=== prog_loader_flat ===
Figure 1. M3 wires (prog_loader_flat).
Scale: 3 px per µm. Cells faint in the background.
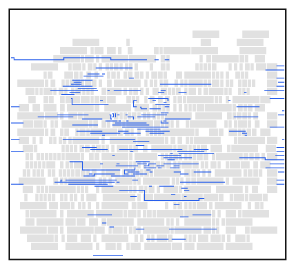

$ cat config.mk
export PLATFORM = sky130hd
export DESIGN_NAME = prog_loader_flat
export DESIGN_NICKNAME = d
export VERILOG_FILES = /design/src/rtl/prog_loader_if.sv /design/src/rtl/prog_loader.sv /design/src/flat_wrapper.sv
export SDC_FILE = /design/constraint.sdc
export NUM_CORES = 1
export LEC_CHECK = 0
export ABC_AREA = 1
export CORE_ASPECT_RATIO = 0.9
export CORE_MARGIN = 2
export CORE_UTILIZATION = 61
export CTS_CLUSTER_DIAMETER = 150
export DETAILED_ROUTE_END_ITERATION = 12
export PLACE_DENSITY = 0.95
export SLEW_MARGIN = 20
export SYNTH_ARGS = -nofsm -noshare
export SYNTH_HDL_FRONTEND = slang
export SYNTH_SLANG_ARGS = --single-unit
$ cat constraint.sdc
create_clock -name clk -period 6 [get_ports clk]
set_input_delay 1.2 -clock clk [delete_from_list [all_inputs] [get_ports clk]]
set_output_delay 1.2 -clock clk [all_outputs]
set_load 0.02 [all_outputs]
$ cat src/rtl/prog_loader_if.sv
// Byte-source and program-memory write bundle for the loader.
// master = loader side, slave = byte source / memory / CPU side.
interface prog_loader_if #(
   parameter int ADDR_WIDTH = 16
);
   logic [7:0]            in_data;
   logic                  in_valid;
   logic                  in_ready;
   logic [ADDR_WIDTH-1:0] mem_address;
   logic [15:0]           mem_data_in;
   logic                  mem_write_enable;
   logic                  cpu_hold;
   logic                  done;
   logic                  error;

   modport master (
      input  in_data,
      input  in_valid,
      output in_ready,
      output mem_address,
      output mem_data_in,
      output mem_write_enable,
      output cpu_hold,
      output done,
      output error
   );

   modport slave (
      output in_data,
      output in_valid,
      input  in_ready,
      input  mem_address,
      input  mem_data_in,
      input  mem_write_enable,
      input  cpu_hold,
      input  done,
      input  error
   );
endinterface

$ cat src/rtl/prog_loader.sv
// Byte-stream program loader: SYNC, LEN, N words, XOR checksum.
// Holds the CPU in reset until a verified image has been written.
module prog_loader #(
   parameter int                    ADDR_WIDTH = 16,
   parameter logic [ADDR_WIDTH-1:0] BASE_ADDR  = '0,
   parameter logic [7:0]            SYNC_BYTE  = 8'hA5
) (
   input logic           clk,
   input logic           reset,
   prog_loader_if.master bus
);

   typedef enum logic [2:0] {
      S_IDLE,
      S_LEN_HI,
      S_LEN_LO,
      S_DATA_HI,
      S_DATA_LO,
      S_CHECK,
      S_DONE,
      S_ERROR
   } state_t;

   state_t                state_q, state_d;
   logic [7:0]            len_hi_q, len_hi_d;
   logic [7:0]            hi_q, hi_d;
   logic [7:0]            xor_q, xor_d;
   logic [15:0]           cnt_q, cnt_d;
   logic [ADDR_WIDTH-1:0] addr_q, addr_d;
   logic [15:0]           wdata_q, wdata_d;
   logic                  we_q, we_d;
   logic                  hold_q, hold_d;
   logic                  err_q, err_d;

   logic                  acc;
   logic [15:0]           len_w;

   assign bus.in_ready         = (state_q != S_DONE);
   assign acc                  = bus.in_valid & bus.in_ready;
   assign len_w                = {len_hi_q, bus.in_data};
   assign bus.mem_address      = addr_q;
   assign bus.mem_data_in      = wdata_q;
   assign bus.mem_write_enable = we_q;
   assign bus.cpu_hold         = hold_q;
   assign bus.done             = (state_q == S_DONE);
   assign bus.error            = err_q;

   // State and datapath registers; reset aborts any frame at once.
   always_ff @(posedge clk or posedge reset) begin
      if (reset) begin
         state_q  <= S_IDLE;
         len_hi_q <= '0;
         hi_q     <= '0;
         xor_q    <= '0;
         cnt_q    <= '0;
         addr_q   <= BASE_ADDR;
         wdata_q  <= '0;
         we_q     <= 1'b0;
         hold_q   <= 1'b0;
         err_q    <= 1'b0;
      end else begin
         state_q  <= state_d;
         len_hi_q <= len_hi_d;
         hi_q     <= hi_d;
         xor_q    <= xor_d;
         cnt_q    <= cnt_d;
         addr_q   <= addr_d;
         wdata_q  <= wdata_d;
         we_q     <= we_d;
         hold_q   <= hold_d;
         err_q    <= err_d;
      end
   end

   // Frame parser: next state, write strobe, checksum and hold control.
   always_comb begin
      state_d  = state_q;
      len_hi_d = len_hi_q;
      hi_d     = hi_q;
      xor_d    = xor_q;
      cnt_d    = cnt_q;
      wdata_d  = wdata_q;
      we_d     = 1'b0;
      hold_d   = hold_q;
      err_d    = err_q;
      // address steps on the edge where the strobe drops
      addr_d   = we_q ? addr_q + ADDR_WIDTH'(1) : addr_q;

      if (state_q == S_DONE) begin
         state_d = S_IDLE;
      end else if (acc) begin
         unique case (state_q)
            S_IDLE, S_ERROR: begin
               if (bus.in_data == SYNC_BYTE) begin
                  state_d = S_LEN_HI;
                  err_d   = 1'b0;
                  xor_d   = '0;
                  addr_d  = BASE_ADDR;
                  hold_d  = 1'b1;
               end
            end
            S_LEN_HI: begin
               len_hi_d = bus.in_data;
               state_d  = S_LEN_LO;
            end
            S_LEN_LO: begin
               cnt_d   = len_w;
               state_d = (len_w == 16'd0) ? S_CHECK : S_DATA_HI;
            end
            S_DATA_HI: begin
               hi_d    = bus.in_data;
               xor_d   = xor_q ^ bus.in_data;
               state_d = S_DATA_LO;
            end
            S_DATA_LO: begin
               wdata_d = {hi_q, bus.in_data};
               we_d    = 1'b1;
               xor_d   = xor_q ^ bus.in_data;
               cnt_d   = cnt_q - 16'd1;
               state_d = (cnt_q == 16'd1) ? S_CHECK : S_DATA_HI;
            end
            S_CHECK: begin
               if (bus.in_data == xor_q) begin
                  state_d = S_DONE;
                  hold_d  = 1'b0;
               end else begin
                  state_d = S_ERROR;
                  err_d   = 1'b1;
               end
            end
            default: ;
         endcase
      end
   end

endmodule

$ cat src/flat_wrapper.sv
// flat-port wrapper written by rule: the top's interface ports become plain ports
module prog_loader_flat 
#(
   parameter int                    ADDR_WIDTH = 16,
   parameter logic [ADDR_WIDTH-1:0] BASE_ADDR  = '0,
   parameter logic [7:0]            SYNC_BYTE  = 8'hA5
)
  (clk, reset, bus_in_data, bus_in_valid, bus_in_ready, bus_mem_address, bus_mem_data_in, bus_mem_write_enable, bus_cpu_hold, bus_done, bus_error);
  prog_loader_if #(.ADDR_WIDTH(ADDR_WIDTH)) bus_i ();
  input logic clk;
  input logic reset;
  input wire logic [$bits(bus_i.in_data)-1:0] bus_in_data;
  input wire logic [$bits(bus_i.in_valid)-1:0] bus_in_valid;
  output wire logic [$bits(bus_i.in_ready)-1:0] bus_in_ready;
  output wire logic [$bits(bus_i.mem_address)-1:0] bus_mem_address;
  output wire logic [$bits(bus_i.mem_data_in)-1:0] bus_mem_data_in;
  output wire logic [$bits(bus_i.mem_write_enable)-1:0] bus_mem_write_enable;
  output wire logic [$bits(bus_i.cpu_hold)-1:0] bus_cpu_hold;
  output wire logic [$bits(bus_i.done)-1:0] bus_done;
  output wire logic [$bits(bus_i.error)-1:0] bus_error;
  assign bus_i.in_data = bus_in_data;
  assign bus_i.in_valid = bus_in_valid;
  assign bus_in_ready = bus_i.in_ready;
  assign bus_mem_address = bus_i.mem_address;
  assign bus_mem_data_in = bus_i.mem_data_in;
  assign bus_mem_write_enable = bus_i.mem_write_enable;
  assign bus_cpu_hold = bus_i.cpu_hold;
  assign bus_done = bus_i.done;
  assign bus_error = bus_i.error;
  prog_loader #(.ADDR_WIDTH(ADDR_WIDTH), .BASE_ADDR(BASE_ADDR), .SYNC_BYTE(SYNC_BYTE)) u_core (.clk(clk), .reset(reset), .bus(bus_i));
endmodule
=== modn_down_timer ===
**src/rtl/modn_down_timer.sv**
```systemverilog
// Loadable mod-N down-counter/timer: counts a loaded value down to 0, then either
// wraps to N-1 (periodic) or halts at 0 (one-shot), with a one-cycle terminal-count pulse.
module modn_down_timer #(
    parameter int N     = 16,
    parameter int width = $clog2(N)
) (
    input  logic             clk,
    input  logic             rst,
    input  logic             en,
    input  logic             load,
    input  logic [width-1:0] load_val,
    input  logic             mode,
    output logic [width-1:0] count,
    output logic             tc,
    output logic             busy
);

    // state | meaning
    // IDLE  | after reset, count parked at N-1, en ignored
    // RUN   | counting down while en is high
    // HALT  | one-shot expired, count parked at 0 until load or rst

    typedef enum logic [1:0] {
        IDLE = 2'd0,
        RUN  = 2'd1,
        HALT = 2'd2
    } state_t;

    localparam logic [width-1:0] max_val = width'(N - 1);

    state_t state;

    always_ff @(posedge clk or posedge rst) begin
        if (rst) begin
            state <= IDLE;
            count <= max_val;
            tc    <= 1'b0;
            busy  <= 1'b0;
        end else if (load) begin
            // Load beats an expiry on the same edge, so no tc and no HALT entry.
            count <= (load_val > max_val) ? max_val : load_val;
            state <= RUN;
            busy  <= 1'b1;
            tc    <= 1'b0;
        end else begin
            case (state)
                RUN: begin
                    if (!en) begin
                        tc <= 1'b0;
                    end else if (count != '0) begin
                        count <= count - width'(1);
                        tc    <= 1'b0;
                    end else if (!mode) begin
                        count <= max_val;
                        tc    <= 1'b1;
                    end else begin
                        tc    <= 1'b1;
                        state <= HALT;
                        busy  <= 1'b0;
                    end
                end
                IDLE, HALT: begin
                    tc <= 1'b0;
                end
                default: begin
                    state <= IDLE;
                    count <= max_val;
                    tc    <= 1'b0;
                    busy  <= 1'b0;
                end
            endcase
        end
    end

endmodule
```
**config.mk**
```make
export PLATFORM = sky130hd
export DESIGN_NAME = modn_down_timer
export DESIGN_NICKNAME = d
export VERILOG_FILES = /design/src/rtl/modn_down_timer.sv
export SDC_FILE = /design/constraint.sdc
export NUM_CORES = 1
export LEC_CHECK = 0
export ABC_AREA = 1
export CAP_MARGIN = 20
export CORE_AREA = 2 2 39 41
export DETAILED_ROUTE_END_ITERATION = 8
export DIE_AREA = 0 0 41 43
export GPL_ROUTABILITY_DRIVEN = 0
export PLACE_DENSITY = 0.59
export SLEW_MARGIN = 20
export SYNTH_ARGS = -nofsm -noshare
export SYNTH_HDL_FRONTEND = slang
export SYNTH_SLANG_ARGS = --single-unit
```
**constraint.sdc**
```tcl
create_clock -name clk -period 1.7 [get_ports clk]
set_clock_uncertainty 0.05 [all_clocks]
set_input_delay 0.34 -clock clk [delete_from_list [all_inputs] [get_ports clk]]
set_output_delay 0.34 -clock clk [all_outputs]
set_load 0.02 [all_outputs]
```
=== symbol_streamer ===
### src/rtl/symstream_pkg.sv
// Shared types, default lane geometry and a counter-width helper for the symbol streamer.
package symstream_pkg;

   typedef enum logic [1:0] {
      ST_IDLE   = 2'd0,
      ST_STREAM = 2'd1,
      ST_FLUSH  = 2'd2
   } state_t;

   localparam int DEF_SYM_W = 2;
   localparam int DEF_CH    = 1;

   // Width of a counter spanning 0..n-1, never narrower than one bit.
   function automatic int cnt_w(input int n);
      return (n > 1) ? $clog2(n) : 1;
   endfunction

endpackage

### src/rtl/sym_unpacker.sv
// One-word holding register with a step pointer; serves MSB-first slices of the held word,
// or of the word being accepted this cycle when the register is empty.
module sym_unpacker
   import symstream_pkg::*;
#(
   parameter int WORD_W = 32,
   parameter int STEP_W = 2
) (
   input  logic              i_clk,
   input  logic              i_rst_n,
   input  logic              i_clr,
   input  logic              i_acc,
   input  logic [WORD_W-1:0] i_word,
   input  logic              i_load,
   output logic [STEP_W-1:0] o_slice,
   output logic              o_empty,
   output logic              o_last
);
   localparam int S     = WORD_W / STEP_W;
   localparam int PTR_W = cnt_w(S);
   localparam logic [PTR_W-1:0] PTR_LAST = PTR_W'(S - 1);

   logic [WORD_W-1:0] r_word;
   logic [PTR_W-1:0]  r_ptr;
   logic              r_full;
   logic [WORD_W-1:0] w_src;
   logic [WORD_W-1:0] w_shifted;
   logic [PTR_W-1:0]  w_ptr;
   logic              w_src_last;

   // Select held word or bypass the incoming one, then pick the current slice.
   always_comb begin
      if (r_full) begin
         w_src = r_word;
         w_ptr = r_ptr;
      end else begin
         w_src = i_word;
         w_ptr = {PTR_W{1'b0}};
      end
      w_shifted  = w_src << (int'(w_ptr) * STEP_W);
      w_src_last = (w_ptr == PTR_LAST);
   end

   assign o_slice = w_shifted[WORD_W-1 -: STEP_W];
   assign o_empty = ~r_full;
   assign o_last  = r_full && (r_ptr == PTR_LAST);

   // Word register and step pointer.
   always_ff @(posedge i_clk or negedge i_rst_n) begin
      if (!i_rst_n) begin
         r_word <= {WORD_W{1'b0}};
         r_ptr  <= {PTR_W{1'b0}};
         r_full <= 1'b0;
      end else if (i_clr) begin
         r_word <= {WORD_W{1'b0}};
         r_ptr  <= {PTR_W{1'b0}};
         r_full <= 1'b0;
      end else if (i_load) begin
         if (!w_src_last) begin
            r_word <= w_src;
            r_ptr  <= w_ptr + PTR_W'(1);
            r_full <= 1'b1;
         end else if (i_acc && r_full) begin
            // last slice of the held word leaves while its successor arrives
            r_word <= i_word;
            r_ptr  <= {PTR_W{1'b0}};
            r_full <= 1'b1;
         end else begin
            r_ptr  <= {PTR_W{1'b0}};
            r_full <= 1'b0;
         end
      end else if (i_acc) begin
         r_word <= i_word;
         r_ptr  <= {PTR_W{1'b0}};
         r_full <= 1'b1;
      end
   end

endmodule

### src/rtl/symbol_streamer.sv
// Streams packed words out as CH-lane symbol steps, each held HOLD cycles, then a TAIL-cycle
// flush and a done pulse. Starvation stalls the stream and sets a sticky underrun flag.
module symbol_streamer
   import symstream_pkg::*;
#(
   parameter int SYM_W  = DEF_SYM_W,
   parameter int CH     = DEF_CH,
   parameter int WORD_W = 32,
   parameter int HOLD   = 2,
   parameter int TAIL   = 86,
   parameter int LEN_W  = 16
) (
   input  logic                  i_clk,
   input  logic                  i_rst_n,
   input  logic                  i_start,
   input  logic [LEN_W-1:0]      i_seq_len,
   input  logic                  i_in_valid,
   input  logic [WORD_W-1:0]     i_in_data,
   output logic                  o_in_ready,
   output logic [CH*SYM_W-1:0]   o_symbol,
   output logic                  o_sym_valid,
   output logic                  o_bc_mode,
   output logic                  o_busy,
   output logic                  o_done,
   output logic                  o_underrun
);
   localparam int STEP_W = CH * SYM_W;
   localparam int HOLD_W = cnt_w(HOLD);
   localparam int TAIL_W = cnt_w(TAIL + 1);
   localparam logic [HOLD_W-1:0] HOLD_LAST = HOLD_W'(HOLD - 1);
   localparam logic [TAIL_W-1:0] TAIL_LAST = TAIL_W'(TAIL);

   state_t              r_state;
   state_t              w_state_nxt;
   logic [LEN_W-1:0]    r_remaining;
   logic [HOLD_W-1:0]   r_hold;
   logic [TAIL_W-1:0]   r_tail;
   logic [TAIL_W-1:0]   w_tail_nxt;
   logic                r_loaded;
   logic [STEP_W-1:0]   r_symbol;
   logic                r_sym_valid;
   logic                r_bc_mode;
   logic                r_busy;
   logic                r_done;
   logic                r_underrun;
   logic                w_due;
   logic                w_empty;
   logic                w_last;
   logic                w_in_ready;
   logic                w_acc;
   logic                w_load;
   logic                w_stall;
   logic                w_start;
   logic [STEP_W-1:0]   w_slice;

   assign w_due   = ~r_loaded || (r_hold == HOLD_LAST);
   assign w_start = (r_state == ST_IDLE) && i_start;
   // Only ask for a word while at least one more step still needs one.
   assign w_in_ready = (r_state == ST_STREAM) &&
                       (w_empty ? (r_remaining != {LEN_W{1'b0}})
                                : (w_due && w_last && (r_remaining > LEN_W'(1))));
   assign w_acc      = i_in_valid && w_in_ready;

   sym_unpacker #(
      .WORD_W (WORD_W),
      .STEP_W (STEP_W)
   ) u_unpacker (
      .i_clk   (i_clk),
      .i_rst_n (i_rst_n),
      .i_clr   (w_state_nxt != ST_STREAM),
      .i_acc   (w_acc),
      .i_word  (i_in_data),
      .i_load  (w_load),
      .o_slice (w_slice),
      .o_empty (w_empty),
      .o_last  (w_last)
   );

   // Next-state and step/stall decisions.
   always_comb begin
      w_state_nxt = r_state;
      w_tail_nxt  = {TAIL_W{1'b0}};
      w_load      = 1'b0;
      w_stall     = 1'b0;
      case (r_state)
         ST_IDLE: begin
            if (i_start) begin
               if (i_seq_len == {LEN_W{1'b0}}) w_state_nxt = ST_FLUSH;
               else                            w_state_nxt = ST_STREAM;
            end else begin
               w_state_nxt = ST_IDLE;
            end
         end
         ST_STREAM: begin
            if (!w_due)                                  w_state_nxt = ST_STREAM;
            else if (r_remaining == {LEN_W{1'b0}})       w_state_nxt = ST_FLUSH;
            else if (!w_empty || w_acc)                  w_load      = 1'b1;
            else                                         w_stall     = 1'b1;
         end
         ST_FLUSH: begin
            if (r_tail == TAIL_LAST) w_state_nxt = ST_IDLE;
            else                     w_tail_nxt  = r_tail + TAIL_W'(1);
         end
         default: w_state_nxt = ST_IDLE;
      endcase
   end

   // State, counters and registered outputs.
   always_ff @(posedge i_clk or negedge i_rst_n) begin
      if (!i_rst_n) begin
         r_state     <= ST_IDLE;
         r_remaining <= {LEN_W{1'b0}};
         r_hold      <= {HOLD_W{1'b0}};
         r_tail      <= {TAIL_W{1'b0}};
         r_loaded    <= 1'b0;
         r_symbol    <= {STEP_W{1'b0}};
         r_sym_valid <= 1'b0;
         r_bc_mode   <= 1'b0;
         r_busy      <= 1'b0;
         r_done      <= 1'b0;
         r_underrun  <= 1'b0;
      end else begin
         r_state     <= w_state_nxt;
         r_tail      <= w_tail_nxt;
         r_done      <= (w_state_nxt == ST_FLUSH) && (w_tail_nxt == TAIL_LAST);
         r_busy      <= (w_state_nxt != ST_IDLE);
         r_bc_mode   <= (r_state == ST_STREAM) && (w_state_nxt == ST_STREAM);
         r_sym_valid <= w_load;
         if (w_state_nxt != ST_STREAM) r_symbol <= {STEP_W{1'b0}};
         else if (w_load)              r_symbol <= w_slice;
         if (w_start) begin
            r_remaining <= i_seq_len;
            r_hold      <= {HOLD_W{1'b0}};
            r_loaded    <= 1'b0;
            r_underrun  <= 1'b0;
         end else if (w_load) begin
            r_remaining <= r_remaining - LEN_W'(1);
            r_hold      <= {HOLD_W{1'b0}};
            r_loaded    <= 1'b1;
         end else if (w_stall) begin
            r_underrun  <= 1'b1;
         end else if ((r_state == ST_STREAM) && !w_due) begin
            r_hold      <= r_hold + HOLD_W'(1);
         end
      end
   end

   assign o_in_ready  = w_in_ready;
   assign o_symbol    = r_symbol;
   assign o_sym_valid = r_sym_valid;
   assign o_bc_mode   = r_bc_mode;
   assign o_busy      = r_busy;
   assign o_done      = r_done;
   assign o_underrun  = r_underrun;

endmodule

### config.mk
export PLATFORM = sky130hd
export DESIGN_NAME = symbol_streamer
export DESIGN_NICKNAME = d
export VERILOG_FILES = /design/src/rtl/symstream_pkg.sv /design/src/rtl/sym_unpacker.sv /design/src/rtl/symbol_streamer.sv
export SDC_FILE = /design/constraint.sdc
export NUM_CORES = 1
export LEC_CHECK = 0
export CAP_MARGIN = 30
export CELL_PAD_IN_SITES_DETAIL_PLACEMENT = 0
export CELL_PAD_IN_SITES_GLOBAL_PLACEMENT = 1
export CORE_UTILIZATION = 30
export DETAILED_ROUTE_END_ITERATION = 8
export GPL_ROUTABILITY_DRIVEN = 0
export PLACE_DENSITY = 0.68
export RECOVER_POWER = 25
export SYNTH_ARGS = -nofsm -noshare
export SYNTH_HDL_FRONTEND = slang
export SYNTH_SLANG_ARGS = --single-unit
### constraint.sdc
create_clock -name i_clk -period 6.95 [get_ports i_clk]
set_input_delay 1.7375 -clock i_clk [delete_from_list [all_inputs] [get_ports i_clk]]
set_output_delay 1.7375 -clock i_clk [all_outputs]
set_load 0.005 [all_outputs]

## Gallery

Clock wiring as the flow saved it.
(a)
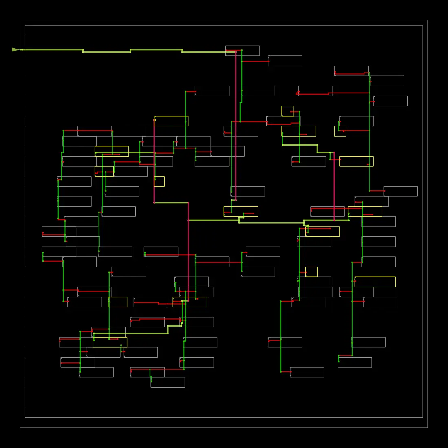
(b)
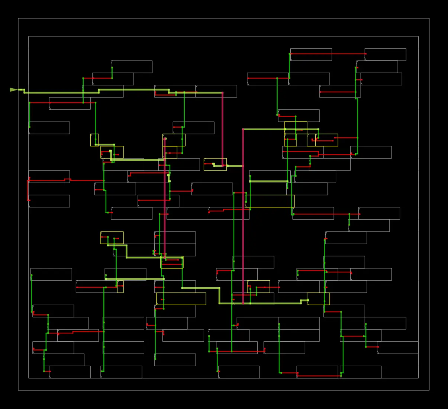
(c)
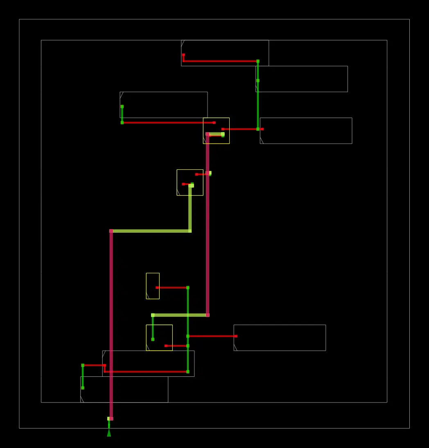
Of these, fewest sequential cells: (c)
Of these, fewest clock buffers: (c)
- modn_down_timer = (c)
- prog_loader_flat = (b)
- symbol_streamer = (a)

Figure 2. Power grid (symbol_streamer).
Scale: 3 px per µm. Pins as bars on the die edge. Tap cells in gray.
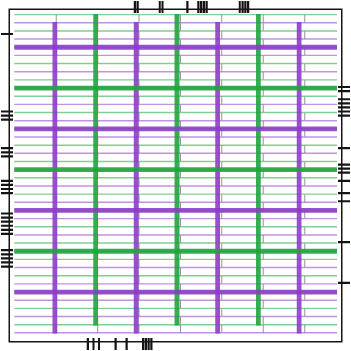
Key: green = VDD; purple = VSS
7 straps on met5. 60 signal pins sit on the boundary. The core has 39 rows.
die y size: 110 µm
total core area: 11400 µm²
Max VDD drop: 0.234 mV
Die Wd: 110 µm

Figure 3. The metal 2 layer (symbol_streamer).
Scale: 2 px per µm.
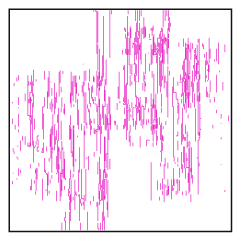
The longest straight run is 34.5 µm. 365 nets have wire on it. The wires run mostly vertical.
met2 usage: 0.231
drt total wl: 8.31 mm
total number of vias: 2768

==> impl_metrics.json, symbol_streamer <==
{
  "status": "finished clean",
  "layout_top_cell": "dfrtp_1",
  "finalSetupTns_ns": 0,
  "period_used_share": 0.611,
  "drc_errors": 0,
  "worstReg2RegEnd": "u_unpacker.r_word[12]$_DFFE_PN0P_",
  "path_clk_slew_ns": 0.06,
  "dp.cells": 511,
  "intPower_w": 0.00121,
  "drt_iter0_markers": 134,
  "synthCells": 322,
  "clockBufferDepth": 2,
  "critPathMaxFanout": 12,
  "reg2reg_depth": 10,
  "cts_resized": 0,
  "final_cell_mix": "71 x dfrtp_1, 58 x clkdlybuf4s50_1, 32 x nand2_1, 32 x a22o_1, 27 x nor2_1",
  "slew_headroom": 0.384,
  "syn_area_per_cell_um2": 10.9,
  "cts_tree": "built",
  "wl_per_cell_um": 15.8,
  "finish.utilization": 0.399,
  "ys_chip_area_um2": 3520,
  "grt_pass1_vias": 2772
}
## symbol_streamer: layout make-up
type,instances,share of cell area
flip-flops and latches,71,0.390
multi-input cells,223,0.357
well taps,143,0.0393
clock buffers,11,0.0555
repair buffers,64,0.136
inverters,10,0.00824
clock inverters,5,0.0140
## symbol_streamer: critical path, cell delays in order, from the launching register on
cell and delay, ns:
dfrtp_1 0.72, nand3_1 0.22, o31a_1 0.31, a41o_1 0.25
nor2_1 0.14, clkdlybuf4s50_1 0.52
## symbol_streamer: layer usage
metal / track usage / vias to the layer above / wire length, µm
li1: - / 1340 / -
met1: 0.202 / 1355 / 3930
met2: 0.231 / 63 / 3870
met3: 0.0435 / 10 / 407
met4: 0.0555 / 0 / 107
met5: 0 / - / 0
## symbol_streamer: power by group through the flow
stage               registers [W]  clock network [W]  logic (W)
floorplan                0.000656                  0   0.000539
global placement         0.000720                  0   0.000677
detailed placement       0.000724                  0   0.000686
CTS                      0.000718           0.000495   0.000691
global route             0.000743           0.000511   0.000761
finish                   0.000717           0.000485   0.000682
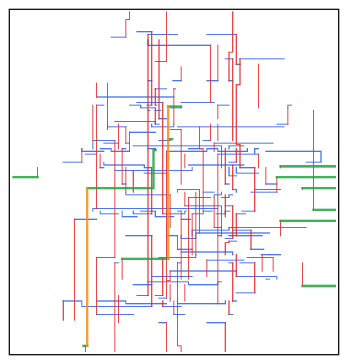
Figure 4: modn_down_timer, signal wires by layer.
Scale: 8 px per µm.
Key: orange = met4 [wire length 38.8 µm]; blue = met1 [wire length 423 µm]; red = met2 [wire length 477 µm]; green = met3 [wire length 55.6 µm]
total number of vias: 441
Total GRT Usage: 0.144

Figure 5. Power grid (modn_down_timer).
Scale: 8 px per µm. Pins as bars on the die edge. Tap cells in gray.
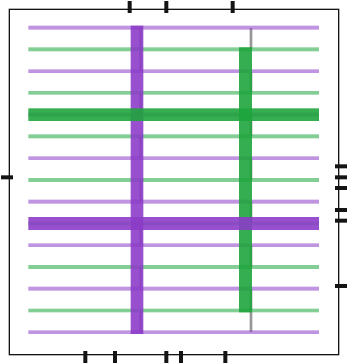
Key: purple = VSS; green = VDD
The core has 14 rows. 2 straps on met4. 15 met1 rails follow the rows. 15 signal pins sit on the boundary. 2 straps on met5.
die y size: 43 µm
Max VDD drop: 0.377 mV
total core area: 1380 µm²

==> impl_metrics.json, modn_down_timer <==
{
  "cts_hold_buf": 0,
  "swShare": 0.359,
  "largest_area_cell": "dfstp_2",
  "start_kind": "flip-flop",
  "layout_top_cell": "nand2_1",
  "critPathCapture": "count[2]",
  "fp-utilization": 0.320,
  "clockBufferCount": 4,
  "drc_errors": 0,
  "num-fill-cells": 148,
  "comb_cell_power_w": 0.000216,
  "intPower_w": 0.000386,
  "antenna_found_initial": 0,
  "r2r-start": "count[0]$_DFFE_PP1P_",
  "chipArea_um2": 1760,
  "regArea_um2": 180,
  "pg_clk_w": 0.000157,
  "status": "finished clean",
  "grt_pass1_vias": 405,
  "async_flop_share": 1.00,
  "hpwlAfterDp_um": 797,
  "nets": 88,
  "slowest_stage": "dfstp_2",
  "path_buffers": 1,
  "slew_headroom": 0.814,
  "finalSetupTns_ns": 0,
  "synth_warnings": 0,
  "tap_cells": 16,
  "final_cell_mix": "18 x nand2_1, 9 x clkdlybuf4s50_1, 7 x inv_1, 5 x dlygate4sd2_1",
  "inv_count": 9,
  "totalPowerFinal_w": 0.000603,
  "cts_resized": 5,
  "clock_power_share": 0.261,
  "startpoint": "count[2]$_DFFE_PP1P_",
  "drv_slew": 0,
  "cp.arrival_ns": 1.19,
  "hold_viol_final": 0,
  "ant_nets": 0,
  "final-nonclk-buf-share": 0.224,
  "crit_required_ns": 1.31,
  "warnings": 26,
  "finalSetupViolations": 0,
  "numSequentialCells": 7,
  "syn_to_final_growth_pct": 42.4,
  "cts_made_buffers": 3
}
modn_down_timer: per-layer routing:
metal,vias up,track usage,wire length (µm)
li1,223,-,-
met1,201,0.177,422
met2,12,0.213,477
met3,5,0.0157,55
met4,0,0.120,38
met5,-,0,0
modn_down_timer: kinds of logic (layout without fill, tap and decap cells):
logic type,after synthesis,in the layout,share of synthesized area
buf+inv,9,28,0.0763
flops,7,7,0.407
xor+xnor,1,1,0.0198
simple gates,32,32,0.353
fa+ha+maj,1,1,0.0282
compound gates,8,8,0.116
modn_down_timer: registers in the layout (all words and copies together) (netlist names):
signal,flops
count,4
state,2
tc,1
modn_down_timer: stage by stage:
| step | utilization | instances | cell area (µm²) | setup WS [ns] | hold slack [ns] |
|---|---|---|---|---|---|
| floorplan | - | 58 | 443 | 0.257 | 0.0905 |
| global placement | 0.441 | 89 | 611 | 0.140 | 0.415 |
| detailed placement | 0.441 | 89 | 611 | 0.121 | 0.430 |
| CTS | 0.456 | 93 | 631 | 0.121 | 0.295 |
| global route | 0.456 | 93 | 631 | 0.0738 | 0.292 |
| finish | 0.456 | 93 | 631 | 0.125 | 0.284 |
Figure 6. The metal 2 layer (prog_loader_flat).
Scale: 3 px per µm.
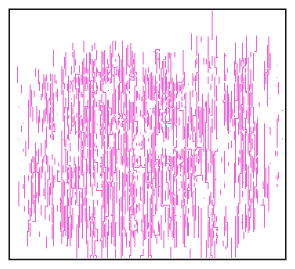
The longest straight run is 35.2 µm. The wires run mostly vertical. The layer carries 5210 µm of wire.

About Figure 1:
The wires run mostly horizontal. The layer carries 859 µm of wire. The layer holds 8.1% of the routed length. The longest straight run is 23.9 µm. 118 nets have wire on it.
met3 Track Usage GR: 0.0626
total number of vias: 4081
drt total wl: 10.6 mm

==> impl_metrics.json, prog_loader_flat <==
{
  "edf_count": 0,
  "final-nonclk-buf-share": 0.0968,
  "cts_hold_buf": 0,
  "synth-main-ff-cell": "dfrtp_1",
  "regArea_um2": 1950,
  "worstReg2RegEnd": "u_core.cnt_q[11]$_DFFE_PP0P_",
  "cts_resized": 0,
  "seq_share": 0.395,
  "logic_area_um2": 1870,
  "die_h_um": 82.9,
  "synth_cell_type_count": 36,
  "cts_tree": "built",
  "port_buffers": 47,
  "top_cells_by_count": "187 x nand2_1, 78 x dfrtp_1, 71 x inv_1",
  "met1_usage": 0.379,
  "comb_area_frac": 0.379,
  "status": "finished clean",
  "die_w_um": 91.7,
  "worst_slew_pin_slew_ns": 0.761,
  "logic_gate_count": 391,
  "area_dominant_class": "registers",
  "cpPeakStageDelay_ns": 0.63
}
prog_loader_flat: report_power, final:
group,total [W],switching [W],internal [W]
logic,0.00102,0.000636,0.000380
registers,0.000910,0.000183,0.000727
clock network,0.000430,0.000196,0.000234
prog_loader_flat: metrics by stage:
stage	hold WS [ns]	setup WS [ns]	utilization	instance area, µm²	power [W]
floorplan	0.449	2.80	-	4220	0.00156
global placement	0.452	3.25	0.713	4720	0.00184
detailed placement	0.459	3.15	0.713	4720	0.00189
CTS	0.487	2.99	0.745	4940	0.00234
global route	0.507	2.91	0.745	4940	0.00250
finish	0.486	2.97	0.745	4940	0.00236
prog_loader_flat: placed cells by master, fill, tap and decap left out, drive strengths merged:
| cell type | instances |
|---|---|
| clkdlybuf4s50 | 47 |
| xnor2 | 2 |
| nand2 | 194 |
| bufinv | 2 |
| clkinv | 3 |
| a21oi | 25 |
| o21ai | 52 |
| nand4 | 6 |
| o211ai | 2 |
| and2 | 1 |
| nor2 | 58 |
| inv | 82 |
| clkinvlp | 1 |
| nand3b | 1 |
| nand3 | 34 |
| nor3 | 7 |
| xor2 | 4 |
| clkbuf | 10 |
| or2 | 1 |
| buf | 1 |
| ha | 3 |
| dfrtp | 78 |
| o21bai | 1 |

=== seq_alu ===
Figure 7. The metal 2 layer (seq_alu).
Scale: 2 px per µm.
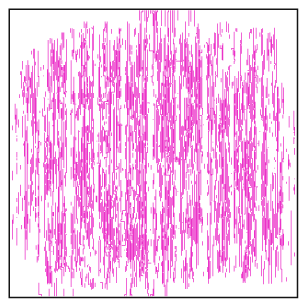

--- src/rtl/seq_alu_pkg.sv ---
// Shared definitions for the sequential ALU: opcode and state encodings and status bit positions.
package seq_alu_pkg;

    typedef enum logic [2:0] {
        OP_ADD = 3'b000,
        OP_SUB = 3'b001,
        OP_SHL = 3'b010,
        OP_SHR = 3'b011,
        OP_MUL = 3'b100,
        OP_DIV = 3'b101
    } opcode_e;

    typedef enum logic [1:0] {
        ST_IDLE = 2'd0,
        ST_EXEC = 2'd1,
        ST_DONE = 2'd2
    } state_e;

    localparam int unsigned STAT_C = 0;
    localparam int unsigned STAT_Z = 1;
    localparam int unsigned STAT_N = 2;
    localparam int unsigned STAT_E = 3;

endpackage

--- src/rtl/seq_alu_muldiv.sv ---
// One-bit-per-cycle shift-add multiplier and restoring divider (divider only with SEQ_ALU_DIV_EN).
// A down-counter loaded with WIDTH on start. o_last flags the final iteration step.
module seq_alu_muldiv #(
    parameter int WIDTH = 16
) (
    input  logic             clk,
    input  logic             rst_n,
    input  logic             i_start,
`ifdef SEQ_ALU_DIV_EN
    input  logic             i_div,
`endif
    input  logic             i_step,
    input  logic [WIDTH-1:0] i_a,
    input  logic [WIDTH-1:0] i_b,
    output logic             o_last,
    output logic [WIDTH-1:0] o_lo,
    output logic [WIDTH-1:0] o_hi
);
    localparam int CNTW = $clog2(WIDTH + 1);

    logic [WIDTH-1:0] r_hi, r_lo, r_m;
    logic [CNTW-1:0]  r_cnt;
    logic [WIDTH:0]   w_sum, w_add;
    logic [WIDTH-1:0] w_mul_hi, w_mul_lo, w_nxt_hi, w_nxt_lo;
`ifdef SEQ_ALU_DIV_EN
    logic             r_div;
    logic [WIDTH:0]   w_shift;
    logic [WIDTH-1:0] w_trial, w_div_hi, w_div_lo;
    logic             w_ge;
`endif

    // Multiply: hi accumulates, lo holds the multiplier and receives product bits from the right.
    always_comb begin
        w_sum    = {1'b0, r_hi} + {1'b0, r_m};
        w_add    = r_lo[0] ? w_sum : {1'b0, r_hi};
        w_mul_hi = w_add[WIDTH:1];
        w_mul_lo = {w_add[0], r_lo[WIDTH-1:1]};
        w_nxt_hi = w_mul_hi;
        w_nxt_lo = w_mul_lo;
`ifdef SEQ_ALU_DIV_EN
        // Divide: hi is the partial remainder, lo shifts the dividend out and quotient bits in.
        w_shift  = {r_hi, r_lo[WIDTH-1]};
        w_ge     = (w_shift >= {1'b0, r_m});
        w_trial  = w_shift[WIDTH-1:0] - r_m;
        w_div_hi = w_ge ? w_trial : w_shift[WIDTH-1:0];
        w_div_lo = {r_lo[WIDTH-2:0], w_ge};
        if (r_div) begin
            w_nxt_hi = w_div_hi;
            w_nxt_lo = w_div_lo;
        end
`endif
    end

    always_ff @(posedge clk or negedge rst_n) begin
        if (!rst_n) begin
            r_hi  <= '0;
            r_lo  <= '0;
            r_m   <= '0;
            r_cnt <= '0;
`ifdef SEQ_ALU_DIV_EN
            r_div <= 1'b0;
`endif
        end else if (i_start) begin
            r_hi  <= '0;
            r_cnt <= CNTW'(WIDTH);
`ifdef SEQ_ALU_DIV_EN
            r_div <= i_div;
            r_lo  <= i_div ? i_a : i_b;
            r_m   <= i_div ? i_b : i_a;
`else
            r_lo  <= i_b;
            r_m   <= i_a;
`endif
        end else if (i_step && (r_cnt != '0)) begin
            r_hi  <= w_nxt_hi;
            r_lo  <= w_nxt_lo;
            r_cnt <= r_cnt - CNTW'(1);
        end
    end

    assign o_last = (r_cnt == CNTW'(1));
    assign o_lo   = r_lo;
    assign o_hi   = r_hi;

endmodule

--- src/rtl/seq_alu.sv ---
// Sequential ALU top: handshake FSM, single-cycle ops, and result/status muxing.
// DIV (opcode 101) is implemented only when SEQ_ALU_DIV_EN is defined; otherwise it is illegal.
//   state   | meaning
//   IDLE    | in_ready high, waiting for in_valid
//   EXEC    | MUL/DIV iterating in seq_alu_muldiv
//   DONE    | out_valid high, result held until out_ready
module seq_alu
    import seq_alu_pkg::*;
#(
    parameter int WIDTH = 16,
    parameter int SHW   = $clog2(WIDTH)
) (
    input  logic             clk,
    input  logic             rst_n,
    input  logic             in_valid,
    output logic             in_ready,
    input  logic [2:0]       opcode,
    input  logic [WIDTH-1:0] operand_a,
    input  logic [WIDTH-1:0] operand_b,
    output logic             out_valid,
    input  logic             out_ready,
    output logic [WIDTH-1:0] result_lo,
    output logic [WIDTH-1:0] result_hi,
    output logic [3:0]       status
);
    state_e           r_state, w_next;
    logic [WIDTH-1:0] r_res_lo, r_res_hi;
    logic             r_err, r_carry, r_use_md;

    logic [WIDTH:0]   w_sum, w_diff;
    logic [WIDTH-1:0] w_lo, w_hi, w_md_lo, w_md_hi, w_out_lo, w_out_hi;
    logic             w_err, w_c, w_use_md, w_div, w_accept, w_md_last;
    logic [3:0]       w_status;

    assign w_accept = (r_state == ST_IDLE) && in_valid;

    always_comb begin
        w_lo     = '0;
        w_hi     = '0;
        w_err    = 1'b0;
        w_c      = 1'b0;
        w_use_md = 1'b0;
        w_div    = 1'b0;
        w_sum    = {1'b0, operand_a} + {1'b0, operand_b};
        w_diff   = {1'b0, operand_a} + {1'b0, ~operand_b} + (WIDTH+1)'(1);
        case (opcode)
            OP_ADD: {w_c, w_lo} = w_sum;
            OP_SUB: {w_c, w_lo} = w_diff;
            OP_SHL: w_lo = operand_a << operand_b[SHW-1:0];
            OP_SHR: w_lo = operand_a >> operand_b[SHW-1:0];
            OP_MUL: w_use_md = 1'b1;
`ifdef SEQ_ALU_DIV_EN
            OP_DIV: begin
                if (operand_b == '0) begin
                    w_lo  = '1;
                    w_hi  = operand_a;
                    w_err = 1'b1;
                end else begin
                    w_use_md = 1'b1;
                    w_div    = 1'b1;
                end
            end
`endif
            default: w_err = 1'b1;
        endcase
    end

    always_comb begin
        w_next = r_state;
        case (r_state)
            ST_IDLE: if (in_valid) w_next = w_use_md ? ST_EXEC : ST_DONE;
            ST_EXEC: if (w_md_last) w_next = ST_DONE;
            ST_DONE: if (out_ready) w_next = ST_IDLE;
            default: w_next = ST_IDLE;
        endcase
    end

    always_ff @(posedge clk or negedge rst_n) begin
        if (!rst_n) begin
            r_state  <= ST_IDLE;
            r_res_lo <= '0;
            r_res_hi <= '0;
            r_err    <= 1'b0;
            r_carry  <= 1'b0;
            r_use_md <= 1'b0;
        end else begin
            r_state <= w_next;
            if (w_accept) begin
                r_res_lo <= w_lo;
                r_res_hi <= w_hi;
                r_err    <= w_err;
                r_carry  <= w_c;
                r_use_md <= w_use_md;
            end
        end
    end

    seq_alu_muldiv #(.WIDTH(WIDTH)) u_muldiv (
        .clk     (clk),
        .rst_n   (rst_n),
        .i_start (w_accept && w_use_md),
`ifdef SEQ_ALU_DIV_EN
        .i_div   (w_div),
`endif
        .i_step  (r_state == ST_EXEC),
        .i_a     (operand_a),
        .i_b     (operand_b),
        .o_last  (w_md_last),
        .o_lo    (w_md_lo),
        .o_hi    (w_md_hi)
    );

    // The iterative unit holds its final value once its counter reaches zero, so DONE reads it directly.
    assign w_out_lo = r_use_md ? w_md_lo : r_res_lo;
    assign w_out_hi = r_use_md ? w_md_hi : r_res_hi;

    always_comb begin
        w_status = '0;
        if (r_state == ST_DONE) begin
            w_status[STAT_E] = r_err;
            w_status[STAT_N] = w_out_lo[WIDTH-1];
            w_status[STAT_Z] = ({w_out_hi, w_out_lo} == '0);
            w_status[STAT_C] = r_carry;
        end
    end

    assign in_ready  = (r_state == ST_IDLE);
    assign out_valid = (r_state == ST_DONE);
    assign result_lo = (r_state == ST_DONE) ? w_out_lo : '0;
    assign result_hi = (r_state == ST_DONE) ? w_out_hi : '0;
    assign status    = w_status;

endmodule
--- config.mk ---
export PLATFORM = sky130hd
export DESIGN_NAME = seq_alu
export DESIGN_NICKNAME = d
export VERILOG_FILES = /design/src/rtl/seq_alu_pkg.sv /design/src/rtl/seq_alu_muldiv.sv /design/src/rtl/seq_alu.sv
export SDC_FILE = /design/constraint.sdc
export NUM_CORES = 1
export LEC_CHECK = 0
export CELL_PAD_IN_SITES_DETAIL_PLACEMENT = 2
export CELL_PAD_IN_SITES_GLOBAL_PLACEMENT = 2
export CORE_MARGIN = 2
export CORE_UTILIZATION = 37
export DETAILED_ROUTE_END_ITERATION = 10
export GPL_TIMING_DRIVEN = 0
export PLACE_DENSITY = 0.87
export SETUP_SLACK_MARGIN = 0.2
export SYNTH_ARGS = -nofsm -noshare
export SYNTH_HDL_FRONTEND = slang
export SYNTH_SLANG_ARGS = --single-unit
--- constraint.sdc ---
create_clock -name clk -period 6.35 [get_ports clk]
set_input_delay 1.27 -clock clk [delete_from_list [all_inputs] [get_ports clk]]
set_output_delay 1.27 -clock clk [all_outputs]
set_load 0.005 [all_outputs]
=== param_fifo_flat ===
$ cat src/rtl/param_fifo_if.sv
`default_nettype none
// ============================================================================
// Module      : param_fifo_if
// Description : Push/pop handshake, status and error signals of param_fifo.
//               The master modport belongs to the user and the slave modport
//               to the FIFO.
// Revision    : 1.0 - initial release
// ============================================================================
interface param_fifo_if #(
  parameter int DATA_WIDTH = 32,
  parameter int ADDR_WIDTH = 4
);
  logic                  wr_en;
  logic [DATA_WIDTH-1:0] din;
  logic                  full;
  logic                  almost_full;
  logic                  rd_en;
  logic [DATA_WIDTH-1:0] dout;
  logic                  dout_valid;
  logic                  empty;
  logic                  almost_empty;
  logic [ADDR_WIDTH:0]   count;
  logic                  overflow;
  logic                  underflow;
  logic                  clr_err;

  modport master (
    output wr_en, din, rd_en, clr_err,
    input  full, almost_full, dout, dout_valid, empty, almost_empty,
           count, overflow, underflow
  );

  modport slave (
    input  wr_en, din, rd_en, clr_err,
    output full, almost_full, dout, dout_valid, empty, almost_empty,
           count, overflow, underflow
  );
endinterface
`default_nettype wire

$ cat src/rtl/param_fifo.sv
`default_nettype none
// ============================================================================
// Module      : param_fifo
// Description : Parametrised synchronous FIFO. It provides full detection
//               from a count one bit wider than the address, programmable
//               almost-full and almost-empty levels, an optional
//               first-word-fall-through output stage, and sticky
//               overflow/underflow flags.
// Revision    : 1.0 - initial release
// ============================================================================
module param_fifo #(
  parameter int DATA_WIDTH = 32,
  parameter int ADDR_WIDTH = 4,
  parameter int AF_LEVEL   = 2**ADDR_WIDTH - 2,
  parameter int AE_LEVEL   = 1,
  parameter int FWFT       = 0
) (
  input  logic        clk,
  input  logic        rst,
  param_fifo_if.slave bus
);

  localparam int                  c_DEPTH    = 2**ADDR_WIDTH;
  localparam logic [ADDR_WIDTH:0] c_FULL_CNT = {1'b1, {ADDR_WIDTH{1'b0}}};

  logic [DATA_WIDTH-1:0] r_mem [c_DEPTH];
  logic [ADDR_WIDTH-1:0] r_wr_ptr;
  logic [ADDR_WIDTH-1:0] r_rd_ptr;
  logic [ADDR_WIDTH:0]   r_count;
  logic [DATA_WIDTH-1:0] r_dout;
  logic                  r_dout_valid;
  logic                  r_overflow;
  logic                  r_underflow;

  logic w_full;
  logic w_empty;
  logic w_push;
  logic w_pop;
  logic w_load;        // RAM read into the dout register this cycle
  logic w_valid_next;

  // Status flags are decoded from registered state only, so wr_en and rd_en
  // have no combinational path to them.
  assign w_full = (r_count == c_FULL_CNT);

  generate
    if (FWFT != 0) begin : g_fwft
      // count includes the word held in the output stage. The RAM therefore
      // holds count minus that word.
      logic [ADDR_WIDTH:0] w_ram_count;
      assign w_ram_count  = r_count - (ADDR_WIDTH+1)'(r_dout_valid);
      assign w_empty      = ~r_dout_valid;
      // Refill the output stage when it is empty or being popped, provided
      // the RAM holds a word written on an earlier edge.
      assign w_load       = (~r_dout_valid | w_pop) & (w_ram_count != '0);
      assign w_valid_next = w_load | (r_dout_valid & ~w_pop);
    end else begin : g_std
      assign w_empty      = (r_count == '0);
      assign w_load       = w_pop;
      assign w_valid_next = w_pop;
    end
  endgenerate

  assign w_push = bus.wr_en & ~w_full;
  assign w_pop  = bus.rd_en & ~w_empty;

  // Storage write port. Contents need no reset because the pointers gate visibility.
  always_ff @(posedge clk) begin
    if (w_push) begin
      r_mem[r_wr_ptr] <= bus.din;
    end
  end

  // Pointers, occupancy, registered read port and sticky error flags
  always_ff @(posedge clk or posedge rst) begin
    if (rst) begin
      r_wr_ptr     <= '0;
      r_rd_ptr     <= '0;
      r_count      <= '0;
      r_dout       <= '0;
      r_dout_valid <= 1'b0;
      r_overflow   <= 1'b0;
      r_underflow  <= 1'b0;
    end else begin
      if (w_push) begin
        r_wr_ptr <= r_wr_ptr + ADDR_WIDTH'(1);
      end
      if (w_load) begin
        r_dout   <= r_mem[r_rd_ptr];
        r_rd_ptr <= r_rd_ptr + ADDR_WIDTH'(1);
      end
      case ({w_push, w_pop})
        2'b10:   r_count <= r_count + (ADDR_WIDTH+1)'(1);
        2'b01:   r_count <= r_count - (ADDR_WIDTH+1)'(1);
        default: r_count <= r_count;
      endcase
      r_dout_valid <= w_valid_next;
      // A new error in the same cycle as clr_err takes priority over the clear.
      r_overflow   <= (bus.wr_en & w_full)  | (r_overflow  & ~bus.clr_err);
      r_underflow  <= (bus.rd_en & w_empty) | (r_underflow & ~bus.clr_err);
    end
  end

  assign bus.full         = w_full;
  assign bus.empty        = w_empty;
  assign bus.almost_full  = (int'(r_count) >= AF_LEVEL);
  assign bus.almost_empty = (int'(r_count) <= AE_LEVEL);
  assign bus.count        = r_count;
  assign bus.dout         = r_dout;
  assign bus.dout_valid   = r_dout_valid;
  assign bus.overflow     = r_overflow;
  assign bus.underflow    = r_underflow;

endmodule
`default_nettype wire

$ cat src/flat_wrapper.sv
// flat-port wrapper written by rule: the top's interface ports become plain ports
module param_fifo_flat 
#(
  parameter int DATA_WIDTH = 32,
  parameter int ADDR_WIDTH = 4,
  parameter int AF_LEVEL   = 2**ADDR_WIDTH - 2,
  parameter int AE_LEVEL   = 1,
  parameter int FWFT       = 0
)
  (clk, rst, bus_wr_en, bus_din, bus_rd_en, bus_clr_err, bus_full, bus_almost_full, bus_dout, bus_dout_valid, bus_empty, bus_almost_empty, bus_count, bus_overflow, bus_underflow);
  param_fifo_if #(.DATA_WIDTH(DATA_WIDTH), .ADDR_WIDTH(ADDR_WIDTH)) bus_i ();
  input  logic clk;
  input  logic rst;
  input wire logic [$bits(bus_i.wr_en)-1:0] bus_wr_en;
  input wire logic [$bits(bus_i.din)-1:0] bus_din;
  input wire logic [$bits(bus_i.rd_en)-1:0] bus_rd_en;
  input wire logic [$bits(bus_i.clr_err)-1:0] bus_clr_err;
  output wire logic [$bits(bus_i.full)-1:0] bus_full;
  output wire logic [$bits(bus_i.almost_full)-1:0] bus_almost_full;
  output wire logic [$bits(bus_i.dout)-1:0] bus_dout;
  output wire logic [$bits(bus_i.dout_valid)-1:0] bus_dout_valid;
  output wire logic [$bits(bus_i.empty)-1:0] bus_empty;
  output wire logic [$bits(bus_i.almost_empty)-1:0] bus_almost_empty;
  output wire logic [$bits(bus_i.count)-1:0] bus_count;
  output wire logic [$bits(bus_i.overflow)-1:0] bus_overflow;
  output wire logic [$bits(bus_i.underflow)-1:0] bus_underflow;
  assign bus_i.wr_en = bus_wr_en;
  assign bus_i.din = bus_din;
  assign bus_i.rd_en = bus_rd_en;
  assign bus_i.clr_err = bus_clr_err;
  assign bus_full = bus_i.full;
  assign bus_almost_full = bus_i.almost_full;
  assign bus_dout = bus_i.dout;
  assign bus_dout_valid = bus_i.dout_valid;
  assign bus_empty = bus_i.empty;
  assign bus_almost_empty = bus_i.almost_empty;
  assign bus_count = bus_i.count;
  assign bus_overflow = bus_i.overflow;
  assign bus_underflow = bus_i.underflow;
  param_fifo #(.DATA_WIDTH(DATA_WIDTH), .ADDR_WIDTH(ADDR_WIDTH), .AF_LEVEL(AF_LEVEL), .AE_LEVEL(AE_LEVEL), .FWFT(FWFT)) u_core (.clk(clk), .rst(rst), .bus(bus_i));
endmodule
$ cat config.mk
export PLATFORM = sky130hd
export DESIGN_NAME = param_fifo_flat
export DESIGN_NICKNAME = d
export VERILOG_FILES = /design/src/rtl/param_fifo_if.sv /design/src/rtl/param_fifo.sv /design/src/flat_wrapper.sv
export SDC_FILE = /design/constraint.sdc
export NUM_CORES = 1
export LEC_CHECK = 0
export ABC_CLOCK_PERIOD_IN_PS = 8000
export CORE_MARGIN = 2
export CORE_UTILIZATION = 40
export CTS_CLUSTER_DIAMETER = 80
export DETAILED_ROUTE_END_ITERATION = 10
export GPL_TIMING_DRIVEN = 0
export PLACE_DENSITY = 0.56
export SYNTH_ARGS = -nofsm -noshare
export SYNTH_HDL_FRONTEND = slang
export SYNTH_SLANG_ARGS = --single-unit
export TNS_END_PERCENT = 30
$ cat constraint.sdc
create_clock -name clk -period 8 [get_ports clk]
set_input_delay 0.8 -clock clk [delete_from_list [all_inputs] [get_ports clk]]
set_output_delay 0.8 -clock clk [all_outputs]
set_load 0.03 [all_outputs]
=== fetch_stage ===
[config.mk]
export PLATFORM = sky130hd
export DESIGN_NAME = fetch_stage
export DESIGN_NICKNAME = d
export VERILOG_FILES = /design/src/rtl/fetch_stage.sv
export SDC_FILE = /design/constraint.sdc
export NUM_CORES = 1
export LEC_CHECK = 0
export CORE_MARGIN = 5
export CORE_UTILIZATION = 52
export DETAILED_ROUTE_END_ITERATION = 16
export PLACE_DENSITY = 0.86
export SETUP_SLACK_MARGIN = 0.05
export SLEW_MARGIN = 10
export SYNTH_ARGS = -nofsm -noshare
export SYNTH_HDL_FRONTEND = slang
export SYNTH_SLANG_ARGS = --single-unit
[constraint.sdc]
create_clock -name clk -period 5.6 [get_ports clk]
set_clock_uncertainty 0.2 [all_clocks]
set_input_delay 1.12 -clock clk [delete_from_list [all_inputs] [get_ports clk]]
set_output_delay 1.12 -clock clk [all_outputs]
set_load 0.02 [all_outputs]
[src/rtl/fetch_stage.sv]
// ============================================================================
// fetch_stage : instruction fetch + IF/ID register, two-word immediate assembly
// Optional stall counter built when FETCH_STALL_CNT_EN is defined.
// Revision: 1.0
// ============================================================================
`default_nettype none

module fetch_stage #(
  parameter int         ADDR_W = 20,
  parameter logic [6:0] HLT_OP = 7'b1100001
) (
  input  logic              clk,
  input  logic              reset,
  output logic [ADDR_W-1:0] imem_addr,
  input  logic [15:0]       imem_data,
  input  logic              stall,
  input  logic              redirect_valid,
  input  logic [ADDR_W-1:0] redirect_pc,
  output logic              if_id_valid,
  output logic [15:0]       if_id_instr,
  output logic [15:0]       if_id_imm,
  output logic [ADDR_W-1:0] if_id_pc,
  output logic [6:0]        opcode,
  output logic              halted,
  output logic [31:0]       stall_cycles
);

  typedef enum logic [2:0] {
    RST_VEC0  = 3'd0,
    RST_VEC1  = 3'd1,
    FETCH     = 3'd2,
    FETCH_IMM = 3'd3,
    HALT      = 3'd4
  } state_t;

  localparam logic [ADDR_W-1:0] PC_ONE = ADDR_W'(1);

  state_t            state_q, state_d;
  logic [ADDR_W-1:0] pc_q, pc_d;
  logic [15:0]       hold_q, hold_d;
  logic              valid_q, valid_d;
  logic [15:0]       instr_q, instr_d;
  logic [15:0]       imm_q, imm_d;
  logic [ADDR_W-1:0] ifpc_q, ifpc_d;
  logic              two_word;

  // Opcode bits [6:5] == 01 marks an instruction followed by an immediate word.
  assign two_word = (imem_data[15:14] == 2'b01);

  always_ff @(posedge clk) begin
    if (reset) begin
      state_q <= RST_VEC0;
      pc_q    <= '0;
      hold_q  <= '0;
      valid_q <= 1'b0;
      instr_q <= '0;
      imm_q   <= '0;
      ifpc_q  <= '0;
    end else begin
      state_q <= state_d;
      pc_q    <= pc_d;
      hold_q  <= hold_d;
      valid_q <= valid_d;
      instr_q <= instr_d;
      imm_q   <= imm_d;
      ifpc_q  <= ifpc_d;
    end
  end

  always_comb begin
    state_d   = state_q;
    pc_d      = pc_q;
    hold_d    = hold_q;
    valid_d   = valid_q;
    instr_d   = instr_q;
    imm_d     = imm_q;
    ifpc_d    = ifpc_q;
    imem_addr = pc_q;
    case (state_q)
      RST_VEC0: begin
        imem_addr  = '0;
        pc_d[15:0] = imem_data;
        valid_d    = 1'b0;
        state_d    = RST_VEC1;
      end
      RST_VEC1: begin
        imem_addr          = PC_ONE;
        pc_d[ADDR_W-1:16]  = imem_data[ADDR_W-17:0];
        valid_d            = 1'b0;
        state_d            = FETCH;
      end
      FETCH: begin
        if (redirect_valid) begin
          pc_d    = redirect_pc;
          valid_d = 1'b0;
        end else if (!stall) begin
          pc_d = pc_q + PC_ONE;
          if (two_word) begin
            hold_d  = imem_data;
            valid_d = 1'b0;
            state_d = FETCH_IMM;
          end else begin
            instr_d = imem_data;
            imm_d   = '0;
            ifpc_d  = pc_q;
            valid_d = 1'b1;
            if (imem_data[15:9] == HLT_OP) state_d = HALT;
          end
        end
      end
      FETCH_IMM: begin
        if (redirect_valid) begin
          hold_d  = '0;
          pc_d    = redirect_pc;
          valid_d = 1'b0;
          state_d = FETCH;
        end else if (!stall) begin
          instr_d = hold_q;
          imm_d   = imem_data;
          ifpc_d  = pc_q - PC_ONE;
          valid_d = 1'b1;
          pc_d    = pc_q + PC_ONE;
          state_d = FETCH;
        end
      end
      HALT: begin
        valid_d = 1'b0;
        if (redirect_valid) begin
          pc_d    = redirect_pc;
          state_d = FETCH;
        end
      end
      default: state_d = RST_VEC0;
    endcase
  end

  assign if_id_valid = valid_q;
  assign if_id_instr = instr_q;
  assign if_id_imm   = imm_q;
  assign if_id_pc    = ifpc_q;
  assign opcode      = instr_q[15:9];
  assign halted      = (state_q == HALT);

`ifdef FETCH_STALL_CNT_EN
  logic [31:0] stall_cnt_q;

  always_ff @(posedge clk) begin
    if (reset) begin
      stall_cnt_q <= '0;
    end else if (stall && !redirect_valid &&
                 (state_q == FETCH || state_q == FETCH_IMM) &&
                 (stall_cnt_q != 32'hFFFF_FFFF)) begin
      stall_cnt_q <= stall_cnt_q + 32'd1;
    end
  end

  assign stall_cycles = stall_cnt_q;
`else
  assign stall_cycles = '0;
`endif

endmodule

`default_nettype wire

=== cnoc_indication_serializer ===
<file path="src/rtl/cnoc_indication_serializer.sv">
// Indication-side CNOC adapter: arbitrates NUM_CHAN portal indication FIFOs onto one
// 32-bit message stream (header beat + ceil(size/32) payload beats). Optional macro:
// CNOC_FIXED_PRIORITY_EN selects fixed lowest-index priority instead of round-robin.
module cnoc_indication_serializer #(
  parameter int unsigned NUM_CHAN = 2,
  parameter int unsigned ID_BASE  = 0
) (
  input  logic                   CLK,
  input  logic                   RST_N,
  input  logic [NUM_CHAN-1:0]    ind_notEmpty,
  input  logic [16*NUM_CHAN-1:0] ind_size,
  input  logic [32*NUM_CHAN-1:0] ind_first,
  input  logic [NUM_CHAN-1:0]    ind_rdy_first,
  output logic [NUM_CHAN-1:0]    EN_ind_deq,
  output logic [31:0]            indications_0_message_first,
  output logic                   RDY_indications_0_message_first,
  input  logic                   EN_indications_0_message_deq,
  output logic                   RDY_indication
);

  localparam int unsigned CHW  = 4;
  localparam int unsigned REMW = 12;

  typedef enum logic [1:0] {IDLE, HEADER, PAYLOAD} state_t;

  state_t            state;
  logic [CHW-1:0]    chan;
  logic [REMW-1:0]   remain;
  logic [31:0]       hdr;
`ifndef CNOC_FIXED_PRIORITY_EN
  logic [CHW-1:0]    last_grant;
`endif

  logic              grant_valid;
  logic [CHW-1:0]    grant_idx;
  int unsigned       arb_best;
  int unsigned       arb_dist;
  logic [15:0]       sel_size;
  logic [31:0]       chan_word;
  logic              chan_rdy;
  logic [REMW-1:0]   rem_calc;
  logic              deq_fire;

  // Arbiter: smallest distance from the preferred start index wins.
  always_comb begin
    grant_valid = 1'b0;
    grant_idx   = '0;
    arb_best    = NUM_CHAN;
    arb_dist    = 0;
    for (int unsigned i = 0; i < NUM_CHAN; i++) begin
`ifdef CNOC_FIXED_PRIORITY_EN
      arb_dist = i;
`else
      arb_dist = (i + 2 * NUM_CHAN - 32'(last_grant) - 1) % NUM_CHAN;
`endif
      if (ind_notEmpty[i] && (arb_dist < arb_best)) begin
        arb_best    = arb_dist;
        grant_valid = 1'b1;
        grant_idx   = CHW'(i);
      end
    end
  end

  // Per-channel selects: size of the candidate, word/valid of the locked channel.
  always_comb begin
    sel_size  = '0;
    chan_word = '0;
    chan_rdy  = 1'b0;
    for (int unsigned i = 0; i < NUM_CHAN; i++) begin
      if (grant_idx == CHW'(i)) begin
        sel_size = ind_size[16*i +: 16];
      end
      if (chan == CHW'(i)) begin
        chan_word = ind_first[32*i +: 32];
        chan_rdy  = ind_rdy_first[i];
      end
    end
  end

  assign rem_calc = REMW'(sel_size[15:5]) + REMW'(sel_size[4:0] != 5'd0);

  // Output stream: header from register, payload passed straight from the locked FIFO.
  always_comb begin
    indications_0_message_first     = '0;
    RDY_indications_0_message_first = 1'b0;
    EN_ind_deq                      = '0;
    unique case (state)
      HEADER: begin
        indications_0_message_first     = hdr;
        RDY_indications_0_message_first = 1'b1;
      end
      PAYLOAD: begin
        indications_0_message_first     = chan_word;
        RDY_indications_0_message_first = chan_rdy;
        for (int unsigned i = 0; i < NUM_CHAN; i++) begin
          if (chan == CHW'(i)) begin
            EN_ind_deq[i] = EN_indications_0_message_deq & chan_rdy;
          end
        end
      end
      default: begin
        indications_0_message_first     = '0;
        RDY_indications_0_message_first = 1'b0;
      end
    endcase
  end

  assign deq_fire       = EN_indications_0_message_deq & RDY_indications_0_message_first;
  assign RDY_indication = (|ind_notEmpty) | (state != IDLE);

  always_ff @(posedge CLK or negedge RST_N) begin
    if (!RST_N) begin
      state  <= IDLE;
      chan   <= '0;
      remain <= '0;
      hdr    <= '0;
`ifndef CNOC_FIXED_PRIORITY_EN
      last_grant <= CHW'(NUM_CHAN - 1);
`endif
    end else begin
      unique case (state)
        IDLE: begin
          if (grant_valid) begin
            chan   <= grant_idx;
            remain <= rem_calc;
            hdr    <= {16'(ID_BASE + 32'(grant_idx)), 16'(rem_calc) + 16'd1};
            state  <= HEADER;
          end
        end
        HEADER: begin
          if (deq_fire) begin
            if (remain == '0) begin
              state <= IDLE;
`ifndef CNOC_FIXED_PRIORITY_EN
              last_grant <= chan;
`endif
            end else begin
              state <= PAYLOAD;
            end
          end
        end
        PAYLOAD: begin
          if (deq_fire) begin
            remain <= remain - REMW'(1);
            if (remain == REMW'(1)) begin
              state <= IDLE;
`ifndef CNOC_FIXED_PRIORITY_EN
              last_grant <= chan;
`endif
            end
          end
        end
        default: state <= IDLE;
      endcase
    end
  end

endmodule

</file>
<file path="config.mk">
export PLATFORM = sky130hd
export DESIGN_NAME = cnoc_indication_serializer
export DESIGN_NICKNAME = d
export VERILOG_FILES = /design/src/rtl/cnoc_indication_serializer.sv
export SDC_FILE = /design/constraint.sdc
export NUM_CORES = 1
export LEC_CHECK = 0
export ABC_AREA = 1
export CORE_ASPECT_RATIO = 0.9
export CORE_UTILIZATION = 45
export DETAILED_ROUTE_END_ITERATION = 12
export PLACE_DENSITY_LB_ADDON = 0.2
export SYNTH_ARGS = -nofsm -noshare
export SYNTH_HDL_FRONTEND = slang
export SYNTH_SLANG_ARGS = --single-unit
</file>
<file path="constraint.sdc">
create_clock -name CLK -period 6.96 [get_ports CLK]
set_input_delay 1.74 -clock CLK [delete_from_list [all_inputs] [get_ports CLK]]
set_output_delay 1.74 -clock CLK [all_outputs]
set_load 0.02 [all_outputs]
</file>

## Gallery

Clock wiring as the flow saved it.
panel A
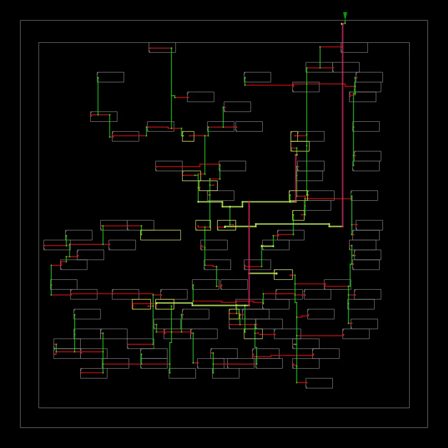
panel B
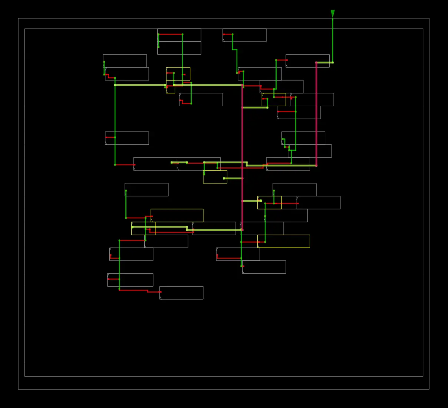
panel C
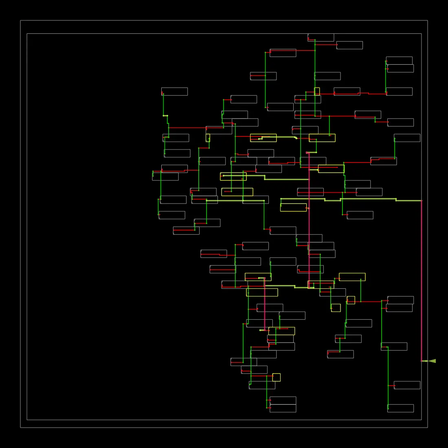
panel D
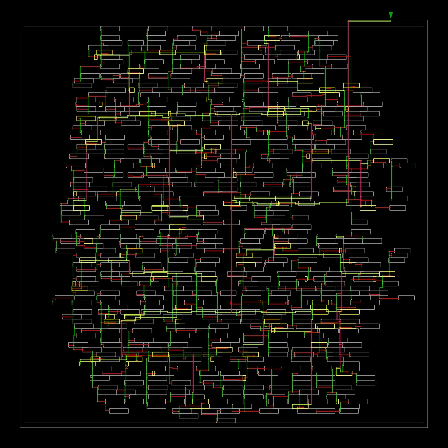
fetch_stage -> panel A
seq_alu -> panel C
param_fifo_flat -> panel D
cnoc_indication_serializer -> panel B

Figure 8. Power grid (fetch_stage).
Scale: 3 px per µm. Pins as bars on the die edge. Tap cells in gray.
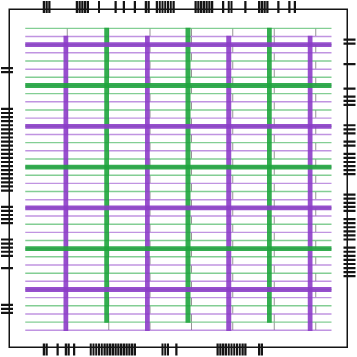
Key: purple = VSS; green = VDD
The core has 37 rows. 7 straps on met4. 136 tap cells. 7 straps on met5.
Die Wd: 112 µm
Max VDD drop: 0.241 mV
die y size: 112 µm

Figure 9. M3 wires (fetch_stage).
Scale: 2 px per µm. Cells faint in the background.
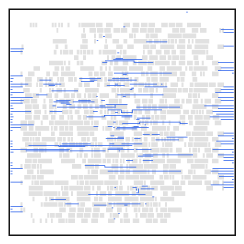
The wires run mostly horizontal. The layer carries 1260 µm of wire. 143 nets have wire on it. The longest straight run is 36.3 µm.
total number of vias: 5239
drt total wl: 16.0 mm
met3 Track Usage GR: 0.0464

==> impl_metrics.json, fetch_stage <==
{
  "status": "finished clean",
  "ant_nets": 0,
  "worstHoldPathCells": 2,
  "port_buffers": 120,
  "ys_cells": 673,
  "ys_top_logic_family": "simple AND/OR/NAND/NOR gates",
  "synth_warnings": 0,
  "mux_share": 0.0297,
  "seq_share": 0.279,
  "synth_area_um2": 5430,
  "grt_start_max_net_pins": 72,
  "worstSkewPairLatency_ns": 0.36,
  "startpoint": "state_q[2]$_SDFFE_PP0P_",
  "yosysMostFrequentCell": "nor2_1",
  "reg2reg_depth": 6,
  "final_cell_mix": "119 x clkdlybuf4s50_1, 102 x nor2_1, 92 x dfxtp_1, 42 x a211oi_1, 32 x conb_1",
  "logic_area_um2": 3090,
  "inv_count": 9,
  "end_kind": "primary output",
  "netlist.area_leader.share": 0.339
}
fetch_stage: critical path: cells and delay by family (launching register included):
| family | cells | cell delay, ns |
|---|---|---|
| flip-flops | 1 | 1.04 |
| buffers and inverters | 2 | 1.08 |
| AND/OR/NAND/NOR | 1 | 0.57 |
fetch_stage: power groups by stage:
stage / combinational [W] / sequential [W] / clock (W)
after floorplan: 0.00108 / 0.000894 / 0
after global placement: 0.00129 / 0.00100 / 0
after detailed placement: 0.00132 / 0.00102 / 0
after CTS: 0.00133 / 0.00100 / 0.000460
after global routing: 0.00146 / 0.00103 / 0.000492
final: 0.00134 / 0.00101 / 0.000454
fetch_stage: registers in the layout, indices dropped and copies added, names as in the netlist:
| name | cells |
|---|---|
| hold_q | 16 |
| if_id_valid | 1 |
| if_id_pc | 20 |
| if_id_instr | 16 |
| pc_q | 20 |
| if_id_imm | 16 |
| state_q | 3 |
fetch_stage: stage by stage:
step           instance area [µm²]  setup slack [ns]  instances   util
4_1_cts                       6590              1.33        879  0.641
3_3_place_gp                  6400              1.62        864  0.622
2_1_floorplan                 5550              2.64        704      -
5_1_grt                       6590              1.11        879  0.641
6_report                      6590              1.23        879  0.641
3_5_place_dp                  6400              1.51        864  0.622
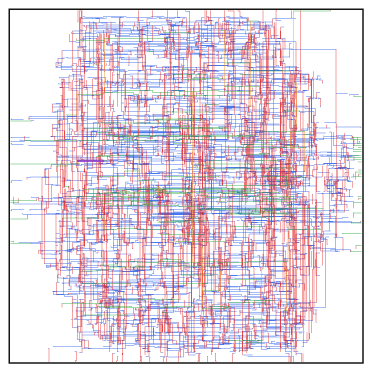
Figure 10: param_fifo_flat, signal wires by layer.
Scale: 1.5 px per µm.
Key: orange = met4 [wire length 1060 µm]; red = met2 [wire length 23.0 mm]; green = met3 [wire length 3650 µm]; purple = met5 [wire length 16.6 µm]; blue = met1 [wire length 22.5 mm]

==> impl_metrics.json, param_fifo_flat <==
{
  "drt_iter0_markers": 871,
  "hold_class": "reg -> reg",
  "die_w_um": 235,
  "critPathCapture": "bus_empty",
  "diodes": 0,
  "chipArea_um2": 55200,
  "ys_cells": 961,
  "numSequentialCells": 560,
  "worstSetupPathType": "reg -> out",
  "finalSetupTns_ns": 0,
  "cp.arrival_ns": 2.72,
  "syn_to_final_growth_pct": 19.1,
  "path_buffers": 4,
  "layout_top_cell": "edfxtp_1",
  "comb_cell_power_w": 0.00282,
  "wl_mm": 50.3,
  "ff2ff_setup_slack_ns": 4.52,
  "wl_per_cell_um": 26.8,
  "leakage_nw": 8.22,
  "synth-main-ff-cell": "edfxtp_1",
  "clockBufferCount": 68,
  "clock.fmax_mhz": 284,
  "largest_area_cell": "edfxtp_1",
  "post_cts.repair.setup_buffers": 0,
  "pg_clk_w": 0.00258,
  "start_kind": "flip-flop",
  "worstSkewPairLatency_ns": 0.60,
  "crit_required_ns": 7.20,
  "ys_chip_area_um2": 21300,
  "port_buffers": 80,
  "worst_slew_pin_slew_ns": 1.01,
  "comb_power_share": 0.309,
  "final-nonclk-buf-share": 0.0636,
  "min_period_ns": 3.52,
  "viasPerCell": 5.56,
  "status": "finished clean",
  "vias": 10400,
  "hpwlAfterDp_mm": 31.6,
  "swShare": 0.306,
  "rsz0062_at_grt": "no",
  "dp.cells": 1777,
  "final_cells": 1878,
  "path_common_cell": "inv_1",
  "synth_warnings": 0,
  "worstPathCellList": "inv_1 > ha_1 > or4b_4 > buf_6 > inv_1 > clkdlybuf4s50_1",
  "coreArea_um2": 52700
}
==> param_fifo_flat: flip-flops by register name (all words and copies together) (netlist names) <==
name / count
u_core.bus.count: 5
u_core.bus.dout: 32
u_core.bus.dout_valid: 1
u_core.bus.overflow: 1
u_core.bus.underflow: 1
u_core.r_mem: 512
u_core.r_rd_ptr: 4
u_core.r_wr_ptr: 4
==> param_fifo_flat: metrics by stage <==
step	hold WS [ns]	util	worst slack (ns)	area, µm²
2_1_floorplan	0.574	-	2.69	21300
3_3_place_gp	0.530	0.436	-2.12	23000
3_5_place_dp	0.540	0.448	4.23	23600
4_1_cts	0.550	0.482	4.43	25400
5_1_grt	0.585	0.482	4.29	25400
6_report	0.539	0.482	4.48	25400
==> param_fifo_flat: cells by family after synthesis <==
logic type / after synthesis / share of synthesized area
flops: 560 / 0.777
xor+xnor: 11 / 0.00452
compound gates: 89 / 0.0279
fa+ha+maj: 11 / 0.00645
mux: 162 / 0.152
buf+inv: 66 / 0.0156
simple gates: 62 / 0.0158
==> param_fifo_flat: per-layer routing <==
layer	track usage	wire length, µm	vias up
met5	0	16	-
met4	0.0470	1060	2
met3	0.0419	3650	74
met2	0.277	23000	372
met1	0.273	22500	5594
li1	-	-	4391
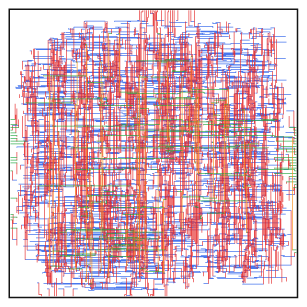
Figure 11: seq_alu, signal wires by layer.
Scale: 2 px per µm.
Key: orange = met4 [wire length 1870 µm]; red = met2 [wire length 16100 µm]; green = met3 [wire length 1600 µm]; blue = met1 [wire length 13000 µm]
drt total wl: 32.6 mm
Total GRT Usage: 0.321
Routed WL per cell: 25.6 µm
total number of vias: 7810

Notes on Figure 7 above:
The longest straight run is 75.1 µm. The wires run mostly vertical. The layer carries 16100 µm of wire.

==> impl_metrics.json, seq_alu <==
{
  "clockRootBuffer": "clkbuf_16",
  "path_clk_slew_ns": 0.07,
  "gp_congestion": 0.972,
  "top_cells_by_count": "126 x nand2_1, 87 x nor2_1, 74 x dfrtp_1",
  "tap_cells": 260,
  "comb_area_frac": 0.577,
  "period_used_share": 0.769,
  "maxCapViolCount": 0,
  "clockBufferCount": 10,
  "edf_count": 0,
  "comb_power_share": 0.480,
  "diodes": 0,
  "worstReg2RegEnd": "u_muldiv.o_hi[15]$_DFFE_PN0P_",
  "cts_hold_buf": 0,
  "seq-power_w": 0.000885,
  "crit_required_ns": 6.57,
  "logic_area_um2": 4980,
  "final_cells": 1273,
  "reg2reg_depth": 10,
  "status": "finished clean",
  "clock.fmax_mhz": 205,
  "nets": 1102,
  "end_kind": "flip-flop",
  "mux_share": 0.0936,
  "numSequentialCells": 74,
  "final-nonclk-buf-share": 0.119,
  "clock_power_share": 0.202,
  "clockBufferDepth": 2
}
## seq_alu: worst max path at each step
stage / start / to / slack, ns / depth (start not counted)
floorplan: operand_b[2] / r_res_lo[13]$_DFFE_PN0P_ / 2.50 / 12
global placement: rst_n / u_muldiv.r_cnt[3]$_DFFE_PN0P_ / 1.31 / 1
detailed placement: operand_b[2] / r_carry$_DFFE_PN0P_ / 1.22 / 13
CTS: operand_b[1] / r_res_lo[15]$_DFFE_PN0P_ / 1.49 / 13
global route: operand_b[2] / r_carry$_DFFE_PN0P_ / 1.29 / 13
finish: operand_b[2] / r_carry$_DFFE_PN0P_ / 1.47 / 13
## seq_alu: sequential cells by signal, summed over array words and instances, names as in the netlist
| register | cells |
|---|---|
| r_err | 1 |
| r_state | 2 |
| r_use_md | 1 |
| u_muldiv.o_hi | 16 |
| u_muldiv.r_cnt | 5 |
| u_muldiv.r_m | 16 |
| u_muldiv.o_lo | 16 |
| r_carry | 1 |
| r_res_lo | 16 |
## seq_alu: routing by layer
metal,track usage,up-vias,share of wire
li1,-,3519,-
met1,0.381,3914,0.40
met2,0.569,282,0.49
met3,0.0363,95,0.049
met4,0.170,0,0.057
met5,0,-,0
Figure 12. The metal 2 layer (cnoc_indication_serializer).
Scale: 3 px per µm.
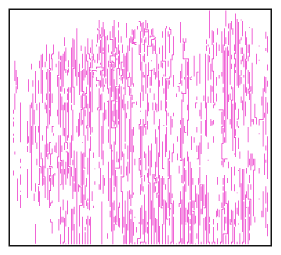
The layer holds 48% of the routed length. 582 nets have wire on it. The layer carries 4640 µm of wire. The longest straight run is 31.6 µm.
total number of vias: 3659
drt total wl: 9.65 mm

==> impl_metrics.json, cnoc_indication_serializer <==
{
  "status": "finished clean",
  "clockRootBuffer": "clkbuf_8",
  "top_power_group": "combinational logic",
  "warnings": 29,
  "seq_share": 0.163,
  "ys_cells": 485,
  "track_usage": 0.300,
  "comb_cell_power_w": 0.00113,
  "regArea_um2": 727,
  "tap_cells": 87,
  "drt_iter0_markers": 216,
  "top_layer": "met4",
  "synthCells": 485,
  "grt-busiest-layer": "met2",
  "worst_slew_pin_slew_ns": 0.771,
  "cts_hold_buf": 0,
  "cts_tree": "built",
  "start_kind": "primary input",
  "finalSetupViolations": 0,
  "syn_nets": 596,
  "syn_area_per_cell_um2": 6.01,
  "viasPerCell": 5.23,
  "cpPeakStageDelay_ns": 0.75,
  "numSequentialCells": 29,
  "maxCapViolCount": 0,
  "finalSetupTns_ns": 0,
  "rsz0062_at_grt": "no",
  "worstSkewPairLatency_ns": 0.29,
  "largest_area_cell": "dfrtp_1",
  "synth_seq_share": 0.249,
  "p_switching_w": 0.000815,
  "cts_resized": 0,
  "peakVddDrop_mv": 0.164,
  "grt_pass1_wl_mm": 16.3,
  "htree_levels": 2,
  "dp.cells": 692,
  "ys_chip_area_um2": 2920,
  "worstPathCellList": "clkdlybuf4s50_1 > nor3_1 > inv_1 > clkdlybuf4s50_1",
  "hpwlAfterDp_mm": 7.41,
  "grt_pass1_vias": 3519,
  "gp_congestion": 0.949,
  "period_used_share": 0.729,
  "xor_area_frac": 0.0300,
  "top_cells_by_count": "130 x nand2_1, 62 x nor2_1, 60 x inv_1",
  "aoi_share": 0.130,
  "area_dominant_class": "combinational gates",
  "grt_use_met3": 0.0610,
  "crit_required_ns": 5.22
}
-- cnoc_indication_serializer: path summary, 6_finish.rpt --
path / end / cells after the start / start
worst max-delay path: RDY_indication / 4 / ind_notEmpty[1]
worst min-delay path: hdr[5]$_DFFE_PN0P_ / 2 / hdr[5]$_DFFE_PN0P_
worst max register to register: remain[4]$_DFFE_PN0P_ / 11 / chan[0]$_DFFE_PN0P_
worst min register to register: hdr[5]$_DFFE_PN0P_ / 2 / hdr[5]$_DFFE_PN0P_
max in group asynchronous: last_grant[0]$_DFFE_PN1P_ / 2 / RST_N
min in group asynchronous: remain[9]$_DFFE_PN0P_ / 2 / RST_N
-- cnoc_indication_serializer: state kept, by name, indices dropped and copies added (netlist names) --
signal	flops
hdr	13
remain	12
state	2
chan	1
last_grant	1
-- cnoc_indication_serializer: through the flow --
stage	util	setup slack, ns	instance area [µm²]
floorplan	-	2.78	2920
global placement	0.701	1.91	4330
detailed placement	0.701	1.88	4330
CTS	0.722	1.88	4470
global route	0.722	1.82	4470
finish	0.722	1.89	4470

=== qspi_ctrl ===
File: src/rtl/qspi_pkg.sv
// qspi_pkg: FSM states, opcodes and field lengths for the QPI flash controller.
// The QSPI_WRITE_EN macro adds the page-program (write) path.
package qspi_pkg;

  typedef enum logic [2:0] {
    IDLE,
    CMD,
    ADDR,
    DUMMY,
    DATA,
    END
  } state_t;

  localparam logic [7:0] CMD_RD = 8'hEB;
`ifdef QSPI_WRITE_EN
  localparam logic [7:0] CMD_WR = 8'h38;
`endif

  localparam logic [3:0] CMD_NIB  = 4'd2;
  localparam logic [3:0] ADDR_NIB = 4'd6;
  localparam logic [3:0] DATA_NIB = 4'd2;

endpackage

File: src/rtl/qspi_ctrl.sv
// qspi_ctrl: single-byte QPI (4-4-4) flash access, SCK = CLK/2, mode 0.
// Define QSPI_WRITE_EN for writes; otherwise write requests ack at once.
module qspi_ctrl
  import qspi_pkg::*;
#(
  parameter int DUMMY_CYCLES = 6
) (
  input  logic        CLK,
  input  logic        RES_N,
  input  logic        BUS_REQ,
  input  logic        BUS_WE,
  input  logic [23:0] BUS_ADDR,
  input  logic [7:0]  BUS_WDATA,
  output logic [7:0]  BUS_RDATA,
  output logic        BUS_ACK,
  output logic        QSPI_CS_N,
  output logic        QSPI_CS_E,
  output logic        QSPI_SCK,
  output logic        QSPI_SCK_E,
  output logic [3:0]  QSPI_SIO_O,
  output logic [3:0]  QSPI_SIO_E,
  input  logic [3:0]  QSPI_SIO_I
);

  localparam bit         HAS_DUMMY = (DUMMY_CYCLES > 0);
  localparam logic [3:0] DUM_LAST  = 4'(DUMMY_CYCLES - 1);

  state_t      state_q;
  state_t      state_d;
  state_t      start_st;
  logic        armed_q;
  logic        ph_q;
  logic [3:0]  nib_q;
  logic [3:0]  nib_last;
  logic [31:0] sr_q;
  logic [7:0]  rdata_q;
  logic [7:0]  cmd_sel;
  logic        we_q;
  logic        busy;
  logic        accept;
  logic        fld_end;
  logic        rd_smp;

  assign busy    = (state_q == CMD) || (state_q == ADDR) ||
                   (state_q == DUMMY) || (state_q == DATA);
  assign accept  = (state_q == IDLE) && BUS_REQ && armed_q;
  assign fld_end = ph_q && (nib_q == nib_last);
  assign rd_smp  = (state_q == DATA) && !we_q;

`ifdef QSPI_WRITE_EN
  logic [7:0] wdata_q;

  assign start_st = CMD;
  assign cmd_sel  = BUS_WE ? CMD_WR : CMD_RD;

  always_ff @(posedge CLK or negedge RES_N) begin
    if (!RES_N) begin
      we_q    <= 1'b0;
      wdata_q <= 8'h00;
    end else if (accept) begin
      we_q    <= BUS_WE;
      wdata_q <= BUS_WDATA;
    end
  end
`else
  logic unused_wdata;

  assign unused_wdata = ^BUS_WDATA;
  assign we_q         = 1'b0;
  assign start_st     = BUS_WE ? END : CMD;
  assign cmd_sel      = CMD_RD;
`endif

  always_comb begin
    nib_last = 4'd0;
    unique case (state_q)
      CMD:     nib_last = CMD_NIB - 4'd1;
      ADDR:    nib_last = ADDR_NIB - 4'd1;
      DUMMY:   nib_last = DUM_LAST;
      DATA:    nib_last = DATA_NIB - 4'd1;
      default: nib_last = 4'd0;
    endcase
  end

  always_ff @(posedge CLK or negedge RES_N) begin
    if (!RES_N) state_q <= IDLE;
    else        state_q <= state_d;
  end

  always_comb begin
    state_d = state_q;
    unique case (state_q)
      IDLE:  if (accept) state_d = start_st;
      CMD:   if (fld_end) state_d = ADDR;
      ADDR:
        if (fld_end)
          state_d = (!we_q && HAS_DUMMY) ? DUMMY : DATA;
      DUMMY: if (fld_end) state_d = DATA;
      DATA:  if (fld_end) state_d = END;
      END:   state_d = IDLE;
      default: state_d = IDLE;
    endcase
  end

  // Nibbles advance at the end of the SCK-high phase, which is also
  // where read data is sampled.
  always_ff @(posedge CLK or negedge RES_N) begin
    if (!RES_N) begin
      armed_q <= 1'b0;
      ph_q    <= 1'b0;
      nib_q   <= 4'd0;
      sr_q    <= 32'h0;
      rdata_q <= 8'h00;
    end else begin
      armed_q <= 1'b1;
      if (!busy) begin
        ph_q  <= 1'b0;
        nib_q <= 4'd0;
        if (accept) sr_q <= {cmd_sel, BUS_ADDR};
      end else begin
        ph_q <= ~ph_q;
        if (ph_q) begin
          nib_q <= fld_end ? 4'd0 : nib_q + 4'd1;
          sr_q  <= {sr_q[27:0], rd_smp ? QSPI_SIO_I : 4'h0};
          if (rd_smp && fld_end)
            rdata_q <= {sr_q[3:0], QSPI_SIO_I};
`ifdef QSPI_WRITE_EN
          if ((state_q == ADDR) && fld_end && we_q)
            sr_q <= {wdata_q, 24'h0};
`endif
        end
      end
    end
  end

  assign QSPI_CS_N  = !busy;
  assign QSPI_CS_E  = 1'b1;
  assign QSPI_SCK   = busy && ph_q;
  assign QSPI_SCK_E = 1'b1;
  assign QSPI_SIO_E = ((state_q == CMD) || (state_q == ADDR) ||
                       ((state_q == DATA) && we_q)) ? 4'hF : 4'h0;
  assign QSPI_SIO_O = (QSPI_SIO_E != 4'h0) ? sr_q[31:28] : 4'h0;
  assign BUS_ACK    = (state_q == END);
  assign BUS_RDATA  = rdata_q;

endmodule

File: config.mk
export PLATFORM = sky130hd
export DESIGN_NAME = qspi_ctrl
export DESIGN_NICKNAME = d
export VERILOG_FILES = /design/src/rtl/qspi_pkg.sv /design/src/rtl/qspi_ctrl.sv
export SDC_FILE = /design/constraint.sdc
export NUM_CORES = 1
export LEC_CHECK = 0
export ABC_AREA = 1
export CORE_ASPECT_RATIO = 1.5
export CORE_MARGIN = 8
export CORE_UTILIZATION = 50
export DETAILED_ROUTE_END_ITERATION = 6
export PLACE_DENSITY = 0.8
export SLEW_MARGIN = 10
export SYNTH_ARGS = -nofsm -noshare
export SYNTH_HDL_FRONTEND = slang
export SYNTH_SLANG_ARGS = --single-unit
File: constraint.sdc
create_clock -name CLK -period 1.75 [get_ports CLK]
set_input_delay 0.35 -clock CLK [delete_from_list [all_inputs] [get_ports CLK]]
set_output_delay 0.35 -clock CLK [all_outputs]
set_load 0.05 [all_outputs]
=== sender_mpi ===
[config.mk]
export PLATFORM = sky130hd
export DESIGN_NAME = sender_mpi
export DESIGN_NICKNAME = d
export VERILOG_FILES = /design/src/rtl/metro_mpi_pkg.sv /design/src/rtl/mpi_sync_fifo.sv /design/src/rtl/sender_mpi.sv
export SDC_FILE = /design/constraint.sdc
export NUM_CORES = 1
export LEC_CHECK = 0
export CAP_MARGIN = 20
export CORE_UTILIZATION = 54
export DETAILED_ROUTE_END_ITERATION = 8
export MAX_ROUTING_LAYER = met4
export PLACE_DENSITY = 0.82
export SYNTH_ARGS = -nofsm -noshare
export SYNTH_HDL_FRONTEND = slang
export SYNTH_HIERARCHICAL = 1
export SYNTH_SLANG_ARGS = --single-unit
[constraint.sdc]
create_clock -name clk_i -period 10.3 [get_ports clk_i]
set_input_delay 2.06 -clock clk_i [delete_from_list [all_inputs] [get_ports clk_i]]
set_output_delay 2.06 -clock clk_i [all_outputs]
set_load 0.02 [all_outputs]
[src/rtl/metro_mpi_pkg.sv]
// metro_mpi_pkg: shared flit type, sender FSM state encoding and the
// default credit constants used by the metro-mpi link blocks.
package metro_mpi_pkg;

    localparam int FLIT_W = 64;

    // Credits the receiver grants out of reset and the sender's ceiling.
    localparam int DEF_INIT_CREDITS = 1;
    localparam int DEF_MAX_CREDITS  = 4;

    // Width of the statistics counters.
    localparam int STAT_W = 32;

    typedef logic [FLIT_W-1:0] flit_t;

    typedef enum logic [1:0] {
        S_INIT = 2'd0,
        S_RUN  = 2'd1,
        S_ERR  = 2'd2
    } sender_state_e;

endpackage

[src/rtl/mpi_sync_fifo.sv]
// mpi_sync_fifo: single-clock FIFO with push/pop, occupancy count and
// full/empty flags. The head entry is visible combinationally on rdata_o,
// so a flit written at one edge can be popped at the very next edge.
// Reset is synchronous and active-low; storage itself is not cleared.
module mpi_sync_fifo #(
    parameter int DEPTH = 4,
    parameter int WIDTH = 64
) (
    input  logic                       clk_i,
    input  logic                       rstn_i,
    input  logic                       push_i,
    input  logic [WIDTH-1:0]           wdata_i,
    input  logic                       pop_i,
    output logic [WIDTH-1:0]           rdata_o,
    output logic [$clog2(DEPTH+1)-1:0] count_o,
    output logic                       full_o,
    output logic                       empty_o
);

    localparam int AW = $clog2(DEPTH);
    localparam int CW = $clog2(DEPTH+1);

    logic [WIDTH-1:0] mem [DEPTH];

    logic [AW-1:0] wr_ptr_q, wr_ptr_d;
    logic [AW-1:0] rd_ptr_q, rd_ptr_d;
    logic [CW-1:0] count_q, count_d;

    logic push_ok;
    logic pop_ok;

    assign full_o  = (count_q == CW'(DEPTH));
    assign empty_o = (count_q == '0);
    assign count_o = count_q;
    assign rdata_o = mem[rd_ptr_q];

    // Overfilling or underflowing is refused here regardless of the caller.
    assign push_ok = push_i && !full_o;
    assign pop_ok  = pop_i && !empty_o;

    // Next pointers and occupancy; DEPTH is a power of two so pointers wrap naturally.
    always_comb begin
        wr_ptr_d = wr_ptr_q + AW'(push_ok);
        rd_ptr_d = rd_ptr_q + AW'(pop_ok);
        count_d  = count_q + CW'(push_ok) - CW'(pop_ok);
    end

    // Pointer and count registers.
    always_ff @(posedge clk_i) begin
        if (!rstn_i) begin
            wr_ptr_q <= '0;
            rd_ptr_q <= '0;
            count_q  <= '0;
        end else begin
            wr_ptr_q <= wr_ptr_d;
            rd_ptr_q <= rd_ptr_d;
            count_q  <= count_d;
        end
    end

    // Storage write port.
    always_ff @(posedge clk_i) begin
        if (push_ok) begin
            mem[wr_ptr_q] <= wdata_i;
        end
    end

endmodule

[src/rtl/sender_mpi.sv]
// sender_mpi: credit-based transmit stage feeding the metro-mpi receiver.
// Buffers producer flits and sends at most one per cycle, only while a
// credit is held. Each yummy returns a credit; a yummy arriving at the
// credit ceiling without a matching send is an overflow, which is latched
// on err_o and stops transmission until reset.
// Optional statistics counters are built when SENDER_MPI_STATS_EN is defined.
module sender_mpi
    import metro_mpi_pkg::*;
#(
    parameter int FIFO_DEPTH   = 4,
    parameter int INIT_CREDITS = DEF_INIT_CREDITS,
    parameter int MAX_CREDITS  = DEF_MAX_CREDITS
) (
    input  logic                               clk_i,
    input  logic                               rstn_i,
    input  logic                               valid_i,
    input  logic [63:0]                        data_i,
    output logic                               ready_o,
    output logic                               valid_o,
    output logic [63:0]                        data_o,
    input  logic                               yummy_i,
    output logic [$clog2(MAX_CREDITS+1)-1:0]   credit_o,
    output logic                               err_o,
    output logic [31:0]                        sent_cnt_o,
    output logic [31:0]                        stall_cnt_o
);

    localparam int CREDIT_W = $clog2(MAX_CREDITS+1);
    localparam int FCNT_W   = $clog2(FIFO_DEPTH+1);

    sender_state_e state_q, state_d;
    logic [CREDIT_W-1:0] credit_q, credit_d;
    logic                err_q, err_d;
    logic                valid_q, valid_d;
    flit_t               data_q, data_d;

    flit_t             fifo_head;
    logic [FCNT_W-1:0] fifo_count;
    logic              fifo_full;
    logic              fifo_empty;
    logic              fifo_push;

    logic send;
    logic overflow;

    // Ready comes from the registered occupancy, so a pop at a full FIFO
    // only frees a slot from the following cycle. Held low during reset.
    assign ready_o   = rstn_i && (fifo_count < FCNT_W'(FIFO_DEPTH));
    assign fifo_push = valid_i && ready_o && !fifo_full;

    mpi_sync_fifo #(
        .DEPTH (FIFO_DEPTH),
        .WIDTH (FLIT_W)
    ) u_fifo (
        .clk_i   (clk_i),
        .rstn_i  (rstn_i),
        .push_i  (fifo_push),
        .wdata_i (data_i),
        .pop_i   (send),
        .rdata_o (fifo_head),
        .count_o (fifo_count),
        .full_o  (fifo_full),
        .empty_o (fifo_empty)
    );

    assign send     = (state_q == S_RUN) && !fifo_empty && (credit_q != '0);
    assign overflow = (credit_q == CREDIT_W'(MAX_CREDITS)) && yummy_i && !send;

    // Credit accounting, FSM next state and the registered link outputs.
    always_comb begin
        state_d = state_q;
        err_d   = err_q;
        valid_d = send;
        data_d  = send ? fifo_head : data_q;

        // Credits are tracked in every state; an overflow saturates.
        if (overflow) begin
            credit_d = credit_q;
        end else begin
            credit_d = credit_q - CREDIT_W'(send) + CREDIT_W'(yummy_i);
        end

        unique case (state_q)
            S_INIT: state_d = S_RUN;
            S_RUN: begin
                if (overflow) begin
                    state_d = S_ERR;
                    err_d   = 1'b1;
                end
            end
            S_ERR:   state_d = S_ERR;
            default: state_d = S_ERR;
        endcase
    end

    // Control and output registers.
    always_ff @(posedge clk_i) begin
        if (!rstn_i) begin
            state_q  <= S_INIT;
            credit_q <= CREDIT_W'(INIT_CREDITS);
            err_q    <= 1'b0;
            valid_q  <= 1'b0;
            data_q   <= '0;
        end else begin
            state_q  <= state_d;
            credit_q <= credit_d;
            err_q    <= err_d;
            valid_q  <= valid_d;
            data_q   <= data_d;
        end
    end

    assign credit_o = credit_q;
    assign err_o    = err_q;
    assign valid_o  = valid_q;
    assign data_o   = data_q;

`ifdef SENDER_MPI_STATS_EN
    logic [STAT_W-1:0] sent_cnt_q, sent_cnt_d;
    logic [STAT_W-1:0] stall_cnt_q, stall_cnt_d;
    logic              stall;

    assign stall = (state_q == S_RUN) && !fifo_empty && (credit_q == '0);

    // Saturating counts of sends and of credit-starved cycles.
    always_comb begin
        sent_cnt_d  = sent_cnt_q;
        stall_cnt_d = stall_cnt_q;
        if (send && (sent_cnt_q != '1)) begin
            sent_cnt_d = sent_cnt_q + 1'b1;
        end
        if (stall && (stall_cnt_q != '1)) begin
            stall_cnt_d = stall_cnt_q + 1'b1;
        end
    end

    // Statistics registers.
    always_ff @(posedge clk_i) begin
        if (!rstn_i) begin
            sent_cnt_q  <= '0;
            stall_cnt_q <= '0;
        end else begin
            sent_cnt_q  <= sent_cnt_d;
            stall_cnt_q <= stall_cnt_d;
        end
    end

    assign sent_cnt_o  = sent_cnt_q;
    assign stall_cnt_o = stall_cnt_q;
`else
    assign sent_cnt_o  = '0;
    assign stall_cnt_o = '0;
`endif

endmodule

Figure 13. Power grid (qspi_ctrl).
Scale: 4 px per µm. Pins as bars on the die edge. Tap cells in gray.
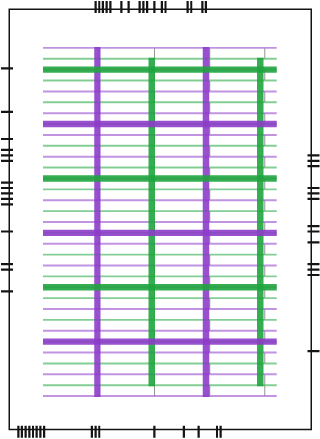
Key: purple = VSS; green = VDD
The core has 32 rows. 6 straps on met5.
die y size: 105 µm
total core area: 5080 µm²
Die Wd: 75.1 µm
Max VDD drop: 1.48 mV

==> impl_metrics.json, qspi_ctrl <==
{
  "clockBufferCount": 5,
  "p_switching_w": 0.00452,
  "maxCapViolCount": 0,
  "synthCells": 283,
  "antenna_found_initial": 0,
  "hold_ws_ns": 0.493,
  "dr.pass1.iters": 4,
  "n_all_buffers": 96,
  "netlist.area_leader.share": 0.468,
  "post-place-ws_ns": -0.0111,
  "regArea_um2": 1230,
  "top_power_group": "combinational logic",
  "clock_power_share": 0.083,
  "cts_tree": "built",
  "drt_iter0_markers": 160,
  "finalSetupViolations": 24,
  "port_buffers": 50,
  "drive_above_1_share": 0.391,
  "top_cells_by_count": "64 x nand2_1, 49 x dfrtp_1, 30 x inv_1",
  "start_kind": "flip-flop",
  "seqPwrFrac": 0.213,
  "comb_area_frac": 0.320,
  "slowest_stage": "dfrtp_2",
  "failed_checks": "negative setup slack",
  "finish.utilization": 0.773,
  "warnings": 37,
  "top_level_ports": 61,
  "tap_cells": 68,
  "startpoint": "state_q[0]$_DFFE_PN0P_",
  "drc_errors": 0,
  "grt_pass1_wl_mm": 10.7,
  "status": "complete, but fails checks",
  "clock.fmax_mhz": 511,
  "synth_cell_type_count": 37,
  "setup_slack_ns": -0.206,
  "gp_congestion": 0.802,
  "regMostFlops": "sr_q",
  "drv_slew": 0
}
==> qspi_ctrl: metrics by stage <==
step / std cells / TNS (ns)
2_1_floorplan: 285 / -0.984
3_3_place_gp: 399 / 0
3_5_place_dp: 399 / -0.0351
4_1_cts: 425 / -1.47
5_1_grt: 439 / -4.21
6_report: 439 / -1.54
==> qspi_ctrl: cells by family after synthesis <==
logic type	count (synthesis)	share of synthesized area
compound gates	64	0.192
xor+xnor	2	0.00668
fa+ha+maj	1	0.00477
buf+inv	53	0.113
flops	49	0.468
other cells	1	0.00143
simple gates	113	0.214
==> qspi_ctrl: layer usage <==
layer  share of wire  wire, µm
met4           0.026       195
met5               0         0
met3           0.048       362
met1            0.37      2790
met2            0.56      4220
==> qspi_ctrl: worst max-delay path: cells and delay by family, from the launching register on <==
kind            cells  cell delay, ns
buf+inv             3            0.41
simple gates        2            0.26
flops               1            0.45
compound gates      1            0.18
==> qspi_ctrl: what timing repair did <==
action / CTS / global route
gates resized: 17 / 35
gates cloned: 0 / 7
endpoints found under the hold margin: 16 / 0
buffers inserted: 19 / 7
hold buffers: 1 / 0
setup endpoints to repair: 11 / 51
pin swaps: 7 / 13
Figure 14. Power grid (sender_mpi).
Scale: 2 px per µm. Pins as bars on the die edge. Tap cells in gray.
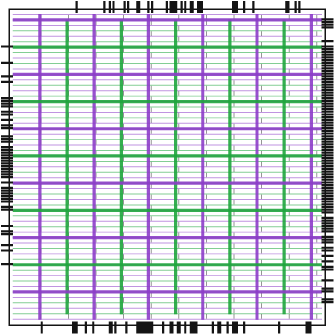
Key: green = VDD; purple = VSS
11 straps on met5. The core has 56 rows. 319 tap cells. 202 signal pins sit on the boundary.

Figure 15. M3 wires (sender_mpi).
Scale: 2 px per µm. Cells faint in the background.
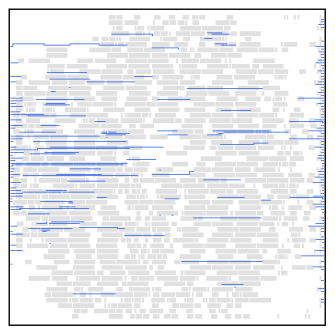
The layer holds 8.1% of the routed length. The layer carries 1810 µm of wire.

==> impl_metrics.json, sender_mpi <==
{
  "status": "finished clean",
  "grt_start_max_net_pins": 97,
  "xor_area_frac": 0.00538,
  "reg2reg_depth": 11,
  "synthCells": 744,
  "hold_viol_final": 0,
  "hold-path-endpoint": "data_o[55]$_SDFFE_PN0P_",
  "syn_area_per_cell_um2": 17.5,
  "crit_required_ns": 8.24,
  "slowest_stage": "clkdlybuf4s50_1",
  "slew_headroom": 0.330,
  "cts_made_buffers": 31,
  "clockBufferCount": 43,
  "startpoint": "rstn_i",
  "p_switching_w": 0.000922,
  "clockRootBuffer": "clkbuf_16",
  "grt_pass1_vias": 6436,
  "setup_slack_ns": 4.84,
  "cts_resized": 0,
  "top_power_group": "sequential cells",
  "overflow": 0,
  "clk_share": 0.0654,
  "ff2ff_setup_slack_ns": 7.34,
  "min-delay-start": "data_o[55]$_SDFFE_PN0P_",
  "final_cell_mix": "256 x edfxtp_1, 136 x clkdlybuf4s50_1, 129 x nand2_1, 76 x dfxtp_1",
  "drv_slew": 0,
  "chipArea_um2": 24700,
  "seqPwrFrac": 0.476,
  "dr.pass1.iters": 7,
  "seq_share": 0.603,
  "synth_warnings": 6,
  "syn_to_final_growth_pct": 17.9,
  "nets": 961,
  "min_period_ns": 5.46,
  "path_clk_slew_ns": 0.06,
  "drt_iter0_markers": 377,
  "viasPerCell": 5.24,
  "r2r-start": "u_fifo/count_o[2]$_SDFF_PN0_",
  "swShare": 0.262,
  "coreArea_um2": 23500,
  "worst_slew_pin_slew_ns": 1.01,
  "std_cell_rows": 56,
  "fin_area_um2": 15400,
  "top_level_ports": 202,
  "topCellsByArea": "edfxtp_1 59%, dfxtp_1 12%, mux4_2 11%",
  "regArea_um2": 9260,
  "final_cells": 1229,
  "worstReg2RegEnd": "credit_o[2]$_SDFFE_PN0N_",
  "wl_mm": 22.5,
  "finalSetupTns_ns": 0
}
sender_mpi: synthesized netlist by cell type:
master    count
nor4b_1       1
buf_2         7
ha_1          4
xor2_1        2
and4bb_1      1
and2_1        8
o311ai_1      1
buf_4        68
o21ai_1       1
a31oi_1       1
and3_1        1
mux4_2       64
buf_12        6
inv_2         2
clkbuf_1     14
fa_1          2
o31ai_1       1
nand2_1     129
buf_6         5
nor4_1        1
nor2_1        2
nand2b_4      1
dfxtp_1      78
nor3b_1       3
nor3_1        2
nand2b_1      2
conb_1        1
a21o_1        1
nor3_4        2
xnor2_1       6
nor3b_2       1
inv_1         4
a21oi_1       1
edfxtp_1    256
o31ai_2       1
mux2i_1      64
sender_mpi: per-layer routing:
layer	routed length, µm	part of all wire	global-route usage	vias up
met5	0	0	-	-
met4	171	0.0076	0.0398	0
met3	1810	0.080	0.0419	19
met2	11300	0.50	0.318	284
met1	9250	0.41	0.255	3201
li1	-	-	-	2934
sender_mpi: critical path: cells and delay by family:
| kind | cells | cell delay (ns) |
|---|---|---|
| buffers and inverters | 3 | 1.16 |
| AND/OR/NAND/NOR | 1 | 0.17 |

==> layout pictures side by side <==
Signal wires by layer.
shot_01.png
Scale: 2 px per µm.
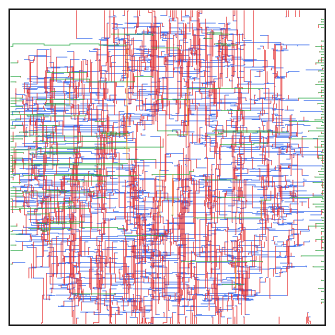
shot_02.png
Scale: 4 px per µm.
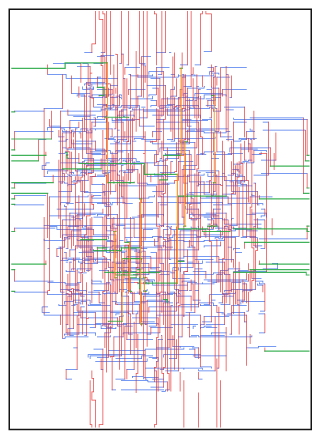
sender_mpi -> shot_01.png
qspi_ctrl -> shot_02.png
- largest die: shot_01.png

Key to shot_02.png:
Key: orange = met4 [wire length 196 µm]; red = met2 [wire length 4220 µm]; green = met3 [wire length 363 µm]; blue = met1 [wire length 2790 µm]


=== eq_mix_core ===
Figure 16. Power grid (eq_mix_core).
Scale: 1.5 px per µm. Pins as bars on the die edge. Tap cells in gray.
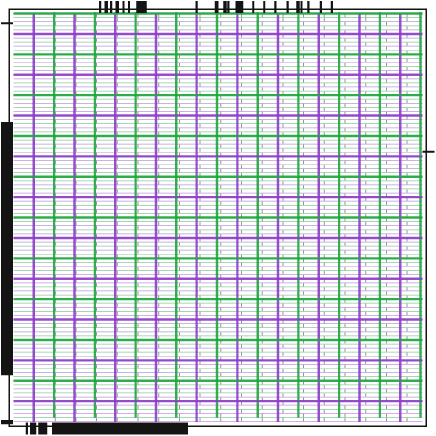

==> src/rtl/eq_mix_core.sv <==
// rtl/eq_mix_core.sv - per-band gain MAC, master volume and amplifier warm-up gate for a stereo equalizer.
// Define EQ_MIX_SAT_EN to clamp the mix to DW bits and flag clipping; otherwise the mix wraps.
module eq_mix_core #(
   parameter int NUM_BANDS = 5,
   parameter int DW        = 16,
   parameter int PW        = 12,
   parameter int WARMUP    = 1024
) (
   input  logic                    clk,
   input  logic                    rst,
   input  logic                    smpl_vld,
   input  logic [NUM_BANDS*DW-1:0] band_L,
   input  logic [NUM_BANDS*DW-1:0] band_R,
   input  logic [NUM_BANDS*PW-1:0] pot_band,
   input  logic [PW-1:0]           pot_vol,
   input  logic                    seq_ok,
   output logic [DW-1:0]           lft_out,
   output logic [DW-1:0]           rht_out,
   output logic                    out_vld,
   output logic                    busy,
   output logic                    overrun,
   output logic                    sat,
   output logic                    AMP_ON
);

   localparam int IW  = $clog2(NUM_BANDS);
   localparam int AW  = DW + PW + $clog2(NUM_BANDS) + 1;
   localparam int PRW = DW + PW + 1;
   localparam int CW  = $clog2(WARMUP + 1);

   typedef enum logic [1:0] {IDLE, MAC, VOL} state_t;

   state_t                    state;
   logic [IW-1:0]             idx;
   logic [NUM_BANDS*DW-1:0]   bl_r, br_r;
   logic [NUM_BANDS*PW-1:0]   pb_r;
   logic [PW-1:0]             pv_r;
   logic signed [AW-1:0]      acc_l, acc_r;
   logic                      mix_done;
   logic [CW-1:0]             warm_cnt;

   logic signed [DW-1:0]      smp_l, smp_r;
   logic [PW-1:0]             pot_sel;
   logic signed [PRW-1:0]     prod_l, prod_r;
   logic signed [DW-1:0]      red_l, red_r;
   logic signed [PRW-1:0]     vol_l, vol_r;

`ifdef EQ_MIX_SAT_EN
   localparam logic signed [AW-1:0] ACC_MAX = {{(AW-DW+1){1'b0}}, {(DW-1){1'b1}}};
   localparam logic signed [AW-1:0] ACC_MIN = {{(AW-DW+1){1'b1}}, {(DW-1){1'b0}}};
   logic sat_r;
   logic clip;
   assign clip = (acc_l > ACC_MAX) || (acc_l < ACC_MIN) ||
                 (acc_r > ACC_MAX) || (acc_r < ACC_MIN);
   assign sat  = sat_r;
`else
   assign sat = 1'b0;
`endif

   function automatic logic signed [DW-1:0] reduce(input logic signed [AW-1:0] a);
`ifdef EQ_MIX_SAT_EN
      if (a > ACC_MAX)      reduce = {1'b0, {(DW-1){1'b1}}};
      else if (a < ACC_MIN) reduce = {1'b1, {(DW-1){1'b0}}};
      else                  reduce = a[DW-1:0];
`else
      reduce = a[DW-1:0];
`endif
   endfunction

   // One multiplier per channel, fed by the band selected by idx.
   assign smp_l   = bl_r[idx*DW +: DW];
   assign smp_r   = br_r[idx*DW +: DW];
   assign pot_sel = pb_r[idx*PW +: PW];
   assign prod_l  = smp_l * $signed({1'b0, pot_sel});
   assign prod_r  = smp_r * $signed({1'b0, pot_sel});

   // Accumulators and pv_r stay untouched after VOL, so the volume stage reads them one cycle later.
   assign red_l = reduce(acc_l);
   assign red_r = reduce(acc_r);
   assign vol_l = red_l * $signed({1'b0, pv_r});
   assign vol_r = red_r * $signed({1'b0, pv_r});

   assign busy   = (state != IDLE);
   assign AMP_ON = (warm_cnt == CW'(WARMUP));

   always_ff @(posedge clk) begin
      if (rst) begin
         state    <= IDLE;
         idx      <= '0;
         bl_r     <= '0;
         br_r     <= '0;
         pb_r     <= '0;
         pv_r     <= '0;
         acc_l    <= '0;
         acc_r    <= '0;
         mix_done <= 1'b0;
         lft_out  <= '0;
         rht_out  <= '0;
         out_vld  <= 1'b0;
         overrun  <= 1'b0;
         warm_cnt <= '0;
`ifdef EQ_MIX_SAT_EN
         sat_r    <= 1'b0;
`endif
      end else begin
         mix_done <= 1'b0;
         out_vld  <= mix_done;
         if (mix_done) begin
            lft_out <= DW'(vol_l >>> PW);
            rht_out <= DW'(vol_r >>> PW);
         end

         if (!seq_ok)
            warm_cnt <= '0;
         else if (smpl_vld && state == IDLE && warm_cnt != CW'(WARMUP))
            warm_cnt <= warm_cnt + 1'b1;

         if (smpl_vld && state != IDLE)
            overrun <= 1'b1;

         case (state)
            IDLE: begin
               if (smpl_vld) begin
                  bl_r  <= band_L;
                  br_r  <= band_R;
                  pb_r  <= pot_band;
                  pv_r  <= pot_vol;
                  acc_l <= '0;
                  acc_r <= '0;
                  idx   <= '0;
                  state <= MAC;
               end
            end
            MAC: begin
               acc_l <= acc_l + AW'(prod_l >>> (PW-1));
               acc_r <= acc_r + AW'(prod_r >>> (PW-1));
               if (idx == IW'(NUM_BANDS-1))
                  state <= VOL;
               else
                  idx <= idx + 1'b1;
            end
            VOL: begin
               mix_done <= 1'b1;
`ifdef EQ_MIX_SAT_EN
               if (clip)
                  sat_r <= 1'b1;
`endif
               state <= IDLE;
            end
            default: state <= IDLE;
         endcase
      end
   end

endmodule

==> config.mk <==
export PLATFORM = sky130hd
export DESIGN_NAME = eq_mix_core
export DESIGN_NICKNAME = d
export VERILOG_FILES = /design/src/rtl/eq_mix_core.sv
export SDC_FILE = /design/constraint.sdc
export NUM_CORES = 2
export LEC_CHECK = 0
export ABC_AREA = 1
export ABC_CLOCK_PERIOD_IN_PS = 10600
export CORE_MARGIN = 2
export CORE_UTILIZATION = 57
export DETAILED_ROUTE_END_ITERATION = 12
export PLACE_DENSITY = 0.77
export SLEW_MARGIN = 25
export SYNTH_ARGS = -nofsm -noshare
export SYNTH_HDL_FRONTEND = slang
export SYNTH_SLANG_ARGS = --single-unit
==> constraint.sdc <==
create_clock -name clk -period 10.6 [get_ports clk]
set_clock_uncertainty 0.2 [all_clocks]
set_input_delay 2.65 -clock clk [delete_from_list [all_inputs] [get_ports clk]]
set_output_delay 2.65 -clock clk [all_outputs]
set_load 0.005 [all_outputs]
=== pixel_binarizer ===
File: src/rtl/pixel_binarizer.sv
// rtl/pixel_binarizer.sv - multi-channel pixel threshold stage with per-frame foreground counter
//
// Purpose: thresholds CHANNELS packed samples against double-buffered LO/HI
// limits under one of four modes, and counts foreground pixels per frame.
//
// Ports:
//   iCLK, iRST        pixel clock, synchronous active-high reset
//   iDATA, iDVAL      input samples (channel 0 in the LSBs) and their valid
//   iSOF, iEOF        start / end of frame pulses (iEOF on the last pixel)
//   iTHRESH_LO/HI     threshold inputs, captured into shadow on iCFG_LD
//   iMODE             0=above, 1=below, 2=pass-through, 3=window
//   iCFG_LD           shadow register load strobe
//   oDATA, oDVAL      processed samples, 2 cycles after input
//   oFG_COUNT         foreground count of the last completed frame
//   oCNT_VALID        pulse when oFG_COUNT updates
//   oFRAME_CONT       completed frame counter (wraps)
//   oABORT            pulse when a frame is restarted without iEOF
module pixel_binarizer #(
  parameter int DATA_W     = 10,
  parameter int CHANNELS   = 3,
  parameter int DEFAULT_LO = 92,
  parameter int CNT_W      = 20
) (
  input  logic                       iCLK,
  input  logic                       iRST,
  input  logic [CHANNELS*DATA_W-1:0] iDATA,
  input  logic                       iDVAL,
  input  logic                       iSOF,
  input  logic                       iEOF,
  input  logic [DATA_W-1:0]          iTHRESH_LO,
  input  logic [DATA_W-1:0]          iTHRESH_HI,
  input  logic [1:0]                 iMODE,
  input  logic                       iCFG_LD,
  output logic [CHANNELS*DATA_W-1:0] oDATA,
  output logic                       oDVAL,
  output logic [CNT_W-1:0]           oFG_COUNT,
  output logic                       oCNT_VALID,
  output logic [15:0]                oFRAME_CONT,
  output logic                       oABORT
);

  localparam logic [DATA_W-1:0] LO_RST = DATA_W'(DEFAULT_LO);

  typedef enum logic {IDLE, IN_FRAME} state_t;

  // Shadow and active configuration
  logic [DATA_W-1:0] r_sh_lo, r_sh_hi, r_act_lo, r_act_hi;
  logic [1:0]        r_sh_mode, r_act_mode;

  // Configuration seen by the current pixel: on iSOF the new active value
  // applies immediately, with a same-cycle iCFG_LD bypassing the shadow.
  logic [DATA_W-1:0] w_lo, w_hi;
  logic [1:0]        w_mode;

  always_comb begin
    w_lo   = r_act_lo;
    w_hi   = r_act_hi;
    w_mode = r_act_mode;
    if (iSOF) begin
      if (iCFG_LD) begin
        w_lo   = iTHRESH_LO;
        w_hi   = iTHRESH_HI;
        w_mode = iMODE;
      end else begin
        w_lo   = r_sh_lo;
        w_hi   = r_sh_hi;
        w_mode = r_sh_mode;
      end
    end
  end

  always_ff @(posedge iCLK) begin
    if (iRST) begin
      r_sh_lo    <= LO_RST;
      r_sh_hi    <= '1;
      r_sh_mode  <= 2'd0;
      r_act_lo   <= LO_RST;
      r_act_hi   <= '1;
      r_act_mode <= 2'd0;
    end else begin
      if (iCFG_LD) begin
        r_sh_lo   <= iTHRESH_LO;
        r_sh_hi   <= iTHRESH_HI;
        r_sh_mode <= iMODE;
      end
      if (iSOF) begin
        r_act_lo   <= w_lo;
        r_act_hi   <= w_hi;
        r_act_mode <= w_mode;
      end
    end
  end

  // Per-channel threshold rule; window mode yields zero when LO > HI
  // because no x can satisfy both bounds.
  logic [CHANNELS*DATA_W-1:0] w_res;
  logic                       w_fg;

  always_comb begin
    w_res = '0;
    for (int c = 0; c < CHANNELS; c++) begin
      case (w_mode)
        2'd0: w_res[c*DATA_W +: DATA_W] = (iDATA[c*DATA_W +: DATA_W] > w_lo)  ? '1 : '0;
        2'd1: w_res[c*DATA_W +: DATA_W] = (iDATA[c*DATA_W +: DATA_W] <= w_lo) ? '1 : '0;
        2'd2: w_res[c*DATA_W +: DATA_W] = iDATA[c*DATA_W +: DATA_W];
        default: w_res[c*DATA_W +: DATA_W] =
                   ((iDATA[c*DATA_W +: DATA_W] >= w_lo) &&
                    (iDATA[c*DATA_W +: DATA_W] <= w_hi)) ? '1 : '0;
      endcase
    end
  end

  assign w_fg = |w_res[DATA_W-1:0];

  // Frame FSM and foreground counter
  state_t           r_state;
  logic [CNT_W-1:0] r_count;
  logic [CNT_W-1:0] r_s1_final;
  logic             r_s1_eof, r_s1_abort;
  logic [CNT_W-1:0] w_cnt_base, w_cnt_next;
  logic             w_cnt_en;

  // iSOF restarts the count with the pixel of the same cycle.
  always_comb begin
    w_cnt_base = iSOF ? '0 : r_count;
    w_cnt_en   = iDVAL && w_fg && (iSOF || (r_state == IN_FRAME));
    w_cnt_next = w_cnt_base;
    if (w_cnt_en && (w_cnt_base != {CNT_W{1'b1}}))
      w_cnt_next = w_cnt_base + 1'b1;
  end

  always_ff @(posedge iCLK) begin
    if (iRST) begin
      r_state    <= IDLE;
      r_count    <= '0;
      r_s1_final <= '0;
      r_s1_eof   <= 1'b0;
      r_s1_abort <= 1'b0;
    end else begin
      r_s1_eof   <= 1'b0;
      r_s1_abort <= 1'b0;
      r_count    <= w_cnt_next;
      case (r_state)
        IDLE: begin
          if (iSOF)
            r_state <= IN_FRAME;
        end
        default: begin
          if (iSOF) begin
            r_s1_abort <= 1'b1;
          end else if (iEOF) begin
            r_s1_eof   <= 1'b1;
            r_s1_final <= w_cnt_next;
            r_state    <= IDLE;
          end
        end
      endcase
    end
  end

  // Stage 1 data register
  logic [CHANNELS*DATA_W-1:0] r_s1_data;
  logic                       r_s1_dval;

  always_ff @(posedge iCLK) begin
    if (iRST) begin
      r_s1_data <= '0;
      r_s1_dval <= 1'b0;
    end else begin
      r_s1_dval <= iDVAL;
      if (iDVAL)
        r_s1_data <= w_res;
    end
  end

  // Stage 2: outputs, with frame events aligned to the last pixel's oDVAL
  always_ff @(posedge iCLK) begin
    if (iRST) begin
      oDATA       <= '0;
      oDVAL       <= 1'b0;
      oFG_COUNT   <= '0;
      oCNT_VALID  <= 1'b0;
      oFRAME_CONT <= '0;
      oABORT      <= 1'b0;
    end else begin
      oDVAL      <= r_s1_dval;
      oCNT_VALID <= r_s1_eof;
      oABORT     <= r_s1_abort;
      if (r_s1_dval)
        oDATA <= r_s1_data;
      if (r_s1_eof) begin
        oFG_COUNT   <= r_s1_final;
        oFRAME_CONT <= oFRAME_CONT + 16'd1;
      end
    end
  end

endmodule

File: config.mk
export PLATFORM = sky130hd
export DESIGN_NAME = pixel_binarizer
export DESIGN_NICKNAME = d
export VERILOG_FILES = /design/src/rtl/pixel_binarizer.sv
export SDC_FILE = /design/constraint.sdc
export NUM_CORES = 1
export LEC_CHECK = 0
export CORE_ASPECT_RATIO = 1.5
export CORE_MARGIN = 2
export CORE_UTILIZATION = 30
export CTS_CLUSTER_SIZE = 25
export DETAILED_ROUTE_END_ITERATION = 10
export GPL_ROUTABILITY_DRIVEN = 0
export GPL_TIMING_DRIVEN = 0
export SYNTH_ARGS = -nofsm -noshare
export SYNTH_HDL_FRONTEND = slang
export SYNTH_SLANG_ARGS = --single-unit
File: constraint.sdc
create_clock -name iCLK -period 9.3 [get_ports iCLK]
set_clock_uncertainty 0.05 [all_clocks]
set_input_delay 1.395 -clock iCLK [delete_from_list [all_inputs] [get_ports iCLK]]
set_output_delay 1.395 -clock iCLK [all_outputs]
set_load 0.05 [all_outputs]
Figure 17. Signal wires by layer (eq_mix_core).
Scale: 1.5 px per µm.
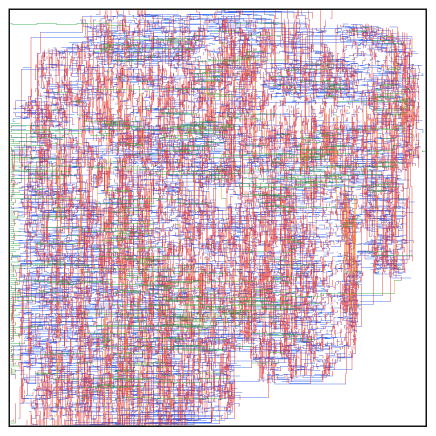
Key: orange = met4 [wire length 3500 µm]; blue = met1 [wire length 46.9 mm]; green = met3 [wire length 8350 µm]; red = met2 [wire length 53.5 mm]

Notes on Figure 16 above:
Key: green = VDD; purple = VSS
The core has 100 rows. 969 tap cells. 20 straps on met5.

==> impl_metrics.json, eq_mix_core <==
{
  "p_switching_w": 0.00520,
  "ys_sh_adder": 0.404,
  "wl_per_cell_um": 16.4,
  "hold_ws_ns": 0.247,
  "antenna_found_initial": 1,
  "viasPerCell": 5.33,
  "netlist.area_leader.share": 0.324,
  "end_kind": "flip-flop",
  "min_period_ns": 9.00,
  "worstSkewPairLatency_ns": 0.62,
  "leakage_nw": 25.5,
  "grt_pass1_vias": 37800,
  "reg2reg_depth": 38,
  "worst_slew_pin_slew_ns": 1.08,
  "status": "finished clean",
  "top_power_group": "combinational logic",
  "synth_warnings": 0
}
-- eq_mix_core: registers in the layout, indices dropped and copies added, names as in the netlist, 11 cells and up --
| register | count |
|---|---|
| acc_l | 16 |
| br_r | 80 |
| pv_r | 12 |
| lft_out | 16 |
| warm_cnt | 11 |
| pb_r | 60 |
| acc_r | 16 |
| bl_r | 80 |
| rht_out | 16 |
-- eq_mix_core: area by class of cell --
| cell class | instances | area [µm²] |
|---|---|---|
| fillers | 6509 | 27200 |
| clock inverters | 20 | 273 |
| clock buffers | 49 | 1040 |
| well taps | 969 | 1210 |
| repair buffers | 312 | 3020 |
| flip-flops and latches | 315 | 6320 |
| inverters | 1443 | 5430 |
| multi-input cells | 3742 | 29700 |
-- eq_mix_core: worst max-delay path, delay by kind of cell (launching register included) --
family / cells / cell delay, ns
simple gates: 14 / 1.31
xor+xnor: 1 / 0.15
flops: 1 / 0.80
fa+ha+maj: 7 / 3.22
compound gates: 10 / 1.93
buf+inv: 6 / 1.16
-- eq_mix_core: routing by layer --
layer	vias up	global-route usage	routed length, µm
met5	-	0	0
met4	0	0.0982	3500
met3	240	0.0448	8350
met2	1350	0.509	53500
met1	17600	0.400	46900
li1	17300	-	-
Figure 18. Clock wiring as the flow saved it (pixel_binarizer).
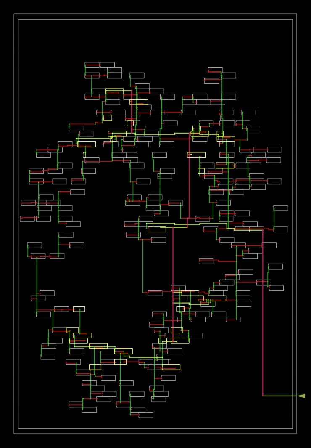
Clock buffer cells: 18
clk ins delay skew pair: 0.45 ns
Seq Cell Count: 187
CTS sink cnt: 187
TritonCTS buffer count: 17

==> impl_metrics.json, pixel_binarizer <==
{
  "status": "finished clean",
  "min_period_ns": 6.01,
  "powerDensity_nw_per_um2": 166,
  "fp-utilization": 0.303,
  "path_common_cell": "clkbuf_1",
  "end_kind": "flip-flop",
  "seqPwrFrac": 0.453,
  "startpoint": "iSOF",
  "synth_warnings": 0,
  "synth-main-ff-cell": "dfxtp_1",
  "crit_required_ns": 9.56,
  "num-fill-cells": 2956,
  "top_layer": "met4",
  "worstSetupPathType": "in -> reg",
  "grt-busiest-layer": "met2",
  "wl_per_cell_um": 16.8,
  "coreArea_um2": 29400,
  "finalSetupTns_ns": 0,
  "hpwlAfterDp_mm": 20.2,
  "comb_cell_power_w": 0.000294,
  "drv_slew": 0,
  "htree_levels": 4,
  "critPathMaxFanout": 10,
  "met2_wirelength_mm": 13.7,
  "regArea_um2": 3740,
  "worstReg2RegEnd": "r_s1_final[8]$_SDFFE_PP0P_",
  "grt_start_max_net_pins": 21,
  "hold_viol_final": 0,
  "die_w_um": 145,
  "hold-path-endpoint": "oABORT$_SDFF_PP0_",
  "wl_met3_um": 911,
  "min-delay-start": "r_s1_abort$_SDFF_PP0_",
  "pg_clk_w": 0.000731
}
pixel_binarizer: registers in the layout, indices dropped and copies added (netlist names):
name         cells
r_count         20
oFG_COUNT       20
oABORT           1
r_act_mode       2
oCNT_VALID       1
r_s1_eof         1
oDATA           30
r_act_hi        10
r_s1_data       30
r_state          1
oDVAL            1
r_sh_mode        2
r_act_lo        10
r_s1_dval        1
r_sh_hi         10
r_s1_final      20
r_sh_lo         10
oFRAME_CONT     16
r_s1_abort       1
pixel_binarizer: metrics by stage:
step | power, W | utilization | hold slack (ns) | instances | instance area (µm²)
2_1_floorplan | 0.00105 | - | 0.364 | 971 | 8910
3_3_place_gp | 0.00115 | 0.363 | 0.380 | 1491 | 10700
3_5_place_dp | 0.00116 | 0.363 | 0.386 | 1491 | 10700
4_1_cts | 0.00189 | 0.383 | 0.406 | 1523 | 11300
5_1_grt | 0.00196 | 0.383 | 0.428 | 1523 | 11300
6_report | 0.00187 | 0.383 | 0.400 | 1523 | 11300
pixel_binarizer: layout make-up:
type,count,share of cell area
clock inverters,14,0.0150
clock buffers,18,0.0381
plain buffers,54,0.0203
inverters,19,0.00634
repair buffers,125,0.111
multi-input cells,711,0.433
well taps,395,0.0439
flip-flops and latches,187,0.333

## Gallery

M3 wires.
Scale: 1 px per µm. Cells faint in the background.
image #1
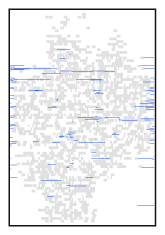
image #2
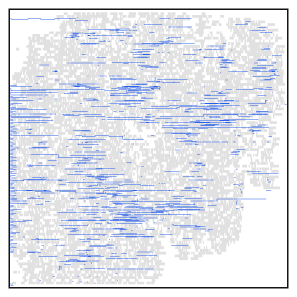
| picture | from |
|---|---|
| image #2 | eq_mix_core |
| image #1 | pixel_binarizer |
- largest die: image #2


=== pila_subrutinas ===
Figure 19. Clock wiring as the flow saved it (pila_subrutinas).
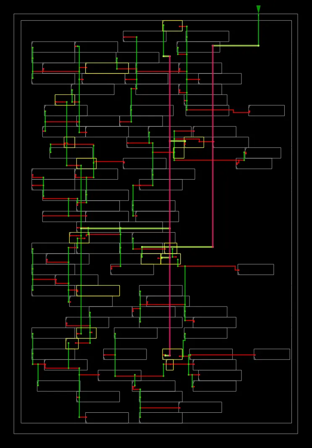

<file path="src/rtl/pila_subrutinas.sv">
// pila_subrutinas: return-address stack with combinational top-of-stack read and sticky overflow/underflow flags
module pila_subrutinas #(
   parameter int AW    = 10,
   parameter int DEPTH = 8
) (
   input  logic                       clk,
   input  logic                       reset,
   input  logic                       push,
   input  logic                       pop,
   input  logic [AW-1:0]              din,
   output logic [AW-1:0]              dout,
   output logic                       empty,
   output logic                       full,
   output logic [$clog2(DEPTH):0]     count,
   output logic                       ovf,
   output logic                       unf
);
   localparam int AI = $clog2(DEPTH);
   localparam int PW = AI + 1;
   logic [AW-1:0] mem [DEPTH];
   logic [PW-1:0] sp;
   logic [AI-1:0] top_idx;
   logic [AI-1:0] wr_idx;
   logic          wr_en;
   logic          replace;
   logic          inc;
   logic          dec;
   // pointer decode, write selection and pointer step
   always_comb begin
      top_idx = AI'(sp - PW'(1));
      empty   = (sp == '0);
      full    = (sp == PW'(DEPTH));
      replace = push & pop & !empty;
      wr_en   = push & (pop | !full);
      wr_idx  = replace ? top_idx : sp[AI-1:0];
      inc     = push & !full & (!pop | empty);
      dec     = pop & !push & !empty;
      dout    = empty ? '0 : mem[top_idx];
      count   = sp;
   end
   // stack pointer and sticky error flags
   always_ff @(posedge clk or posedge reset) begin
      if (reset) begin
         sp  <= '0;
         ovf <= 1'b0;
         unf <= 1'b0;
      end else begin
         sp  <= inc ? sp + PW'(1) : dec ? sp - PW'(1) : sp;
         ovf <= ovf | (push & !pop & full);
         unf <= unf | (pop & !push & empty);
      end
   end
   // entry storage, not reset; writes suppressed while reset is held
   always_ff @(posedge clk) begin
      if (wr_en && !reset) mem[wr_idx] <= din;
   end
endmodule

</file>
<file path="config.mk">
export PLATFORM = sky130hd
export DESIGN_NAME = pila_subrutinas
export DESIGN_NICKNAME = d
export VERILOG_FILES = /design/src/rtl/pila_subrutinas.sv
export SDC_FILE = /design/constraint.sdc
export NUM_CORES = 1
export LEC_CHECK = 0
export ABC_AREA = 0
export CORE_ASPECT_RATIO = 1.5
export CORE_MARGIN = 1.5
export CORE_UTILIZATION = 50
export CTS_CLUSTER_SIZE = 25
export DETAILED_ROUTE_END_ITERATION = 8
export HOLD_SLACK_MARGIN = 0.03
export PLACE_DENSITY = 0.68
export SETUP_SLACK_MARGIN = 0.1
export SYNTH_ARGS = -nofsm -noshare
export SYNTH_HDL_FRONTEND = slang
export SYNTH_SLANG_ARGS = --single-unit
</file>
<file path="constraint.sdc">
create_clock -name clk -period 3.73 [get_ports clk]
set_clock_uncertainty 0.15 [all_clocks]
set_input_delay 0.5595 -clock clk [delete_from_list [all_inputs] [get_ports clk]]
set_output_delay 0.5595 -clock clk [all_outputs]
set_load 0.02 [all_outputs]
</file>
=== axi_lite_master ===
==> src/rtl/axi_lite_master.sv <==
// rtl/axi_lite_master.sv - single-outstanding AXI4-Lite master driven by a cmd/rsp handshake
module axi_lite_master #(
   parameter int DATA_WIDTH = 32,
   parameter int ADDR_WIDTH = 32
) (
   input  logic                  aclk,
   input  logic                  aresetn,
   // command side
   input  logic                  cmd_valid,
   output logic                  cmd_ready,
   input  logic                  cmd_write,
   input  logic [ADDR_WIDTH-1:0] cmd_addr,
   input  logic [DATA_WIDTH-1:0] cmd_wdata,
   input  logic [3:0]            cmd_wstrb,
   // response side
   output logic                  rsp_valid,
   output logic                  rsp_write,
   output logic [DATA_WIDTH-1:0] rsp_rdata,
   output logic [1:0]            rsp_resp,
   output logic [7:0]            err_count,
   // AXI4-Lite write address channel
   output logic [ADDR_WIDTH-1:0] awaddr,
   output logic                  awvalid,
   input  logic                  awready,
   // AXI4-Lite write data channel
   output logic [DATA_WIDTH-1:0] wdata,
   output logic [3:0]            wstrb,
   output logic                  wvalid,
   input  logic                  wready,
   // AXI4-Lite write response channel
   input  logic [1:0]            bresp,
   input  logic                  bvalid,
   output logic                  bready,
   // AXI4-Lite read address channel
   output logic [ADDR_WIDTH-1:0] araddr,
   output logic                  arvalid,
   input  logic                  arready,
   // AXI4-Lite read data channel
   input  logic [DATA_WIDTH-1:0] rdata,
   input  logic [1:0]            rresp,
   input  logic                  rvalid,
   output logic                  rready
);

   typedef enum logic [2:0] {
      S_IDLE,
      S_WR,
      S_WR_RESP,
      S_RD_ADDR,
      S_RD_DATA,
      S_DONE
   } state_t;

   state_t                state_q, state_d;
   logic                  write_q, write_d;
   logic [ADDR_WIDTH-1:0] addr_q, addr_d;
   logic [DATA_WIDTH-1:0] wdata_q, wdata_d;
   logic [3:0]            wstrb_q, wstrb_d;
   logic                  awvalid_q, awvalid_d;
   logic                  wvalid_q, wvalid_d;
   logic                  arvalid_q, arvalid_d;
   logic                  aw_done_q, aw_done_d;
   logic                  w_done_q, w_done_d;
   logic [DATA_WIDTH-1:0] rsp_rdata_q, rsp_rdata_d;
   logic [1:0]            rsp_resp_q, rsp_resp_d;
   logic [7:0]            err_count_q, err_count_d;

   // State and datapath registers; reset abandons any transaction in flight
   always_ff @(posedge aclk or negedge aresetn) begin
      if (!aresetn) begin
         state_q     <= S_IDLE;
         write_q     <= 1'b0;
         addr_q      <= '0;
         wdata_q     <= '0;
         wstrb_q     <= '0;
         awvalid_q   <= 1'b0;
         wvalid_q    <= 1'b0;
         arvalid_q   <= 1'b0;
         aw_done_q   <= 1'b0;
         w_done_q    <= 1'b0;
         rsp_rdata_q <= '0;
         rsp_resp_q  <= '0;
         err_count_q <= '0;
      end else begin
         state_q     <= state_d;
         write_q     <= write_d;
         addr_q      <= addr_d;
         wdata_q     <= wdata_d;
         wstrb_q     <= wstrb_d;
         awvalid_q   <= awvalid_d;
         wvalid_q    <= wvalid_d;
         arvalid_q   <= arvalid_d;
         aw_done_q   <= aw_done_d;
         w_done_q    <= w_done_d;
         rsp_rdata_q <= rsp_rdata_d;
         rsp_resp_q  <= rsp_resp_d;
         err_count_q <= err_count_d;
      end
   end

   // Next-state logic; every VALID is a flop so it never follows READY combinationally
   always_comb begin
      state_d     = state_q;
      write_d     = write_q;
      addr_d      = addr_q;
      wdata_d     = wdata_q;
      wstrb_d     = wstrb_q;
      awvalid_d   = awvalid_q;
      wvalid_d    = wvalid_q;
      arvalid_d   = arvalid_q;
      aw_done_d   = aw_done_q;
      w_done_d    = w_done_q;
      rsp_rdata_d = rsp_rdata_q;
      rsp_resp_d  = rsp_resp_q;
      err_count_d = err_count_q;

      unique case (state_q)
         S_IDLE: begin
            if (cmd_valid) begin
               write_d = cmd_write;
               addr_d  = cmd_addr;
               wdata_d = cmd_wdata;
               wstrb_d = cmd_wstrb;
               if (cmd_write) begin
                  awvalid_d = 1'b1;
                  wvalid_d  = 1'b1;
                  aw_done_d = 1'b0;
                  w_done_d  = 1'b0;
                  state_d   = S_WR;
               end else begin
                  arvalid_d = 1'b1;
                  state_d   = S_RD_ADDR;
               end
            end
         end
         S_WR: begin
            // AW and W complete independently, in any order or together
            if (awvalid_q && awready) begin
               awvalid_d = 1'b0;
               aw_done_d = 1'b1;
            end
            if (wvalid_q && wready) begin
               wvalid_d = 1'b0;
               w_done_d = 1'b1;
            end
            if (aw_done_d && w_done_d) begin
               state_d = S_WR_RESP;
            end
         end
         S_WR_RESP: begin
            if (bvalid) begin
               rsp_resp_d = bresp;
               state_d    = S_DONE;
            end
         end
         S_RD_ADDR: begin
            if (arvalid_q && arready) begin
               arvalid_d = 1'b0;
               state_d   = S_RD_DATA;
            end
         end
         S_RD_DATA: begin
            if (rvalid) begin
               rsp_rdata_d = rdata;
               rsp_resp_d  = rresp;
               state_d     = S_DONE;
            end
         end
         S_DONE: begin
            if (rsp_resp_q != 2'b00 && err_count_q != 8'hFF) begin
               err_count_d = err_count_q + 8'd1;
            end
            state_d = S_IDLE;
         end
         default: begin
            state_d = S_IDLE;
         end
      endcase
   end

   assign cmd_ready = (state_q == S_IDLE);
   assign rsp_valid = (state_q == S_DONE);
   assign rsp_write = write_q;
   assign rsp_rdata = rsp_rdata_q;
   assign rsp_resp  = rsp_resp_q;
   assign err_count = err_count_q;

   assign awaddr  = addr_q;
   assign awvalid = awvalid_q;
   assign wdata   = wdata_q;
   assign wstrb   = wstrb_q;
   assign wvalid  = wvalid_q;
   assign bready  = (state_q == S_WR_RESP);
   assign araddr  = addr_q;
   assign arvalid = arvalid_q;
   assign rready  = (state_q == S_RD_DATA);

endmodule

==> config.mk <==
export PLATFORM = sky130hd
export DESIGN_NAME = axi_lite_master
export DESIGN_NICKNAME = d
export VERILOG_FILES = /design/src/rtl/axi_lite_master.sv
export SDC_FILE = /design/constraint.sdc
export NUM_CORES = 1
export LEC_CHECK = 0
export ABC_AREA = 1
export CORE_ASPECT_RATIO = 1.2
export CORE_MARGIN = 4
export CORE_UTILIZATION = 43
export DETAILED_ROUTE_END_ITERATION = 10
export GPL_TIMING_DRIVEN = 0
export HOLD_SLACK_MARGIN = 0.03
export PLACE_DENSITY = 0.86
export SLEW_MARGIN = 40
export SYNTH_ARGS = -nofsm -noshare
export SYNTH_HDL_FRONTEND = slang
export SYNTH_SLANG_ARGS = --single-unit
==> constraint.sdc <==
create_clock -name aclk -period 1.9 [get_ports aclk]
set_input_delay 0.38 -clock aclk [delete_from_list [all_inputs] [get_ports aclk]]
set_output_delay 0.38 -clock aclk [all_outputs]
set_load 0.03 [all_outputs]
Figure 20. Signal wires by layer (pila_subrutinas).
Scale: 3 px per µm.
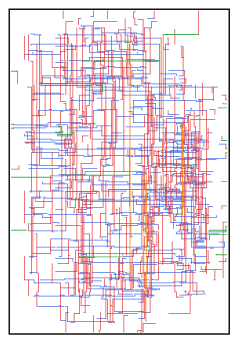
Key: red = met2 [wire length 3610 µm]; orange = met4 [wire length 294 µm]; green = met3 [wire length 239 µm]; blue = met1 [wire length 2930 µm]
Total GRT Usage: 0.203
drt total wl: 7.07 mm
total number of vias: 2070
Routed WL per cell: 19.3 µm

Figure 21. M3 wires (pila_subrutinas).
Scale: 2 px per µm. Cells faint in the background.
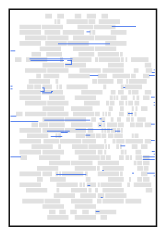
36 nets have wire on it. The layer carries 239 µm of wire. The wires run mostly horizontal. The layer holds 3.4% of the routed length. The longest straight run is 25.8 µm.
met3 Track Usage GR: 0.0384

## Picture notes: Figure 19
clk ins delay skew pair: 0.35 ns
TritonCTS buffer count: 9
Seq Cell Count: 86
Clock group: 0.000707 W
Clock buffer cells: 9

==> impl_metrics.json, pila_subrutinas <==
{
  "cpPeakStageDelay_ns": 0.54,
  "period_used_share": 0.918,
  "grt_pass1_wl_mm": 11.0,
  "grt_use_met2": 0.318,
  "synth_cell_type_count": 38,
  "clock.fmax_mhz": 292,
  "viasPerCell": 5.66,
  "ff2ff_setup_slack_ns": 1.09,
  "synth_area_um2": 3660,
  "status": "finished clean",
  "edf_count": 80,
  "maxCapViolCount": 0,
  "topCellsByArea": "edfxtp_1 66%, mux4_2 12%, dfrtp_1 4.1%",
  "powerDensity_nw_per_um2": 821,
  "synth-main-ff-cell": "edfxtp_1",
  "start_kind": "flip-flop",
  "end_kind": "primary output",
  "post-place-ws_ns": 0.532,
  "met1_usage": 0.250,
  "synthCells": 219,
  "top_level_ports": 32,
  "crit_required_ns": 3.02,
  "cts_resized": 0,
  "std_cell_rows": 38,
  "overflow": 0,
  "worstPathCellList": "inv_1 > ha_2 > buf_4 > mux4_2 > o21ai_0 > nand2_1 > clkdlybuf4s50_1",
  "cts_hold_buf": 0,
  "drv_slew": 0,
  "fp-utilization": 0.510
}
[pila_subrutinas: cell families after synthesis]
group | synth area share
AOI/OAI and AO/OA | 0.0694
DFF | 0.697
adders and majority gates | 0.00684
muxes | 0.126
xor gates and xnor gates | 0.00479
and+or+nand+nor | 0.0650
buffers and inverters | 0.0308
[pila_subrutinas: cell type report]
type | instances | area (µm²)
Timing Repair Buffer | 46 | 435
Clock inverter | 7 | 97.6
Inverter | 5 | 18.8
Tap cell | 100 | 125
Fill cell | 557 | 2830
Sequential cell | 86 | 2550
Clock buffer | 9 | 124
Multi-Input combinational cell | 113 | 998
[pila_subrutinas: where the power goes]
part	internal [W]	total, W	switching (W)
Clock	0.000379	0.000707	0.000328
Sequential	0.00116	0.00122	0.0000626
Combinational	0.000787	0.00164	0.000855
[pila_subrutinas: state kept, by name (all words and copies together), names as in the netlist]
register  count
unf           1
count         4
ovf           1
mem          80
[pila_subrutinas: metrics by stage]
step	std cells	hold WS, ns	instance area (µm²)
CTS	366	0.307	4350
global route	366	0.336	4350
finish	366	0.314	4350
global placement	350	0.293	4130
floorplan	219	0.200	3660
detailed placement	350	0.301	4130
Figure 22. Power grid (axi_lite_master).
Scale: 3 px per µm. Pins as bars on the die edge. Tap cells in gray.
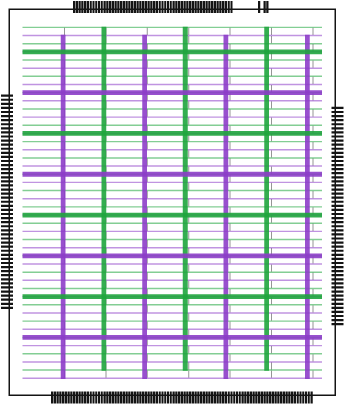
Key: green = VDD; purple = VSS
157 tap cells. 7 straps on met4. 263 signal pins sit on the boundary. 8 straps on met5.
Max VDD drop: 1.13 mV
Die Wd: 108 µm
total core area: 11700 µm²
die y size: 128 µm

==> impl_metrics.json, axi_lite_master <==
{
  "status": "finished clean",
  "logic_area_um2": 1720,
  "setup_slack_ns": 0.0384,
  "rsz0062_at_grt": "yes",
  "period_used_share": 0.980,
  "warnings": 27,
  "final-nonclk-buf-share": 0.349,
  "fin_area_um2": 8670,
  "finalSetupViolations": 0,
  "logic_gate_count": 413,
  "mux_share": 0,
  "syn_to_final_growth_pct": 67.5,
  "reg2reg_depth": 7,
  "dr.pass1.iters": 4,
  "num-fill-cells": 845,
  "end_kind": "primary output",
  "synthCells": 611
}
-- axi_lite_master: sequential cells by signal, summed over array words and instances, names as in the netlist, 2 cells and up --
name	count
rsp_resp	2
err_count	8
rsp_rdata	32
wstrb	4
araddr	32
wdata	32
state_q	3
-- axi_lite_master: per-layer routing --
metal  share of wire  routed length [µm]  track usage  vias up
met3           0.074                1150       0.0761       37
li1                -                   -            -     2407
met5               0                   0            0        -
met4           0.027                 429       0.0899        0
met2            0.53                8250        0.402      179
met1            0.37                5790        0.252     2284
-- axi_lite_master: synth_stat cells (all sizes together) --
| library cell | count | share of area |
|---|---|---|
| nand3b | 3 | 0.0044 |
| xor2 | 2 | 0.0034 |
| nor2 | 11 | 0.014 |
| nor3 | 1 | 0.0019 |
| dfrtp | 119 | 0.58 |
| xnor2 | 2 | 0.0034 |
| o21a | 1 | 0.0015 |
| ha | 1 | 0.0024 |
| a21oi | 1 | 0.00097 |
| nand3 | 43 | 0.042 |
| o21ai | 7 | 0.0068 |
| buf | 54 | 0.074 |
| and2 | 1 | 0.0012 |
| clkbuf | 4 | 0.0029 |
| inv | 21 | 0.016 |
| nand2 | 340 | 0.25 |

=== dehaze_ram_sched_flat ===
Figure 23. Power grid (dehaze_ram_sched_flat).
Scale: 3 px per µm. Pins as bars on the die edge. Tap cells in gray.
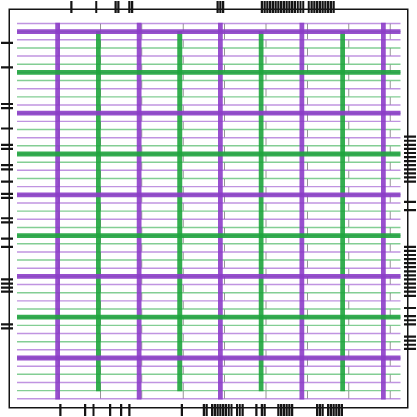

<file path="config.mk">
export PLATFORM = sky130hd
export DESIGN_NAME = dehaze_ram_sched_flat
export DESIGN_NICKNAME = d
export VERILOG_FILES = /design/src/rtl/dehaze_ram_sched_if.sv /design/src/rtl/dehaze_ram_sched.sv /design/src/flat_wrapper.sv
export SDC_FILE = /design/constraint.sdc
export NUM_CORES = 1
export LEC_CHECK = 0
export CORE_MARGIN = 2
export CORE_UTILIZATION = 55
export DETAILED_ROUTE_END_ITERATION = 10
export GPL_TIMING_DRIVEN = 0
export PLACE_DENSITY_LB_ADDON = 0.1
export SLEW_MARGIN = 15
export SYNTH_ARGS = -nofsm -noshare
export SYNTH_HDL_FRONTEND = slang
export SYNTH_SLANG_ARGS = --single-unit
</file>
<file path="constraint.sdc">
create_clock -name clk -period 7.7 [get_ports clk]
set_input_delay 1.54 -clock clk [delete_from_list [all_inputs] [get_ports clk]]
set_output_delay 1.54 -clock clk [all_outputs]
set_load 0.03 [all_outputs]
</file>
<file path="src/rtl/dehaze_ram_sched_if.sv">
// Control, display, core-stream and frame-RAM signals of the dehaze RAM scheduler.
// master = scheduler side, slave = surrounding logic.
interface dehaze_ram_sched_if #(
  parameter int ADDR_W = 18,
  parameter int DATA_W = 16
);
  logic              start;
  logic              switch_ram;
  logic              disp_req;
  logic [ADDR_W-1:0] disp_addr;
  logic              disp_valid;
  logic [DATA_W-1:0] disp_data;
  logic              src_valid;
  logic              src_ready;
  logic [DATA_W-1:0] src_data;
  logic              res_valid;
  logic              res_ready;
  logic [DATA_W-1:0] res_data;
  logic              ram_en;
  logic              ram_we;
  logic [ADDR_W-1:0] ram_addr;
  logic [DATA_W-1:0] ram_wdata;
  logic [DATA_W-1:0] ram_rdata;
  logic              busy;
  logic              done;

  modport master (
    input  start, switch_ram, disp_req, disp_addr,
    input  src_ready, res_valid, res_data, ram_rdata,
    output disp_valid, disp_data, src_valid, src_data,
    output res_ready, ram_en, ram_we, ram_addr, ram_wdata,
    output busy, done
  );

  modport slave (
    output start, switch_ram, disp_req, disp_addr,
    output src_ready, res_valid, res_data, ram_rdata,
    input  disp_valid, disp_data, src_valid, src_data,
    input  res_ready, ram_en, ram_we, ram_addr, ram_wdata,
    input  busy, done
  );
endinterface

</file>
<file path="src/rtl/dehaze_ram_sched.sv">
// Single-port frame-RAM scheduler for one dehaze pass.
// Port priority per cycle: display, then result write, then source read.
module dehaze_ram_sched #(
  parameter int ADDR_W     = 18,
  parameter int DATA_W     = 16,
  parameter int PIX_NUM    = 129600,
  parameter int FIFO_DEPTH = 4
) (
  input logic clk,
  input logic rst,
  dehaze_ram_sched_if.master bus
);

  localparam int FW = $clog2(FIFO_DEPTH);
  localparam logic [ADDR_W-1:0] PIX = ADDR_W'(PIX_NUM);

  typedef enum logic [1:0] {
    S_IDLE, S_RUN, S_DRAIN, S_DONE
  } state_t;

  state_t r_state, w_nxt;

  logic              r_start_d;
  logic [ADDR_W-1:0] r_rd_cnt;
  logic [ADDR_W-1:0] r_wr_cnt;
  logic [ADDR_W-1:0] r_acc_cnt;

  logic [DATA_W-1:0] r_ff [FIFO_DEPTH];
  logic [FW:0]       r_ff_wp;
  logic [FW:0]       r_ff_rp;

  logic [DATA_W-1:0] r_sk [2];
  logic              r_sk_wp;
  logic              r_sk_rp;
  logic [1:0]        r_sk_cnt;

  logic r_core_tag;
  logic r_disp_tag;

  logic w_act, w_edge, w_disp;
  logic w_ff_empty, w_ff_full;
  logic w_res_ready, w_push_res;
  logic w_wr, w_rd, w_credit;
  logic w_sk_ne, w_sk_push, w_sk_pop;
  logic w_src_valid;
  logic [DATA_W-1:0] w_src_data;

  assign w_act  = (r_state == S_RUN) | (r_state == S_DRAIN);
  assign w_edge = bus.start & ~r_start_d;
  assign w_disp = bus.disp_req & ~rst;

  assign w_ff_empty = (r_ff_wp == r_ff_rp);
  assign w_ff_full  = (r_ff_wp[FW] != r_ff_rp[FW]) &&
                      (r_ff_wp[FW-1:0] == r_ff_rp[FW-1:0]);

  assign w_res_ready = w_act & ~w_ff_full & (r_acc_cnt < PIX);
  assign w_push_res  = bus.res_valid & w_res_ready;

  assign w_wr = ~w_ff_empty & ~w_disp & w_act;

  // Occupancy plus the read still in flight must stay below the skid size
  assign w_credit = (r_sk_cnt + {1'b0, r_core_tag}) < 2'd2;

  assign w_rd = (r_state == S_RUN) & ~w_disp & ~w_wr &
                (r_rd_cnt < PIX) & w_credit;

  // Returning read data bypasses an empty skid straight to the core
  assign w_sk_ne     = (r_sk_cnt != 2'd0);
  assign w_src_valid = w_sk_ne | r_core_tag;
  assign w_src_data  = w_sk_ne    ? r_sk[r_sk_rp] :
                       r_core_tag ? bus.ram_rdata : '0;
  assign w_sk_push   = r_core_tag & (w_sk_ne | ~bus.src_ready);
  assign w_sk_pop    = w_sk_ne & bus.src_ready;

  assign bus.src_valid  = w_src_valid;
  assign bus.src_data   = w_src_data;
  assign bus.res_ready  = w_res_ready;
  assign bus.disp_valid = r_disp_tag;
  assign bus.disp_data  = r_disp_tag ? bus.ram_rdata : '0;
  assign bus.busy       = w_act;
  assign bus.done       = (r_state == S_DONE);

  always_comb begin
    bus.ram_en    = 1'b0;
    bus.ram_we    = 1'b0;
    bus.ram_addr  = '0;
    bus.ram_wdata = '0;
    if (w_disp) begin
      bus.ram_en   = 1'b1;
      bus.ram_addr = bus.disp_addr + (bus.switch_ram ? PIX : '0);
    end else if (w_wr) begin
      bus.ram_en    = 1'b1;
      bus.ram_we    = 1'b1;
      bus.ram_addr  = PIX + r_wr_cnt;
      bus.ram_wdata = r_ff[r_ff_rp[FW-1:0]];
    end else if (w_rd) begin
      bus.ram_en   = 1'b1;
      bus.ram_addr = r_rd_cnt;
    end
  end

  always_comb begin
    w_nxt = r_state;
    unique case (r_state)
      S_IDLE:  if (w_edge) w_nxt = S_RUN;
      S_RUN:   if (r_rd_cnt == PIX) w_nxt = S_DRAIN;
      S_DRAIN: if (r_wr_cnt == PIX) w_nxt = S_DONE;
      S_DONE:  w_nxt = S_IDLE;
      default: w_nxt = S_IDLE;
    endcase
  end

  always_ff @(posedge clk or posedge rst) begin
    if (rst) begin
      r_state    <= S_IDLE;
      r_start_d  <= 1'b0;
      r_rd_cnt   <= '0;
      r_wr_cnt   <= '0;
      r_acc_cnt  <= '0;
      r_ff_wp    <= '0;
      r_ff_rp    <= '0;
      r_sk_wp    <= 1'b0;
      r_sk_rp    <= 1'b0;
      r_sk_cnt   <= 2'd0;
      r_core_tag <= 1'b0;
      r_disp_tag <= 1'b0;
      for (int i = 0; i < FIFO_DEPTH; i++) r_ff[i] <= '0;
      for (int i = 0; i < 2; i++) r_sk[i] <= '0;
    end else begin
      r_state    <= w_nxt;
      r_start_d  <= bus.start;
      r_core_tag <= w_rd;
      r_disp_tag <= w_disp;
      if ((r_state == S_IDLE) && w_edge) begin
        r_rd_cnt  <= '0;
        r_wr_cnt  <= '0;
        r_acc_cnt <= '0;
      end else begin
        if (w_rd)       r_rd_cnt  <= r_rd_cnt + 1'b1;
        if (w_wr)       r_wr_cnt  <= r_wr_cnt + 1'b1;
        if (w_push_res) r_acc_cnt <= r_acc_cnt + 1'b1;
      end
      if (w_push_res) begin
        r_ff[r_ff_wp[FW-1:0]] <= bus.res_data;
        r_ff_wp <= r_ff_wp + 1'b1;
      end
      if (w_wr) r_ff_rp <= r_ff_rp + 1'b1;
      if (w_sk_push) begin
        r_sk[r_sk_wp] <= bus.ram_rdata;
        r_sk_wp <= ~r_sk_wp;
      end
      if (w_sk_pop) r_sk_rp <= ~r_sk_rp;
      r_sk_cnt <= r_sk_cnt + {1'b0, w_sk_push} - {1'b0, w_sk_pop};
    end
  end

endmodule

</file>
<file path="src/flat_wrapper.sv">
// flat-port wrapper written by rule: the top's interface ports become plain ports
module dehaze_ram_sched_flat 
#(
  parameter int ADDR_W     = 18,
  parameter int DATA_W     = 16,
  parameter int PIX_NUM    = 129600,
  parameter int FIFO_DEPTH = 4
)
  (clk, rst, bus_start, bus_switch_ram, bus_disp_req, bus_disp_addr, bus_src_ready, bus_res_valid, bus_res_data, bus_ram_rdata, bus_disp_valid, bus_disp_data, bus_src_valid, bus_src_data, bus_res_ready, bus_ram_en, bus_ram_we, bus_ram_addr, bus_ram_wdata, bus_busy, bus_done);
  dehaze_ram_sched_if #(.ADDR_W(ADDR_W), .DATA_W(DATA_W)) bus_i ();
  input logic clk;
  input logic rst;
  input wire logic [$bits(bus_i.start)-1:0] bus_start;
  input wire logic [$bits(bus_i.switch_ram)-1:0] bus_switch_ram;
  input wire logic [$bits(bus_i.disp_req)-1:0] bus_disp_req;
  input wire logic [$bits(bus_i.disp_addr)-1:0] bus_disp_addr;
  input wire logic [$bits(bus_i.src_ready)-1:0] bus_src_ready;
  input wire logic [$bits(bus_i.res_valid)-1:0] bus_res_valid;
  input wire logic [$bits(bus_i.res_data)-1:0] bus_res_data;
  input wire logic [$bits(bus_i.ram_rdata)-1:0] bus_ram_rdata;
  output wire logic [$bits(bus_i.disp_valid)-1:0] bus_disp_valid;
  output wire logic [$bits(bus_i.disp_data)-1:0] bus_disp_data;
  output wire logic [$bits(bus_i.src_valid)-1:0] bus_src_valid;
  output wire logic [$bits(bus_i.src_data)-1:0] bus_src_data;
  output wire logic [$bits(bus_i.res_ready)-1:0] bus_res_ready;
  output wire logic [$bits(bus_i.ram_en)-1:0] bus_ram_en;
  output wire logic [$bits(bus_i.ram_we)-1:0] bus_ram_we;
  output wire logic [$bits(bus_i.ram_addr)-1:0] bus_ram_addr;
  output wire logic [$bits(bus_i.ram_wdata)-1:0] bus_ram_wdata;
  output wire logic [$bits(bus_i.busy)-1:0] bus_busy;
  output wire logic [$bits(bus_i.done)-1:0] bus_done;
  assign bus_i.start = bus_start;
  assign bus_i.switch_ram = bus_switch_ram;
  assign bus_i.disp_req = bus_disp_req;
  assign bus_i.disp_addr = bus_disp_addr;
  assign bus_i.src_ready = bus_src_ready;
  assign bus_i.res_valid = bus_res_valid;
  assign bus_i.res_data = bus_res_data;
  assign bus_i.ram_rdata = bus_ram_rdata;
  assign bus_disp_valid = bus_i.disp_valid;
  assign bus_disp_data = bus_i.disp_data;
  assign bus_src_valid = bus_i.src_valid;
  assign bus_src_data = bus_i.src_data;
  assign bus_res_ready = bus_i.res_ready;
  assign bus_ram_en = bus_i.ram_en;
  assign bus_ram_we = bus_i.ram_we;
  assign bus_ram_addr = bus_i.ram_addr;
  assign bus_ram_wdata = bus_i.ram_wdata;
  assign bus_busy = bus_i.busy;
  assign bus_done = bus_i.done;
  dehaze_ram_sched #(.ADDR_W(ADDR_W), .DATA_W(DATA_W), .PIX_NUM(PIX_NUM), .FIFO_DEPTH(FIFO_DEPTH)) u_core (.clk(clk), .rst(rst), .bus(bus_i));
endmodule
</file>
=== sys_apb_master ===
File: src/rtl/sys_apb_master.sv
// APB requester: accepts one CPU-side request at a time, runs the SETUP/ACCESS
// handshake and returns a one-cycle response, aborting stalled transfers after TIMEOUT cycles.
module sys_apb_master #(
  parameter int ADDR_WIDTH = 32,
  parameter int DATA_WIDTH = 32,
  parameter int TIMEOUT    = 16
) (
  input  logic                    pclk,
  input  logic                    rst,
  input  logic                    req_valid,
  output logic                    req_ready,
  input  logic [ADDR_WIDTH-1:0]   req_addr,
  input  logic [DATA_WIDTH-1:0]   req_wdata,
  input  logic                    req_write,
  input  logic [DATA_WIDTH/8-1:0] req_stb,
  output logic                    rsp_valid,
  output logic [DATA_WIDTH-1:0]   rsp_rdata,
  output logic                    rsp_err,
  output logic [ADDR_WIDTH-1:0]   paddr,
  output logic [DATA_WIDTH-1:0]   pdata,
  input  logic [DATA_WIDTH-1:0]   prdata,
  output logic                    psel,
  output logic                    penable,
  output logic                    pwrite,
  output logic [DATA_WIDTH/8-1:0] pstb,
  input  logic                    pready,
  input  logic                    perr
);

  // Sized to hold TIMEOUT itself so the count can never wrap before the abort.
  localparam int CNT_W = (TIMEOUT < 1) ? 1 : $clog2(TIMEOUT + 1);

  typedef enum logic [1:0] {
    IDLE   = 2'd0,
    SETUP  = 2'd1,
    ACCESS = 2'd2
  } state_t;

  state_t           state;
  logic [CNT_W-1:0] tmo_cnt;
  logic             tmo_hit;

  assign req_ready = (state == IDLE);

  // True on the ACCESS edge whose stall would bring the count up to TIMEOUT.
  assign tmo_hit = (TIMEOUT != 0) && (tmo_cnt == CNT_W'(TIMEOUT - 1));

  // NOTE: every register here uses <= so all branches see pre-edge values;
  // a blocking = would let later statements observe half-updated state.
  always_ff @(posedge pclk or posedge rst) begin
    if (rst) begin
      state     <= IDLE;
      psel      <= 1'b0;
      penable   <= 1'b0;
      rsp_valid <= 1'b0;
      rsp_err   <= 1'b0;
      rsp_rdata <= '0;
      paddr     <= '0;
      pdata     <= '0;
      pwrite    <= 1'b0;
      pstb      <= '0;
      tmo_cnt   <= '0;
    end else begin
      rsp_valid <= 1'b0;
      unique case (state)
        IDLE: begin
          if (req_valid) begin
            paddr   <= req_addr;
            pdata   <= req_wdata;
            pwrite  <= req_write;
            pstb    <= req_write ? req_stb : '0;
            psel    <= 1'b1;
            penable <= 1'b0;
            tmo_cnt <= '0;
            state   <= SETUP;
          end
        end
        SETUP: begin
          penable <= 1'b1;
          state   <= ACCESS;
        end
        ACCESS: begin
          // pready wins over a timeout landing on the same edge.
          if (pready) begin
            rsp_valid <= 1'b1;
            rsp_rdata <= pwrite ? '0 : prdata;
            rsp_err   <= perr;
            psel      <= 1'b0;
            penable   <= 1'b0;
            state     <= IDLE;
          end else if (tmo_hit) begin
            rsp_valid <= 1'b1;
            rsp_rdata <= '0;
            rsp_err   <= 1'b1;
            psel      <= 1'b0;
            penable   <= 1'b0;
            state     <= IDLE;
          end else begin
            tmo_cnt <= tmo_cnt + 1'b1;
          end
        end
        default: begin
          psel    <= 1'b0;
          penable <= 1'b0;
          state   <= IDLE;
        end
      endcase
    end
  end

endmodule
File: config.mk
export PLATFORM = sky130hd
export DESIGN_NAME = sys_apb_master
export DESIGN_NICKNAME = d
export VERILOG_FILES = /design/src/rtl/sys_apb_master.sv
export SDC_FILE = /design/constraint.sdc
export NUM_CORES = 1
export LEC_CHECK = 0
export CAP_MARGIN = 10
export CORE_MARGIN = 10
export CORE_UTILIZATION = 43
export DETAILED_ROUTE_END_ITERATION = 8
export PLACE_DENSITY = 0.85
export RECOVER_POWER = 100
export SYNTH_ARGS = -nofsm -noshare
export SYNTH_HDL_FRONTEND = slang
export SYNTH_SLANG_ARGS = --single-unit
File: constraint.sdc
create_clock -name pclk -period 6.2 [get_ports pclk]
set_clock_uncertainty 0.15 [all_clocks]
set_input_delay 1.24 -clock pclk [delete_from_list [all_inputs] [get_ports pclk]]
set_output_delay 1.24 -clock pclk [all_outputs]
set_load 0.1 [all_outputs]
=== weight_update_unit_flat ===
## src/rtl/weight_update_unit_if.sv

```systemverilog
// Delta stream, direct-load, epoch-control and weight-read signals of weight_update_unit.
// The master modport is the driver side; the slave modport is the weight update unit.
interface weight_update_unit_if #(
  parameter int unsigned IDX_W = 2
);
  logic             iDELTA_VALID;
  logic [31:0]      iDELTA;
  logic [IDX_W-1:0] iIDX;
  logic             oDELTA_READY;
  logic             iLOAD;
  logic [IDX_W-1:0] iLOAD_IDX;
  logic [31:0]      iLOAD_DATA;
  logic             iEPOCH_END;
  logic             oEPOCH_DONE;
  logic [IDX_W-1:0] iRD_IDX;
  logic [31:0]      oRD_WEIGHT;
  logic             oBUSY;
  logic [15:0]      oUPD_CNT;
  logic             oERR;

  modport master (
    output iDELTA_VALID, iDELTA, iIDX, iLOAD, iLOAD_IDX, iLOAD_DATA, iEPOCH_END, iRD_IDX,
    input  oDELTA_READY, oEPOCH_DONE, oRD_WEIGHT, oBUSY, oUPD_CNT, oERR
  );

  modport slave (
    input  iDELTA_VALID, iDELTA, iIDX, iLOAD, iLOAD_IDX, iLOAD_DATA, iEPOCH_END, iRD_IDX,
    output oDELTA_READY, oEPOCH_DONE, oRD_WEIGHT, oBUSY, oUPD_CNT, oERR
  );
endinterface

```

## src/rtl/weight_update_unit.sv

```systemverilog
// FP32 weight store committing w[idx] += delta through an ADD_LAT-deep adder pipeline,
// with same-index hazard stalls and epoch drain. Optional write-back clamp: WEIGHT_CLAMP_EN.
module weight_update_unit #(
  parameter int unsigned NUM_W       = 4,
  parameter int unsigned IDX_W       = 2,
  parameter int unsigned ADD_LAT     = 7,
  parameter logic [31:0] INIT_WEIGHT = 32'h3f800000,
  parameter logic [31:0] CLAMP_MAG   = 32'h40800000
) (
  input logic                 iCLK,
  input logic                 iRST_N,
  weight_update_unit_if.slave bus
);

  localparam int unsigned DEPTH = 1 << IDX_W;
`ifdef WEIGHT_CLAMP_EN
  localparam bit CLAMP_ON = 1'b1;
`else
  localparam bit CLAMP_ON = 1'b0;
`endif

  typedef enum logic [1:0] {RUN, DRAIN, DONE} state_t;
  typedef struct packed {
    logic             valid;
    logic [IDX_W-1:0] idx;
  } trkEntry_t;

  state_t      state, stateNext;
  logic [31:0] w       [DEPTH];
  logic [31:0] sumPipe [ADD_LAT];
  trkEntry_t   trk     [ADD_LAT];
  logic        armed, hazard, trkAny, deltaReady, accept, idxInRange, loadInRange, commitEn;
  logic [31:0] rawSum, commitData, rdWeight;
  logic [15:0] updCnt;
  logic        err;

  // FP32 add, round-to-nearest-even, subnormal inputs/results flushed to zero
  function automatic logic [31:0] fpAdd(input logic [31:0] a, input logic [31:0] b);
    logic [31:0] x, y;
    logic [27:0] mx, my, sum, mask;
    logic [7:0]  d;
    logic [4:0]  lz;
    logic [24:0] rnd;
    logic        sx, sticky, found, rup;
    int          ee;
    if (a[30:0] >= b[30:0]) begin x = a; y = b; end
    else                    begin x = b; y = a; end
    sx = x[31];
    if (x[30:23] == 8'hff) begin
      if ((x[22:0] != 23'd0) || ((y[30:0] == x[30:0]) && (x[31] != y[31]))) return 32'h7fc00000;
      return x;
    end
    if (x[30:23] == 8'd0) return 32'd0;
    mx = {1'b0, 1'b1, x[22:0], 3'b000};
    my = (y[30:23] == 8'd0) ? 28'd0 : {1'b0, 1'b1, y[22:0], 3'b000};
    d  = x[30:23] - y[30:23];
    if (d > 8'd27) begin
      sticky = |my;
      my     = {27'd0, sticky};
    end else begin
      mask   = ~(28'hfffffff << d);
      sticky = |(my & mask);
      my     = (my >> d) | {27'd0, sticky};
    end
    sum = (x[31] == y[31]) ? mx + my : mx - my;
    if (sum == 28'd0) return 32'd0;
    ee = 32'(x[30:23]);
    if (sum[27]) begin
      sum = {1'b0, sum[27:2], sum[1] | sum[0]};
      ee  = ee + 1;
    end else begin
      found = 1'b0;
      lz    = 5'd0;
      for (int i = 26; i >= 0; i--) begin
        if (!found && sum[i]) begin
          found = 1'b1;
          lz    = 5'(26 - i);
        end
      end
      sum = sum << lz;
      ee  = ee - int'(lz);
    end
    if (ee <= 0) return {sx, 31'd0};
    rup = sum[2] & (sum[1] | sum[0] | sum[3]);
    rnd = {1'b0, sum[26:3]} + 25'(rup);
    if (rnd[24]) begin
      rnd = rnd >> 1;
      ee  = ee + 1;
    end
    if (ee >= 255) return {sx, 8'hff, 23'd0};
    return {sx, 8'(ee), rnd[22:0]};
  endfunction

  // Hazard scan over every tracker stage, committing stage included
  always_comb begin
    hazard = 1'b0;
    trkAny = 1'b0;
    for (int i = 0; i < int'(ADD_LAT); i++) begin
      if (trk[i].valid) begin
        trkAny = 1'b1;
        if (trk[i].idx == bus.iIDX) hazard = 1'b1;
      end
    end
  end

  always_ff @(posedge iCLK or negedge iRST_N) begin
    if (!iRST_N) state <= RUN;
    else         state <= stateNext;
  end

  always_comb begin
    stateNext  = state;
    deltaReady = 1'b0;
    unique case (state)
      RUN: begin
        deltaReady = armed && !bus.iLOAD && !hazard;
        if (bus.iEPOCH_END) stateNext = DRAIN;
      end
      DRAIN:   if (!trkAny) stateNext = DONE;
      DONE:    stateNext = RUN;
      default: stateNext = RUN;
    endcase
  end

  assign accept      = bus.iDELTA_VALID && deltaReady;
  assign idxInRange  = 32'(bus.iIDX) < NUM_W;
  assign loadInRange = 32'(bus.iLOAD_IDX) < NUM_W;
  assign rawSum      = fpAdd(w[bus.iIDX], bus.iDELTA);
  // A load to the committing index overrides the commit
  assign commitEn    = trk[ADD_LAT-1].valid &&
                       !(bus.iLOAD && loadInRange && (bus.iLOAD_IDX == trk[ADD_LAT-1].idx));
  assign commitData  = (CLAMP_ON && (sumPipe[ADD_LAT-1][30:0] > CLAMP_MAG[30:0])) ?
                       {sumPipe[ADD_LAT-1][31], CLAMP_MAG[30:0]} : sumPipe[ADD_LAT-1];

  // Adder datapath carries no reset; its data only matters alongside a tracker valid
  always_ff @(posedge iCLK) begin
    sumPipe[0] <= rawSum;
    for (int i = 1; i < int'(ADD_LAT); i++) sumPipe[i] <= sumPipe[i-1];
  end

  always_ff @(posedge iCLK or negedge iRST_N) begin
    if (!iRST_N) begin
      for (int i = 0; i < int'(DEPTH); i++) w[i] <= INIT_WEIGHT;
      for (int i = 0; i < int'(ADD_LAT); i++) trk[i] <= '0;
      armed    <= 1'b0;
      updCnt   <= 16'd0;
      err      <= 1'b0;
      rdWeight <= INIT_WEIGHT;
    end else begin
      armed        <= 1'b1;
      trk[0].valid <= accept && idxInRange;
      trk[0].idx   <= bus.iIDX;
      for (int i = 1; i < int'(ADD_LAT); i++) trk[i] <= trk[i-1];
      if (commitEn) w[trk[ADD_LAT-1].idx] <= commitData;
      if (bus.iLOAD && loadInRange) w[bus.iLOAD_IDX] <= bus.iLOAD_DATA;
      if (commitEn && (updCnt != 16'hffff)) updCnt <= updCnt + 16'd1;
      if (accept && !idxInRange) err <= 1'b1;
      rdWeight <= w[bus.iRD_IDX];
    end
  end

  assign bus.oDELTA_READY = deltaReady;
  assign bus.oEPOCH_DONE  = (state == DONE);
  assign bus.oRD_WEIGHT   = rdWeight;
  assign bus.oBUSY        = trkAny;
  assign bus.oUPD_CNT     = updCnt;
  assign bus.oERR         = err;

endmodule

```

## src/flat_wrapper.sv

```systemverilog
// flat-port wrapper written by rule: the top's interface ports become plain ports
module weight_update_unit_flat 
#(
  parameter int unsigned NUM_W       = 4,
  parameter int unsigned IDX_W       = 2,
  parameter int unsigned ADD_LAT     = 7,
  parameter logic [31:0] INIT_WEIGHT = 32'h3f800000,
  parameter logic [31:0] CLAMP_MAG   = 32'h40800000
)
  (iCLK, iRST_N, bus_iDELTA_VALID, bus_iDELTA, bus_iIDX, bus_iLOAD, bus_iLOAD_IDX, bus_iLOAD_DATA, bus_iEPOCH_END, bus_iRD_IDX, bus_oDELTA_READY, bus_oEPOCH_DONE, bus_oRD_WEIGHT, bus_oBUSY, bus_oUPD_CNT, bus_oERR);
  weight_update_unit_if #(.IDX_W(IDX_W)) bus_i ();
  input logic iCLK;
  input logic iRST_N;
  input wire logic [$bits(bus_i.iDELTA_VALID)-1:0] bus_iDELTA_VALID;
  input wire logic [$bits(bus_i.iDELTA)-1:0] bus_iDELTA;
  input wire logic [$bits(bus_i.iIDX)-1:0] bus_iIDX;
  input wire logic [$bits(bus_i.iLOAD)-1:0] bus_iLOAD;
  input wire logic [$bits(bus_i.iLOAD_IDX)-1:0] bus_iLOAD_IDX;
  input wire logic [$bits(bus_i.iLOAD_DATA)-1:0] bus_iLOAD_DATA;
  input wire logic [$bits(bus_i.iEPOCH_END)-1:0] bus_iEPOCH_END;
  input wire logic [$bits(bus_i.iRD_IDX)-1:0] bus_iRD_IDX;
  output wire logic [$bits(bus_i.oDELTA_READY)-1:0] bus_oDELTA_READY;
  output wire logic [$bits(bus_i.oEPOCH_DONE)-1:0] bus_oEPOCH_DONE;
  output wire logic [$bits(bus_i.oRD_WEIGHT)-1:0] bus_oRD_WEIGHT;
  output wire logic [$bits(bus_i.oBUSY)-1:0] bus_oBUSY;
  output wire logic [$bits(bus_i.oUPD_CNT)-1:0] bus_oUPD_CNT;
  output wire logic [$bits(bus_i.oERR)-1:0] bus_oERR;
  assign bus_i.iDELTA_VALID = bus_iDELTA_VALID;
  assign bus_i.iDELTA = bus_iDELTA;
  assign bus_i.iIDX = bus_iIDX;
  assign bus_i.iLOAD = bus_iLOAD;
  assign bus_i.iLOAD_IDX = bus_iLOAD_IDX;
  assign bus_i.iLOAD_DATA = bus_iLOAD_DATA;
  assign bus_i.iEPOCH_END = bus_iEPOCH_END;
  assign bus_i.iRD_IDX = bus_iRD_IDX;
  assign bus_oDELTA_READY = bus_i.oDELTA_READY;
  assign bus_oEPOCH_DONE = bus_i.oEPOCH_DONE;
  assign bus_oRD_WEIGHT = bus_i.oRD_WEIGHT;
  assign bus_oBUSY = bus_i.oBUSY;
  assign bus_oUPD_CNT = bus_i.oUPD_CNT;
  assign bus_oERR = bus_i.oERR;
  weight_update_unit #(.NUM_W(NUM_W), .IDX_W(IDX_W), .ADD_LAT(ADD_LAT), .INIT_WEIGHT(INIT_WEIGHT), .CLAMP_MAG(CLAMP_MAG)) u_core (.iCLK(iCLK), .iRST_N(iRST_N), .bus(bus_i));
endmodule
```

## config.mk

```make
export PLATFORM = sky130hd
export DESIGN_NAME = weight_update_unit_flat
export DESIGN_NICKNAME = d
export VERILOG_FILES = /design/src/rtl/weight_update_unit_if.sv /design/src/rtl/weight_update_unit.sv /design/src/flat_wrapper.sv
export SDC_FILE = /design/constraint.sdc
export NUM_CORES = 1
export LEC_CHECK = 0
export CORE_MARGIN = 4
export CORE_UTILIZATION = 40
export CTS_CLUSTER_SIZE = 12
export DETAILED_ROUTE_END_ITERATION = 7
export GPL_ROUTABILITY_DRIVEN = 0
export PLACE_DENSITY_LB_ADDON = 0.2
export SYNTH_ARGS = -nofsm -noshare
export SYNTH_HDL_FRONTEND = slang
export SYNTH_SLANG_ARGS = --single-unit
export TNS_END_PERCENT = 100
```

## constraint.sdc

```tcl
create_clock -name iCLK -period 20 [get_ports iCLK]
set_input_delay 4 -clock iCLK [delete_from_list [all_inputs] [get_ports iCLK]]
set_output_delay 4 -clock iCLK [all_outputs]
set_load 0.02 [all_outputs]
```

=== usb_rx_pkt_ctrl ===
$ cat config.mk
export PLATFORM = sky130hd
export DESIGN_NAME = usb_rx_pkt_ctrl
export DESIGN_NICKNAME = d
export VERILOG_FILES = /design/src/rtl/usb_rx_pkt_ctrl.sv
export SDC_FILE = /design/constraint.sdc
export NUM_CORES = 1
export LEC_CHECK = 0
export CAP_MARGIN = 20
export CORE_MARGIN = 4
export CORE_UTILIZATION = 30
export CTS_CLUSTER_SIZE = 14
export DETAILED_ROUTE_END_ITERATION = 10
export GPL_ROUTABILITY_DRIVEN = 0
export GPL_TIMING_DRIVEN = 0
export PLACE_DENSITY = 0.6
export SLEW_MARGIN = 40
export SYNTH_ARGS = -nofsm -noshare
export SYNTH_HDL_FRONTEND = slang
export SYNTH_SLANG_ARGS = --single-unit
$ cat constraint.sdc
create_clock -name clk -period 5 [get_ports clk]
set_input_delay 1 -clock clk [delete_from_list [all_inputs] [get_ports clk]]
set_output_delay 1 -clock clk [all_outputs]
set_load 0.005 [all_outputs]
$ cat src/rtl/usb_rx_pkt_ctrl.sv
// USB receive packet controller: drains the RX FIFO, checks the PID byte, streams
// payload over valid/ready and frames each packet with done/error pulses.
module usb_rx_pkt_ctrl #(
    parameter int MAX_BYTES = 64,
    parameter int CW        = $clog2(MAX_BYTES + 1)
) (
    input  logic          clk,
    input  logic          rst,
    input  logic [7:0]    rx_data,
    input  logic          rx_empty,
    input  logic          rx_rcving,
    input  logic          rx_error,
    output logic          rx_ren,
    output logic [3:0]    pid,
    output logic          pid_valid,
    output logic [7:0]    out_data,
    output logic          out_valid,
    input  logic          out_ready,
    output logic          pkt_done,
    output logic          pkt_err,
    output logic [1:0]    err_code,
    output logic [CW-1:0] byte_count,
    output logic          busy
);

    typedef enum logic [2:0] {
        S_IDLE  = 3'd0,
        S_PID   = 3'd1,
        S_DATA  = 3'd2,
        S_END   = 3'd3,
        S_ERR   = 3'd4,
        S_FLUSH = 3'd5
    } state_t;

    localparam logic [CW-1:0] MAX_CNT  = CW'(MAX_BYTES);
    localparam logic [1:0]    ERR_NONE = 2'd0;
    localparam logic [1:0]    ERR_PID  = 2'd1;
    localparam logic [1:0]    ERR_RX   = 2'd2;
    localparam logic [1:0]    ERR_OVF  = 2'd3;

    // A PID byte carries its own type in the low nibble and the complement above it.
    function automatic logic pid_ok(input logic [7:0] b);
        return (b[7:4] == ~b[3:0]);
    endfunction

    state_t          state_q, state_d;
    logic [7:0]      hold_q;
    logic [3:0]      pid_q;
    logic            pid_valid_q;
    logic [7:0]      out_data_q;
    logic            out_valid_q;
    logic            pkt_done_q;
    logic            pkt_err_q;
    logic [1:0]      err_code_q;
    logic [CW-1:0]   byte_count_q;
    logic            ren_s;
    logic [1:0]      code_s;

    // Next-state, FIFO pop and fault code selection; rx_error outranks every other event.
    always_comb begin
        state_d = state_q;
        ren_s   = 1'b0;
        code_s  = ERR_NONE;
        case (state_q)
            S_IDLE: begin
                if (!rx_empty) begin
                    ren_s   = 1'b1;
                    state_d = S_PID;
                end else begin
                    state_d = S_IDLE;
                end
            end
            S_PID: begin
                if (rx_error) begin
                    state_d = S_ERR;
                    code_s  = ERR_RX;
                end else if (!pid_ok(hold_q)) begin
                    state_d = S_ERR;
                    code_s  = ERR_PID;
                end else begin
                    state_d = S_DATA;
                end
            end
            S_DATA: begin
                if (rx_error) begin
                    state_d = S_ERR;
                    code_s  = ERR_RX;
                end else if ((byte_count_q == MAX_CNT) && !rx_empty) begin
                    state_d = S_ERR;
                    code_s  = ERR_OVF;
                end else if (!rx_rcving && rx_empty) begin
                    state_d = S_END;
                end else if (!rx_empty && (!out_valid_q || out_ready)) begin
                    ren_s = 1'b1;
                end else begin
                    state_d = S_DATA;
                end
            end
            S_END: begin
                if (rx_error) begin
                    state_d = S_ERR;
                    code_s  = ERR_RX;
                end else if (!out_valid_q) begin
                    state_d = S_IDLE;
                end else begin
                    state_d = S_END;
                end
            end
            S_ERR: begin
                state_d = S_FLUSH;
            end
            S_FLUSH: begin
                ren_s = !rx_empty;
                if (rx_empty && !rx_rcving) begin
                    state_d = S_IDLE;
                end else begin
                    state_d = S_FLUSH;
                end
            end
            default: begin
                state_d = S_IDLE;
            end
        endcase
    end

    // State and registered outputs; a fault entry overrides any pending payload byte.
    always_ff @(posedge clk or posedge rst) begin
        if (rst) begin
            state_q      <= S_IDLE;
            hold_q       <= 8'h00;
            pid_q        <= 4'h0;
            pid_valid_q  <= 1'b0;
            out_data_q   <= 8'h00;
            out_valid_q  <= 1'b0;
            pkt_done_q   <= 1'b0;
            pkt_err_q    <= 1'b0;
            err_code_q   <= ERR_NONE;
            byte_count_q <= '0;
        end else begin
            state_q     <= state_d;
            pid_valid_q <= 1'b0;
            pkt_done_q  <= 1'b0;
            pkt_err_q   <= 1'b0;
            if ((state_q == S_IDLE) && ren_s) begin
                hold_q       <= rx_data;
                byte_count_q <= '0;
                err_code_q   <= ERR_NONE;
                if (pid_ok(rx_data)) begin
                    pid_q       <= rx_data[3:0];
                    pid_valid_q <= 1'b1;
                end
            end
            if ((state_q == S_DATA) && ren_s) begin
                out_data_q  <= rx_data;
                out_valid_q <= 1'b1;
                if (byte_count_q != MAX_CNT) begin
                    byte_count_q <= byte_count_q + CW'(1);
                end
            end else if (out_valid_q && out_ready) begin
                out_valid_q <= 1'b0;
            end
            if ((state_q == S_END) && (state_d == S_IDLE)) begin
                pkt_done_q <= 1'b1;
            end
            if (state_d == S_ERR) begin
                out_valid_q <= 1'b0;
                err_code_q  <= code_s;
                pkt_err_q   <= 1'b1;
            end
        end
    end

    assign rx_ren     = ren_s & ~rst;
    assign pid        = pid_q;
    assign pid_valid  = pid_valid_q;
    assign out_data   = out_data_q;
    assign out_valid  = out_valid_q;
    assign pkt_done   = pkt_done_q;
    assign pkt_err    = pkt_err_q;
    assign err_code   = err_code_q;
    assign byte_count = byte_count_q;
    assign busy       = (state_q != S_IDLE);

endmodule

Figure 24. Power grid (usb_rx_pkt_ctrl).
Scale: 4 px per µm. Pins as bars on the die edge. Tap cells in gray.
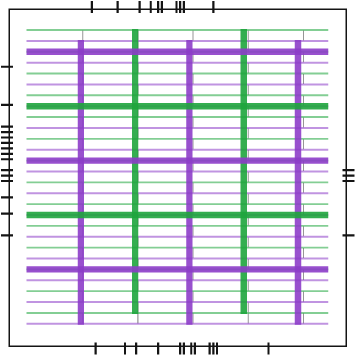
Key: green = VDD; purple = VSS
The core has 27 rows. 72 tap cells.

Figure 25. Signal wires by layer (usb_rx_pkt_ctrl).
Scale: 4 px per µm.
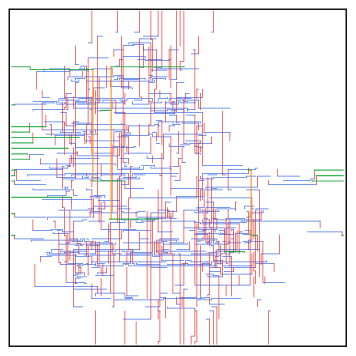
Key: red = met2 [wire length 1770 µm]; blue = met1 [wire length 1990 µm]; green = met3 [wire length 167 µm]; orange = met4 [wire length 82.3 µm]

==> impl_metrics.json, usb_rx_pkt_ctrl <==
{
  "port_buffers": 40,
  "hold_viol_final": 0,
  "clockBufferCount": 6,
  "num-fill-cells": 566,
  "wl_met3_um": 167,
  "placed_area_um2": 2250,
  "status": "finished clean",
  "rsz0062_at_grt": "no",
  "largest_area_cell": "dfrtp_1",
  "dp.cells": 295,
  "setup_slack_ns": 0.892,
  "cts_tree": "built",
  "wl_mm": 4.01,
  "clockRootBuffer": "clkbuf_8",
  "ys_sh_adder": 0.0145,
  "ys_top_logic_family": "simple AND/OR/NAND/NOR gates",
  "crit_required_ns": 4.00
}
-- usb_rx_pkt_ctrl: path summary, 6_finish.rpt --
| check | start | to | slack (ns) | depth (start not counted) |
|---|---|---|---|---|
| setup reg to reg | byte_count[1]$_DFF_PP0_ | err_code[0]$_DFFE_PP0P_ | 2.77 | 7 |
| min in group asynchronous | rst | byte_count[4]$_DFF_PP0_ | 1.03 | 2 |
| hold reg to reg | out_data[0]$_DFFE_PP0N_ | out_data[0]$_DFFE_PP0N_ | 0.48 | 2 |
| setup / recovery | rx_error | rx_ren | 0.89 | 7 |
| hold / removal | out_data[0]$_DFFE_PP0N_ | out_data[0]$_DFFE_PP0N_ | 0.48 | 2 |
| max in group asynchronous | rst | out_data[3]$_DFFE_PP0N_ | 3.53 | 3 |
-- usb_rx_pkt_ctrl: sequential cells by signal (all words and copies together) (netlist names), 2 cells and up --
| name | cells |
|---|---|
| pid | 4 |
| err_code | 2 |
| out_data | 8 |
| byte_count | 7 |
| state_q | 3 |
| hold_q | 8 |
Figure 26. Signal wires by layer (dehaze_ram_sched_flat).
Scale: 3 px per µm.
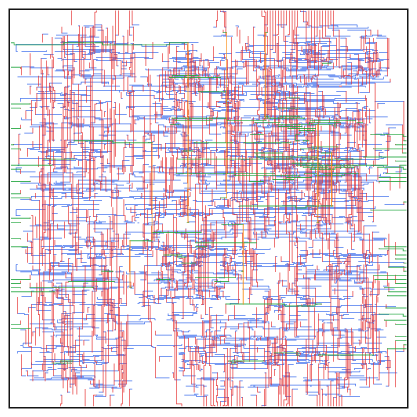
Key: red = met2 [wire length 9860 µm]; blue = met1 [wire length 9620 µm]; green = met3 [wire length 1170 µm]; orange = met4 [wire length 269 µm]

Figure 27. M3 wires (dehaze_ram_sched_flat).
Scale: 2 px per µm. Cells faint in the background.
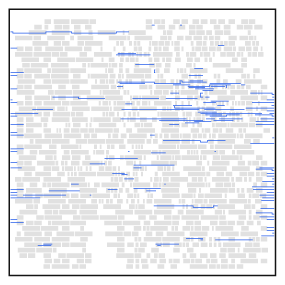
115 nets have wire on it. The layer holds 5.6% of the routed length. The wires run mostly horizontal. The longest straight run is 38.6 µm. The layer carries 1170 µm of wire.

About Figure 23:
Key: purple = VSS; green = VDD
9 straps on met4. 130 signal pins sit on the boundary.
Die Wd: 132 µm
total core area: 16000 µm²

==> impl_metrics.json, dehaze_ram_sched_flat <==
{
  "status": "finished clean",
  "tap_cells": 216,
  "seq_share": 0.367,
  "finClkSkew_ns": 0.0128,
  "fin_area_um2": 11300,
  "hold_ws_ns": 0.504,
  "syn_nets": 921,
  "xor_area_frac": 0.0502,
  "clockBufferDepth": 2,
  "synth_area_um2": 9060,
  "min-delay-start": "u_core.r_ff[14]$_DFFE_PP0P_",
  "wl_per_cell_um": 17.2,
  "clockBufferCount": 17,
  "final_cells": 1215,
  "worstReg2RegEnd": "u_core.r_rd_cnt[8]$_DFFE_PP0P_",
  "warnings": 35,
  "synth_warnings": 0,
  "antenna_found_initial": 0,
  "drv_slew": 0,
  "rsz0062_at_grt": "no",
  "path_clk_slew_ns": 0.07,
  "ys_chip_area_um2": 9060,
  "regArea_um2": 4130,
  "overflow": 0,
  "r2r-start": "u_core.r_state[0]$_DFFE_PP0P_",
  "met2_wirelength_mm": 9.86,
  "syn_to_final_growth_pct": 24.3,
  "nets": 1070,
  "slew_headroom": 0.406,
  "cts_tree": "built",
  "cpPeakStageDelay_ns": 0.71,
  "dp.cells": 1183,
  "top_level_ports": 130,
  "reg2reg_depth": 8,
  "grt-busiest-layer": "met2",
  "start_kind": "primary input",
  "fp-utilization": 0.566,
  "final_cell_mix": "165 x dfrtp_1, 129 x clkdlybuf4s50_1, 97 x mux2_2, 53 x nand2_1, 50 x nor2_1",
  "netlist.area_leader.share": 0.456
}
## dehaze_ram_sched_flat: sequential cells by signal, summed over array words and instances, names as in the netlist
| name | cells |
|---|---|
| u_core.bus.disp_valid | 1 |
| u_core.r_acc_cnt | 18 |
| u_core.r_core_tag | 1 |
| u_core.r_ff | 64 |
| u_core.r_ff_rp | 3 |
| u_core.r_ff_wp | 3 |
| u_core.r_rd_cnt | 18 |
| u_core.r_sk | 32 |
| u_core.r_sk_cnt | 2 |
| u_core.r_sk_rp | 1 |
| u_core.r_sk_wp | 1 |
| u_core.r_start_d | 1 |
| u_core.r_state | 2 |
| u_core.r_wr_cnt | 18 |
## dehaze_ram_sched_flat: through the flow
stage / setup WS (ns) / util
6_report: 1.70 / 0.703
5_1_grt: 1.51 / 0.703
4_1_cts: 1.71 / 0.703
3_5_place_dp: 1.72 / 0.666
3_3_place_gp: -0.562 / 0.664
2_1_floorplan: 1.70 / -
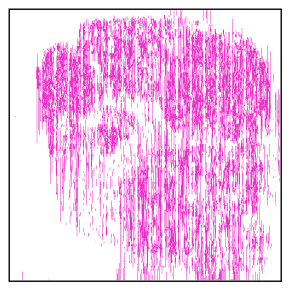
Figure 28: weight_update_unit_flat, the metal 2 layer.
Scale: 1 px per µm.
2771 nets have wire on it. The longest straight run is 116 µm.

==> impl_metrics.json, weight_update_unit_flat <==
{
  "grt_use_met3": 0.0485,
  "clockBufferCount": 67,
  "drv_slew": 0,
  "diodes": 0,
  "synth-main-ff-cell": "dfxtp_1",
  "async_flop_share": 0.472,
  "status": "finished clean",
  "clockRootBuffer": "clkbuf_16",
  "wl_mm": 99.2,
  "finalSetupViolations": 0,
  "inv_count": 112,
  "clk_share": 0.0424,
  "post_cts.repair.setup_buffers": 0,
  "ant_nets": 0
}
weight_update_unit_flat: synth_stat cells (all sizes together) (12+ instances only):
cell / number / area (µm²)
xnor2: 71 / 622
a21oi: 240 / 1240
dfstp: 35 / 920
a311oi: 18 / 170
o31ai: 20 / 174
nor3: 68 / 350
or3: 19 / 129
nor4: 28 / 236
xor2: 25 / 219
nand2b: 14 / 87.6
ha: 100 / 1250
dfrtp: 165 / 4130
nand4: 48 / 313
o21a: 13 / 97.6
mux4: 75 / 1690
a21o: 24 / 180
dfxtp: 224 / 4480
nor2: 254 / 982
nand2: 336 / 1270
o22ai: 34 / 219
a211oi: 29 / 240
mux2i: 190 / 1910
o21bai: 26 / 199
mux2: 34 / 402
a31oi: 24 / 150
nand3: 98 / 495
and2: 35 / 225
buf: 89 / 541
inv: 109 / 414
and3: 26 / 163
o221ai: 12 / 111
or4: 16 / 135
o211ai: 29 / 228
o21ai: 212 / 1060
clkbuf: 105 / 394
a211o: 12 / 105
weight_update_unit_flat: timing repair:
action | CTS | global route
hold buffers | 0 | 0
setup endpoints to repair | 0 | 18
gates resized | 0 | 6
Figure 29. Signal wires by layer (sys_apb_master).
Scale: 3 px per µm.
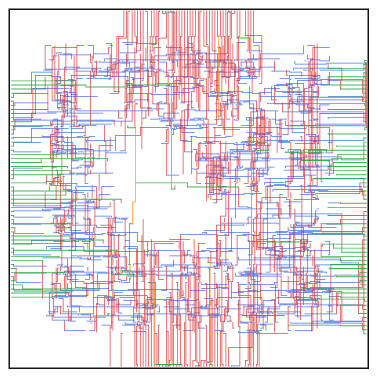
Key: blue = met1 [wire length 5110 µm]; green = met3 [wire length 1390 µm]; orange = met4 [wire length 217 µm]; red = met2 [wire length 6450 µm]
Routed WL per cell: 17.5 µm
drt total wl: 13.2 mm
total number of vias: 3676

==> impl_metrics.json, sys_apb_master <==
{
  "maxCapViolCount": 1,
  "aoi_share": 0.0876,
  "met1_usage": 0.216,
  "reg2reg_depth": 7,
  "period_used_share": 0.632,
  "drv_slew": 72,
  "synth_seq_share": 0.663,
  "worstHoldPathCells": 2,
  "coreArea_um2": 9680,
  "dr.pass1.iters": 6,
  "failed_checks": "max-capacitance violations, max-slew violations",
  "grt_use_met3": 0.0727,
  "status": "complete, but fails checks",
  "cts_resized": 0,
  "worst_slew_pin_slew_ns": 3.02,
  "worstReg2RegEnd": "rsp_err$_DFFE_PP0P_",
  "end_kind": "async pin",
  "syn_nets": 520
}
==> sys_apb_master: per-stage QoR <==
stage	cell area [µm²]	hold WS, ns
6_report	6630	0.324
5_1_grt	6630	0.353
4_1_cts	6610	0.335
3_5_place_dp	6400	0.311
3_3_place_gp	6400	0.307
2_1_floorplan	4230	0.319
==> sys_apb_master: metal layers <==
layer,wire length (µm),vias to the layer above
li1,-,1728
met1,5110,1762
met2,6450,170
met3,1390,16
met4,217,0
met5,0,-
==> sys_apb_master: area by class of cell <==
type	count	area (µm²)	share of cell area
sequential	112	2800	0.423
clock buffer	13	169	0.0255
timing repair buffer	215	2160	0.326
clock inverter	2	37.5	0.00567
inverter	9	40.0	0.00604
multi-input combinational	268	1250	0.189
tap	133	166	0.0251
==> sys_apb_master: critical path, cell delays in order <==
cell and delay (ns):
dlygate4sd3_1 0.54, clkinvlp_2 1.72, buf_4 0.70
==> sys_apb_master: flip-flops by register name, summed over array words and instances, names as in the netlist <==
signal,cells
rsp_err,1
pdata,32
rsp_valid,1
pstb,4
state,2
rsp_rdata,32
psel,1
penable,1
pwrite,1
tmo_cnt,5
paddr,32


==> gallery <==
Signal wires by layer.
picture 1
Scale: 1.5 px per µm.
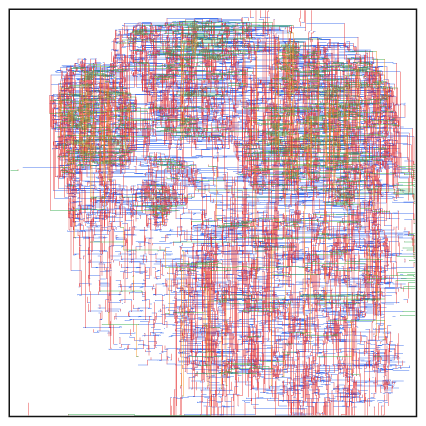
picture 2
Scale: 1.5 px per µm.
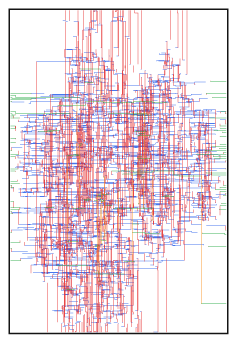
picture 3
Scale: 3 px per µm.
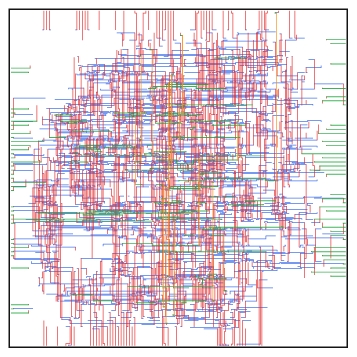
picture 4
Scale: 4 px per µm.
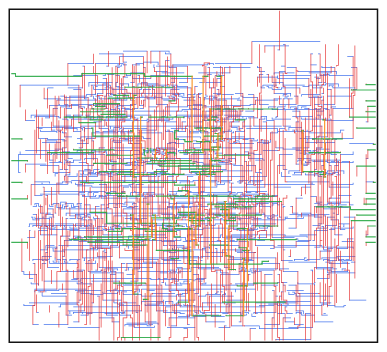
picture 5
Scale: 3 px per µm.
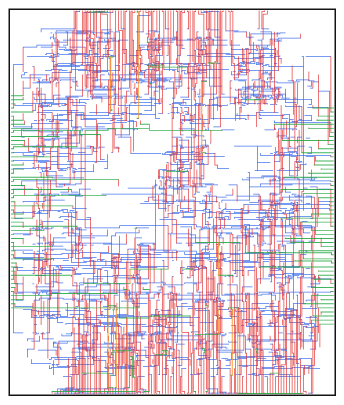
picture 6
Scale: 3 px per µm.
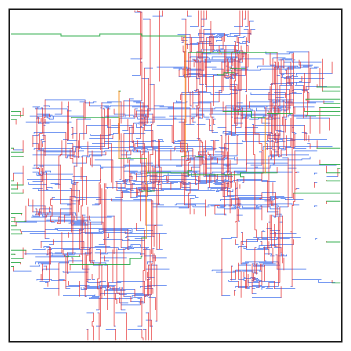
picture 6 -> symbol_streamer
picture 2 -> pixel_binarizer
picture 5 -> axi_lite_master
picture 3 -> fetch_stage
picture 4 -> prog_loader_flat
picture 1 -> weight_update_unit_flat

Key to picture 6:
Key: blue = met1 [wire length 3930 µm]; orange = met4 [wire length 107 µm]; red = met2 [wire length 3870 µm]; green = met3 [wire length 408 µm]


==> screenshots <==
Power grid.
Plate I
Scale: 1.5 px per µm. Pins as bars on the die edge. Tap cells in gray.
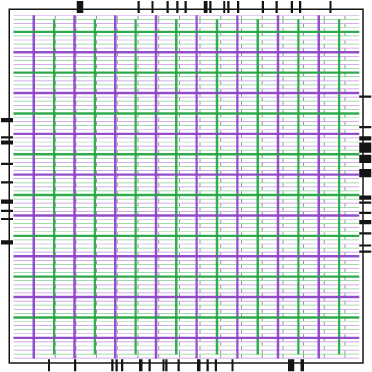
Plate II
Scale: 3 px per µm. Pins as bars on the die edge. Tap cells in gray.
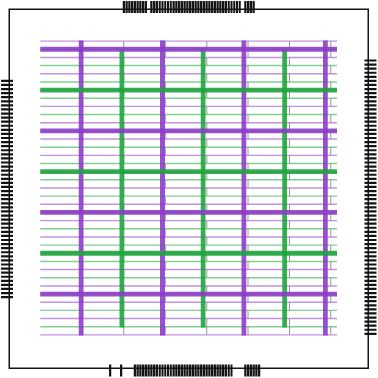
Plate III
Scale: 1.5 px per µm. Pins as bars on the die edge. Tap cells in gray.
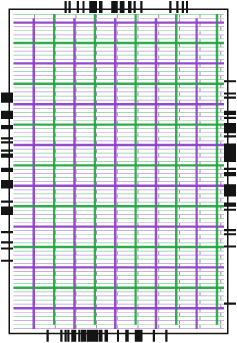
Plate IV
Scale: 4 px per µm. Pins as bars on the die edge. Tap cells in gray.
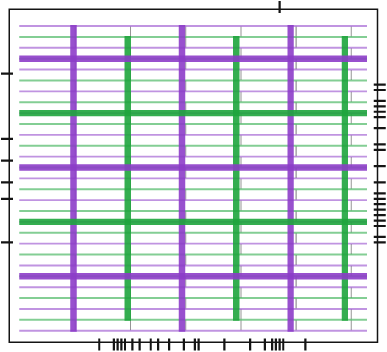
Plate V
Scale: 2 px per µm. Pins as bars on the die edge. Tap cells in gray.
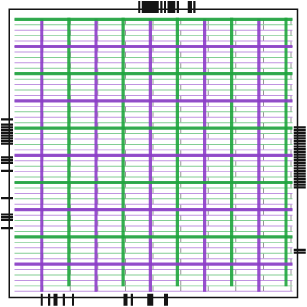
Plate VI
Scale: 1.5 px per µm. Pins as bars on the die edge. Tap cells in gray.
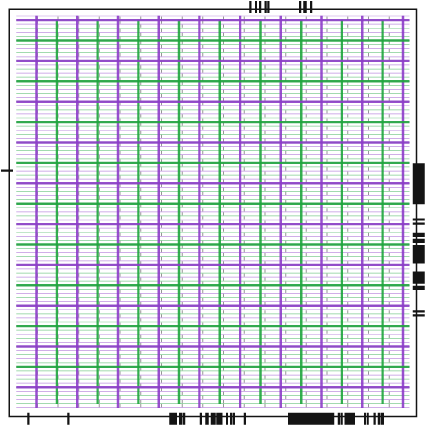
Plate III comes from pixel_binarizer.
Plate IV comes from prog_loader_flat.
Plate II comes from sys_apb_master.
Plate I comes from param_fifo_flat.
Plate V comes from seq_alu.
Plate VI comes from weight_update_unit_flat.

Power figures rest on the tool's default switching activity, not on a simulated workload.
